# design 1

### Selected gate families, design 1

(3 px per um)
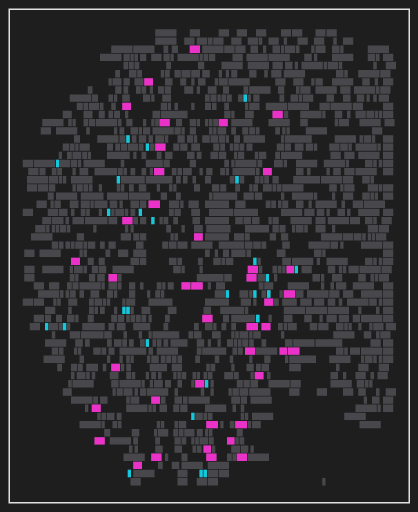

--- config.mk ---
export PLATFORM = sky130hd
export DESIGN_NAME = issue_scoreboard_flat
export DESIGN_NICKNAME = d
export VERILOG_FILES = /design/src/rtl/issue_scoreboard_pkg.sv /design/src/rtl/issue_scoreboard_if.sv /design/src/rtl/issue_scoreboard_pend_counter.sv /design/src/rtl/issue_scoreboard.sv /design/src/flat_wrapper.sv
export SDC_FILE = /design/constraint.sdc
export NUM_CORES = 1
export LEC_CHECK = 0
export CAP_MARGIN = 10
export CORE_ASPECT_RATIO = 1.25
export CORE_MARGIN = 4
export CORE_UTILIZATION = 40
export CTS_CLUSTER_DIAMETER = 120
export DETAILED_ROUTE_END_ITERATION = 8
export PLACE_DENSITY = 0.72
export SYNTH_ARGS = -nofsm -noshare
export SYNTH_HDL_FRONTEND = slang
export SYNTH_SLANG_ARGS = --single-unit
--- constraint.sdc ---
create_clock -name clk -period 6.4 [get_ports clk]
set_input_delay 1.28 -clock clk [delete_from_list [all_inputs] [get_ports clk]]
set_output_delay 1.28 -clock clk [all_outputs]
set_load 0.03 [all_outputs]
--- src/rtl/issue_scoreboard_pkg.sv ---
// rtl/issue_scoreboard_pkg.sv - shared types and constants for the issue scoreboard
package issue_scoreboard_pkg;

  localparam int NUM_ARCH_REGS = 32;
  localparam int DEF_MAX_PEND  = 3;

  typedef logic [31:0] idrf_tdata_t;

  // Instruction as handed over by the register-file read stage.
  typedef struct packed {
    logic [4:0]  rs1;
    logic [4:0]  rs2;
    logic [4:0]  rd;
    logic        wb_en;
    idrf_tdata_t payload;
  } issue_tdata_t;

endpackage

--- src/rtl/issue_scoreboard_if.sv ---
// rtl/issue_scoreboard_if.sv - valid/ready stream interface carrying issue payloads
interface axis_if #(
  parameter int TDATA_WIDTH = 8
);
  logic [TDATA_WIDTH-1:0] tdata;
  logic                   tvalid;
  logic                   tready;

  modport m (output tdata, output tvalid, input tready);
  modport s (input tdata, input tvalid, output tready);
endinterface

--- src/rtl/issue_scoreboard_pend_counter.sv ---
// rtl/issue_scoreboard_pend_counter.sv - saturating pending-write counter for one register
module pend_counter #(
  parameter int MAX_PEND = 3,
  parameter int CNT_W    = $clog2(MAX_PEND + 1)
) (
  input  logic             clk,
  input  logic             rst,
  input  logic             inc,
  input  logic             dec,
  input  logic             clr,
  output logic [CNT_W-1:0] cnt,
  output logic             zero,
  output logic             full,
  output logic             err
);

  logic [CNT_W-1:0] cnt_q, cnt_d;
  logic             dec_ok;

  assign zero   = (cnt_q == '0);
  assign full   = (cnt_q == CNT_W'(MAX_PEND));
  assign dec_ok = dec && !zero;
  // A retire with nothing outstanding is reported and otherwise ignored.
  assign err    = dec && zero;
  assign cnt    = cnt_q;

  // Next count: clear wins, simultaneous inc/dec cancel, both directions saturate.
  always_comb begin
    cnt_d = cnt_q;
    if (clr) begin
      cnt_d = '0;
    end else if (inc && !dec_ok && !full) begin
      cnt_d = cnt_q + 1'b1;
    end else if (dec_ok && !inc) begin
      cnt_d = cnt_q - 1'b1;
    end
  end

  // Count register with synchronous active-low reset.
  always_ff @(posedge clk) begin
    if (!rst) begin
      cnt_q <= '0;
    end else begin
      cnt_q <= cnt_d;
    end
  end

endmodule

--- src/rtl/issue_scoreboard.sv ---
// rtl/issue_scoreboard.sv - register-dependency issue gate; ISSUE_SCOREBOARD_WB_BYPASS_EN enables writeback bypass
module issue_scoreboard
  import issue_scoreboard_pkg::*;
#(
  parameter int TDATA_WIDTH = $bits(issue_tdata_t),
  parameter int MAX_PEND    = DEF_MAX_PEND
) (
  input  logic        clk,
  input  logic        rst,
  axis_if.s           issue_sif,
  axis_if.m           issue_mif,
  input  logic        wb_vld,
  input  logic [4:0]  wb_rd,
  input  logic        invalidate,
  output logic [31:0] busy,
  output logic        wb_err
);

  localparam int CNT_W = $clog2(MAX_PEND + 1);
`ifdef ISSUE_SCOREBOARD_WB_BYPASS_EN
  localparam logic BYPASS = 1'b1;
`else
  localparam logic BYPASS = 1'b0;
`endif

  issue_tdata_t                   head;
  issue_tdata_t                   out_data_q, out_data_d;
  logic                           out_vld_q, out_vld_d;
  logic                           wb_err_q, wb_err_d;
  logic                           out_free, haz, accept, counted;
  logic [NUM_ARCH_REGS-1:1]       inc_vec, dec_vec, zero_vec, full_vec, err_vec;
  logic [NUM_ARCH_REGS-1:0]       src_busy, rd_full;
  logic [CNT_W-1:0]               cnt_arr [1:NUM_ARCH_REGS-1];

  assign head     = issue_tdata_t'(issue_sif.tdata);
  assign counted  = head.wb_en && (head.rd != 5'd0);
  assign out_free = !out_vld_q || issue_mif.tready;
  assign haz      = src_busy[head.rs1] || src_busy[head.rs2] || (counted && rd_full[head.rd]);

  assign issue_sif.tready = rst && out_free && !haz && !invalidate;
  assign accept           = issue_sif.tvalid && issue_sif.tready;

  // x0 is never tracked: it never blocks a source and never fills.
  assign src_busy[0] = 1'b0;
  assign rd_full[0]  = 1'b0;

  for (genvar r = 1; r < NUM_ARCH_REGS; r++) begin : g_reg
    assign inc_vec[r] = accept && counted && (head.rd == 5'(r));
    // Writebacks during a flush are dropped so they neither count down nor flag errors.
    assign dec_vec[r] = wb_vld && !invalidate && (wb_rd == 5'(r));

    pend_counter #(
      .MAX_PEND (MAX_PEND),
      .CNT_W    (CNT_W)
    ) u_cnt (
      .clk  (clk),
      .rst  (rst),
      .inc  (inc_vec[r]),
      .dec  (dec_vec[r]),
      .clr  (invalidate),
      .cnt  (cnt_arr[r]),
      .zero (zero_vec[r]),
      .full (full_vec[r]),
      .err  (err_vec[r])
    );

    // With bypass, the retiring last write frees the source in the same cycle.
    assign src_busy[r] = !zero_vec[r] && !(BYPASS && dec_vec[r] && (cnt_arr[r] == CNT_W'(1)));
    assign rd_full[r]  = full_vec[r] && !(BYPASS && dec_vec[r]);
  end

  assign busy          = {~zero_vec, 1'b0};
  assign wb_err        = wb_err_q;
  assign issue_mif.tvalid = out_vld_q;
  assign issue_mif.tdata  = out_data_q;

  // Output register: flush drops it, accept loads it, a consumed beat empties it.
  always_comb begin
    out_vld_d  = out_vld_q;
    out_data_d = out_data_q;
    if (invalidate) begin
      out_vld_d = 1'b0;
    end else if (accept) begin
      out_vld_d  = 1'b1;
      out_data_d = head;
    end else if (issue_mif.tready) begin
      out_vld_d = 1'b0;
    end
  end

  // Sticky error: any writeback to an idle register latches it until reset.
  always_comb begin
    wb_err_d = wb_err_q || (|err_vec);
  end

  // State registers with synchronous active-low reset.
  always_ff @(posedge clk) begin
    if (!rst) begin
      out_vld_q  <= 1'b0;
      out_data_q <= '0;
      wb_err_q   <= 1'b0;
    end else begin
      out_vld_q  <= out_vld_d;
      out_data_q <= out_data_d;
      wb_err_q   <= wb_err_d;
    end
  end

endmodule

--- src/flat_wrapper.sv ---
// flat-port wrapper written by rule: the top's interface ports become plain ports
module issue_scoreboard_flat import issue_scoreboard_pkg::*;
#(
  parameter int TDATA_WIDTH = $bits(issue_tdata_t),
  parameter int MAX_PEND    = DEF_MAX_PEND
)
  (clk, rst, wb_vld, wb_rd, invalidate, busy, wb_err, issue_sif_tdata, issue_sif_tvalid, issue_sif_tready, issue_mif_tdata, issue_mif_tvalid, issue_mif_tready);
  axis_if #(.TDATA_WIDTH(TDATA_WIDTH)) issue_sif_i ();
  axis_if #(.TDATA_WIDTH(TDATA_WIDTH)) issue_mif_i ();
  input  logic clk;
  input  logic rst;
  input  logic wb_vld;
  input  logic [4:0] wb_rd;
  input  logic invalidate;
  output logic [31:0] busy;
  output logic wb_err;
  input wire logic [$bits(issue_sif_i.tdata)-1:0] issue_sif_tdata;
  input wire logic [$bits(issue_sif_i.tvalid)-1:0] issue_sif_tvalid;
  output wire logic [$bits(issue_sif_i.tready)-1:0] issue_sif_tready;
  output wire logic [$bits(issue_mif_i.tdata)-1:0] issue_mif_tdata;
  output wire logic [$bits(issue_mif_i.tvalid)-1:0] issue_mif_tvalid;
  input wire logic [$bits(issue_mif_i.tready)-1:0] issue_mif_tready;
  assign issue_sif_i.tdata = issue_sif_tdata;
  assign issue_sif_i.tvalid = issue_sif_tvalid;
  assign issue_sif_tready = issue_sif_i.tready;
  assign issue_mif_tdata = issue_mif_i.tdata;
  assign issue_mif_tvalid = issue_mif_i.tvalid;
  assign issue_mif_i.tready = issue_mif_tready;
  issue_scoreboard #(.TDATA_WIDTH(TDATA_WIDTH), .MAX_PEND(MAX_PEND)) u_core (.clk(clk), .rst(rst), .issue_sif(issue_sif_i), .issue_mif(issue_mif_i), .wb_vld(wb_vld), .wb_rd(wb_rd), .invalidate(invalidate), .busy(busy), .wb_err(wb_err));
endmodule
# design 2

### config.mk
export PLATFORM = sky130hd
export DESIGN_NAME = switch_out_arbiter
export DESIGN_NICKNAME = d
export VERILOG_FILES = /design/src/rtl/switch_out_arbiter.sv
export SDC_FILE = /design/constraint.sdc
export NUM_CORES = 1
export LEC_CHECK = 0
export ABC_AREA = 1
export CORE_ASPECT_RATIO = 0.75
export CORE_MARGIN = 2
export CORE_UTILIZATION = 35
export CTS_BUF_LIST = sky130_fd_sc_hd__clkbuf_4 sky130_fd_sc_hd__clkbuf_8 sky130_fd_sc_hd__clkbuf_16
export DETAILED_ROUTE_END_ITERATION = 10
export PLACE_DENSITY = 0.76
export SLEW_MARGIN = 40
export SYNTH_ARGS = -nofsm -noshare
export SYNTH_HDL_FRONTEND = slang
export SYNTH_SLANG_ARGS = --single-unit
### constraint.sdc
create_clock -name clk -period 2.4 [get_ports clk]
set_input_delay 0.48 -clock clk [delete_from_list [all_inputs] [get_ports clk]]
set_output_delay 0.48 -clock clk [all_outputs]
set_load 0.05 [all_outputs]
### src/rtl/switch_out_arbiter.sv
// Output-port arbiter for a small crossbar switch.
// NUM_SRC input FIFOs compete for one output register. A round-robin pointer
// picks one requester whenever the output slot is free: either the register
// is empty, or its packet is leaving this cycle. The winner gets a one-cycle
// grant_ack and its data lands in the output register on the next edge.
// A saturating counter tracks how many packets downstream has accepted.
module switch_out_arbiter #(
  parameter int NUM_SRC = 4,
  parameter int DATA_W  = 8,
  parameter int CNT_W   = 16,
  localparam int SRC_W  = (NUM_SRC > 1) ? $clog2(NUM_SRC) : 1
) (
  input  logic                      clk,
  input  logic                      rst,
  input  logic [NUM_SRC-1:0]        req_valid,
  input  logic [NUM_SRC*DATA_W-1:0] req_data,
  output logic [NUM_SRC-1:0]        grant_ack,
  output logic                      valid_out,
  output logic [DATA_W-1:0]         data_out,
  output logic [SRC_W-1:0]          src_out,
  input  logic                      out_ready,
  output logic [CNT_W-1:0]          pkt_count
);

  typedef enum logic {
    EMPTY = 1'b0,
    FULL  = 1'b1
  } state_t;

  state_t             state;
  logic [SRC_W-1:0]   last_grant;

  logic               drain;
  logic               slot_free;
  logic               found;
  logic [SRC_W-1:0]   grant_idx;
  logic [SRC_W-1:0]   cand;
  logic               do_grant;
  logic [DATA_W-1:0]  sel_data;

  // A packet leaves when the register holds one and downstream is ready; that
  // same cycle the register can be refilled, which gives one packet per cycle.
  assign drain     = valid_out && out_ready;
  assign slot_free = (state == EMPTY) || drain;
  assign do_grant  = slot_free && found && !rst;

  // Round-robin search: start one past the last winner and wrap, so every
  // continuously requesting source is served within NUM_SRC grants.
  always_comb begin
    found     = 1'b0;
    grant_idx = '0;
    cand      = '0;
    for (int k = 1; k <= NUM_SRC; k++) begin
      cand = SRC_W'((int'(last_grant) + k) % NUM_SRC);
      if (!found && req_valid[cand]) begin
        found     = 1'b1;
        grant_idx = cand;
      end
    end
  end

  // Select the winner's data and raise its one-hot acknowledge in the grant cycle.
  always_comb begin
    sel_data  = '0;
    grant_ack = '0;
    for (int i = 0; i < NUM_SRC; i++) begin
      if (grant_idx == SRC_W'(i)) begin
        sel_data     = req_data[i*DATA_W +: DATA_W];
        grant_ack[i] = do_grant;
      end
    end
  end

  // Output register FSM: capture on grant, empty out on a drain with nothing to
  // replace it, and hold everything steady while downstream stalls.
  always_ff @(posedge clk or posedge rst) begin
    if (rst) begin
      state      <= EMPTY;
      valid_out  <= 1'b0;
      data_out   <= '0;
      src_out    <= '0;
      last_grant <= SRC_W'(NUM_SRC - 1);
    end else begin
      case (state)
        EMPTY: begin
          if (do_grant) begin
            state      <= FULL;
            valid_out  <= 1'b1;
            data_out   <= sel_data;
            src_out    <= grant_idx;
            last_grant <= grant_idx;
          end
        end
        FULL: begin
          if (do_grant) begin
            state      <= FULL;
            valid_out  <= 1'b1;
            data_out   <= sel_data;
            src_out    <= grant_idx;
            last_grant <= grant_idx;
          end else if (drain) begin
            state     <= EMPTY;
            valid_out <= 1'b0;
          end
        end
        default: begin
          state     <= EMPTY;
          valid_out <= 1'b0;
        end
      endcase
    end
  end

  // Count delivered packets, sticking at all-ones instead of wrapping.
  always_ff @(posedge clk or posedge rst) begin
    if (rst) begin
      pkt_count <= '0;
    end else if (drain && (pkt_count != {CNT_W{1'b1}})) begin
      pkt_count <= pkt_count + CNT_W'(1);
    end
  end

endmodule

# design 3

<file path="src/rtl/tensor_pkg.sv">
// -----------------------------------------------------------------------------
// tensor_pkg
// Definitions shared by the tensor read-address generator and the tensor
// unpacker:
//   - dtype_e          : element type codes carried in the job descriptor
//   - CFG_* constants  : bit positions of the fields inside cfg_tdata
//   - lanes_per_word() : how many elements one 32-bit memory word holds
//   - dtype_valid()    : whether a raw dtype code names a supported type
// -----------------------------------------------------------------------------
package tensor_pkg;

    // Descriptor layout: [42:40] dtype code, [39:0] element count.
    localparam int CFG_W         = 43;
    localparam int CFG_DTYPE_MSB = 42;
    localparam int CFG_DTYPE_LSB = 40;
    localparam int CFG_COUNT_MSB = 39;
    localparam int CFG_COUNT_LSB = 0;
    localparam int COUNT_W       = CFG_COUNT_MSB - CFG_COUNT_LSB + 1;
    localparam int DTYPE_W       = CFG_DTYPE_MSB - CFG_DTYPE_LSB + 1;

    // Codes 5..7 are intentionally left unnamed; they are treated as invalid.
    typedef enum logic [DTYPE_W-1:0] {
        DT_NONE  = 3'd0,
        DT_INT8  = 3'd1,
        DT_INT16 = 3'd2,
        DT_INT32 = 3'd3,
        DT_FP32  = 3'd4
    } dtype_e;

    // Elements packed into one 32-bit word; 0 marks an unsupported code.
    function automatic logic [2:0] lanes_per_word(input logic [DTYPE_W-1:0] dtype);
        logic [2:0] lanes;
        case (dtype)
            DT_INT8:  lanes = 3'd4;
            DT_INT16: lanes = 3'd2;
            DT_INT32: lanes = 3'd1;
            DT_FP32:  lanes = 3'd1;
            default:  lanes = 3'd0;
        endcase
        return lanes;
    endfunction

    function automatic logic dtype_valid(input logic [DTYPE_W-1:0] dtype);
        return lanes_per_word(dtype) != 3'd0;
    endfunction

endpackage

</file>
<file path="src/rtl/tensor_word_fifo.sv">
// -----------------------------------------------------------------------------
// tensor_word_fifo
// Synchronous word FIFO with a first-word fall-through head: the oldest entry
// is always visible on rdata while empty is low, and a word written on one
// edge is visible on the next cycle.
//
// Ports:
//   clock  in   sole clock, rising edge
//   reset  in   synchronous, active-high; empties the FIFO
//   push   in   write request for wdata
//   wdata  in   word to write
//   pop    in   remove the head word (ignored while empty)
//   rdata  out  head word (meaningful only while empty is low)
//   full   out  all DEPTH entries occupied
//   empty  out  no entries occupied
//   count  out  occupancy, 0..DEPTH
//
// A push while full is still taken when a pop happens in the same cycle,
// because the slot freed by the pop absorbs the new word. Otherwise a push
// while full is ignored; the caller is responsible for reporting the loss.
// DEPTH must be a power of two so the pointers wrap naturally.
// -----------------------------------------------------------------------------
module tensor_word_fifo #(
    parameter int WIDTH = 32,
    parameter int DEPTH = 8
) (
    input  logic                     clock,
    input  logic                     reset,
    input  logic                     push,
    input  logic [WIDTH-1:0]         wdata,
    input  logic                     pop,
    output logic [WIDTH-1:0]         rdata,
    output logic                     full,
    output logic                     empty,
    output logic [$clog2(DEPTH):0]   count
);

    localparam int AW = $clog2(DEPTH);
    localparam logic [AW:0] FULL_COUNT = (AW+1)'(DEPTH);

    logic [WIDTH-1:0] mem [DEPTH];
    logic [AW-1:0]    wr_ptr;
    logic [AW-1:0]    rd_ptr;
    logic             do_push;
    logic             do_pop;

    assign full    = (count == FULL_COUNT);
    assign empty   = (count == '0);
    assign do_pop  = pop && !empty;
    assign do_push = push && (!full || do_pop);
    assign rdata   = mem[rd_ptr];

    // Storage array carries no reset; validity is tracked by count alone.
    always_ff @(posedge clock) begin
        if (do_push) begin
            mem[wr_ptr] <= wdata;
        end
    end

    // Pointer and occupancy bookkeeping.
    always_ff @(posedge clock) begin
        if (reset) begin
            wr_ptr <= '0;
            rd_ptr <= '0;
            count  <= '0;
        end else begin
            if (do_push) begin
                wr_ptr <= wr_ptr + AW'(1);
            end
            if (do_pop) begin
                rd_ptr <= rd_ptr + AW'(1);
            end
            case ({do_push, do_pop})
                2'b10:   count <= count + (AW+1)'(1);
                2'b01:   count <= count - (AW+1)'(1);
                default: count <= count;
            endcase
        end
    end

endmodule

</file>
<file path="src/rtl/tensor_unpacker.sv">
// -----------------------------------------------------------------------------
// tensor_unpacker
// Downstream stage of the tensor read-address generator. Takes the same job
// descriptor as the address side, buffers the returned memory words in a
// small FIFO, and emits the packed elements one per beat, LSB lane first,
// with tlast on the final element of the job.
//
// Ports:
//   clock         in   sole clock, rising edge
//   reset         in   synchronous, active-high
//   cfg_tdata     in   [42:40] dtype code, [39:0] element count
//   cfg_tvalid    in   descriptor valid
//   cfg_tready    out  high only while idle
//   mem_rdata     in   returned read word
//   mem_rvalid    in   read word valid (cannot be back-pressured)
//   fifo_afull    out  throttle hint: occupancy >= FIFO_DEPTH - AFULL_MARGIN
//   out_tdata     out  element, sign-extended (int8/int16) or passed through
//   out_tvalid    out  element valid
//   out_tready    in   downstream ready
//   out_tlast     out  final element of the job
//   err_dtype     out  one-cycle pulse after a rejected descriptor
//   err_overflow  out  sticky: a returned word was dropped; cleared by reset
// -----------------------------------------------------------------------------
module tensor_unpacker
    import tensor_pkg::*;
#(
    parameter int WORD_W       = 32,
    parameter int FIFO_DEPTH   = 8,
    parameter int AFULL_MARGIN = 3
) (
    input  logic              clock,
    input  logic              reset,
    input  logic [CFG_W-1:0]  cfg_tdata,
    input  logic              cfg_tvalid,
    output logic              cfg_tready,
    input  logic [WORD_W-1:0] mem_rdata,
    input  logic              mem_rvalid,
    output logic              fifo_afull,
    output logic [WORD_W-1:0] out_tdata,
    output logic              out_tvalid,
    input  logic              out_tready,
    output logic              out_tlast,
    output logic              err_dtype,
    output logic              err_overflow
);

    localparam int OCC_W = $clog2(FIFO_DEPTH) + 1;
    localparam logic [OCC_W-1:0] AFULL_LEVEL = OCC_W'(FIFO_DEPTH - AFULL_MARGIN);

    localparam logic [0:0] ST_IDLE = 1'b0;
    localparam logic [0:0] ST_RUN  = 1'b1;

    // Job state.
    logic [0:0]         state;
    dtype_e             dtype_q;
    logic [COUNT_W-1:0] count_q;
    logic [COUNT_W-1:0] elem_cnt;
    logic [1:0]         lane;
    logic               err_dtype_q;
    logic               err_overflow_q;

    // FIFO interface.
    logic               fifo_push;
    logic               fifo_pop;
    logic [WORD_W-1:0]  fifo_head;
    logic               fifo_full;
    logic               fifo_empty;
    logic [OCC_W-1:0]   fifo_count;

    // Decoded descriptor and per-beat control.
    logic [DTYPE_W-1:0] cfg_dtype;
    logic [COUNT_W-1:0] cfg_count;
    logic               cfg_ok;
    logic               cfg_fire;
    logic               in_run;
    logic [2:0]         lane_last_idx;
    logic               lane_is_last;
    logic               elem_is_last;
    logic               out_fire;
    logic               word_dropped;
    logic [WORD_W-1:0]  elem_ext;
    logic [7:0]         elem_b;
    logic [15:0]        elem_h;

    tensor_word_fifo #(
        .WIDTH (WORD_W),
        .DEPTH (FIFO_DEPTH)
    ) u_fifo (
        .clock (clock),
        .reset (reset),
        .push  (fifo_push),
        .wdata (mem_rdata),
        .pop   (fifo_pop),
        .rdata (fifo_head),
        .full  (fifo_full),
        .empty (fifo_empty),
        .count (fifo_count)
    );

    assign cfg_dtype = cfg_tdata[CFG_DTYPE_MSB:CFG_DTYPE_LSB];
    assign cfg_count = cfg_tdata[CFG_COUNT_MSB:CFG_COUNT_LSB];
    assign cfg_ok    = dtype_valid(cfg_dtype) && (cfg_count != '0);

    assign in_run     = (state == ST_RUN);
    assign cfg_tready = (state == ST_IDLE);
    assign cfg_fire   = cfg_tvalid && cfg_tready;

    // Only valid dtypes are ever latched, so lanes_per_word() is >= 1 here.
    assign lane_last_idx = lanes_per_word(dtype_q) - 3'd1;
    assign lane_is_last  = ({1'b0, lane} == lane_last_idx);
    // count_q is never zero while running, so count_q - 1 cannot wrap.
    assign elem_is_last  = (elem_cnt == count_q - COUNT_W'(1));

    assign out_tvalid = in_run && !fifo_empty;
    assign out_tlast  = out_tvalid && elem_is_last;
    assign out_fire   = out_tvalid && out_tready;

    // The head word leaves either when its last lane is consumed or when the
    // job ends mid-word, which discards the unused upper lanes.
    assign fifo_pop  = out_fire && (lane_is_last || elem_is_last);
    assign fifo_push = mem_rvalid && in_run;

    // A word is lost if it arrives while idle, or arrives into a full FIFO
    // that is not popping in the same cycle.
    assign word_dropped = (mem_rvalid && !in_run) ||
                          (fifo_push && fifo_full && !fifo_pop);

    assign fifo_afull   = (fifo_count >= AFULL_LEVEL);
    assign err_dtype    = err_dtype_q;
    assign err_overflow = err_overflow_q;

    // Lane select and extension. The head is zero-forced while not valid so
    // the data bus idles at zero instead of showing stale FIFO contents.
    always_comb begin
        elem_b   = fifo_head[{lane, 3'b000} +: 8];
        elem_h   = fifo_head[{lane[0], 4'b0000} +: 16];
        elem_ext = fifo_head;
        case (dtype_q)
            DT_INT8:  elem_ext = {{(WORD_W-8){elem_b[7]}}, elem_b};
            DT_INT16: elem_ext = {{(WORD_W-16){elem_h[15]}}, elem_h};
            default:  elem_ext = fifo_head;
        endcase
        out_tdata = out_tvalid ? elem_ext : '0;
    end

    // Job FSM: IDLE accepts a descriptor, RUN walks elements until tlast.
    always_ff @(posedge clock) begin
        if (reset) begin
            state          <= ST_IDLE;
            dtype_q        <= DT_NONE;
            count_q        <= '0;
            elem_cnt       <= '0;
            lane           <= '0;
            err_dtype_q    <= 1'b0;
            err_overflow_q <= 1'b0;
        end else begin
            err_dtype_q <= 1'b0;
            if (word_dropped) begin
                err_overflow_q <= 1'b1;
            end
            if (state == ST_IDLE) begin
                if (cfg_fire) begin
                    if (cfg_ok) begin
                        dtype_q  <= dtype_e'(cfg_dtype);
                        count_q  <= cfg_count;
                        elem_cnt <= '0;
                        lane     <= '0;
                        state    <= ST_RUN;
                    end else begin
                        err_dtype_q <= 1'b1;
                    end
                end
            end else begin
                if (out_fire) begin
                    // elem_cnt stops at count_q - 1 <= 2^40 - 2; no wrap.
                    elem_cnt <= elem_cnt + COUNT_W'(1);
                    lane     <= lane_is_last ? 2'd0 : lane + 2'd1;
                    if (elem_is_last) begin
                        state <= ST_IDLE;
                    end
                end
            end
        end
    end

endmodule

</file>
<file path="config.mk">
export PLATFORM = sky130hd
export DESIGN_NAME = tensor_unpacker
export DESIGN_NICKNAME = d
export VERILOG_FILES = /design/src/rtl/tensor_pkg.sv /design/src/rtl/tensor_word_fifo.sv /design/src/rtl/tensor_unpacker.sv
export SDC_FILE = /design/constraint.sdc
export NUM_CORES = 1
export LEC_CHECK = 0
export CAP_MARGIN = 20
export CELL_PAD_IN_SITES_DETAIL_PLACEMENT = 0
export CELL_PAD_IN_SITES_GLOBAL_PLACEMENT = 1
export CORE_MARGIN = 4
export CORE_UTILIZATION = 35
export DETAILED_ROUTE_END_ITERATION = 8
export HOLD_SLACK_MARGIN = 0.12
export PLACE_DENSITY = 0.68
export SYNTH_ARGS = -nofsm -noshare
export SYNTH_HDL_FRONTEND = slang
export SYNTH_SLANG_ARGS = --single-unit
</file>
<file path="constraint.sdc">
create_clock -name clock -period 10.38 [get_ports clock]
set_input_delay 1.557 -clock clock [delete_from_list [all_inputs] [get_ports clock]]
set_output_delay 1.557 -clock clock [all_outputs]
set_load 0.1 [all_outputs]
</file>
# design 4

File: config.mk
export PLATFORM = sky130hd
export DESIGN_NAME = bch_eras_syndrome
export DESIGN_NICKNAME = d
export VERILOG_FILES = /design/src/rtl/bch_eras_syndrome_pkg.sv /design/src/rtl/bch_eras_syndrome_acc.sv /design/src/rtl/bch_eras_syndrome.sv
export SDC_FILE = /design/constraint.sdc
export NUM_CORES = 1
export LEC_CHECK = 0
export CORE_ASPECT_RATIO = 1.25
export CORE_MARGIN = 3
export CORE_UTILIZATION = 45
export DETAILED_ROUTE_END_ITERATION = 7
export PLACE_DENSITY = 0.74
export SKIP_CTS_REPAIR_TIMING = 1
export SKIP_LAST_GASP = 1
export SLEW_MARGIN = 40
export SYNTH_ARGS = -nofsm -noshare
export SYNTH_HDL_FRONTEND = slang
export SYNTH_SLANG_ARGS = --single-unit
File: constraint.sdc
create_clock -name iclk -period 8.6 [get_ports iclk]
set_input_delay 1.72 -clock iclk [delete_from_list [all_inputs] [get_ports iclk]]
set_output_delay 1.72 -clock iclk [all_outputs]
set_load 0.01 [all_outputs]
File: src/rtl/bch_eras_syndrome_pkg.sv
// Shared types, code geometry and GF(2^m) helpers for the BCH errors-and-erasures syndrome block.
package bch_eras_syndrome_pkg;

  localparam int M      = 4;
  localparam int K_MAX  = 5;
  localparam int D      = 7;
  localparam int N      = 15;
  localparam int IRRPOL = 19;
  localparam int T      = (D - 1) / 2;
  localparam int T2     = 2 * T;

  function automatic int clogb2(input int v);
    int r;
    for (r = 0; (1 << r) < v; r++) begin
    end
    return r;
  endfunction

  localparam int ERA_W = clogb2(T2 + 2);

  typedef logic [M-1:0]     data_t;
  typedef logic [3:0]       ptr_t;
  typedef logic [ERA_W-1:0] era_t;

  typedef enum logic {cIDLE, cFRAME} state_t;

  localparam data_t POLY = data_t'(IRRPOL);

  // Multiply by alpha (x) modulo the primitive polynomial.
  function automatic data_t gf_xtime(input data_t a);
    return {a[M-2:0], 1'b0} ^ (a[M-1] ? POLY : data_t'(0));
  endfunction

  function automatic data_t gf_mult_a_by_b(input data_t a, input data_t b);
    data_t p;
    data_t aa;
    p  = '0;
    aa = a;
    for (int i = 0; i < M; i++) begin
      if (b[i]) p = p ^ aa;
      aa = gf_xtime(aa);
    end
    return p;
  endfunction

  function automatic data_t gf_alpha_pow(input int e);
    data_t a;
    a = data_t'(1);
    for (int i = 0; i < (e % ((1 << M) - 1)); i++) a = gf_xtime(a);
    return a;
  endfunction

endpackage

File: src/rtl/bch_eras_syndrome_acc.sv
// One Horner cell: acc <= (clear ? 0 : acc * alpha^J) ^ bit, with a constant multiplier.
module bch_eras_syndrome_acc
  import bch_eras_syndrome_pkg::*;
#(
  parameter int J = 1
) (
  input  logic  iclk,
  input  logic  ireset,
  input  logic  iclkena,
  input  logic  iena,
  input  logic  iclear,
  input  logic  ibit,
  output data_t oacc_d,
  output data_t oacc
);

  localparam data_t ALPHA_J = gf_alpha_pow(J);

  data_t acc_q;
  data_t acc_d;

  always_comb begin
    acc_d = (iclear ? data_t'(0) : gf_mult_a_by_b(acc_q, ALPHA_J)) ^ {{(M-1){1'b0}}, ibit};
  end

  always_ff @(posedge iclk or posedge ireset) begin
    if (ireset)                acc_q <= '0;
    else if (iclkena && iena)  acc_q <= acc_d;
  end

  assign oacc_d = acc_d;
  assign oacc   = acc_q;

endmodule

File: src/rtl/bch_eras_syndrome.sv
// Serial MSB-first syndrome generator producing erasures-as-0 and erasures-as-1 syndrome sets.
module bch_eras_syndrome
  import bch_eras_syndrome_pkg::*;
(
  input  logic   iclk,
  input  logic   ireset,
  input  logic   iclkena,
  input  logic   ival,
  input  logic   isop,
  input  logic   ieop,
  input  logic   idat,
  input  logic   iera,
  input  ptr_t   iptr,
  output logic   osyndrome_val,
  output ptr_t   osyndrome_ptr,
  output data_t  osyndrome [2][1:T2],
  output era_t   oera_num,
  output logic   oera_overflow,
  output state_t ostate
);

  // Handshake: a beat is accepted when ival is high on an iclkena cycle and
  // either starts a frame (isop) or continues one already open.
  state_t state_q, state_d;
  era_t   cnt_q, cnt_d, cnt_next;
  ptr_t   ptr_q, ptr_d;
  logic   val_q, val_d;
  ptr_t   optr_q, optr_d;
  era_t   num_q, num_d;
  logic   ovf_q, ovf_d;
  data_t  synd_q [2][1:T2];
  data_t  synd_d [2][1:T2];
  data_t  acc_d  [2][1:T2];
  data_t  acc_q  [2][1:T2];

  logic beat_ok;
  logic done;
  logic b [2];

  assign beat_ok = ival & (isop | (state_q == cFRAME));
  assign done    = beat_ok & ieop;
  assign b[0]    = idat & ~iera;
  assign b[1]    = idat | iera;

  for (genvar s = 0; s < 2; s++) begin : g_set
    for (genvar j = 1; j <= T2; j++) begin : g_pow
      bch_eras_syndrome_acc #(.J(j)) u_acc (
        .iclk    (iclk),
        .ireset  (ireset),
        .iclkena (iclkena),
        .iena    (beat_ok),
        .iclear  (isop),
        .ibit    (b[s]),
        .oacc_d  (acc_d[s][j]),
        .oacc    (acc_q[s][j])
      );
    end
  end

  always_comb begin
    state_d = state_q;
    if (ival) begin
      case (state_q)
        cIDLE:   if (isop && !ieop) state_d = cFRAME;
        cFRAME:  if (ieop) state_d = cIDLE;
        default: state_d = cIDLE;
      endcase
    end

    // Count saturates at T2+1: enough to flag overflow without wrapping.
    if (isop)                               cnt_next = era_t'(iera);
    else if (iera && cnt_q != era_t'(T2+1)) cnt_next = cnt_q + 1'b1;
    else                                    cnt_next = cnt_q;
    cnt_d = beat_ok ? cnt_next : cnt_q;
    ptr_d = (ival && isop) ? iptr : ptr_q;

    val_d  = done;
    optr_d = optr_q;
    num_d  = num_q;
    ovf_d  = ovf_q;
    synd_d = synd_q;
    if (done) begin
      optr_d = ptr_d;
      num_d  = cnt_next;
      ovf_d  = (cnt_next > era_t'(T2));
      synd_d = acc_d;
    end
  end

  always_ff @(posedge iclk or posedge ireset) begin
    if (ireset) begin
      state_q <= cIDLE;
      cnt_q   <= '0;
      ptr_q   <= '0;
      val_q   <= 1'b0;
      optr_q  <= '0;
      num_q   <= '0;
      ovf_q   <= 1'b0;
      for (int s = 0; s < 2; s++)
        for (int j = 1; j <= T2; j++) synd_q[s][j] <= '0;
    end else if (iclkena) begin
      state_q <= state_d;
      cnt_q   <= cnt_d;
      ptr_q   <= ptr_d;
      val_q   <= val_d;
      optr_q  <= optr_d;
      num_q   <= num_d;
      ovf_q   <= ovf_d;
      synd_q  <= synd_d;
    end
  end

  assign osyndrome_val = val_q;
  assign osyndrome_ptr = optr_q;
  assign osyndrome     = synd_q;
  assign oera_num      = num_q;
  assign oera_overflow = ovf_q;
  assign ostate        = state_q;

endmodule

==> layout pictures side by side <==
The metal 3 layer.
image #1
(2 px per um)
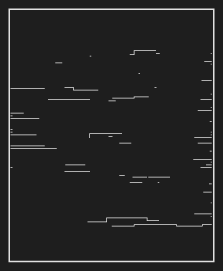
image #2
(3 px per um)
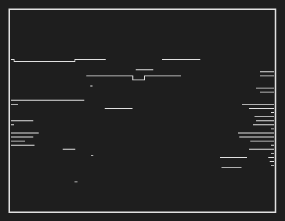
image #3
(1.5 px per um)
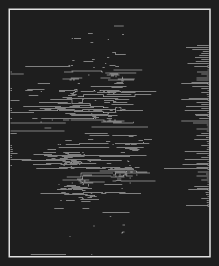
image #4
(1 px per um)
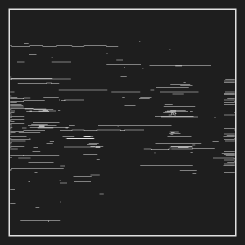
Image #2 comes from design 2.
Image #1 comes from design 4.
Image #4 comes from design 3.
Image #3 comes from design 1.

Key to image #3:
wire length on this layer: 2910 um
nets with wire on the layer: 248
longest straight run: 68.1 um
main direction: horizontal
share of all routed wire: 10%

### Routing congestion, design 1

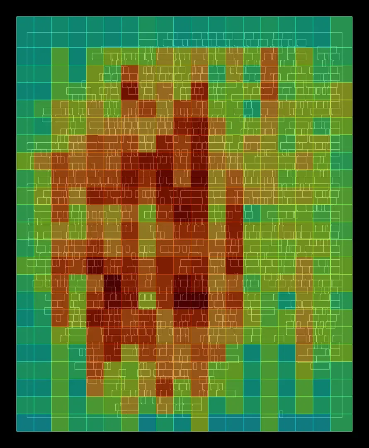
fin util: 51.0%
GRT Overall Usage: 25.7%

## Picture notes: 'Selected gate families' of design 1
[non-inverting ao/oa cells] magenta | cells: 41 | most used: a211o_1
[inv cells] cyan | cells: 26 | most used: inv_1
Comb/total area: 53.4%
most frequent logic cell in the layout: nand2_1
post-route insts no fill: 1419

==> out/qor.csv, design 1 <==
stage;metric;value;unit
grt;first-pass GRT wire length;44.2;mm
worst_setup_path;Req. time, crit path;5.12;ns
sta;crit path time final;5.54;ns
power_and_ir_drop;power density over the cells;163;nW/um2
grt;vias in the first global route;7881;
layout;Design Area, Final;9680;um2
power_and_ir_drop;worst-case vdd ir drop;0.125;mV
route;routed length on met2;12.7;mm
power_and_ir_drop;leak pwr;3.19;nW
clock_network;Clock Path Buffers;2;
outcome;run status;finished clean;
worst_setup_path;critical path class;primary input to output port;
sta;period utilisation layout;86.6;%
worst_setup_path;cell family with most CP delay;buffers and inverters;
sta;setup ws final;0.859;ns
floorplanning;die height;164;um
logic_synthesis;mapped cell area;7790;um2
route;Final ANT Viol Nets;0;
power_and_ir_drop;internal power;0.00108;W
layout;# clk buffers;9;
logic_synthesis;ys flops;112;
clock_network;CTS buffer count;9;
worst_hold_path;worst hold endpoint;u_core.issue_mif.tdata[15];
placed_design;DP Wirelength;21.5;mm
worst_setup_path;FF-to-FF Start;u_core.g_reg[14].u_cnt.cnt[0];
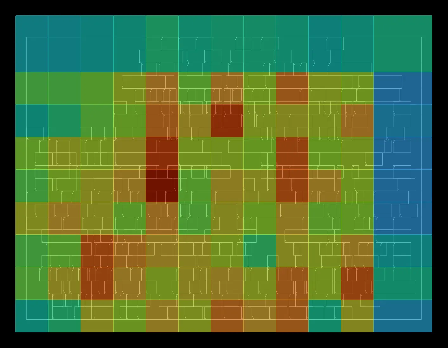
*Routing congestion, design 2*
met1 Use GR: 25.9%
Most Crowded Layer GR: met2
met3 GRT Util: 5.38%
drt wl/cell: 12.9 um

==> out/qor.csv, design 2 <==
stage;metric;value;unit
outcome;run status;finished, violations left;
outcome;failing checks;setup timing;
sta;setup ws final;-0.209;ns
power_and_ir_drop;seq pwr;0.000506;W
grt;grt ovf;0;
route;Via density;4.66;
worst_setup_path;Buffers & Inverters on Critical Path;3;
power_and_ir_drop;largest power group;registers;
logic_synthesis;Yosys top cell by area;dfrtp_1;
layout;Seq cells;30;
worst_setup_path;CP Depth;14;
layout;non-clock inverter count;23;
sta;Setup violations, final;4;
route;routed length on met2;2.44;mm
power_and_ir_drop;internal power;0.000830;W
logic_synthesis;mapped cell area;1860;um2
logic_synthesis;simple-gate share of the synthesized area;41.9;%
logic_synthesis;most frequent cell after synthesis;nand2_1;
grt;largest net degree at the start of global routing;31;
logic_synthesis;Compound-Gate Fraction of Synth Area;3.43;%
floorplanning;Chip Area;5920;um2
power_and_ir_drop;P_clk;0.000428;W
logic_synthesis;Yosys cell types;27;
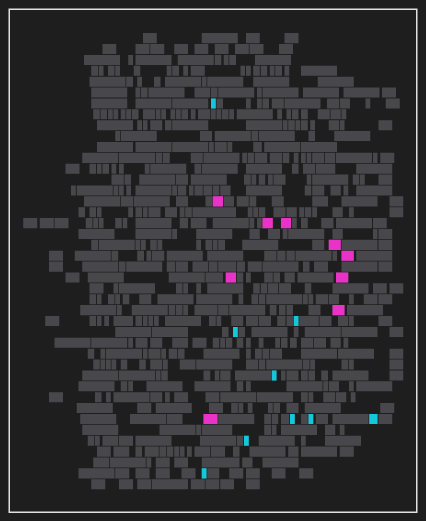
*Selected gate families, design 4*
(4 px per um)
[inv cells] cyan | cells: 9 | most used: inv_1
[non-inverting ao/oa cells] magenta | cells: 9 | most used: a22o_1

==> out/qor.csv, design 4 <==
stage;metric;value;unit
worst_setup_path;cell family with most CP delay;buffers and inverters;
outcome;run status;finished clean;
worst_setup_path;Worst R2R Setup Slack;6.62;ns
power_and_ir_drop;logic gate share of total power;26.3;%
grt;met1 Use GR;23.2;%
power_and_ir_drop;clock power share;33.0;%
layout;Design Area, Final;6400;um2
layout;clock-cell share of area;8.50;%
layout;Biggest Area Class;sequential cells;
power_and_ir_drop;Sw Share;30.6;%
worst_setup_path;crit path from;ival;
logic_synthesis;comb area leader;AND-OR/OR-AND gates;
logic_synthesis;Post-Syn Nets;539;
layout;Comb/total area;32.9;%
route;highest signal layer in the routed design;met4;
power_and_ir_drop;leak pwr;2.80;nW
clock_network;CTS Sinks;113;
logic_synthesis;yosys cell count;525;
power_and_ir_drop;P_clk;0.000647;W
sta;period utilisation layout;38.6;%
logic_synthesis;Yosys cell types;40;
route;drt wl/cell;15.0;um
layout;fillcell total;898;
floorplanning;Rows;42;
layout;Comb gate area;2110;um2
route;metal1 wirelength;4.76;mm
sta;Setup violations, final;0;
### M2 wires, design 3

(1 px per um)
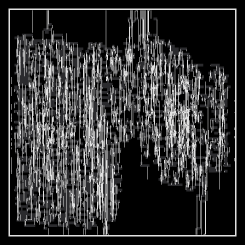
main direction: vertical
share of all routed wire: 48%

==> out/qor.csv, design 3 <==
stage;metric;value;unit
outcome;run status;finished clean;
logic_synthesis;mapped cell area;16500;um2
logic_synthesis;Yosys top cell by area;edfxtp_1;
power_and_ir_drop;largest power group;registers;
layout;combinational gates;823;
logic_synthesis;xor+xnor area frac;4.20;%
placed_design;DP Wirelength;27.5;mm
worst_setup_path;Worst R2R Setup Slack;5.43;ns
layout;Top Layout Cells;256 x edfxtp_1, 149 x nor2_1, 116 x clkdlybuf4s50_1;
logic_synthesis;Post-Syn Nets;1354;
power_and_ir_drop;overall power;0.00349;W
floorplanning;die width;225;um
power_and_ir_drop;Sw Share;25.2;%
worst_setup_path;Crit. End Element;output port;
logic_synthesis;number of synthesis warnings;0;
logic_synthesis;Synth Seq Share;58.9;%
worst_setup_path;crit path capture;out_tdata[21];

# design 5

### Cell sizes after repair, design 5

(4 px per um)
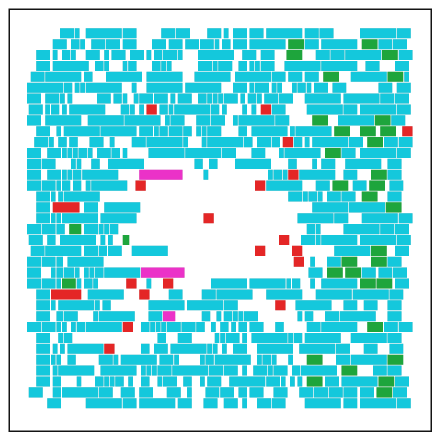

### src/rtl/core_ex_pkg.sv
// Shared EX-stage definitions: ALU opcodes, default watchdog limit and the
// {a_valid, em_valid} slot-state encoding used for debug and assertions.
package core_ex_pkg;

   localparam int CORE_EX_TIMEOUT_DEFAULT = 64;

   typedef enum logic [4:0] {
      ALU_ADD  = 5'd0,
      ALU_SUB  = 5'd1,
      ALU_AND  = 5'd2,
      ALU_OR   = 5'd3,
      ALU_XOR  = 5'd4,
      ALU_SLL  = 5'd5,
      ALU_SRL  = 5'd6,
      ALU_SRA  = 5'd7,
      ALU_SLT  = 5'd8,
      ALU_SLTU = 5'd9,
      ALU_MUL  = 5'd10,
      ALU_DIV  = 5'd11,
      ALU_REM  = 5'd12
   } alu_op_e;

   // Encoded directly as {a_valid, em_valid}.
   typedef enum logic [1:0] {
      EMPTY = 2'b00,
      HOLD  = 2'b01,
      ISSUE = 2'b10,
      FULL  = 2'b11
   } slot_state_e;

endpackage

### src/rtl/core_ex_alu_wdog.sv
// Watchdog for one in-flight ALU op: counts stalled issue cycles and requests an
// abort at TIMEOUT_CYCLES-1. Only instantiated with CORE_EX_ALU_CTRL_TIMEOUT_EN.
module core_ex_alu_wdog
   import core_ex_pkg::*;
#(
   parameter int TIMEOUT_CYCLES = CORE_EX_TIMEOUT_DEFAULT
) (
   input  logic clk,
   input  logic rest,
   input  logic accept,
   input  logic flush,
   input  logic busy,
   input  logic b_free,
   output logic abort_req
);

   localparam logic [15:0] LIMIT = 16'(TIMEOUT_CYCLES - 1);

   logic [15:0] count;

   // Saturates at LIMIT so a blocked output slot just delays the abort.
   always_ff @(posedge clk or negedge rest) begin
      if (!rest) begin
         count <= '0;
      end else if (accept || flush) begin
         count <= '0;
      end else if (busy && count != LIMIT) begin
         count <= count + 16'd1;
      end
   end

   assign abort_req = busy && b_free && (count == LIMIT);

endmodule

### src/rtl/core_ex_alu_ctrl.sv
// EX-stage ALU issue/retire sequencer: issue slot A feeds the ALU, output slot B is
// the EX/MEM register. Optional watchdog abort under CORE_EX_ALU_CTRL_TIMEOUT_EN.
module core_ex_alu_ctrl
   import core_ex_pkg::*;
#(
   parameter int TIMEOUT_CYCLES = CORE_EX_TIMEOUT_DEFAULT
) (
   input  logic        clk,
   input  logic        rest,
   input  logic        de_valid,
   output logic        de_ready,
   input  logic [4:0]  de_alu_op,
   input  logic [31:0] de_in1,
   input  logic [31:0] de_in2,
   output logic [4:0]  alu_op,
   output logic        alu_op_valid,
   input  logic        alu_op_ready,
   output logic [31:0] alu_in1,
   output logic [31:0] alu_in2,
   input  logic [31:0] alu_out,
   output logic        alu_abort,
   output logic        em_valid,
   input  logic        em_ready,
   output logic [31:0] em_result,
   output logic        em_err,
   input  logic        flush_en
);

   logic        a_valid;
   logic [4:0]  a_op;
   logic [31:0] a_in1;
   logic [31:0] a_in2;
   logic        b_free;
   logic        a_fire;
   logic        wd_fire;
   logic        retire;
   logic        accept;
   slot_state_e slot_state;

   assign b_free = !em_valid || em_ready;
   assign a_fire = a_valid && alu_op_ready && b_free;

`ifdef CORE_EX_ALU_CTRL_TIMEOUT_EN
   logic wd_req;

   core_ex_alu_wdog #(
      .TIMEOUT_CYCLES(TIMEOUT_CYCLES)
   ) u_wdog (
      .clk      (clk),
      .rest     (rest),
      .accept   (accept),
      .flush    (flush_en),
      .busy     (a_valid && !alu_op_ready),
      .b_free   (b_free),
      .abort_req(wd_req)
   );

   assign wd_fire = wd_req && !flush_en;
`else
   assign wd_fire = 1'b0;
`endif

   // A watchdog retire frees slot A exactly like a normal ALU completion.
   assign retire   = a_fire || wd_fire;
   assign de_ready = !flush_en && (!a_valid || retire);
   assign accept   = de_valid && de_ready;
   assign alu_abort = (flush_en && a_valid && !alu_op_ready) || wd_fire;

   assign alu_op_valid = a_valid;
   assign alu_op       = a_op;
   assign alu_in1      = a_in1;
   assign alu_in2      = a_in2;

   always_ff @(posedge clk or negedge rest) begin
      if (!rest) begin
         a_valid   <= 1'b0;
         a_op      <= '0;
         a_in1     <= '0;
         a_in2     <= '0;
         em_valid  <= 1'b0;
         em_result <= '0;
      end else if (flush_en) begin
         a_valid  <= 1'b0;
         em_valid <= 1'b0;
      end else begin
         if (accept) begin
            a_valid <= 1'b1;
            a_op    <= de_alu_op;
            a_in1   <= de_in1;
            a_in2   <= de_in2;
         end else if (retire) begin
            a_valid <= 1'b0;
         end
         if (retire) begin
            em_valid  <= 1'b1;
            em_result <= wd_fire ? 32'h0 : alu_out;
         end else if (em_ready) begin
            em_valid <= 1'b0;
         end
      end
   end

`ifdef CORE_EX_ALU_CTRL_TIMEOUT_EN
   always_ff @(posedge clk or negedge rest) begin
      if (!rest) begin
         em_err <= 1'b0;
      end else if (!flush_en && retire) begin
         em_err <= wd_fire;
      end
   end
`else
   assign em_err = 1'b0;
`endif

   assign slot_state = slot_state_e'({a_valid, em_valid});

`ifndef SYNTHESIS
   // An abort only makes sense while an op sits in slot A.
   always_ff @(posedge clk) begin
      if (rest) begin
         assert (!(alu_abort && (slot_state == EMPTY || slot_state == HOLD))
                 && TIMEOUT_CYCLES >= 2 && TIMEOUT_CYCLES <= 65535);
      end
   end
`endif

endmodule

### config.mk
export PLATFORM = sky130hd
export DESIGN_NAME = core_ex_alu_ctrl
export DESIGN_NICKNAME = d
export VERILOG_FILES = /design/src/rtl/core_ex_pkg.sv /design/src/rtl/core_ex_alu_wdog.sv /design/src/rtl/core_ex_alu_ctrl.sv
export SDC_FILE = /design/constraint.sdc
export NUM_CORES = 1
export LEC_CHECK = 0
export CORE_MARGIN = 4
export CORE_UTILIZATION = 44
export CTS_BUF_LIST = sky130_fd_sc_hd__clkbuf_4
export CTS_CLUSTER_DIAMETER = 40
export CTS_CLUSTER_SIZE = 25
export DETAILED_ROUTE_END_ITERATION = 8
export GPL_ROUTABILITY_DRIVEN = 0
export PLACE_DENSITY = 0.88
export SYNTH_ARGS = -nofsm -noshare
export SYNTH_HDL_FRONTEND = slang
export SYNTH_SLANG_ARGS = --single-unit
### constraint.sdc
create_clock -name clk -period 4.3 [get_ports clk]
set_clock_uncertainty 0.15 [all_clocks]
set_input_delay 0.645 -clock clk [delete_from_list [all_inputs] [get_ports clk]]
set_output_delay 0.645 -clock clk [all_outputs]
set_load 0.05 [all_outputs]
# design 6

--- src/rtl/uart_frame_pkg.sv ---
// Shared constants and state encoding for the UART framing stage.
package uart_frame_pkg;

   localparam logic [7:0]  SOF             = 8'hA5;
   localparam int unsigned DEFAULT_MAX_LEN = 16;

   typedef enum logic [2:0] {
      ST_IDLE,
      ST_LEN,
      ST_PAYLOAD,
      ST_CSUM,
      ST_DRAIN
   } state_t;

endpackage

--- src/rtl/uart_frame_buf.sv ---
// Payload buffer: DEPTH x 8 register array, synchronous write, asynchronous read.
module uart_frame_buf #(
   parameter int unsigned DEPTH  = 16,
   parameter int unsigned ADDR_W = 4
) (
   input  logic              clk,
   input  logic              we,
   input  logic [ADDR_W-1:0] waddr,
   input  logic [7:0]        wdata,
   input  logic [ADDR_W-1:0] raddr,
   output logic [7:0]        rdata
);

   logic [7:0] mem [DEPTH];

   // Contents carry no reset; they are only read after being written.
   always_ff @(posedge clk) begin
      if (we) mem[waddr] <= wdata;
   end

   assign rdata = mem[raddr];

endmodule

--- src/rtl/uart_frame_rx.sv ---
// Frame parser behind the UART receiver: SOF, LEN, payload, XOR checksum, then drain.
// Define UART_FRAME_TIMEOUT_EN to build the inter-byte timeout that drops stalled frames.
module uart_frame_rx
   import uart_frame_pkg::*;
#(
   parameter int unsigned MAX_LEN        = DEFAULT_MAX_LEN,
   parameter int unsigned TIMEOUT_CYCLES = 24000
) (
   input  logic       clk,
   input  logic       reset,
   input  logic [7:0] rx_data,
   input  logic       rx_valid,
   output logic [7:0] out_data,
   output logic       out_valid,
   input  logic       out_ready,
   output logic       out_last,
   output logic       frame_ok,
   output logic       frame_err,
   output logic       rx_overrun,
   output logic       busy
);

   localparam int unsigned IDX_W  = $clog2(MAX_LEN + 1);
   localparam int unsigned ADDR_W = (MAX_LEN > 1) ? $clog2(MAX_LEN) : 1;

   state_t           state_q, state_d;
   logic [IDX_W-1:0] len_q, len_d;
   logic [IDX_W-1:0] wr_idx_q, wr_idx_d;
   logic [IDX_W-1:0] rd_idx_q, rd_idx_d;
   logic [IDX_W-1:0] wr_next, rd_next;
   logic [7:0]       csum_q, csum_d;
   logic [7:0]       out_data_q, out_data_d;
   logic             out_valid_q, out_valid_d;
   logic             out_last_q, out_last_d;
   logic             frame_ok_q, frame_ok_d;
   logic             frame_err_q, frame_err_d;
   logic             rx_overrun_q, rx_overrun_d;
   logic             busy_q;
   logic             buf_we;
   logic [ADDR_W-1:0] buf_raddr;
   logic [7:0]       buf_rdata;
   logic             tmo_expire;

   assign wr_next   = wr_idx_q + IDX_W'(1);
   assign rd_next   = rd_idx_q + IDX_W'(1);
   // Read port looks one byte ahead so the next output register load is ready on handshake.
   assign buf_raddr = (state_q == ST_DRAIN) ? ADDR_W'(rd_next) : '0;

   uart_frame_buf #(
      .DEPTH  (MAX_LEN),
      .ADDR_W (ADDR_W)
   ) u_buf (
      .clk   (clk),
      .we    (buf_we),
      .waddr (ADDR_W'(wr_idx_q)),
      .wdata (rx_data),
      .raddr (buf_raddr),
      .rdata (buf_rdata)
   );

`ifdef UART_FRAME_TIMEOUT_EN
   localparam int unsigned CNT_W = $clog2(TIMEOUT_CYCLES + 1);

   logic [CNT_W-1:0] tmo_cnt_q;
   logic             tmo_active;

   assign tmo_active = (state_q == ST_LEN) || (state_q == ST_PAYLOAD) || (state_q == ST_CSUM);
   assign tmo_expire = tmo_active && !rx_valid && (tmo_cnt_q == CNT_W'(TIMEOUT_CYCLES - 1));

   // Holds the number of cycles elapsed since the most recent strobe.
   always_ff @(posedge clk) begin
      if (reset)           tmo_cnt_q <= '0;
      else if (rx_valid)   tmo_cnt_q <= CNT_W'(1);
      else if (tmo_active) tmo_cnt_q <= tmo_cnt_q + CNT_W'(1);
      else                 tmo_cnt_q <= '0;
   end
`else
   assign tmo_expire = 1'b0;
`endif

   // Next-state and next-output logic.
   always_comb begin
      state_d      = state_q;
      len_d        = len_q;
      wr_idx_d     = wr_idx_q;
      rd_idx_d     = rd_idx_q;
      csum_d       = csum_q;
      out_data_d   = out_data_q;
      out_valid_d  = out_valid_q;
      out_last_d   = out_last_q;
      frame_ok_d   = 1'b0;
      frame_err_d  = 1'b0;
      rx_overrun_d = 1'b0;
      buf_we       = 1'b0;

      case (state_q)
         ST_IDLE: begin
            if (rx_valid && rx_data == SOF) state_d = ST_LEN;
         end
         ST_LEN: begin
            if (rx_valid) begin
               if (rx_data == 8'd0 || rx_data > 8'(MAX_LEN)) begin
                  frame_err_d = 1'b1;
                  state_d     = ST_IDLE;
               end else begin
                  len_d    = IDX_W'(rx_data);
                  csum_d   = rx_data;
                  wr_idx_d = '0;
                  state_d  = ST_PAYLOAD;
               end
            end
         end
         ST_PAYLOAD: begin
            if (rx_valid) begin
               buf_we   = 1'b1;
               csum_d   = csum_q ^ rx_data;
               wr_idx_d = wr_next;
               if (wr_next == len_q) state_d = ST_CSUM;
            end
         end
         ST_CSUM: begin
            if (rx_valid) begin
               if (rx_data == csum_q) begin
                  frame_ok_d  = 1'b1;
                  rd_idx_d    = '0;
                  out_valid_d = 1'b1;
                  out_data_d  = buf_rdata;
                  out_last_d  = (len_q == IDX_W'(1));
                  state_d     = ST_DRAIN;
               end else begin
                  frame_err_d = 1'b1;
                  state_d     = ST_IDLE;
               end
            end
         end
         ST_DRAIN: begin
            rx_overrun_d = rx_valid;
            if (out_valid_q && out_ready) begin
               if (out_last_q) begin
                  out_valid_d = 1'b0;
                  out_last_d  = 1'b0;
                  state_d     = ST_IDLE;
               end else begin
                  rd_idx_d   = rd_next;
                  out_data_d = buf_rdata;
                  out_last_d = (rd_next == len_q - IDX_W'(1));
               end
            end
         end
         default: state_d = ST_IDLE;
      endcase

      if (tmo_expire) begin
         frame_err_d = 1'b1;
         state_d     = ST_IDLE;
      end
   end

   always_ff @(posedge clk) begin
      if (reset) begin
         state_q      <= ST_IDLE;
         len_q        <= '0;
         wr_idx_q     <= '0;
         rd_idx_q     <= '0;
         csum_q       <= '0;
         out_data_q   <= '0;
         out_valid_q  <= 1'b0;
         out_last_q   <= 1'b0;
         frame_ok_q   <= 1'b0;
         frame_err_q  <= 1'b0;
         rx_overrun_q <= 1'b0;
         busy_q       <= 1'b0;
      end else begin
         state_q      <= state_d;
         len_q        <= len_d;
         wr_idx_q     <= wr_idx_d;
         rd_idx_q     <= rd_idx_d;
         csum_q       <= csum_d;
         out_data_q   <= out_data_d;
         out_valid_q  <= out_valid_d;
         out_last_q   <= out_last_d;
         frame_ok_q   <= frame_ok_d;
         frame_err_q  <= frame_err_d;
         rx_overrun_q <= rx_overrun_d;
         busy_q       <= (state_d != ST_IDLE);
      end
   end

   assign out_data   = out_data_q;
   assign out_valid  = out_valid_q;
   assign out_last   = out_last_q;
   assign frame_ok   = frame_ok_q;
   assign frame_err  = frame_err_q;
   assign rx_overrun = rx_overrun_q;
   assign busy       = busy_q;

endmodule

--- config.mk ---
export PLATFORM = sky130hd
export DESIGN_NAME = uart_frame_rx
export DESIGN_NICKNAME = d
export VERILOG_FILES = /design/src/rtl/uart_frame_pkg.sv /design/src/rtl/uart_frame_buf.sv /design/src/rtl/uart_frame_rx.sv
export SDC_FILE = /design/constraint.sdc
export NUM_CORES = 1
export LEC_CHECK = 0
export ABC_AREA = 1
export CAP_MARGIN = 20
export CORE_UTILIZATION = 68
export CTS_BUF_LIST = sky130_fd_sc_hd__clkbuf_4 sky130_fd_sc_hd__clkbuf_8
export DETAILED_ROUTE_END_ITERATION = 16
export GPL_TIMING_DRIVEN = 0
export PLACE_DENSITY_LB_ADDON = 0.15
export SYNTH_ARGS = -nofsm -noshare
export SYNTH_HDL_FRONTEND = slang
export SYNTH_SLANG_ARGS = --single-unit
export TNS_END_PERCENT = 30
--- constraint.sdc ---
create_clock -name clk -period 2.9 [get_ports clk]
set_input_delay 0.29 -clock clk [delete_from_list [all_inputs] [get_ports clk]]
set_output_delay 0.29 -clock clk [all_outputs]
set_load 0.01 [all_outputs]
# design 7

## config.mk

```make
export PLATFORM = sky130hd
export DESIGN_NAME = pixel_phase_tracker
export DESIGN_NICKNAME = d
export VERILOG_FILES = /design/src/rtl/pixel_phase_defs.sv /design/src/rtl/bit_synchroniser.sv /design/src/rtl/pixel_phase_tracker.sv
export SDC_FILE = /design/constraint.sdc
export NUM_CORES = 1
export LEC_CHECK = 0
export CAP_MARGIN = 20
export CORE_MARGIN = 10
export CORE_UTILIZATION = 30
export CTS_BUF_LIST = sky130_fd_sc_hd__clkbuf_4 sky130_fd_sc_hd__clkbuf_8
export DETAILED_ROUTE_END_ITERATION = 8
export GPL_ROUTABILITY_DRIVEN = 0
export GPL_TIMING_DRIVEN = 0
export HOLD_SLACK_MARGIN = 0.03
export PLACE_DENSITY_LB_ADDON = 0.15
export SYNTH_ARGS = -nofsm -noshare
export SYNTH_HDL_FRONTEND = slang
export SYNTH_SLANG_ARGS = --single-unit
```

## constraint.sdc

```tcl
create_clock -name sysClock -period 4.8 [get_ports sysClock]
set_input_delay 0.96 -clock sysClock [delete_from_list [all_inputs] [get_ports sysClock]]
set_output_delay 0.96 -clock sysClock [all_outputs]
set_load 0.02 [all_outputs]
```

## src/rtl/pixel_phase_defs.sv

```systemverilog
// Shared definitions for the pixel phase tracker: FSM encoding, clog2 and
// parameter legality checks used at elaboration.
package pixel_phase_defs;

  typedef enum logic [1:0] {
    SEARCH  = 2'd0,
    ACQUIRE = 2'd1,
    LOCKED  = 2'd2
  } track_state_e;

  function automatic int clog2(input int value);
    int width;
    width = 0;
    while ((1 << width) < value) width++;
    return width;
  endfunction

  function automatic bit ratio_ok(input int ratio);
    return (ratio >= 3) && (ratio <= 16);
  endfunction

  function automatic bit sync_stages_ok(input int stages);
    return (stages >= 2) && (stages <= 4);
  endfunction

  function automatic bit lock_count_ok(input int count);
    return (count >= 1) && (count <= 255);
  endfunction

  function automatic bit loss_count_ok(input int count);
    return (count >= 1) && (count <= 15);
  endfunction

endpackage

```

## src/rtl/bit_synchroniser.sv

```systemverilog
// Single-bit multi-flop synchroniser for an asynchronous level.
// Output lags the input by STAGES cycles; no backpressure.
module bit_synchroniser #(
  parameter int STAGES = 2
) (
  input  logic clk_i,
  input  logic rst_i,
  input  logic d_i,
  output logic q_o
);

  logic [STAGES-1:0] sync_q;

  always_ff @(posedge clk_i) begin
    if (rst_i) begin
      sync_q <= '0;
    end else begin
      sync_q <= {sync_q[STAGES-2:0], d_i};
    end
  end

  assign q_o = sync_q[STAGES-1];

endmodule

```

## src/rtl/pixel_phase_tracker.sv

```systemverilog
// Aligns a divide-by-RATIO phase counter to sampled pixel clock edges, with
// lock tracking, flywheel on lost edges and a phase-selectable pixel enable.
module pixel_phase_tracker
  import pixel_phase_defs::*;
#(
  parameter int RATIO       = 6,
  parameter int SYNC_STAGES = 2,
  parameter int LOCK_COUNT  = 8,
  parameter int LOSS_COUNT  = 2,
  localparam int CW         = clog2(RATIO)
) (
  input  logic          sysClock,
  input  logic          reset,
  input  logic          pixelClockIn,
  input  logic [CW-1:0] phaseSel,
  output logic          pixelClockX1_en,
  output logic [CW-1:0] currentPhase,
  output logic          locked,
  output logic          edgeError,
  output logic [7:0]    errorCount
);

  if (!ratio_ok(RATIO) || !sync_stages_ok(SYNC_STAGES) ||
      !lock_count_ok(LOCK_COUNT) || !loss_count_ok(LOSS_COUNT)) begin : g_param_check
    $error("pixel_phase_tracker: parameter out of legal range");
  end

  localparam logic [CW-1:0] LAST_PHASE = CW'(RATIO - 1);

  track_state_e  state_q, state_d;
  logic [CW-1:0] phase_q, phase_d;
  logic [CW-1:0] sel_q, sel_d, sel_clamped;
  logic [7:0]    good_q, good_d;
  logic [3:0]    bad_q, bad_d;
  logic [7:0]    ecnt_q, ecnt_d;
  logic          en_q, en_d;
  logic          err_q, err_d;
  logic          prev_q;
  logic          pix_sync;
  logic          rise, at_last, aligned, misaligned, missing;

  bit_synchroniser #(
    .STAGES(SYNC_STAGES)
  ) u_sync (
    .clk_i(sysClock),
    .rst_i(reset),
    .d_i  (pixelClockIn),
    .q_o  (pix_sync)
  );

  assign rise       = pix_sync & ~prev_q;
  assign at_last    = (phase_q == LAST_PHASE);
  assign aligned    = rise & at_last;
  assign misaligned = rise & ~at_last;
  assign missing    = ~rise & at_last;

  assign sel_clamped = (phaseSel > LAST_PHASE) ? LAST_PHASE : phaseSel;

  always_comb begin
    state_d = state_q;
    phase_d = at_last ? '0 : phase_q + CW'(1);
    good_d  = good_q;
    bad_d   = bad_q;
    err_d   = 1'b0;
    ecnt_d  = ecnt_q;
    unique case (state_q)
      SEARCH: begin
        if (rise) begin
          phase_d = '0;
          good_d  = '0;
          state_d = ACQUIRE;
        end
      end
      ACQUIRE: begin
        if (aligned) begin
          good_d = good_q + 8'd1;
          if (good_q + 8'd1 == 8'(LOCK_COUNT)) begin
            state_d = LOCKED;
            bad_d   = '0;
          end
        end else if (misaligned) begin
          phase_d = '0;
          good_d  = '0;
        end else if (missing) begin
          state_d = SEARCH;
        end
      end
      LOCKED: begin
        // Flywheel: the counter free-runs here, edges only grade the period.
        if (aligned) begin
          bad_d = '0;
        end else if (misaligned || missing) begin
          err_d = 1'b1;
          bad_d = bad_q + 4'd1;
          if (ecnt_q != 8'hFF) ecnt_d = ecnt_q + 8'd1;
          if (bad_q + 4'd1 == 4'(LOSS_COUNT)) state_d = SEARCH;
        end
      end
      default: state_d = SEARCH;
    endcase
    // Selection only moves at the period boundary so a period never sees two pulses.
    sel_d = at_last ? sel_clamped : sel_q;
    en_d  = (phase_d == sel_d);
  end

  always_ff @(posedge sysClock) begin
    if (reset) begin
      state_q <= SEARCH;
      phase_q <= '0;
      sel_q   <= '0;
      good_q  <= '0;
      bad_q   <= '0;
      ecnt_q  <= '0;
      en_q    <= 1'b0;
      err_q   <= 1'b0;
      prev_q  <= 1'b0;
    end else begin
      state_q <= state_d;
      phase_q <= phase_d;
      sel_q   <= sel_d;
      good_q  <= good_d;
      bad_q   <= bad_d;
      ecnt_q  <= ecnt_d;
      en_q    <= en_d;
      err_q   <= err_d;
      prev_q  <= pix_sync;
    end
  end

  assign pixelClockX1_en = en_q;
  assign currentPhase    = phase_q;
  assign locked          = (state_q == LOCKED);
  assign edgeError       = err_q;
  assign errorCount      = ecnt_q;

endmodule

```

# design 8

### src/rtl/sprinkler_cycle_controller.sv
// Sprinkler irrigation cycle FSM: loads a BCD preset, counts it down on ticks while the
// valve is open, pauses on low water, then rests for a fixed number of ticks.
module sprinkler_cycle_controller #(
  parameter logic [3:0]  PRESET_TENS  = 4'd1,
  parameter logic [3:0]  PRESET_UNITS = 4'd5,
  parameter int unsigned REST_TICKS   = 3
) (
  input  logic       clk,
  input  logic       rst_n,
  input  logic       tick,
  input  logic       start_req,
  input  logic       abort,
  input  logic       water_low,
  output logic       valve_on,
  output logic [3:0] tens,
  output logic [3:0] units,
  output logic       busy,
  output logic       done
);

  typedef enum logic [2:0] {StIdle, StLoad, StRun, StHold, StRest} state_e;

  localparam logic [3:0] RestLast = 4'(REST_TICKS - 1);

  state_e     state;
  logic [3:0] rest_cnt;

  always_ff @(posedge clk or negedge rst_n) begin
    if (!rst_n) begin
      state    <= StIdle;
      valve_on <= 1'b0;
      busy     <= 1'b0;
      done     <= 1'b0;
      tens     <= 4'd0;
      units    <= 4'd0;
      rest_cnt <= 4'd0;
    end else begin
      done <= 1'b0;
      unique case (state)
        StIdle: begin
          if (start_req && !water_low && !abort) begin
            state <= StLoad;
            tens  <= PRESET_TENS;
            units <= PRESET_UNITS;
            busy  <= 1'b1;
          end
        end
        StLoad: begin
          if (abort) begin
            state <= StIdle;
            tens  <= 4'd0;
            units <= 4'd0;
            busy  <= 1'b0;
          end else begin
            state    <= StRun;
            valve_on <= 1'b1;
          end
        end
        StRun: begin
          // Priority: abort, then water_low, then tick.
          if (abort) begin
            state    <= StIdle;
            tens     <= 4'd0;
            units    <= 4'd0;
            busy     <= 1'b0;
            valve_on <= 1'b0;
          end else if (water_low) begin
            state    <= StHold;
            valve_on <= 1'b0;
          end else if (tick) begin
            if (tens == 4'd0 && units <= 4'd1) begin
              // Last second, or a preset of 00 which finishes on its first tick.
              state    <= StRest;
              units    <= 4'd0;
              done     <= 1'b1;
              valve_on <= 1'b0;
              rest_cnt <= 4'd0;
            end else if (units != 4'd0) begin
              units <= units - 4'd1;
            end else begin
              units <= 4'd9;
              tens  <= tens - 4'd1;
            end
          end
        end
        StHold: begin
          if (abort) begin
            state <= StIdle;
            tens  <= 4'd0;
            units <= 4'd0;
            busy  <= 1'b0;
          end else if (!water_low) begin
            state    <= StRun;
            valve_on <= 1'b1;
          end
        end
        StRest: begin
          if (tick) begin
            if (rest_cnt == RestLast) begin
              state    <= StIdle;
              busy     <= 1'b0;
              rest_cnt <= 4'd0;
            end else begin
              rest_cnt <= rest_cnt + 4'd1;
            end
          end
        end
        default: begin
          state    <= StIdle;
          valve_on <= 1'b0;
          busy     <= 1'b0;
        end
      endcase
    end
  end

endmodule

### config.mk
export PLATFORM = sky130hd
export DESIGN_NAME = sprinkler_cycle_controller
export DESIGN_NICKNAME = d
export VERILOG_FILES = /design/src/rtl/sprinkler_cycle_controller.sv
export SDC_FILE = /design/constraint.sdc
export NUM_CORES = 1
export LEC_CHECK = 0
export ABC_AREA = 1
export CAP_MARGIN = 15
export CORE_AREA = 2 2 67 44
export DETAILED_ROUTE_END_ITERATION = 8
export DIE_AREA = 0 0 69 46
export PLACE_DENSITY = 0.73
export SLEW_MARGIN = 20
export SYNTH_ARGS = -nofsm -noshare
export SYNTH_HDL_FRONTEND = slang
export SYNTH_SLANG_ARGS = --single-unit
### constraint.sdc
create_clock -name clk -period 3.5 [get_ports clk]
set_input_delay 0.7 -clock clk [delete_from_list [all_inputs] [get_ports clk]]
set_output_delay 0.7 -clock clk [all_outputs]
set_load 0.05 [all_outputs]

==> layout pictures side by side <==
The metal 3 layer.
panel A
(3 px per um)
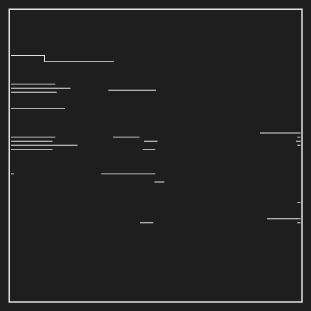
panel B
(2 px per um)
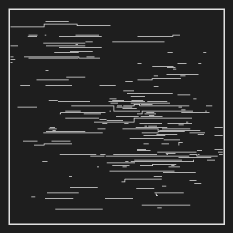
panel C
(3 px per um)
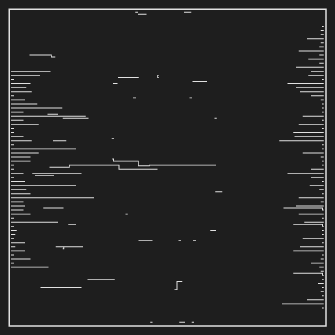
panel D
(4 px per um)
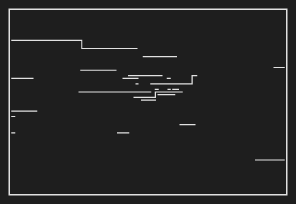
| from | picture |
|---|---|
| design 5 | panel C |
| design 6 | panel B |
| design 7 | panel A |
| design 8 | panel D |

Key to panel A:
nets with wire on the layer: 20
main direction: horizontal
longest straight run: 23.0 um
share of all routed wire: 6.5%
wire length on this layer: 253 um

### Selected gate families, design 6

(4 px per um)
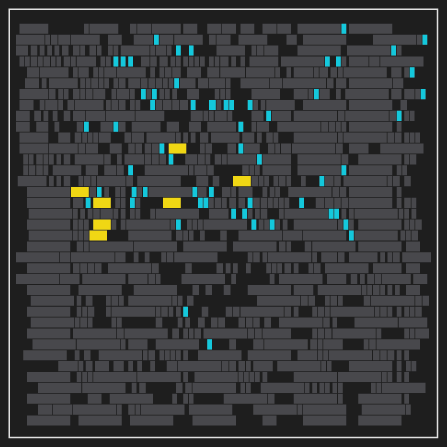
[fa/ha/maj cells] yellow | cells: 7 | most used: ha_1 | where: west
[inv cells] cyan | cells: 57 | most used: inv_1
most frequent logic cell in the layout: nand2_1
post-route insts no fill: 959
Comb/total area: 29.4%

==> out/qor.csv, design 6 <==
stage;metric;value;unit
clock_network;Setup Buffers After CTS;0;
worst_hold_path;hold crit path type;flip-flop to flip-flop;
logic_synthesis;yosys cell count;766;
outcome;run status;finished clean;
layout;max reg flops;128;
clock_network;Root Driver;clkbuf_8;
logic_synthesis;chip area in the Yosys report;7450;um2
logic_synthesis;syn_area_per_cell;9.73;um2
logic_synthesis;Multiplexer share;0;%
worst_setup_path;crit path from;rx_data[4];
power_and_ir_drop;seq pwr;0.00258;W
worst_setup_path;CP arrival;2.93;ns
worst_setup_path;CP Launch Type;primary input;
sta;Worst Tran Pin Value;1.09;ns
clock_network;Latency at later pin;0.47;ns
layout;Biggest Area Class;sequential cells;
power_and_ir_drop;Comb power;0.0000917;W
job;max-cap viol count;0;
layout;share of cells above drive strength 1;9.36;%
sta;Slew Limit Fails;0;
layout;# clk buffers;26;
### Routing congestion, design 8

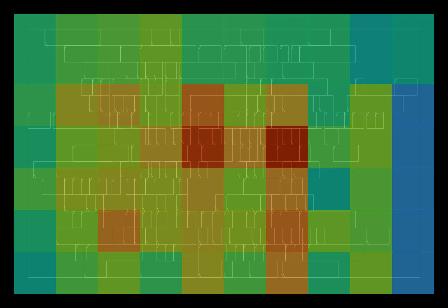
drt wl/cell: 11.9 um
met3 GRT Util: 5.53%
met2 Use GR: 29.2%
fin util: 55.9%

==> out/qor.csv, design 8 <==
stage;metric;value;unit
clock_network;Root Driver;clkbuf_8;
worst_setup_path;crit-path cells;clkdlybuf4s50_1;
floorplanning;Rows;15;
worst_setup_path;largest stage delay on the critical path;0.84;ns
worst_hold_path;min-delay src;busy;
power_and_ir_drop;overall power;0.00108;W
worst_setup_path;crit path from;units[1];
logic_synthesis;most frequent cell after synthesis;nand2_1;
worst_setup_path;crit path capture;units[1];
route;highest signal layer in the routed design;met4;
floorplanning;FP Util;46.0;%
layout;Comb gate area;681;um2
power_and_ir_drop;clock power share;15.8;%
layout;most frequent logic cell in the layout;nand2_1;
route;Final ANT Viol Nets;0;
clock_network;post-cts sizing count;0;
worst_setup_path;critical path class;flip-flop to output port;
outcome;run status;finished clean;
layout;final net count;202;
power_and_ir_drop;Comb power;0.000585;W
route;drt pass-1 iters;4;
placed_design;DP Area;1410;um2
grt;grt ovf;0;
logic_synthesis;Adder Area Share;4.14;%
sta;WHS;0.475;ns
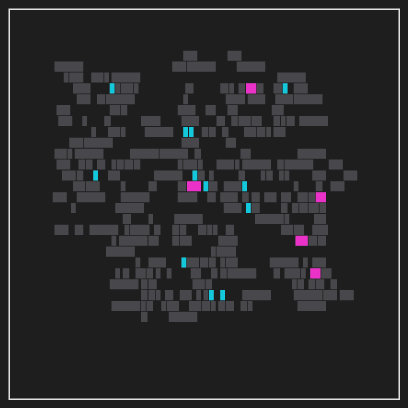
*Selected gate families, design 7*
(4 px per um)
[non-inverting ao/oa cells] magenta | cells: 5 | most used: o21a_1 | where: east
[inv cells] cyan | cells: 12 | most used: inv_1

### Cell sizes after repair, design 7

(4 px per um)
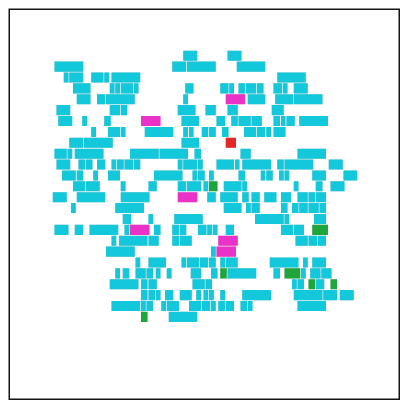
[_0 and _1 cells] cyan | cells: 230 | most used: dfxtp_1
[_2 cells] green | cells: 7
[_3 and _4 cells] red | cells: 1 | most used: clkbuf_4
[_6 and larger] magenta | cells: 6 | most used: clkbuf_8

==> out/qor.csv, design 7 <==
stage;metric;value;unit
logic_synthesis;Post-Syn Nets;235;
worst_setup_path;CP Depth;9;
clock_network;Setup Buffers After CTS;0;
logic_synthesis;Yosys top cell by area;dfxtp_1;
floorplanning;die height;97.1;um
logic_synthesis;Max-area cell share;37.0;%
layout;Top Layout Cells;33 x dfxtp_1, 23 x nor2_1, 19 x clkdlybuf4s50_1;
grt;Most Crowded Layer GR;met2;
sta;final hold vios;0;
job;Tool Warnings;32;
layout;Sequential Area;661;um2
logic_synthesis;xor+xnor area frac;4.91;%
layout;post-route insts no fill;319;
route;drt pass-1 iters;4;
layout;most frequent logic cell in the layout;dfxtp_1;
outcome;run status;finished clean;
layout;non-clock inverter count;12;
worst_setup_path;crit path from;currentPhase[2];
clock_network;post-cts sizing count;0;
clock_network;CTS Sinks;33;
power_and_ir_drop;leak pwr;0.799;nW
### M2 wires, design 5

(3 px per um)
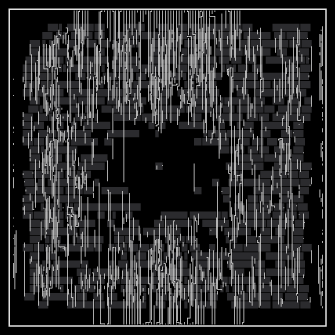
main direction: vertical
wire length on this layer: 5790 um
nets with wire on the layer: 591
share of all routed wire: 49%
met2 Use GR: 36.1%
Vias: 3682
routed wire length: 11.8 mm

### Routing congestion, design 5

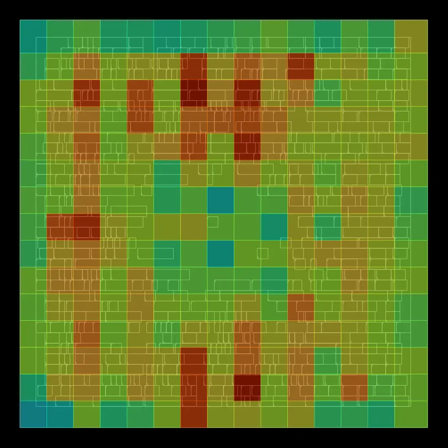
met1 Use GR: 27.8%
GRT Overall Usage: 21.8%

Notes on 'Cell sizes after repair' of design 5 above:
[_3 and _4 cells] red | cells: 20 | most used: clkbuf_4
[_0 and _1 cells] cyan | cells: 530 | most used: clkdlybuf4s50_1
[_6 and larger] magenta | cells: 3 | most used: bufinv_16
[_2 cells] green | cells: 35 | most used: mux2_2
Design Area, Final: 6440 um2
setup ws final: 0.987 ns
Layout area overhead: 55.2%

==> out/qor.csv, design 5 <==
stage;metric;value;unit
power_and_ir_drop;Sw Share;40.9;%
power_and_ir_drop;Switch Pwr;0.00130;W
grt;vias in the first global route;3770;
logic_synthesis;Compound-Gate Fraction of Synth Area;11.0;%
power_and_ir_drop;overall power;0.00317;W
sta;Setup violations, final;0;
floorplanning;FP Util;45.1;%
sta;Max transition margin;34.7;%
grt;first-pass GRT wire length;19.5;mm
logic_synthesis;Adder Area Share;0;%
logic_synthesis;flip-flops with a built-in enable;0;
layout;Seq cells;103;
placed_design;placed insts;685;
worst_setup_path;Crit. End Element;output port;
route;Final ANT Viol Nets;0;
worst_setup_path;critical path peak fanout;5;
grt;initial antenna violation count;0;
layout;combinational gates;251;
layout;fin util;70.0;%
layout;non-clock inverter count;3;
clock_network;Setup Buffers After CTS;0;
clock_network;post-cts sizing count;0;
outcome;run status;finished clean;
placed_design;PortBufs;211;
clock_network;CTS Sinks;103;
power_and_ir_drop;seq pwr;0.00124;W
layout;share of cells above drive strength 1;9.86;%
layout;# clk buffers;9;

# design 9

### Selected gate families, design 9

(6 px per um)
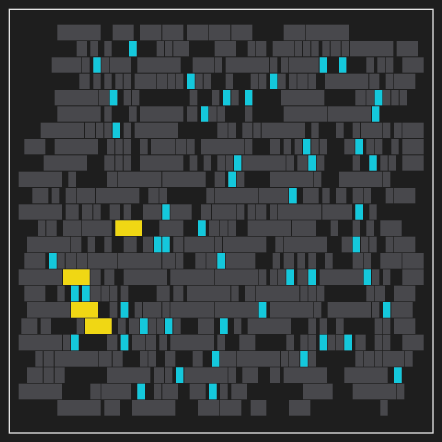

**src/rtl/seq_det_pkg.sv**
```systemverilog
// Shared definitions for the word-level scheduler of the serial 1011 detector:
// FSM encodings, the detected pattern and the result-counter width helper.
package seq_det_pkg;

    typedef enum logic [2:0] {
        IDLE  = 3'd0,
        CLEAR = 3'd1,
        SHIFT = 3'd2,
        DRAIN = 3'd3,
        DONE  = 3'd4
    } sched_state_t;

    localparam logic [3:0] SEQ_PATTERN = 4'b1011;

    // Width able to hold every count from 0 up to and including length.
    function automatic int cnt_width(input int length);
        return $clog2(length + 1);
    endfunction

endpackage

```
**src/rtl/seq_det_piso.sv**
```systemverilog
// Parallel-in serial-out register: loads a word, shifts it left so the MSB
// leaves first, and counts the bits already handed to the detector.
module seq_det_piso #(
    parameter int  LENGTH = 32,
    localparam int BC_W   = $clog2(LENGTH)
) (
    input  logic              clk,
    input  logic              rst,
    input  logic              load,
    input  logic [LENGTH-1:0] load_data,
    input  logic              shift_en,
    input  logic              cnt_en,
    output logic              msb,
    output logic [BC_W-1:0]   bit_cnt
);

    logic [LENGTH-1:0] sr_reg;
    logic [LENGTH-1:0] sr_shift;
    logic [BC_W-1:0]   bit_cnt_reg;

    // Zero fill at the LSB so the register drains to all-zero after a word.
    assign sr_shift[0] = 1'b0;

    genvar gi;
    for (gi = 1; gi < LENGTH; gi++) begin : g_shift
        assign sr_shift[gi] = sr_reg[gi-1];
    end

    always_ff @(posedge clk) begin
        if (rst) begin
            sr_reg      <= '0;
            bit_cnt_reg <= '0;
        end else begin
            if (load) begin
                sr_reg <= load_data;
            end else if (shift_en) begin
                sr_reg <= sr_shift;
            end

            if (load) begin
                bit_cnt_reg <= '0;
            end else if (cnt_en) begin
                bit_cnt_reg <= bit_cnt_reg + BC_W'(1);
            end
        end
    end

    assign msb     = sr_reg[LENGTH-1];
    assign bit_cnt = bit_cnt_reg;

endmodule

```
**src/rtl/seq_det_sched.sv**
```systemverilog
// Word scheduler: clears the detector, streams one word into it MSB-first,
// counts the matches belonging to that word and hands back the count.
module seq_det_sched
    import seq_det_pkg::*;
#(
    parameter int  LENGTH    = 32,
    parameter bit  MEALY_FSM = 1'b0,
    localparam int CNT_W     = cnt_width(LENGTH)
) (
    input  logic              clk,
    input  logic              rst,
    input  logic              in_valid,
    output logic              in_ready,
    input  logic [LENGTH-1:0] in_data,
    output logic              det_rst_n,
    output logic              det_stream,
    input  logic              det_match,
    output logic              out_valid,
    input  logic              out_ready,
    output logic [CNT_W-1:0]  out_count,
    output logic              out_hit
);

    localparam int              BC_W     = $clog2(LENGTH);
    localparam logic [BC_W-1:0] LAST_BIT = BC_W'(LENGTH - 1);

    sched_state_t     state_reg;
    logic             in_ready_reg;
    logic             out_valid_reg;
    logic             out_hit_reg;
    logic             det_rst_n_reg;
    logic             det_stream_reg;
    logic             prev_shift_reg;
    logic [CNT_W-1:0] count_reg;
    logic [CNT_W-1:0] count_next;
    logic [CNT_W-1:0] out_count_reg;

    logic             accept;
    logic             sample_en;
    logic             piso_msb;
    logic [BC_W-1:0]  bit_cnt;

    assign accept = (state_reg == IDLE) && in_valid && in_ready_reg;

    // A Moore detector shows the match one cycle after the bit that caused it,
    // so its sampling window trails SHIFT by one cycle (ending in DRAIN).
    assign sample_en  = MEALY_FSM ? (state_reg == SHIFT) : prev_shift_reg;
    assign count_next = count_reg + CNT_W'(sample_en & det_match);

    seq_det_piso #(
        .LENGTH(LENGTH)
    ) u_piso (
        .clk       (clk),
        .rst       (rst),
        .load      (accept),
        .load_data (in_data),
        .shift_en  ((state_reg == CLEAR) || (state_reg == SHIFT)),
        .cnt_en    (state_reg == SHIFT),
        .msb       (piso_msb),
        .bit_cnt   (bit_cnt)
    );

    always_ff @(posedge clk) begin
        if (rst) begin
            state_reg      <= IDLE;
            in_ready_reg   <= 1'b0;
            out_valid_reg  <= 1'b0;
            out_count_reg  <= '0;
            out_hit_reg    <= 1'b0;
            det_rst_n_reg  <= 1'b0;
            det_stream_reg <= 1'b0;
            prev_shift_reg <= 1'b0;
            count_reg      <= '0;
        end else begin
            prev_shift_reg <= (state_reg == SHIFT);
            count_reg      <= count_next;
            det_rst_n_reg  <= 1'b1;
            det_stream_reg <= 1'b0;

            case (state_reg)
                IDLE: begin
                    if (accept) begin
                        state_reg     <= CLEAR;
                        in_ready_reg  <= 1'b0;
                        det_rst_n_reg <= 1'b0;
                        count_reg     <= '0;
                    end else begin
                        in_ready_reg <= 1'b1;
                    end
                end

                CLEAR: begin
                    state_reg      <= SHIFT;
                    det_stream_reg <= piso_msb;
                end

                SHIFT: begin
                    if (bit_cnt == LAST_BIT) begin
                        if (MEALY_FSM) begin
                            state_reg     <= DONE;
                            out_valid_reg <= 1'b1;
                            out_count_reg <= count_next;
                            out_hit_reg   <= (count_next != '0);
                        end else begin
                            state_reg <= DRAIN;
                        end
                    end else begin
                        det_stream_reg <= piso_msb;
                    end
                end

                DRAIN: begin
                    state_reg     <= DONE;
                    out_valid_reg <= 1'b1;
                    out_count_reg <= count_next;
                    out_hit_reg   <= (count_next != '0);
                end

                DONE: begin
                    if (out_ready) begin
                        state_reg     <= IDLE;
                        out_valid_reg <= 1'b0;
                        in_ready_reg  <= 1'b1;
                    end
                end

                default: begin
                    state_reg <= IDLE;
                end
            endcase
        end
    end

    assign in_ready   = in_ready_reg;
    assign out_valid  = out_valid_reg;
    assign out_count  = out_count_reg;
    assign out_hit    = out_hit_reg;
    assign det_rst_n  = det_rst_n_reg;
    assign det_stream = det_stream_reg;

endmodule
```
**config.mk**
```make
export PLATFORM = sky130hd
export DESIGN_NAME = seq_det_sched
export DESIGN_NICKNAME = d
export VERILOG_FILES = /design/src/rtl/seq_det_pkg.sv /design/src/rtl/seq_det_piso.sv /design/src/rtl/seq_det_sched.sv
export SDC_FILE = /design/constraint.sdc
export NUM_CORES = 1
export LEC_CHECK = 0
export ABC_AREA = 1
export ABC_CLOCK_PERIOD_IN_PS = 3150
export CORE_UTILIZATION = 55
export DETAILED_ROUTE_END_ITERATION = 10
export PLACE_DENSITY = 0.83
export SYNTH_ARGS = -nofsm -noshare
export SYNTH_HDL_FRONTEND = slang
export SYNTH_SLANG_ARGS = --single-unit
```
**constraint.sdc**
```tcl
create_clock -name clk -period 3.15 [get_ports clk]
set_input_delay 0.945 -clock clk [delete_from_list [all_inputs] [get_ports clk]]
set_output_delay 0.945 -clock clk [all_outputs]
set_load 0.1 [all_outputs]
```
# design 10

### config.mk
export PLATFORM = sky130hd
export DESIGN_NAME = ta_fifo_writebuf
export DESIGN_NICKNAME = d
export VERILOG_FILES = /design/src/rtl/ta_fifo_writebuf.sv
export SDC_FILE = /design/constraint.sdc
export NUM_CORES = 2
export LEC_CHECK = 0
export CAP_MARGIN = 20
export CORE_UTILIZATION = 57
export DETAILED_ROUTE_END_ITERATION = 10
export PLACE_DENSITY = 0.73
export SLEW_MARGIN = 25
export SYNTH_ARGS = -nofsm -noshare
export SYNTH_HDL_FRONTEND = slang
export SYNTH_SLANG_ARGS = --single-unit
### constraint.sdc
create_clock -name clock -period 4.41 [get_ports clock]
set_input_delay 0.441 -clock clock [delete_from_list [all_inputs] [get_ports clock]]
set_output_delay 0.441 -clock clock [all_outputs]
set_load 0.05 [all_outputs]
### src/rtl/ta_fifo_writebuf.sv
// Write buffer from SH4 64-bit stores in the TA FIFO region to the 32-bit TA parameter parser.
// Entries drain low word first; every 8 words form one 32-byte block marked by sop/eop.
module ta_fifo_writebuf #(
  parameter int DEPTH = 64,
  parameter int AW    = 6
) (
  input  logic          clock,
  input  logic          reset_n,
  input  logic          ta_fifo_cs,
  input  logic          wr_valid,
  input  logic [63:0]   wr_data,
  output logic          wr_ready,
  input  logic          flush,
  output logic [31:0]   ta_data,
  output logic          ta_valid,
  input  logic          ta_ready,
  output logic          ta_sop,
  output logic          ta_eop,
  output logic [AW:0]   level,
  output logic          ovf_err,
  input  logic          err_clr
);

  localparam logic [AW:0]   LVL_FULL = (AW+1)'(DEPTH);
  localparam logic [AW:0]   LVL_ONE  = (AW+1)'(1);
  localparam logic [AW-1:0] PTR_ONE  = AW'(1);

  logic [63:0]   mem [DEPTH];
  logic [AW-1:0] wr_ptr_reg;
  logic [AW-1:0] rd_ptr_reg;
  logic [AW:0]   level_reg;
  logic [AW:0]   level_next;
  logic          half_reg;
  logic [2:0]    wcnt_reg;
  logic          ovf_reg;
  logic [63:0]   head;
  logic          push;
  logic          drop;
  logic          pop;
  logic          free;

  assign wr_ready = (level_reg != LVL_FULL);
  assign ta_valid = (level_reg != '0);
  assign level    = level_reg;
  assign ovf_err  = ovf_reg;

  assign head    = mem[rd_ptr_reg];
  assign ta_data = ta_valid ? (half_reg ? head[63:32] : head[31:0]) : 32'd0;
  assign ta_sop  = ta_valid & (wcnt_reg == 3'd0);
  assign ta_eop  = ta_valid & (wcnt_reg == 3'd7);

  // A store coinciding with flush is neither written nor counted as an overflow.
  assign push = ta_fifo_cs & wr_valid & wr_ready & ~flush;
  assign drop = ta_fifo_cs & wr_valid & ~wr_ready & ~flush;
  assign pop  = ta_valid & ta_ready;
  assign free = pop & half_reg;

  always_comb begin
    level_next = level_reg;
    case ({push, free})
      2'b10:   level_next = level_reg + LVL_ONE;
      2'b01:   level_next = level_reg - LVL_ONE;
      default: level_next = level_reg;
    endcase
  end

  always_ff @(posedge clock) begin
    if (push) begin
      mem[wr_ptr_reg] <= wr_data;
    end
  end

  always_ff @(posedge clock or negedge reset_n) begin
    if (!reset_n) begin
      wr_ptr_reg <= '0;
      rd_ptr_reg <= '0;
      level_reg  <= '0;
      half_reg   <= 1'b0;
      wcnt_reg   <= 3'd0;
    end else if (flush) begin
      wr_ptr_reg <= '0;
      rd_ptr_reg <= '0;
      level_reg  <= '0;
      half_reg   <= 1'b0;
      wcnt_reg   <= 3'd0;
    end else begin
      if (push) begin
        wr_ptr_reg <= wr_ptr_reg + PTR_ONE;
      end
      if (pop) begin
        half_reg <= ~half_reg;
        wcnt_reg <= wcnt_reg + 3'd1;
      end
      if (free) begin
        rd_ptr_reg <= rd_ptr_reg + PTR_ONE;
      end
      level_reg <= level_next;
    end
  end

  always_ff @(posedge clock or negedge reset_n) begin
    if (!reset_n) begin
      ovf_reg <= 1'b0;
    end else if (err_clr) begin
      ovf_reg <= 1'b0;
    end else if (drop) begin
      ovf_reg <= 1'b1;
    end
  end

endmodule

### The metal 3 layer, design 9

(4 px per um)
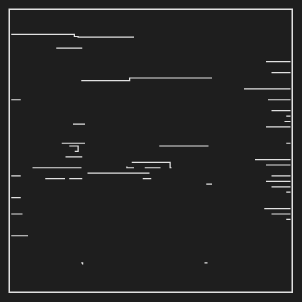
nets with wire on the layer: 32
longest straight run: 20.5 um

### Routing congestion, design 9

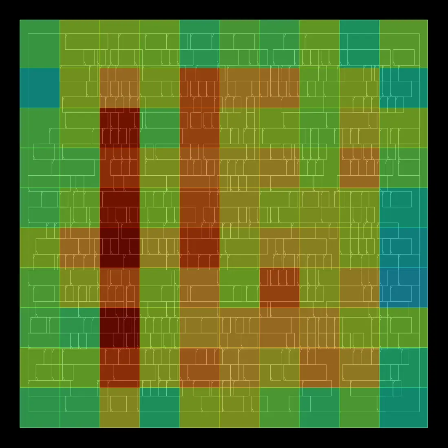
fin util: 71.8%
drt wl/cell: 11.2 um

Notes on 'Selected gate families' of design 9 above:
[fa/ha/maj cells] yellow | cells: 4 | most used: ha_1
[inv cells] cyan | cells: 49 | most used: inv_1 | where: all over the die
post-route insts no fill: 473
Comb/total area: 35.6%

==> out/qor.csv, design 9 <==
stage;metric;value;unit
outcome;run status;finished clean;
floorplanning;die width;70.4;um
worst_setup_path;most used cell, CP;nand2_1;
grt;grt ovf;0;
logic_synthesis;asr flop ratio synth;0;%
power_and_ir_drop;worst-case vdd ir drop;0.457;mV
power_and_ir_drop;clock power share;22.6;%
route;Via density;4.95;
power_and_ir_drop;Switch Pwr;0.00100;W
logic_synthesis;mapped cell area;2570;um2
layout;Signal buffers;50;
sta;WHS;0.463;ns
sta;Fmax achieved;451;MHz
clock_network;Setup Buffers After CTS;0;
clock_network;post-cts sizing count;0;
grt;initial antenna violation count;0;
clock_network;H-tree Lvls;3;
sta;final hold vios;0;
clock_network;Root Driver;clkbuf_8;
clock_network;Latency at later pin;0.34;ns
logic_synthesis;Yosys top cell by area;dfxtp_1;
worst_hold_path;worst hold endpoint;u_piso.sr_reg[27];
layout;share of cells above drive strength 1;7.36;%
layout;max reg flops;32;
sta;Max transition margin;68.8;%
worst_setup_path;CP Depth;8;
clock_network;CTS Sinks;58;
power_and_ir_drop;seq pwr;0.000955;W
### Routing congestion, design 10

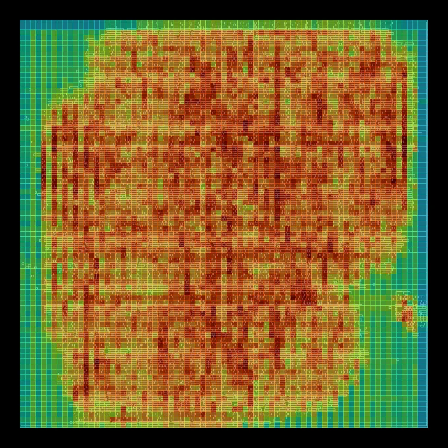
drt wl/cell: 40.5 um
GRT Overall Usage: 35.0%
met1 Use GR: 46.1%
met2 Use GR: 53.8%
fin util: 67.2%

### The metal 3 layer, design 10

(1 px per um)
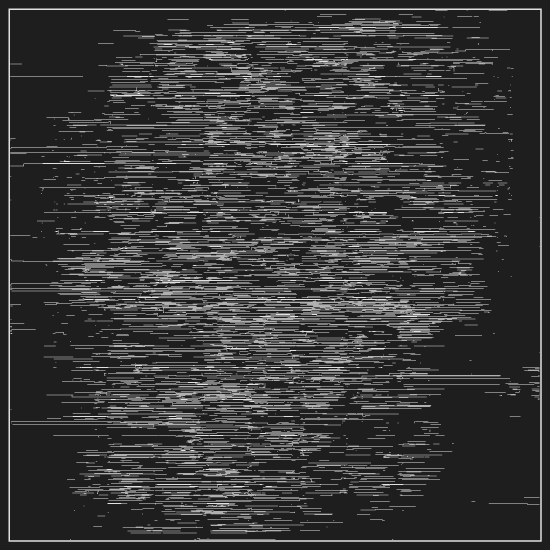
share of all routed wire: 15%
nets with wire on the layer: 1085
routed wire length: 497 mm
met3 GRT Util: 9.12%

==> out/qor.csv, design 10 <==
stage;metric;value;unit
outcome;run status;finished, violations left;
outcome;failing checks;setup timing;
worst_setup_path;cell family with most CP delay;buffers and inverters;
sta;Setup violations, final;18;
layout;non-clock inverter count;7;
sta;setup ws final;-0.0830;ns
worst_setup_path;CP Launch Type;flip-flop;
layout;Seq cells;4120;
layout;flop share of the area;66.4;%
power_and_ir_drop;seq pwr;0.0431;W
grt;grt ovf;0;
layout;most frequent logic cell in the layout;edfxtp_1;
logic_synthesis;mapped cell area;159000;um2
grt;largest net degree at the start of global routing;86;
power_and_ir_drop;logic gate share of total power;3.1;%
grt;Most Crowded Layer GR;met2;
clock_network;Setup Buffers After CTS;80;
floorplanning;I/O pin cnt;115;
logic_synthesis;Multiplexer share;15.0;%
logic_synthesis;flip-flops with a built-in enable;4096;
clock_network;CTS buffer count;399;
worst_setup_path;FF-to-FF Start;level[2];
power_and_ir_drop;power density over the cells;427;nW/um2
sta;period utilisation layout;102;%
sta;Worst Tran Pin Value;1.12;ns
worst_hold_path;worst hold endpoint;mem[63][40];
layout;Top Layout Cells;4096 x edfxtp_1, 782 x mux2i_1, 666 x mux4_2;
logic_synthesis;most frequent cell after synthesis;edfxtp_1;
worst_setup_path;Worst R2R Setup Slack;0.95;ns
clock_network;CTS clk-pin slew, worst paths;0.06;ns

==> gallery <==
M2 wires.
picture 1
(1 px per um)
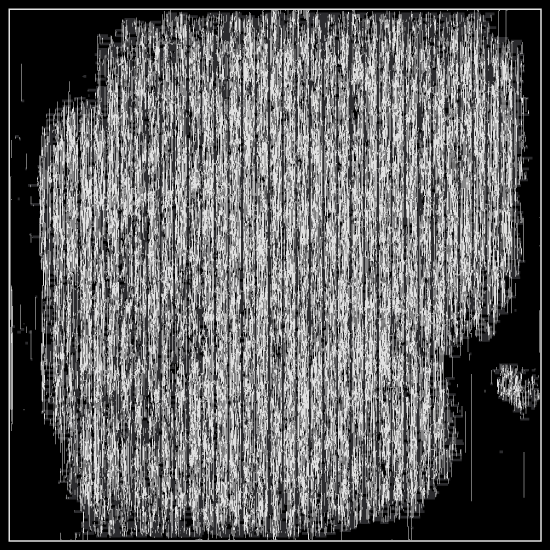
picture 2
(4 px per um)
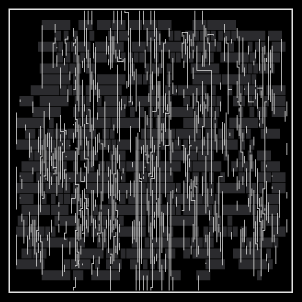
The one with the largest die is picture 1.
picture 2 -> design 9
picture 1 -> design 10


# design 11

### Selected gate families, design 11

(4 px per um)
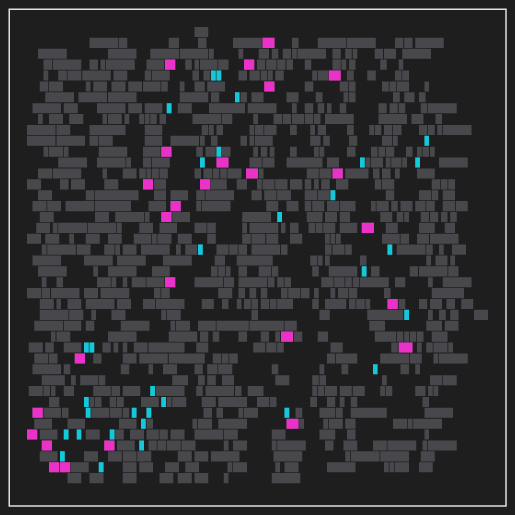

<file path="src/rtl/div_cfg_sched.sv">
// Run-time controller for the programmable clock divider: owns the divide ratio and
// high-time, accepts configs over valid/ready, applies them only at period boundaries.
module div_cfg_sched #(
    parameter int unsigned CNT_W      = 16,
    parameter int unsigned DEF_PERIOD = 28120,
    parameter int unsigned DEF_HIGH   = 5624
) (
    input  logic             clk_in,
    input  logic             rst,
    input  logic             en,
    input  logic             cfg_valid,
    input  logic [CNT_W-1:0] cfg_period,
    input  logic [CNT_W-1:0] cfg_high,
    output logic             cfg_ready,
    output logic             cfg_err,
    output logic             applied,
    output logic             clk_out,
    output logic             period_end,
    output logic             running
);

    typedef enum logic [1:0] {
        IDLE  = 2'd0,
        RUN   = 2'd1,
        DRAIN = 2'd2
    } state_t;

    state_t           state, state_n;
    logic [CNT_W-1:0] cnt, cnt_n;
    logic [CNT_W-1:0] act_period, act_period_n;
    logic [CNT_W-1:0] act_high, act_high_n;
    logic [CNT_W-1:0] pend_period, pend_period_n;
    logic [CNT_W-1:0] pend_high, pend_high_n;
    logic             pend_v, pend_v_n;
    logic             applied_n, cfg_err_n;
    logic             clk_out_n, period_end_n, running_n;
    logic             last, do_apply, cfg_legal;

    // State and registered outputs; outputs are derived from next-state values so they align with cnt.
    always_ff @(posedge clk_in) begin
        if (rst) begin
            state       <= IDLE;
            cnt         <= '0;
            act_period  <= CNT_W'(DEF_PERIOD);
            act_high    <= CNT_W'(DEF_HIGH);
            pend_period <= '0;
            pend_high   <= '0;
            pend_v      <= 1'b0;
            cfg_ready   <= 1'b1;
            cfg_err     <= 1'b0;
            applied     <= 1'b0;
            clk_out     <= 1'b0;
            period_end  <= 1'b0;
            running     <= 1'b0;
        end else begin
            state       <= state_n;
            cnt         <= cnt_n;
            act_period  <= act_period_n;
            act_high    <= act_high_n;
            pend_period <= pend_period_n;
            pend_high   <= pend_high_n;
            pend_v      <= pend_v_n;
            cfg_ready   <= ~pend_v_n;
            cfg_err     <= cfg_err_n;
            applied     <= applied_n;
            clk_out     <= clk_out_n;
            period_end  <= period_end_n;
            running     <= running_n;
        end
    end

    // Next-state, counter, config handling.
    always_comb begin
        state_n       = state;
        cnt_n         = cnt;
        act_period_n  = act_period;
        act_high_n    = act_high;
        pend_period_n = pend_period;
        pend_high_n   = pend_high;
        pend_v_n      = pend_v;
        applied_n     = 1'b0;
        cfg_err_n     = 1'b0;
        do_apply      = 1'b0;
        last          = (cnt == act_period - CNT_W'(1));
        cfg_legal     = (cfg_period >= CNT_W'(2)) && (cfg_high != '0) && (cfg_high < cfg_period);

        case (state)
            IDLE: begin
                do_apply = pend_v;
                if (en) begin
                    state_n = RUN;
                    cnt_n   = '0;
                end
            end
            RUN, DRAIN: begin
                if (last) begin
                    cnt_n    = '0;
                    do_apply = pend_v;
                    state_n  = en ? RUN : IDLE;
                end else begin
                    cnt_n   = cnt + CNT_W'(1);
                    state_n = en ? RUN : DRAIN;
                end
            end
            default: begin
                state_n = IDLE;
                cnt_n   = '0;
            end
        endcase

        if (do_apply) begin
            act_period_n = pend_period;
            act_high_n   = pend_high;
            pend_v_n     = 1'b0;
            applied_n    = 1'b1;
        end

        // A transfer can only happen with the slot empty, so it never collides with an apply.
        if (cfg_valid && !pend_v) begin
            if (cfg_legal) begin
                pend_period_n = cfg_period;
                pend_high_n   = cfg_high;
                pend_v_n      = 1'b1;
            end else begin
                cfg_err_n = 1'b1;
            end
        end

        running_n    = (state_n != IDLE);
        clk_out_n    = running_n && (cnt_n < act_high_n);
        period_end_n = running_n && (cnt_n == act_period_n - CNT_W'(1));
    end

endmodule

</file>
<file path="config.mk">
export PLATFORM = sky130hd
export DESIGN_NAME = div_cfg_sched
export DESIGN_NICKNAME = d
export VERILOG_FILES = /design/src/rtl/div_cfg_sched.sv
export SDC_FILE = /design/constraint.sdc
export NUM_CORES = 1
export LEC_CHECK = 0
export CAP_MARGIN = 25
export CORE_MARGIN = 4
export CORE_UTILIZATION = 45
export CTS_BUF_LIST = sky130_fd_sc_hd__clkbuf_8 sky130_fd_sc_hd__clkbuf_16
export CTS_CLUSTER_SIZE = 20
export DETAILED_ROUTE_END_ITERATION = 8
export SLEW_MARGIN = 20
export SYNTH_ARGS = -nofsm -noshare
export SYNTH_HDL_FRONTEND = slang
export SYNTH_SLANG_ARGS = --single-unit
</file>
<file path="constraint.sdc">
create_clock -name clk_in -period 5.7 [get_ports clk_in]
set_input_delay 0.855 -clock clk_in [delete_from_list [all_inputs] [get_ports clk_in]]
set_output_delay 0.855 -clock clk_in [all_outputs]
set_load 0.02 [all_outputs]
</file>
# design 12

### src/rtl/johnson_phase_monitor_if.sv
// Bundle between the Johnson counter consumer and its user: sampled code in,
// decoded phase, lock and fault status out.
interface johnson_phase_monitor_if #(
  parameter int unsigned REV_W = 8
);
  logic [3:0]       count;
  logic             sample_en;
  logic [2:0]       phase_idx;
  logic [7:0]       phase_onehot;
  logic             valid;
  logic             locked;
  logic             rev_tick;
  logic [REV_W-1:0] rev_count;
  logic             error;
  logic             fault_seen;

  modport master (
    output count, sample_en,
    input  phase_idx, phase_onehot, valid, locked, rev_tick, rev_count, error, fault_seen
  );

  modport slave (
    input  count, sample_en,
    output phase_idx, phase_onehot, valid, locked, rev_tick, rev_count, error, fault_seen
  );
endinterface

### src/rtl/johnson_phase_monitor.sv
// Decodes a 4-bit Johnson code to a phase, tracks lock onto the legal forward
// sequence, counts revolutions while locked and flags sequence faults.
module johnson_phase_monitor #(
  parameter int unsigned LOCK_N = 4,
  parameter int unsigned REV_W  = 8
) (
  input  logic                    clk_i,
  input  logic                    rst_i,
  johnson_phase_monitor_if.slave  bus
);

  typedef enum logic [1:0] {SEARCH, LOCKED, FAULT} state_t;

  state_t           state_q;
  logic [3:0]       good_cnt_q;
  logic [2:0]       prev_idx_q;
  logic             prev_ok_q;
  logic [2:0]       phase_idx_q;
  logic [7:0]       onehot_q;
  logic             valid_q;
  logic             locked_q;
  logic             rev_tick_q;
  logic [REV_W-1:0] rev_cnt_q;
  logic             error_q;
  logic             fault_q;

  logic       code_ok;
  logic [2:0] code_idx;
  logic [2:0] prev_inc;
  logic       is_step;
  logic       is_hold;
  logic [4:0] good_cnt_d;
  logic       lock_hit;

  always_comb begin
    code_ok  = 1'b1;
    code_idx = 3'd0;
    case (bus.count)
      4'b0000: code_idx = 3'd0;
      4'b0001: code_idx = 3'd1;
      4'b0011: code_idx = 3'd2;
      4'b0111: code_idx = 3'd3;
      4'b1111: code_idx = 3'd4;
      4'b1110: code_idx = 3'd5;
      4'b1100: code_idx = 3'd6;
      4'b1000: code_idx = 3'd7;
      default: code_ok  = 1'b0;
    endcase
  end

  // Anything legal that is neither a step nor a hold is a jump (incl. backwards).
  assign prev_inc   = prev_idx_q + 3'd1;
  assign is_step    = code_ok && prev_ok_q && (code_idx == prev_inc);
  assign is_hold    = code_ok && prev_ok_q && (code_idx == prev_idx_q);
  assign good_cnt_d = {1'b0, good_cnt_q} + 5'd1;
  assign lock_hit   = good_cnt_d >= 5'(LOCK_N);

  always_ff @(posedge clk_i or posedge rst_i) begin
    if (rst_i) begin
      state_q     <= SEARCH;
      good_cnt_q  <= '0;
      prev_idx_q  <= '0;
      prev_ok_q   <= 1'b0;
      phase_idx_q <= '0;
      onehot_q    <= '0;
      valid_q     <= 1'b0;
      locked_q    <= 1'b0;
      rev_tick_q  <= 1'b0;
      rev_cnt_q   <= '0;
      error_q     <= 1'b0;
      fault_q     <= 1'b0;
    end else begin
      rev_tick_q <= 1'b0;
      error_q    <= 1'b0;
      if (bus.sample_en) begin
        valid_q   <= code_ok;
        prev_ok_q <= code_ok;
        if (code_ok) begin
          phase_idx_q <= code_idx;
          prev_idx_q  <= code_idx;
          onehot_q    <= 8'(1) << code_idx;
        end else begin
          onehot_q    <= '0;
        end
        case (state_q)
          SEARCH: begin
            if (is_step) begin
              if (lock_hit) begin
                state_q    <= LOCKED;
                locked_q   <= 1'b1;
                good_cnt_q <= '0;
              end else begin
                good_cnt_q <= good_cnt_d[3:0];
              end
            end else if (!is_hold) begin
              good_cnt_q <= '0;
            end
          end
          LOCKED: begin
            if (is_step) begin
              if (code_idx == 3'd0) begin
                rev_cnt_q  <= rev_cnt_q + REV_W'(1);
                rev_tick_q <= 1'b1;
              end
            end else if (!is_hold) begin
              state_q  <= FAULT;
              locked_q <= 1'b0;
              error_q  <= 1'b1;
              fault_q  <= 1'b1;
            end
          end
          FAULT: begin
            if (code_ok) begin
              state_q    <= SEARCH;
              good_cnt_q <= '0;
            end
          end
          default: state_q <= SEARCH;
        endcase
      end
    end
  end

  assign bus.phase_idx    = phase_idx_q;
  assign bus.phase_onehot = onehot_q;
  assign bus.valid        = valid_q;
  assign bus.locked       = locked_q;
  assign bus.rev_tick     = rev_tick_q;
  assign bus.rev_count    = rev_cnt_q;
  assign bus.error        = error_q;
  assign bus.fault_seen   = fault_q;

endmodule

### src/flat_wrapper.sv
// flat-port wrapper written by rule: the top's interface ports become plain ports
module johnson_phase_monitor_flat 
#(
  parameter int unsigned LOCK_N = 4,
  parameter int unsigned REV_W  = 8
)
  (clk_i, rst_i, bus_count, bus_sample_en, bus_phase_idx, bus_phase_onehot, bus_valid, bus_locked, bus_rev_tick, bus_rev_count, bus_error, bus_fault_seen);
  johnson_phase_monitor_if #(.REV_W(REV_W)) bus_i ();
  input  logic clk_i;
  input  logic rst_i;
  input wire logic [$bits(bus_i.count)-1:0] bus_count;
  input wire logic [$bits(bus_i.sample_en)-1:0] bus_sample_en;
  output wire logic [$bits(bus_i.phase_idx)-1:0] bus_phase_idx;
  output wire logic [$bits(bus_i.phase_onehot)-1:0] bus_phase_onehot;
  output wire logic [$bits(bus_i.valid)-1:0] bus_valid;
  output wire logic [$bits(bus_i.locked)-1:0] bus_locked;
  output wire logic [$bits(bus_i.rev_tick)-1:0] bus_rev_tick;
  output wire logic [$bits(bus_i.rev_count)-1:0] bus_rev_count;
  output wire logic [$bits(bus_i.error)-1:0] bus_error;
  output wire logic [$bits(bus_i.fault_seen)-1:0] bus_fault_seen;
  assign bus_i.count = bus_count;
  assign bus_i.sample_en = bus_sample_en;
  assign bus_phase_idx = bus_i.phase_idx;
  assign bus_phase_onehot = bus_i.phase_onehot;
  assign bus_valid = bus_i.valid;
  assign bus_locked = bus_i.locked;
  assign bus_rev_tick = bus_i.rev_tick;
  assign bus_rev_count = bus_i.rev_count;
  assign bus_error = bus_i.error;
  assign bus_fault_seen = bus_i.fault_seen;
  johnson_phase_monitor #(.LOCK_N(LOCK_N), .REV_W(REV_W)) u_core (.clk_i(clk_i), .rst_i(rst_i), .bus(bus_i));
endmodule
### config.mk
export PLATFORM = sky130hd
export DESIGN_NAME = johnson_phase_monitor_flat
export DESIGN_NICKNAME = d
export VERILOG_FILES = /design/src/rtl/johnson_phase_monitor_if.sv /design/src/rtl/johnson_phase_monitor.sv /design/src/flat_wrapper.sv
export SDC_FILE = /design/constraint.sdc
export NUM_CORES = 1
export LEC_CHECK = 0
export ABC_AREA = 1
export CORE_ASPECT_RATIO = 0.75
export CORE_UTILIZATION = 46
export CTS_BUF_LIST = sky130_fd_sc_hd__clkbuf_16
export DETAILED_ROUTE_END_ITERATION = 10
export HOLD_SLACK_MARGIN = 0.15
export PLACE_DENSITY = 0.78
export SLEW_MARGIN = 10
export SYNTH_ARGS = -nofsm -noshare
export SYNTH_HDL_FRONTEND = slang
export SYNTH_SLANG_ARGS = --single-unit
### constraint.sdc
create_clock -name clk_i -period 1.57 [get_ports clk_i]
set_input_delay 0.157 -clock clk_i [delete_from_list [all_inputs] [get_ports clk_i]]
set_output_delay 0.157 -clock clk_i [all_outputs]
set_load 0.01 [all_outputs]
# design 13

===== config.mk =====
export PLATFORM = sky130hd
export DESIGN_NAME = div_exec_unit
export DESIGN_NICKNAME = d
export VERILOG_FILES = /design/src/rtl/div_pkg.sv /design/src/rtl/div_step.sv /design/src/rtl/div_exec_unit.sv
export SDC_FILE = /design/constraint.sdc
export NUM_CORES = 1
export LEC_CHECK = 0
export ABC_AREA = 0
export ABC_CLOCK_PERIOD_IN_PS = 82300
export CAP_MARGIN = 30
export CORE_MARGIN = 2
export CORE_UTILIZATION = 35
export DETAILED_ROUTE_END_ITERATION = 12
export PLACE_DENSITY = 0.56
export SLEW_MARGIN = 20
export SYNTH_ARGS = -nofsm -noshare
export SYNTH_HDL_FRONTEND = slang
export SYNTH_SLANG_ARGS = --single-unit

===== constraint.sdc =====
create_clock -name clk -period 82.3 [get_ports clk]
set_clock_uncertainty 0.05 [all_clocks]
set_input_delay 20.575 -clock clk [delete_from_list [all_inputs] [get_ports clk]]
set_output_delay 20.575 -clock clk [all_outputs]
set_load 0.01 [all_outputs]

===== src/rtl/div_pkg.sv =====
// Shared types and constants for the iterative integer divide execution unit.
package div_pkg;

  localparam int unsigned DIV_LATENCY = 6;
  localparam int unsigned TAG_W       = 6;
  localparam int unsigned XLEN        = 32;

  typedef enum logic [1:0] {
    DIV  = 2'b00,
    DIVU = 2'b01,
    REM  = 2'b10,
    REMU = 2'b11
  } div_func_e;

  typedef enum logic [1:0] {
    IDLE,
    ITER,
    FIXUP,
    DONE
  } div_state_e;

  function automatic logic func_is_signed(input div_func_e f);
    return (f == DIV) || (f == REM);
  endfunction

endpackage


===== src/rtl/div_step.sv =====
// Combinational unrolled restoring-divide step: resolves BITS quotient bits, MSB first.
module div_step
  import div_pkg::*;
#(
  parameter int unsigned BITS = 8
) (
  input  logic [XLEN:0]   rem_i,
  input  logic [BITS-1:0] bits_i,
  input  logic [XLEN-1:0] divisor_i,
  output logic [XLEN:0]   rem_o,
  output logic [BITS-1:0] q_o
);

  logic [XLEN:0]   r;
  logic [BITS-1:0] b;
  logic [BITS-1:0] q;

  always_comb begin
    r = rem_i;
    b = bits_i;
    q = '0;
    for (int unsigned i = 0; i < BITS; i++) begin
      r = {r[XLEN-1:0], b[BITS-1]};
      b = b << 1;
      if (r >= {1'b0, divisor_i}) begin
        r = r - {1'b0, divisor_i};
        q = {q[BITS-2:0], 1'b1};
      end else begin
        q = {q[BITS-2:0], 1'b0};
      end
    end
    rem_o = r;
    q_o   = q;
  end

endmodule


===== src/rtl/div_exec_unit.sv =====
// Iterative 32-bit DIV/DIVU/REM/REMU unit; result and tag appear LATENCY cycles after grant.
module div_exec_unit
  import div_pkg::*;
#(
  parameter int unsigned LATENCY       = 6,
  parameter int unsigned BITS_PER_STEP = 8
) (
  input  logic             clk,
  input  logic             rst,
  input  logic             op_valid,
  input  logic [1:0]       op_func,
  input  logic [31:0]      op_a,
  input  logic [31:0]      op_b,
  input  logic [TAG_W-1:0] op_tag,
  output logic             op_pop,
  output logic             div_ready,
  output logic             div_busy,
  input  logic             div_done,
  output logic [31:0]      div_result,
  output logic [TAG_W-1:0] div_tag
);

  localparam int unsigned ITER_STEPS = XLEN / BITS_PER_STEP;

  if (LATENCY != DIV_LATENCY || ITER_STEPS != LATENCY - 2) begin : g_bad_cfg
    $error("div_exec_unit: LATENCY must be 6 and 32/BITS_PER_STEP must equal LATENCY-2");
  end

  div_state_e       state_q, state_d;
  logic [1:0]       cnt_q, cnt_d;
  div_func_e        func_q, func_d;
  logic [TAG_W-1:0] tag_q, tag_d;
  logic [XLEN-1:0]  dvd_q, dvd_d;
  logic [XLEN-1:0]  dvs_q, dvs_d;
  logic [XLEN:0]    rem_q, rem_d;
  logic [XLEN-1:0]  quo_q, quo_d;
  logic             qneg_q, qneg_d;
  logic             rneg_q, rneg_d;
  logic             bzero_q, bzero_d;
  logic             ovf_q, ovf_d;
  logic [XLEN-1:0]  res_q, res_d;
  logic [TAG_W-1:0] otag_q, otag_d;

  div_func_e              func_in;
  logic                   sgn_in;
  logic [XLEN:0]          step_rem;
  logic [BITS_PER_STEP-1:0] step_q;
  logic [XLEN-1:0]        q_fix, r_fix, fixed;
  logic                   is_rem;

  assign div_ready  = op_valid;
  assign op_pop     = div_done;
  assign div_busy   = (state_q != IDLE);
  assign div_result = res_q;
  assign div_tag    = otag_q;

  assign func_in = div_func_e'(op_func);
  assign sgn_in  = func_is_signed(func_in);

  div_step #(.BITS(BITS_PER_STEP)) u_step (
    .rem_i     (rem_q),
    .bits_i    (dvd_q[XLEN-1 -: BITS_PER_STEP]),
    .divisor_i (dvs_q),
    .rem_o     (step_rem),
    .q_o       (step_q)
  );

  // With b=0 every step subtracts zero, so the raw remainder is |a| and the
  // sign fixup restores a exactly; only the quotient needs an explicit override.
  always_comb begin
    is_rem = (func_q == REM) || (func_q == REMU);
    q_fix  = qneg_q ? -quo_q : quo_q;
    r_fix  = rneg_q ? -rem_q[XLEN-1:0] : rem_q[XLEN-1:0];
    if (is_rem) begin
      fixed = ovf_q ? '0 : r_fix;
    end else if (bzero_q) begin
      fixed = '1;
    end else if (ovf_q) begin
      fixed = 32'h8000_0000;
    end else begin
      fixed = q_fix;
    end
  end

  always_comb begin
    state_d = state_q;
    cnt_d   = cnt_q;
    func_d  = func_q;
    tag_d   = tag_q;
    dvd_d   = dvd_q;
    dvs_d   = dvs_q;
    rem_d   = rem_q;
    quo_d   = quo_q;
    qneg_d  = qneg_q;
    rneg_d  = rneg_q;
    bzero_d = bzero_q;
    ovf_d   = ovf_q;
    res_d   = res_q;
    otag_d  = otag_q;
    case (state_q)
      IDLE: begin
        if (div_done) begin
          state_d = ITER;
          cnt_d   = '0;
          func_d  = func_in;
          tag_d   = op_tag;
          dvd_d   = (sgn_in && op_a[31]) ? -op_a : op_a;
          dvs_d   = (sgn_in && op_b[31]) ? -op_b : op_b;
          rem_d   = '0;
          quo_d   = '0;
          qneg_d  = sgn_in && (op_a[31] ^ op_b[31]);
          rneg_d  = sgn_in && op_a[31];
          bzero_d = (op_b == '0);
          ovf_d   = sgn_in && (op_a == 32'h8000_0000) && (op_b == '1);
        end
      end
      ITER: begin
        rem_d = step_rem;
        quo_d = {quo_q[XLEN-BITS_PER_STEP-1:0], step_q};
        dvd_d = dvd_q << BITS_PER_STEP;
        cnt_d = cnt_q + 2'd1;
        if (cnt_q == 2'(ITER_STEPS - 1)) state_d = FIXUP;
      end
      FIXUP: begin
        state_d = DONE;
        res_d   = fixed;
        otag_d  = tag_q;
      end
      DONE:    state_d = IDLE;
      default: state_d = IDLE;
    endcase
  end

  always_ff @(posedge clk or posedge rst) begin
    if (rst) begin
      state_q <= IDLE;
      cnt_q   <= '0;
      func_q  <= DIV;
      tag_q   <= '0;
      dvd_q   <= '0;
      dvs_q   <= '0;
      rem_q   <= '0;
      quo_q   <= '0;
      qneg_q  <= 1'b0;
      rneg_q  <= 1'b0;
      bzero_q <= 1'b0;
      ovf_q   <= 1'b0;
      res_q   <= '0;
      otag_q  <= '0;
    end else begin
      state_q <= state_d;
      cnt_q   <= cnt_d;
      func_q  <= func_d;
      tag_q   <= tag_d;
      dvd_q   <= dvd_d;
      dvs_q   <= dvs_d;
      rem_q   <= rem_d;
      quo_q   <= quo_d;
      qneg_q  <= qneg_d;
      rneg_q  <= rneg_d;
      bzero_q <= bzero_d;
      ovf_q   <= ovf_d;
      res_q   <= res_d;
      otag_q  <= otag_d;
    end
  end

endmodule


# design 14

$ cat src/rtl/bishift_pkg.sv
// bishift_pkg: shared types and constants for the bishift_loader slice.
//   state_t   : loader FSM states (IDLE, SHIFT, DONE)
//   DIR_LEFT  : load_dir value selecting a left shift (bits enter through sin_l)
//   DIR_RIGHT : load_dir value selecting a right shift (bits enter through sin_r)
package bishift_pkg;

    typedef enum logic [1:0] {
        IDLE,
        SHIFT,
        DONE
    } state_t;

    localparam logic DIR_LEFT  = 1'b0;
    localparam logic DIR_RIGHT = 1'b1;

endpackage

$ cat src/rtl/bishift_bit_cnt.sv
// bishift_bit_cnt: bit counter for the serial load sequence.
//   i_clk    : system clock, rising edge
//   i_reset  : asynchronous active-high reset
//   i_clear  : synchronous clear to 0 (wins over i_enable)
//   i_enable : increment by one
//   o_count  : current count, CNT_W bits
//   o_last   : count == WIDTH-1
module bishift_bit_cnt
    import bishift_pkg::*;
#(
    parameter  int unsigned WIDTH = 4,
    localparam int unsigned CNT_W = $clog2(WIDTH)
) (
    input  logic             i_clk,
    input  logic             i_reset,
    input  logic             i_clear,
    input  logic             i_enable,
    output logic [CNT_W-1:0] o_count,
    output logic             o_last
);

    logic [CNT_W-1:0] r_count;

    always_ff @(posedge i_clk or posedge i_reset) begin
        if (i_reset) begin
            r_count <= '0;
        end else if (i_clear) begin
            r_count <= '0;
        end else if (i_enable) begin
            r_count <= r_count + 1'b1;
        end
    end

    assign o_count = r_count;
    assign o_last  = (r_count == CNT_W'(WIDTH - 1));

endmodule

$ cat src/rtl/bishift_loader.sv
// bishift_loader: accepts a parallel word over valid/ready and drives the mode,
// sin_r and sin_l inputs of a bidirectional shift register for WIDTH clocks so
// that the word ends up in the register.
//   i_clk, i_reset     : clock and asynchronous active-high reset
//   i_load_valid/o_load_ready, i_load_data, i_load_dir : upstream handshake
//   o_mode, o_sin_r, o_sin_l : shift register controls (registered)
//   o_busy             : high while the word is being shifted
//   o_done             : one-cycle pulse after the last bit
//   i_q_in, o_verify_err : loaded-word check, only with BISHIFT_VERIFY_EN
// Optional feature macro: BISHIFT_VERIFY_EN (read-back comparison in DONE).
module bishift_loader
    import bishift_pkg::*;
#(
    parameter  int unsigned WIDTH = 4,
    localparam int unsigned CNT_W = $clog2(WIDTH)
) (
    input  logic             i_clk,
    input  logic             i_reset,
    input  logic             i_load_valid,
    output logic             o_load_ready,
    input  logic [WIDTH-1:0] i_load_data,
    input  logic             i_load_dir,
    output logic             o_mode,
    output logic             o_sin_r,
    output logic             o_sin_l,
    output logic             o_busy,
    output logic             o_done,
    input  logic [WIDTH-1:0] i_q_in,
    output logic             o_verify_err
);

    state_t           r_state;
    logic [WIDTH-1:0] r_shadow;
    logic             r_mode;
    logic             r_sin_r;
    logic             r_sin_l;
    logic             r_busy;
    logic             r_done;

    logic             w_handshake;
    logic             w_last;
    logic [CNT_W-1:0] w_count;
    logic [CNT_W-1:0] w_next_idx;
    logic [CNT_W-1:0] w_next_pos;
    logic             w_next_bit;
    logic             w_first_bit;

    assign o_load_ready = (r_state == IDLE) && !i_reset;
    assign w_handshake  = i_load_valid && o_load_ready;

    // Counter is cleared on the last edge too, so it rests at 0 for any WIDTH.
    bishift_bit_cnt #(
        .WIDTH (WIDTH)
    ) u_bit_cnt (
        .i_clk    (i_clk),
        .i_reset  (i_reset),
        .i_clear  (w_handshake || ((r_state == SHIFT) && w_last)),
        .i_enable (r_state == SHIFT),
        .o_count  (w_count),
        .o_last   (w_last)
    );

    // Right shift sends D[0] first; left shift sends D[WIDTH-1] first.
    assign w_first_bit = (i_load_dir == DIR_RIGHT) ? i_load_data[0] : i_load_data[WIDTH-1];
    assign w_next_idx  = w_count + 1'b1;
    assign w_next_pos  = (r_mode == DIR_RIGHT) ? w_next_idx : (CNT_W'(WIDTH - 1) - w_next_idx);
    assign w_next_bit  = r_shadow[w_next_pos];

    always_ff @(posedge i_clk or posedge i_reset) begin
        if (i_reset) begin
            r_state  <= IDLE;
            r_shadow <= '0;
            r_mode   <= 1'b0;
            r_sin_r  <= 1'b0;
            r_sin_l  <= 1'b0;
            r_busy   <= 1'b0;
            r_done   <= 1'b0;
        end else begin
            case (r_state)
                IDLE: begin
                    if (w_handshake) begin
                        r_shadow <= i_load_data;
                        r_mode   <= i_load_dir;
                        r_busy   <= 1'b1;
                        r_sin_r  <= (i_load_dir == DIR_RIGHT) ? w_first_bit : 1'b0;
                        r_sin_l  <= (i_load_dir == DIR_LEFT)  ? w_first_bit : 1'b0;
                        r_state  <= SHIFT;
                    end
                end
                SHIFT: begin
                    if (w_last) begin
                        r_sin_r <= 1'b0;
                        r_sin_l <= 1'b0;
                        r_busy  <= 1'b0;
                        r_done  <= 1'b1;
                        r_state <= DONE;
                    end else begin
                        r_sin_r <= (r_mode == DIR_RIGHT) ? w_next_bit : 1'b0;
                        r_sin_l <= (r_mode == DIR_LEFT)  ? w_next_bit : 1'b0;
                    end
                end
                DONE: begin
                    r_done  <= 1'b0;
                    r_state <= IDLE;
                end
                default: r_state <= IDLE;
            endcase
        end
    end

    assign o_mode  = r_mode;
    assign o_sin_r = r_sin_r;
    assign o_sin_l = r_sin_l;
    assign o_busy  = r_busy;
    assign o_done  = r_done;

`ifdef BISHIFT_VERIFY_EN
    logic r_verify_err;

    // Sticky until the next accepted word; sampled while the register holds the word.
    always_ff @(posedge i_clk or posedge i_reset) begin
        if (i_reset) begin
            r_verify_err <= 1'b0;
        end else if (w_handshake) begin
            r_verify_err <= 1'b0;
        end else if (r_state == DONE) begin
            r_verify_err <= (i_q_in != r_shadow);
        end
    end

    assign o_verify_err = r_verify_err;
`else
    logic w_unused_q_in;

    assign w_unused_q_in = ^i_q_in;
    assign o_verify_err  = 1'b0;
`endif

endmodule
$ cat config.mk
export PLATFORM = sky130hd
export DESIGN_NAME = bishift_loader
export DESIGN_NICKNAME = d
export VERILOG_FILES = /design/src/rtl/bishift_pkg.sv /design/src/rtl/bishift_bit_cnt.sv /design/src/rtl/bishift_loader.sv
export SDC_FILE = /design/constraint.sdc
export NUM_CORES = 1
export LEC_CHECK = 0
export ABC_AREA = 1
export CORE_MARGIN = 2
export CORE_UTILIZATION = 45
export CTS_BUF_LIST = sky130_fd_sc_hd__clkbuf_16
export DETAILED_ROUTE_END_ITERATION = 16
export GPL_ROUTABILITY_DRIVEN = 0
export PLACE_DENSITY = 0.74
export SETUP_SLACK_MARGIN = 0.5
export SLEW_MARGIN = 20
export SYNTH_ARGS = -nofsm -noshare
export SYNTH_HDL_FRONTEND = slang
export SYNTH_HIERARCHICAL = 1
export SYNTH_SLANG_ARGS = --single-unit
$ cat constraint.sdc
create_clock -name i_clk -period 1.6 [get_ports i_clk]
set_input_delay 0.32 -clock i_clk [delete_from_list [all_inputs] [get_ports i_clk]]
set_output_delay 0.32 -clock i_clk [all_outputs]
set_load 0.02 [all_outputs]
### M2 wires, design 12

(4 px per um)
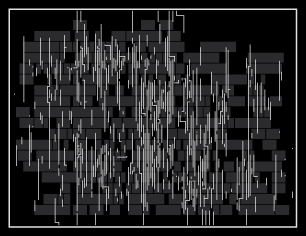
wire length on this layer: 1700 um
main direction: vertical
longest straight run: 32.6 um
met2 Use GR: 33.3%
routed wire length: 3.96 mm
Vias: 1594

==> out/qor.csv, design 12 <==
stage;metric;value;unit
outcome;run status;finished, violations left;
outcome;failing checks;setup timing;
grt;grt ovf;0;
floorplanning;Chip Area;3860;um2
logic_synthesis;yosys cell count;217;
worst_setup_path;critical path class;flip-flop to flip-flop;
logic_synthesis;top cells, area;dfrtp_1 45%, nand2_1 16%, nand3_1 6.3%, inv_1 5.9%, nor2_1 3.6%;
layout;post-route insts no fill;317;
sta;setup ws final;-0.240;ns
clock_network;# hold bufs at CTS;0;
logic_synthesis;mapped cell area;1660;um2
logic_synthesis;ys flops;30;
floorplanning;FP Util;49.3;%
clock_network;Clock Path Buffers;2;
sta;Setup violations, final;14;
logic_synthesis;most common library cells after synthesis;70 x nand2_1, 30 x dfrtp_1, 26 x inv_1;
layout;Biggest Area Class;multi-input combinational cells;
route;drt wl/cell;12.5;um
worst_setup_path;largest stage delay on the critical path;0.42;ns
logic_synthesis;flip-flops with a built-in enable;0;
sta;Fmax achieved;552;MHz
sta;unrepaired setup endpoints after global routing;yes;
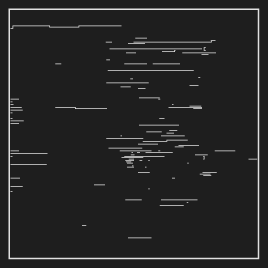
*The metal 3 layer, design 11*
(2 px per um)
share of all routed wire: 4.2%
wire length on this layer: 756 um
main direction: horizontal

Notes on 'Selected gate families' of design 11 above:
[non-inverting ao/oa cells] magenta | cells: 26 | most used: a21o_1 | where: all over the die
[inv cells] cyan | cells: 32 | most used: inv_1 | where: all over the die

==> out/qor.csv, design 11 <==
stage;metric;value;unit
outcome;run status;finished clean;
floorplanning;die height;124;um
clock_network;Clock Path Buffers;2;
sta;WHS;0.495;ns
floorplanning;core box area;13200;um2
placed_design;DP Wirelength;14.0;mm
sta;skew final;0.0130;ns
clock_network;CTS tree;built;
worst_setup_path;Buffers & Inverters on Critical Path;0;
logic_synthesis;asr flop ratio synth;0;%
grt;largest net degree at the start of global routing;72;
layout;Biggest Area Class;multi-input combinational cells;
placed_design;Placer Congestion;0.914;
placed_design;placed insts;918;
layout;clock-cell share of area;4.60;%
worst_setup_path;CP Launch Type;flip-flop;
layout;flop share of the area;26.0;%
floorplanning;Chip Area;15300;um2
layout;Top Layout Cells;89 x dfxtp_1, 78 x nor2_1, 57 x mux2i_1;
layout;Comb gate area;3940;um2
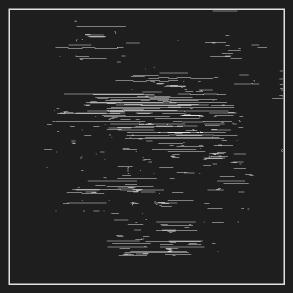
*The metal 3 layer, design 13*
(1 px per um)
longest straight run: 123 um
share of all routed wire: 6.2%
main direction: horizontal

### Cell sizes after repair, design 13

(1.5 px per um)
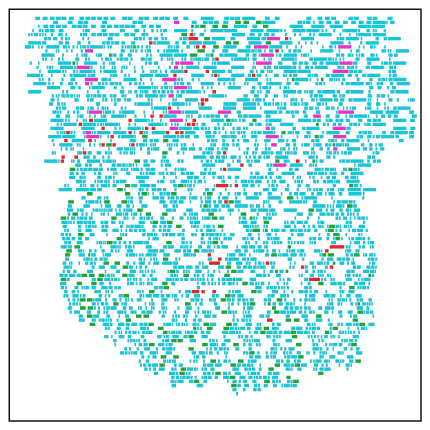
[_2 cells] green | cells: 192 | most used: mux2_2
[_6 and larger] magenta | cells: 34 | most used: clkbuf_16
[_0 and _1 cells] cyan | cells: 3079 | most used: nand2_1
[_3 and _4 cells] red | cells: 65 | most used: buf_4
Design Area, Final: 28400 um2
Layout area overhead: 11.9%
Signal buffers: 176

==> out/qor.csv, design 13 <==
stage;metric;value;unit
placed_design;placed insts;4282;
logic_synthesis;Multiplexer share;7.67;%
logic_synthesis;number of synthesis warnings;0;
layout;post-route insts no fill;4320;
grt;GRT Overall Usage;23.7;%
worst_setup_path;CP Depth;2;
layout;combinational gates;2815;
outcome;run status;finished clean;
layout;Biggest Area Class;multi-input combinational cells;
layout;final net count;3706;
clock_network;Latency at later pin;0.45;ns
logic_synthesis;Post-Syn Instances;3290;
worst_setup_path;Reg-to-Reg End;rem_q[6];
grt;largest net degree at the start of global routing;113;
logic_synthesis;xor+xnor area frac;10.8;%
layout;fin util;39.6;%
logic_synthesis;Adder Area Share;13.7;%
route;Vias;24769;
### Cell sizes after repair, design 14

(12 px per um)
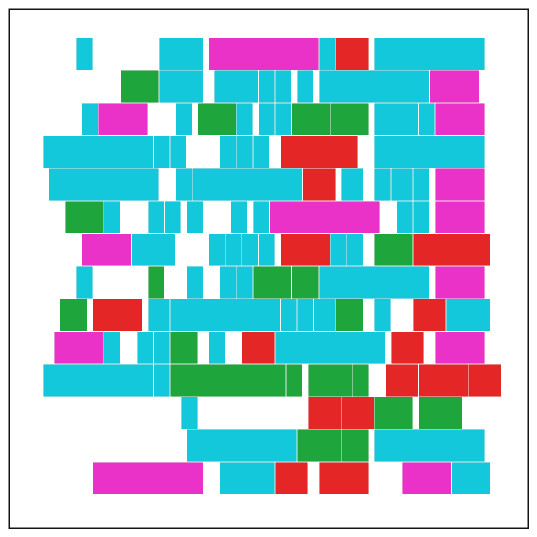
[_3 and _4 cells] red | cells: 16 | most used: buf_4
[_6 and larger] magenta | cells: 13 | most used: buf_6
[_0 and _1 cells] cyan | cells: 70 | most used: nand2_1
[_2 cells] green | cells: 20

==> out/qor.csv, design 14 <==
stage;metric;value;unit
worst_setup_path;critical path's slowest cell;dfrtp_1;
worst_hold_path;hold crit path type;primary input to asynchronous set/reset pin;
worst_setup_path;Crit. End Element;output port;
layout;combinational gates;59;
worst_setup_path;Req. time, crit path;1.28;ns
layout;Seq cells;13;
grt;met2 Use GR;35.2;%
logic_synthesis;Synth Seq Share;47.3;%
clock_network;post-cts sizing count;48;
worst_setup_path;crit-path cells;nor3_2 > buf_4;
outcome;run status;finished clean;
placed_design;DP Wirelength;980;um
layout;Sequential Area;327;um2
sta;unrepaired setup endpoints after global routing;yes;
grt;vias in the first global route;690;

==> notes/layouts.md <==
Pictures saved along the way, in no particular order.

Routing congestion.
(a)
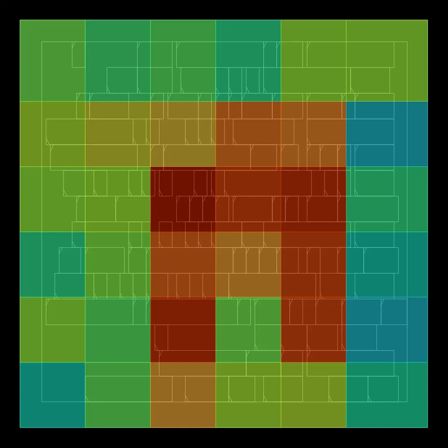
(b)
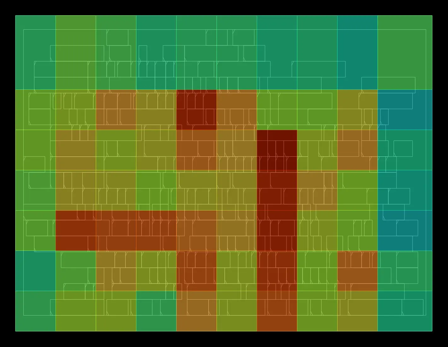
(c)
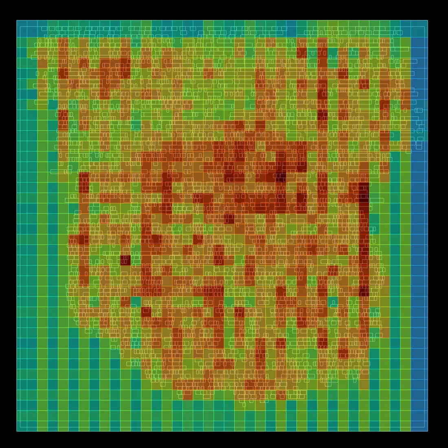
(d)
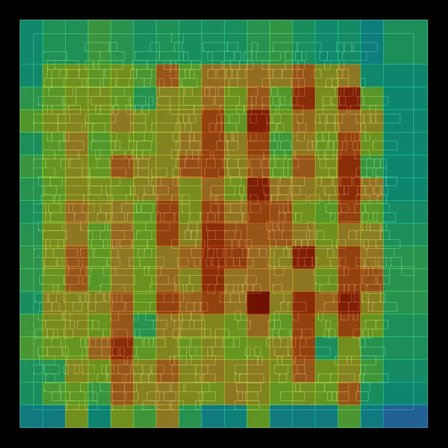
| from | picture |
|---|---|
| design 11 | (d) |
| design 13 | (c) |
| design 14 | (a) |
| design 12 | (b) |



==> screenshots <==
Routing congestion.
shot_01.png
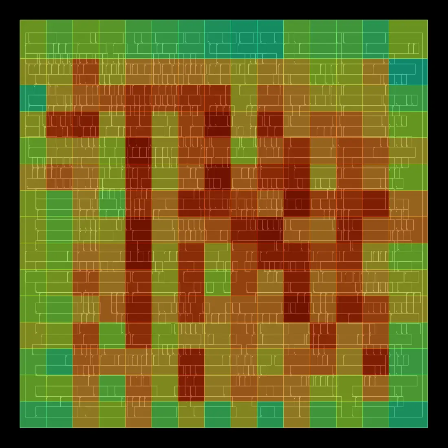
shot_02.png
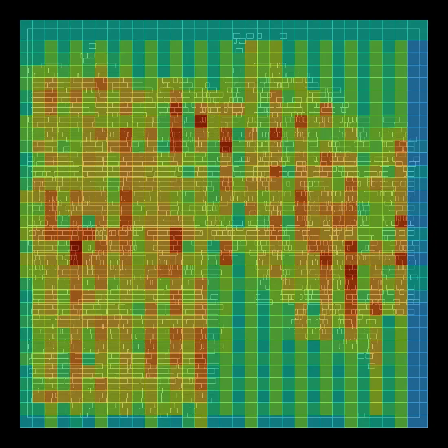
shot_03.png
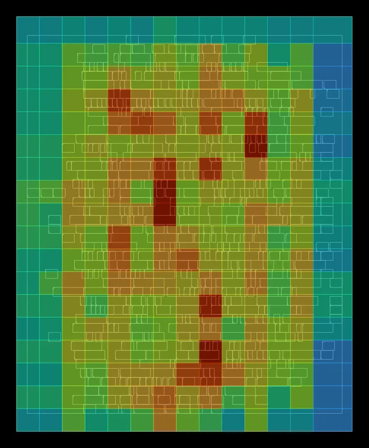
- design 4 = shot_03.png
- design 3 = shot_02.png
- design 6 = shot_01.png
The one with the highest track usage is shot_01.png.
The one with the highest utilization is shot_01.png.


==> gallery <==
Selected gate families.
Plate I
(1.5 px per um)
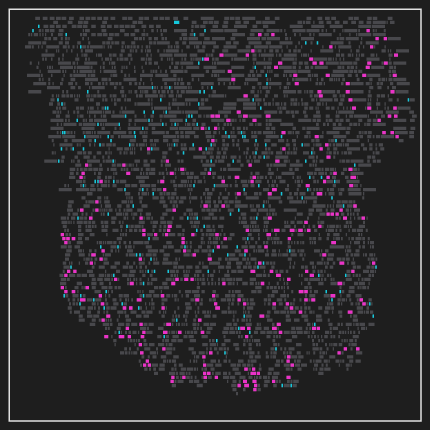
Plate II
(2 px per um)
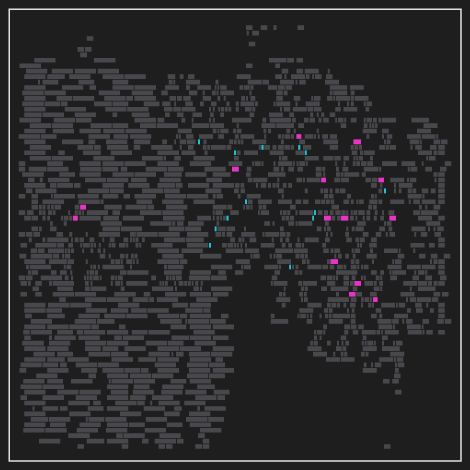
Plate III
(4 px per um)
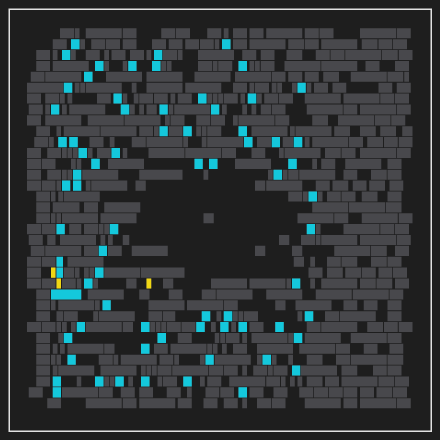
Plate IV
(6 px per um)
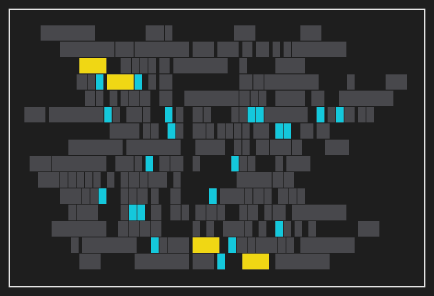
Plate V
(12 px per um)
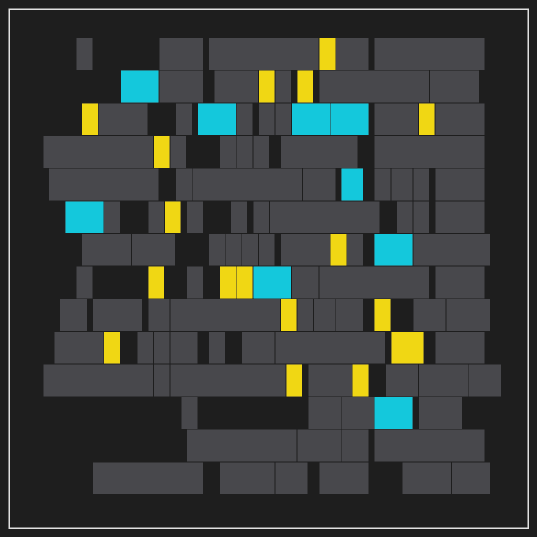
Plate VI
(6 px per um)
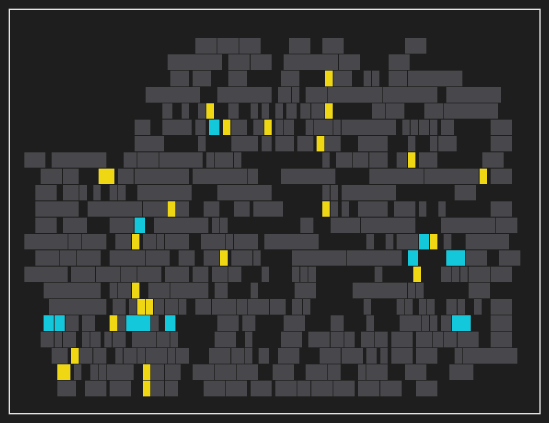
Design 3 is Plate II.
Design 5 is Plate III.
Design 8 is Plate IV.
Design 13 is Plate I.
Design 2 is Plate VI.
Design 14 is Plate V.

Power is estimated from default activity; no workload was simulated.
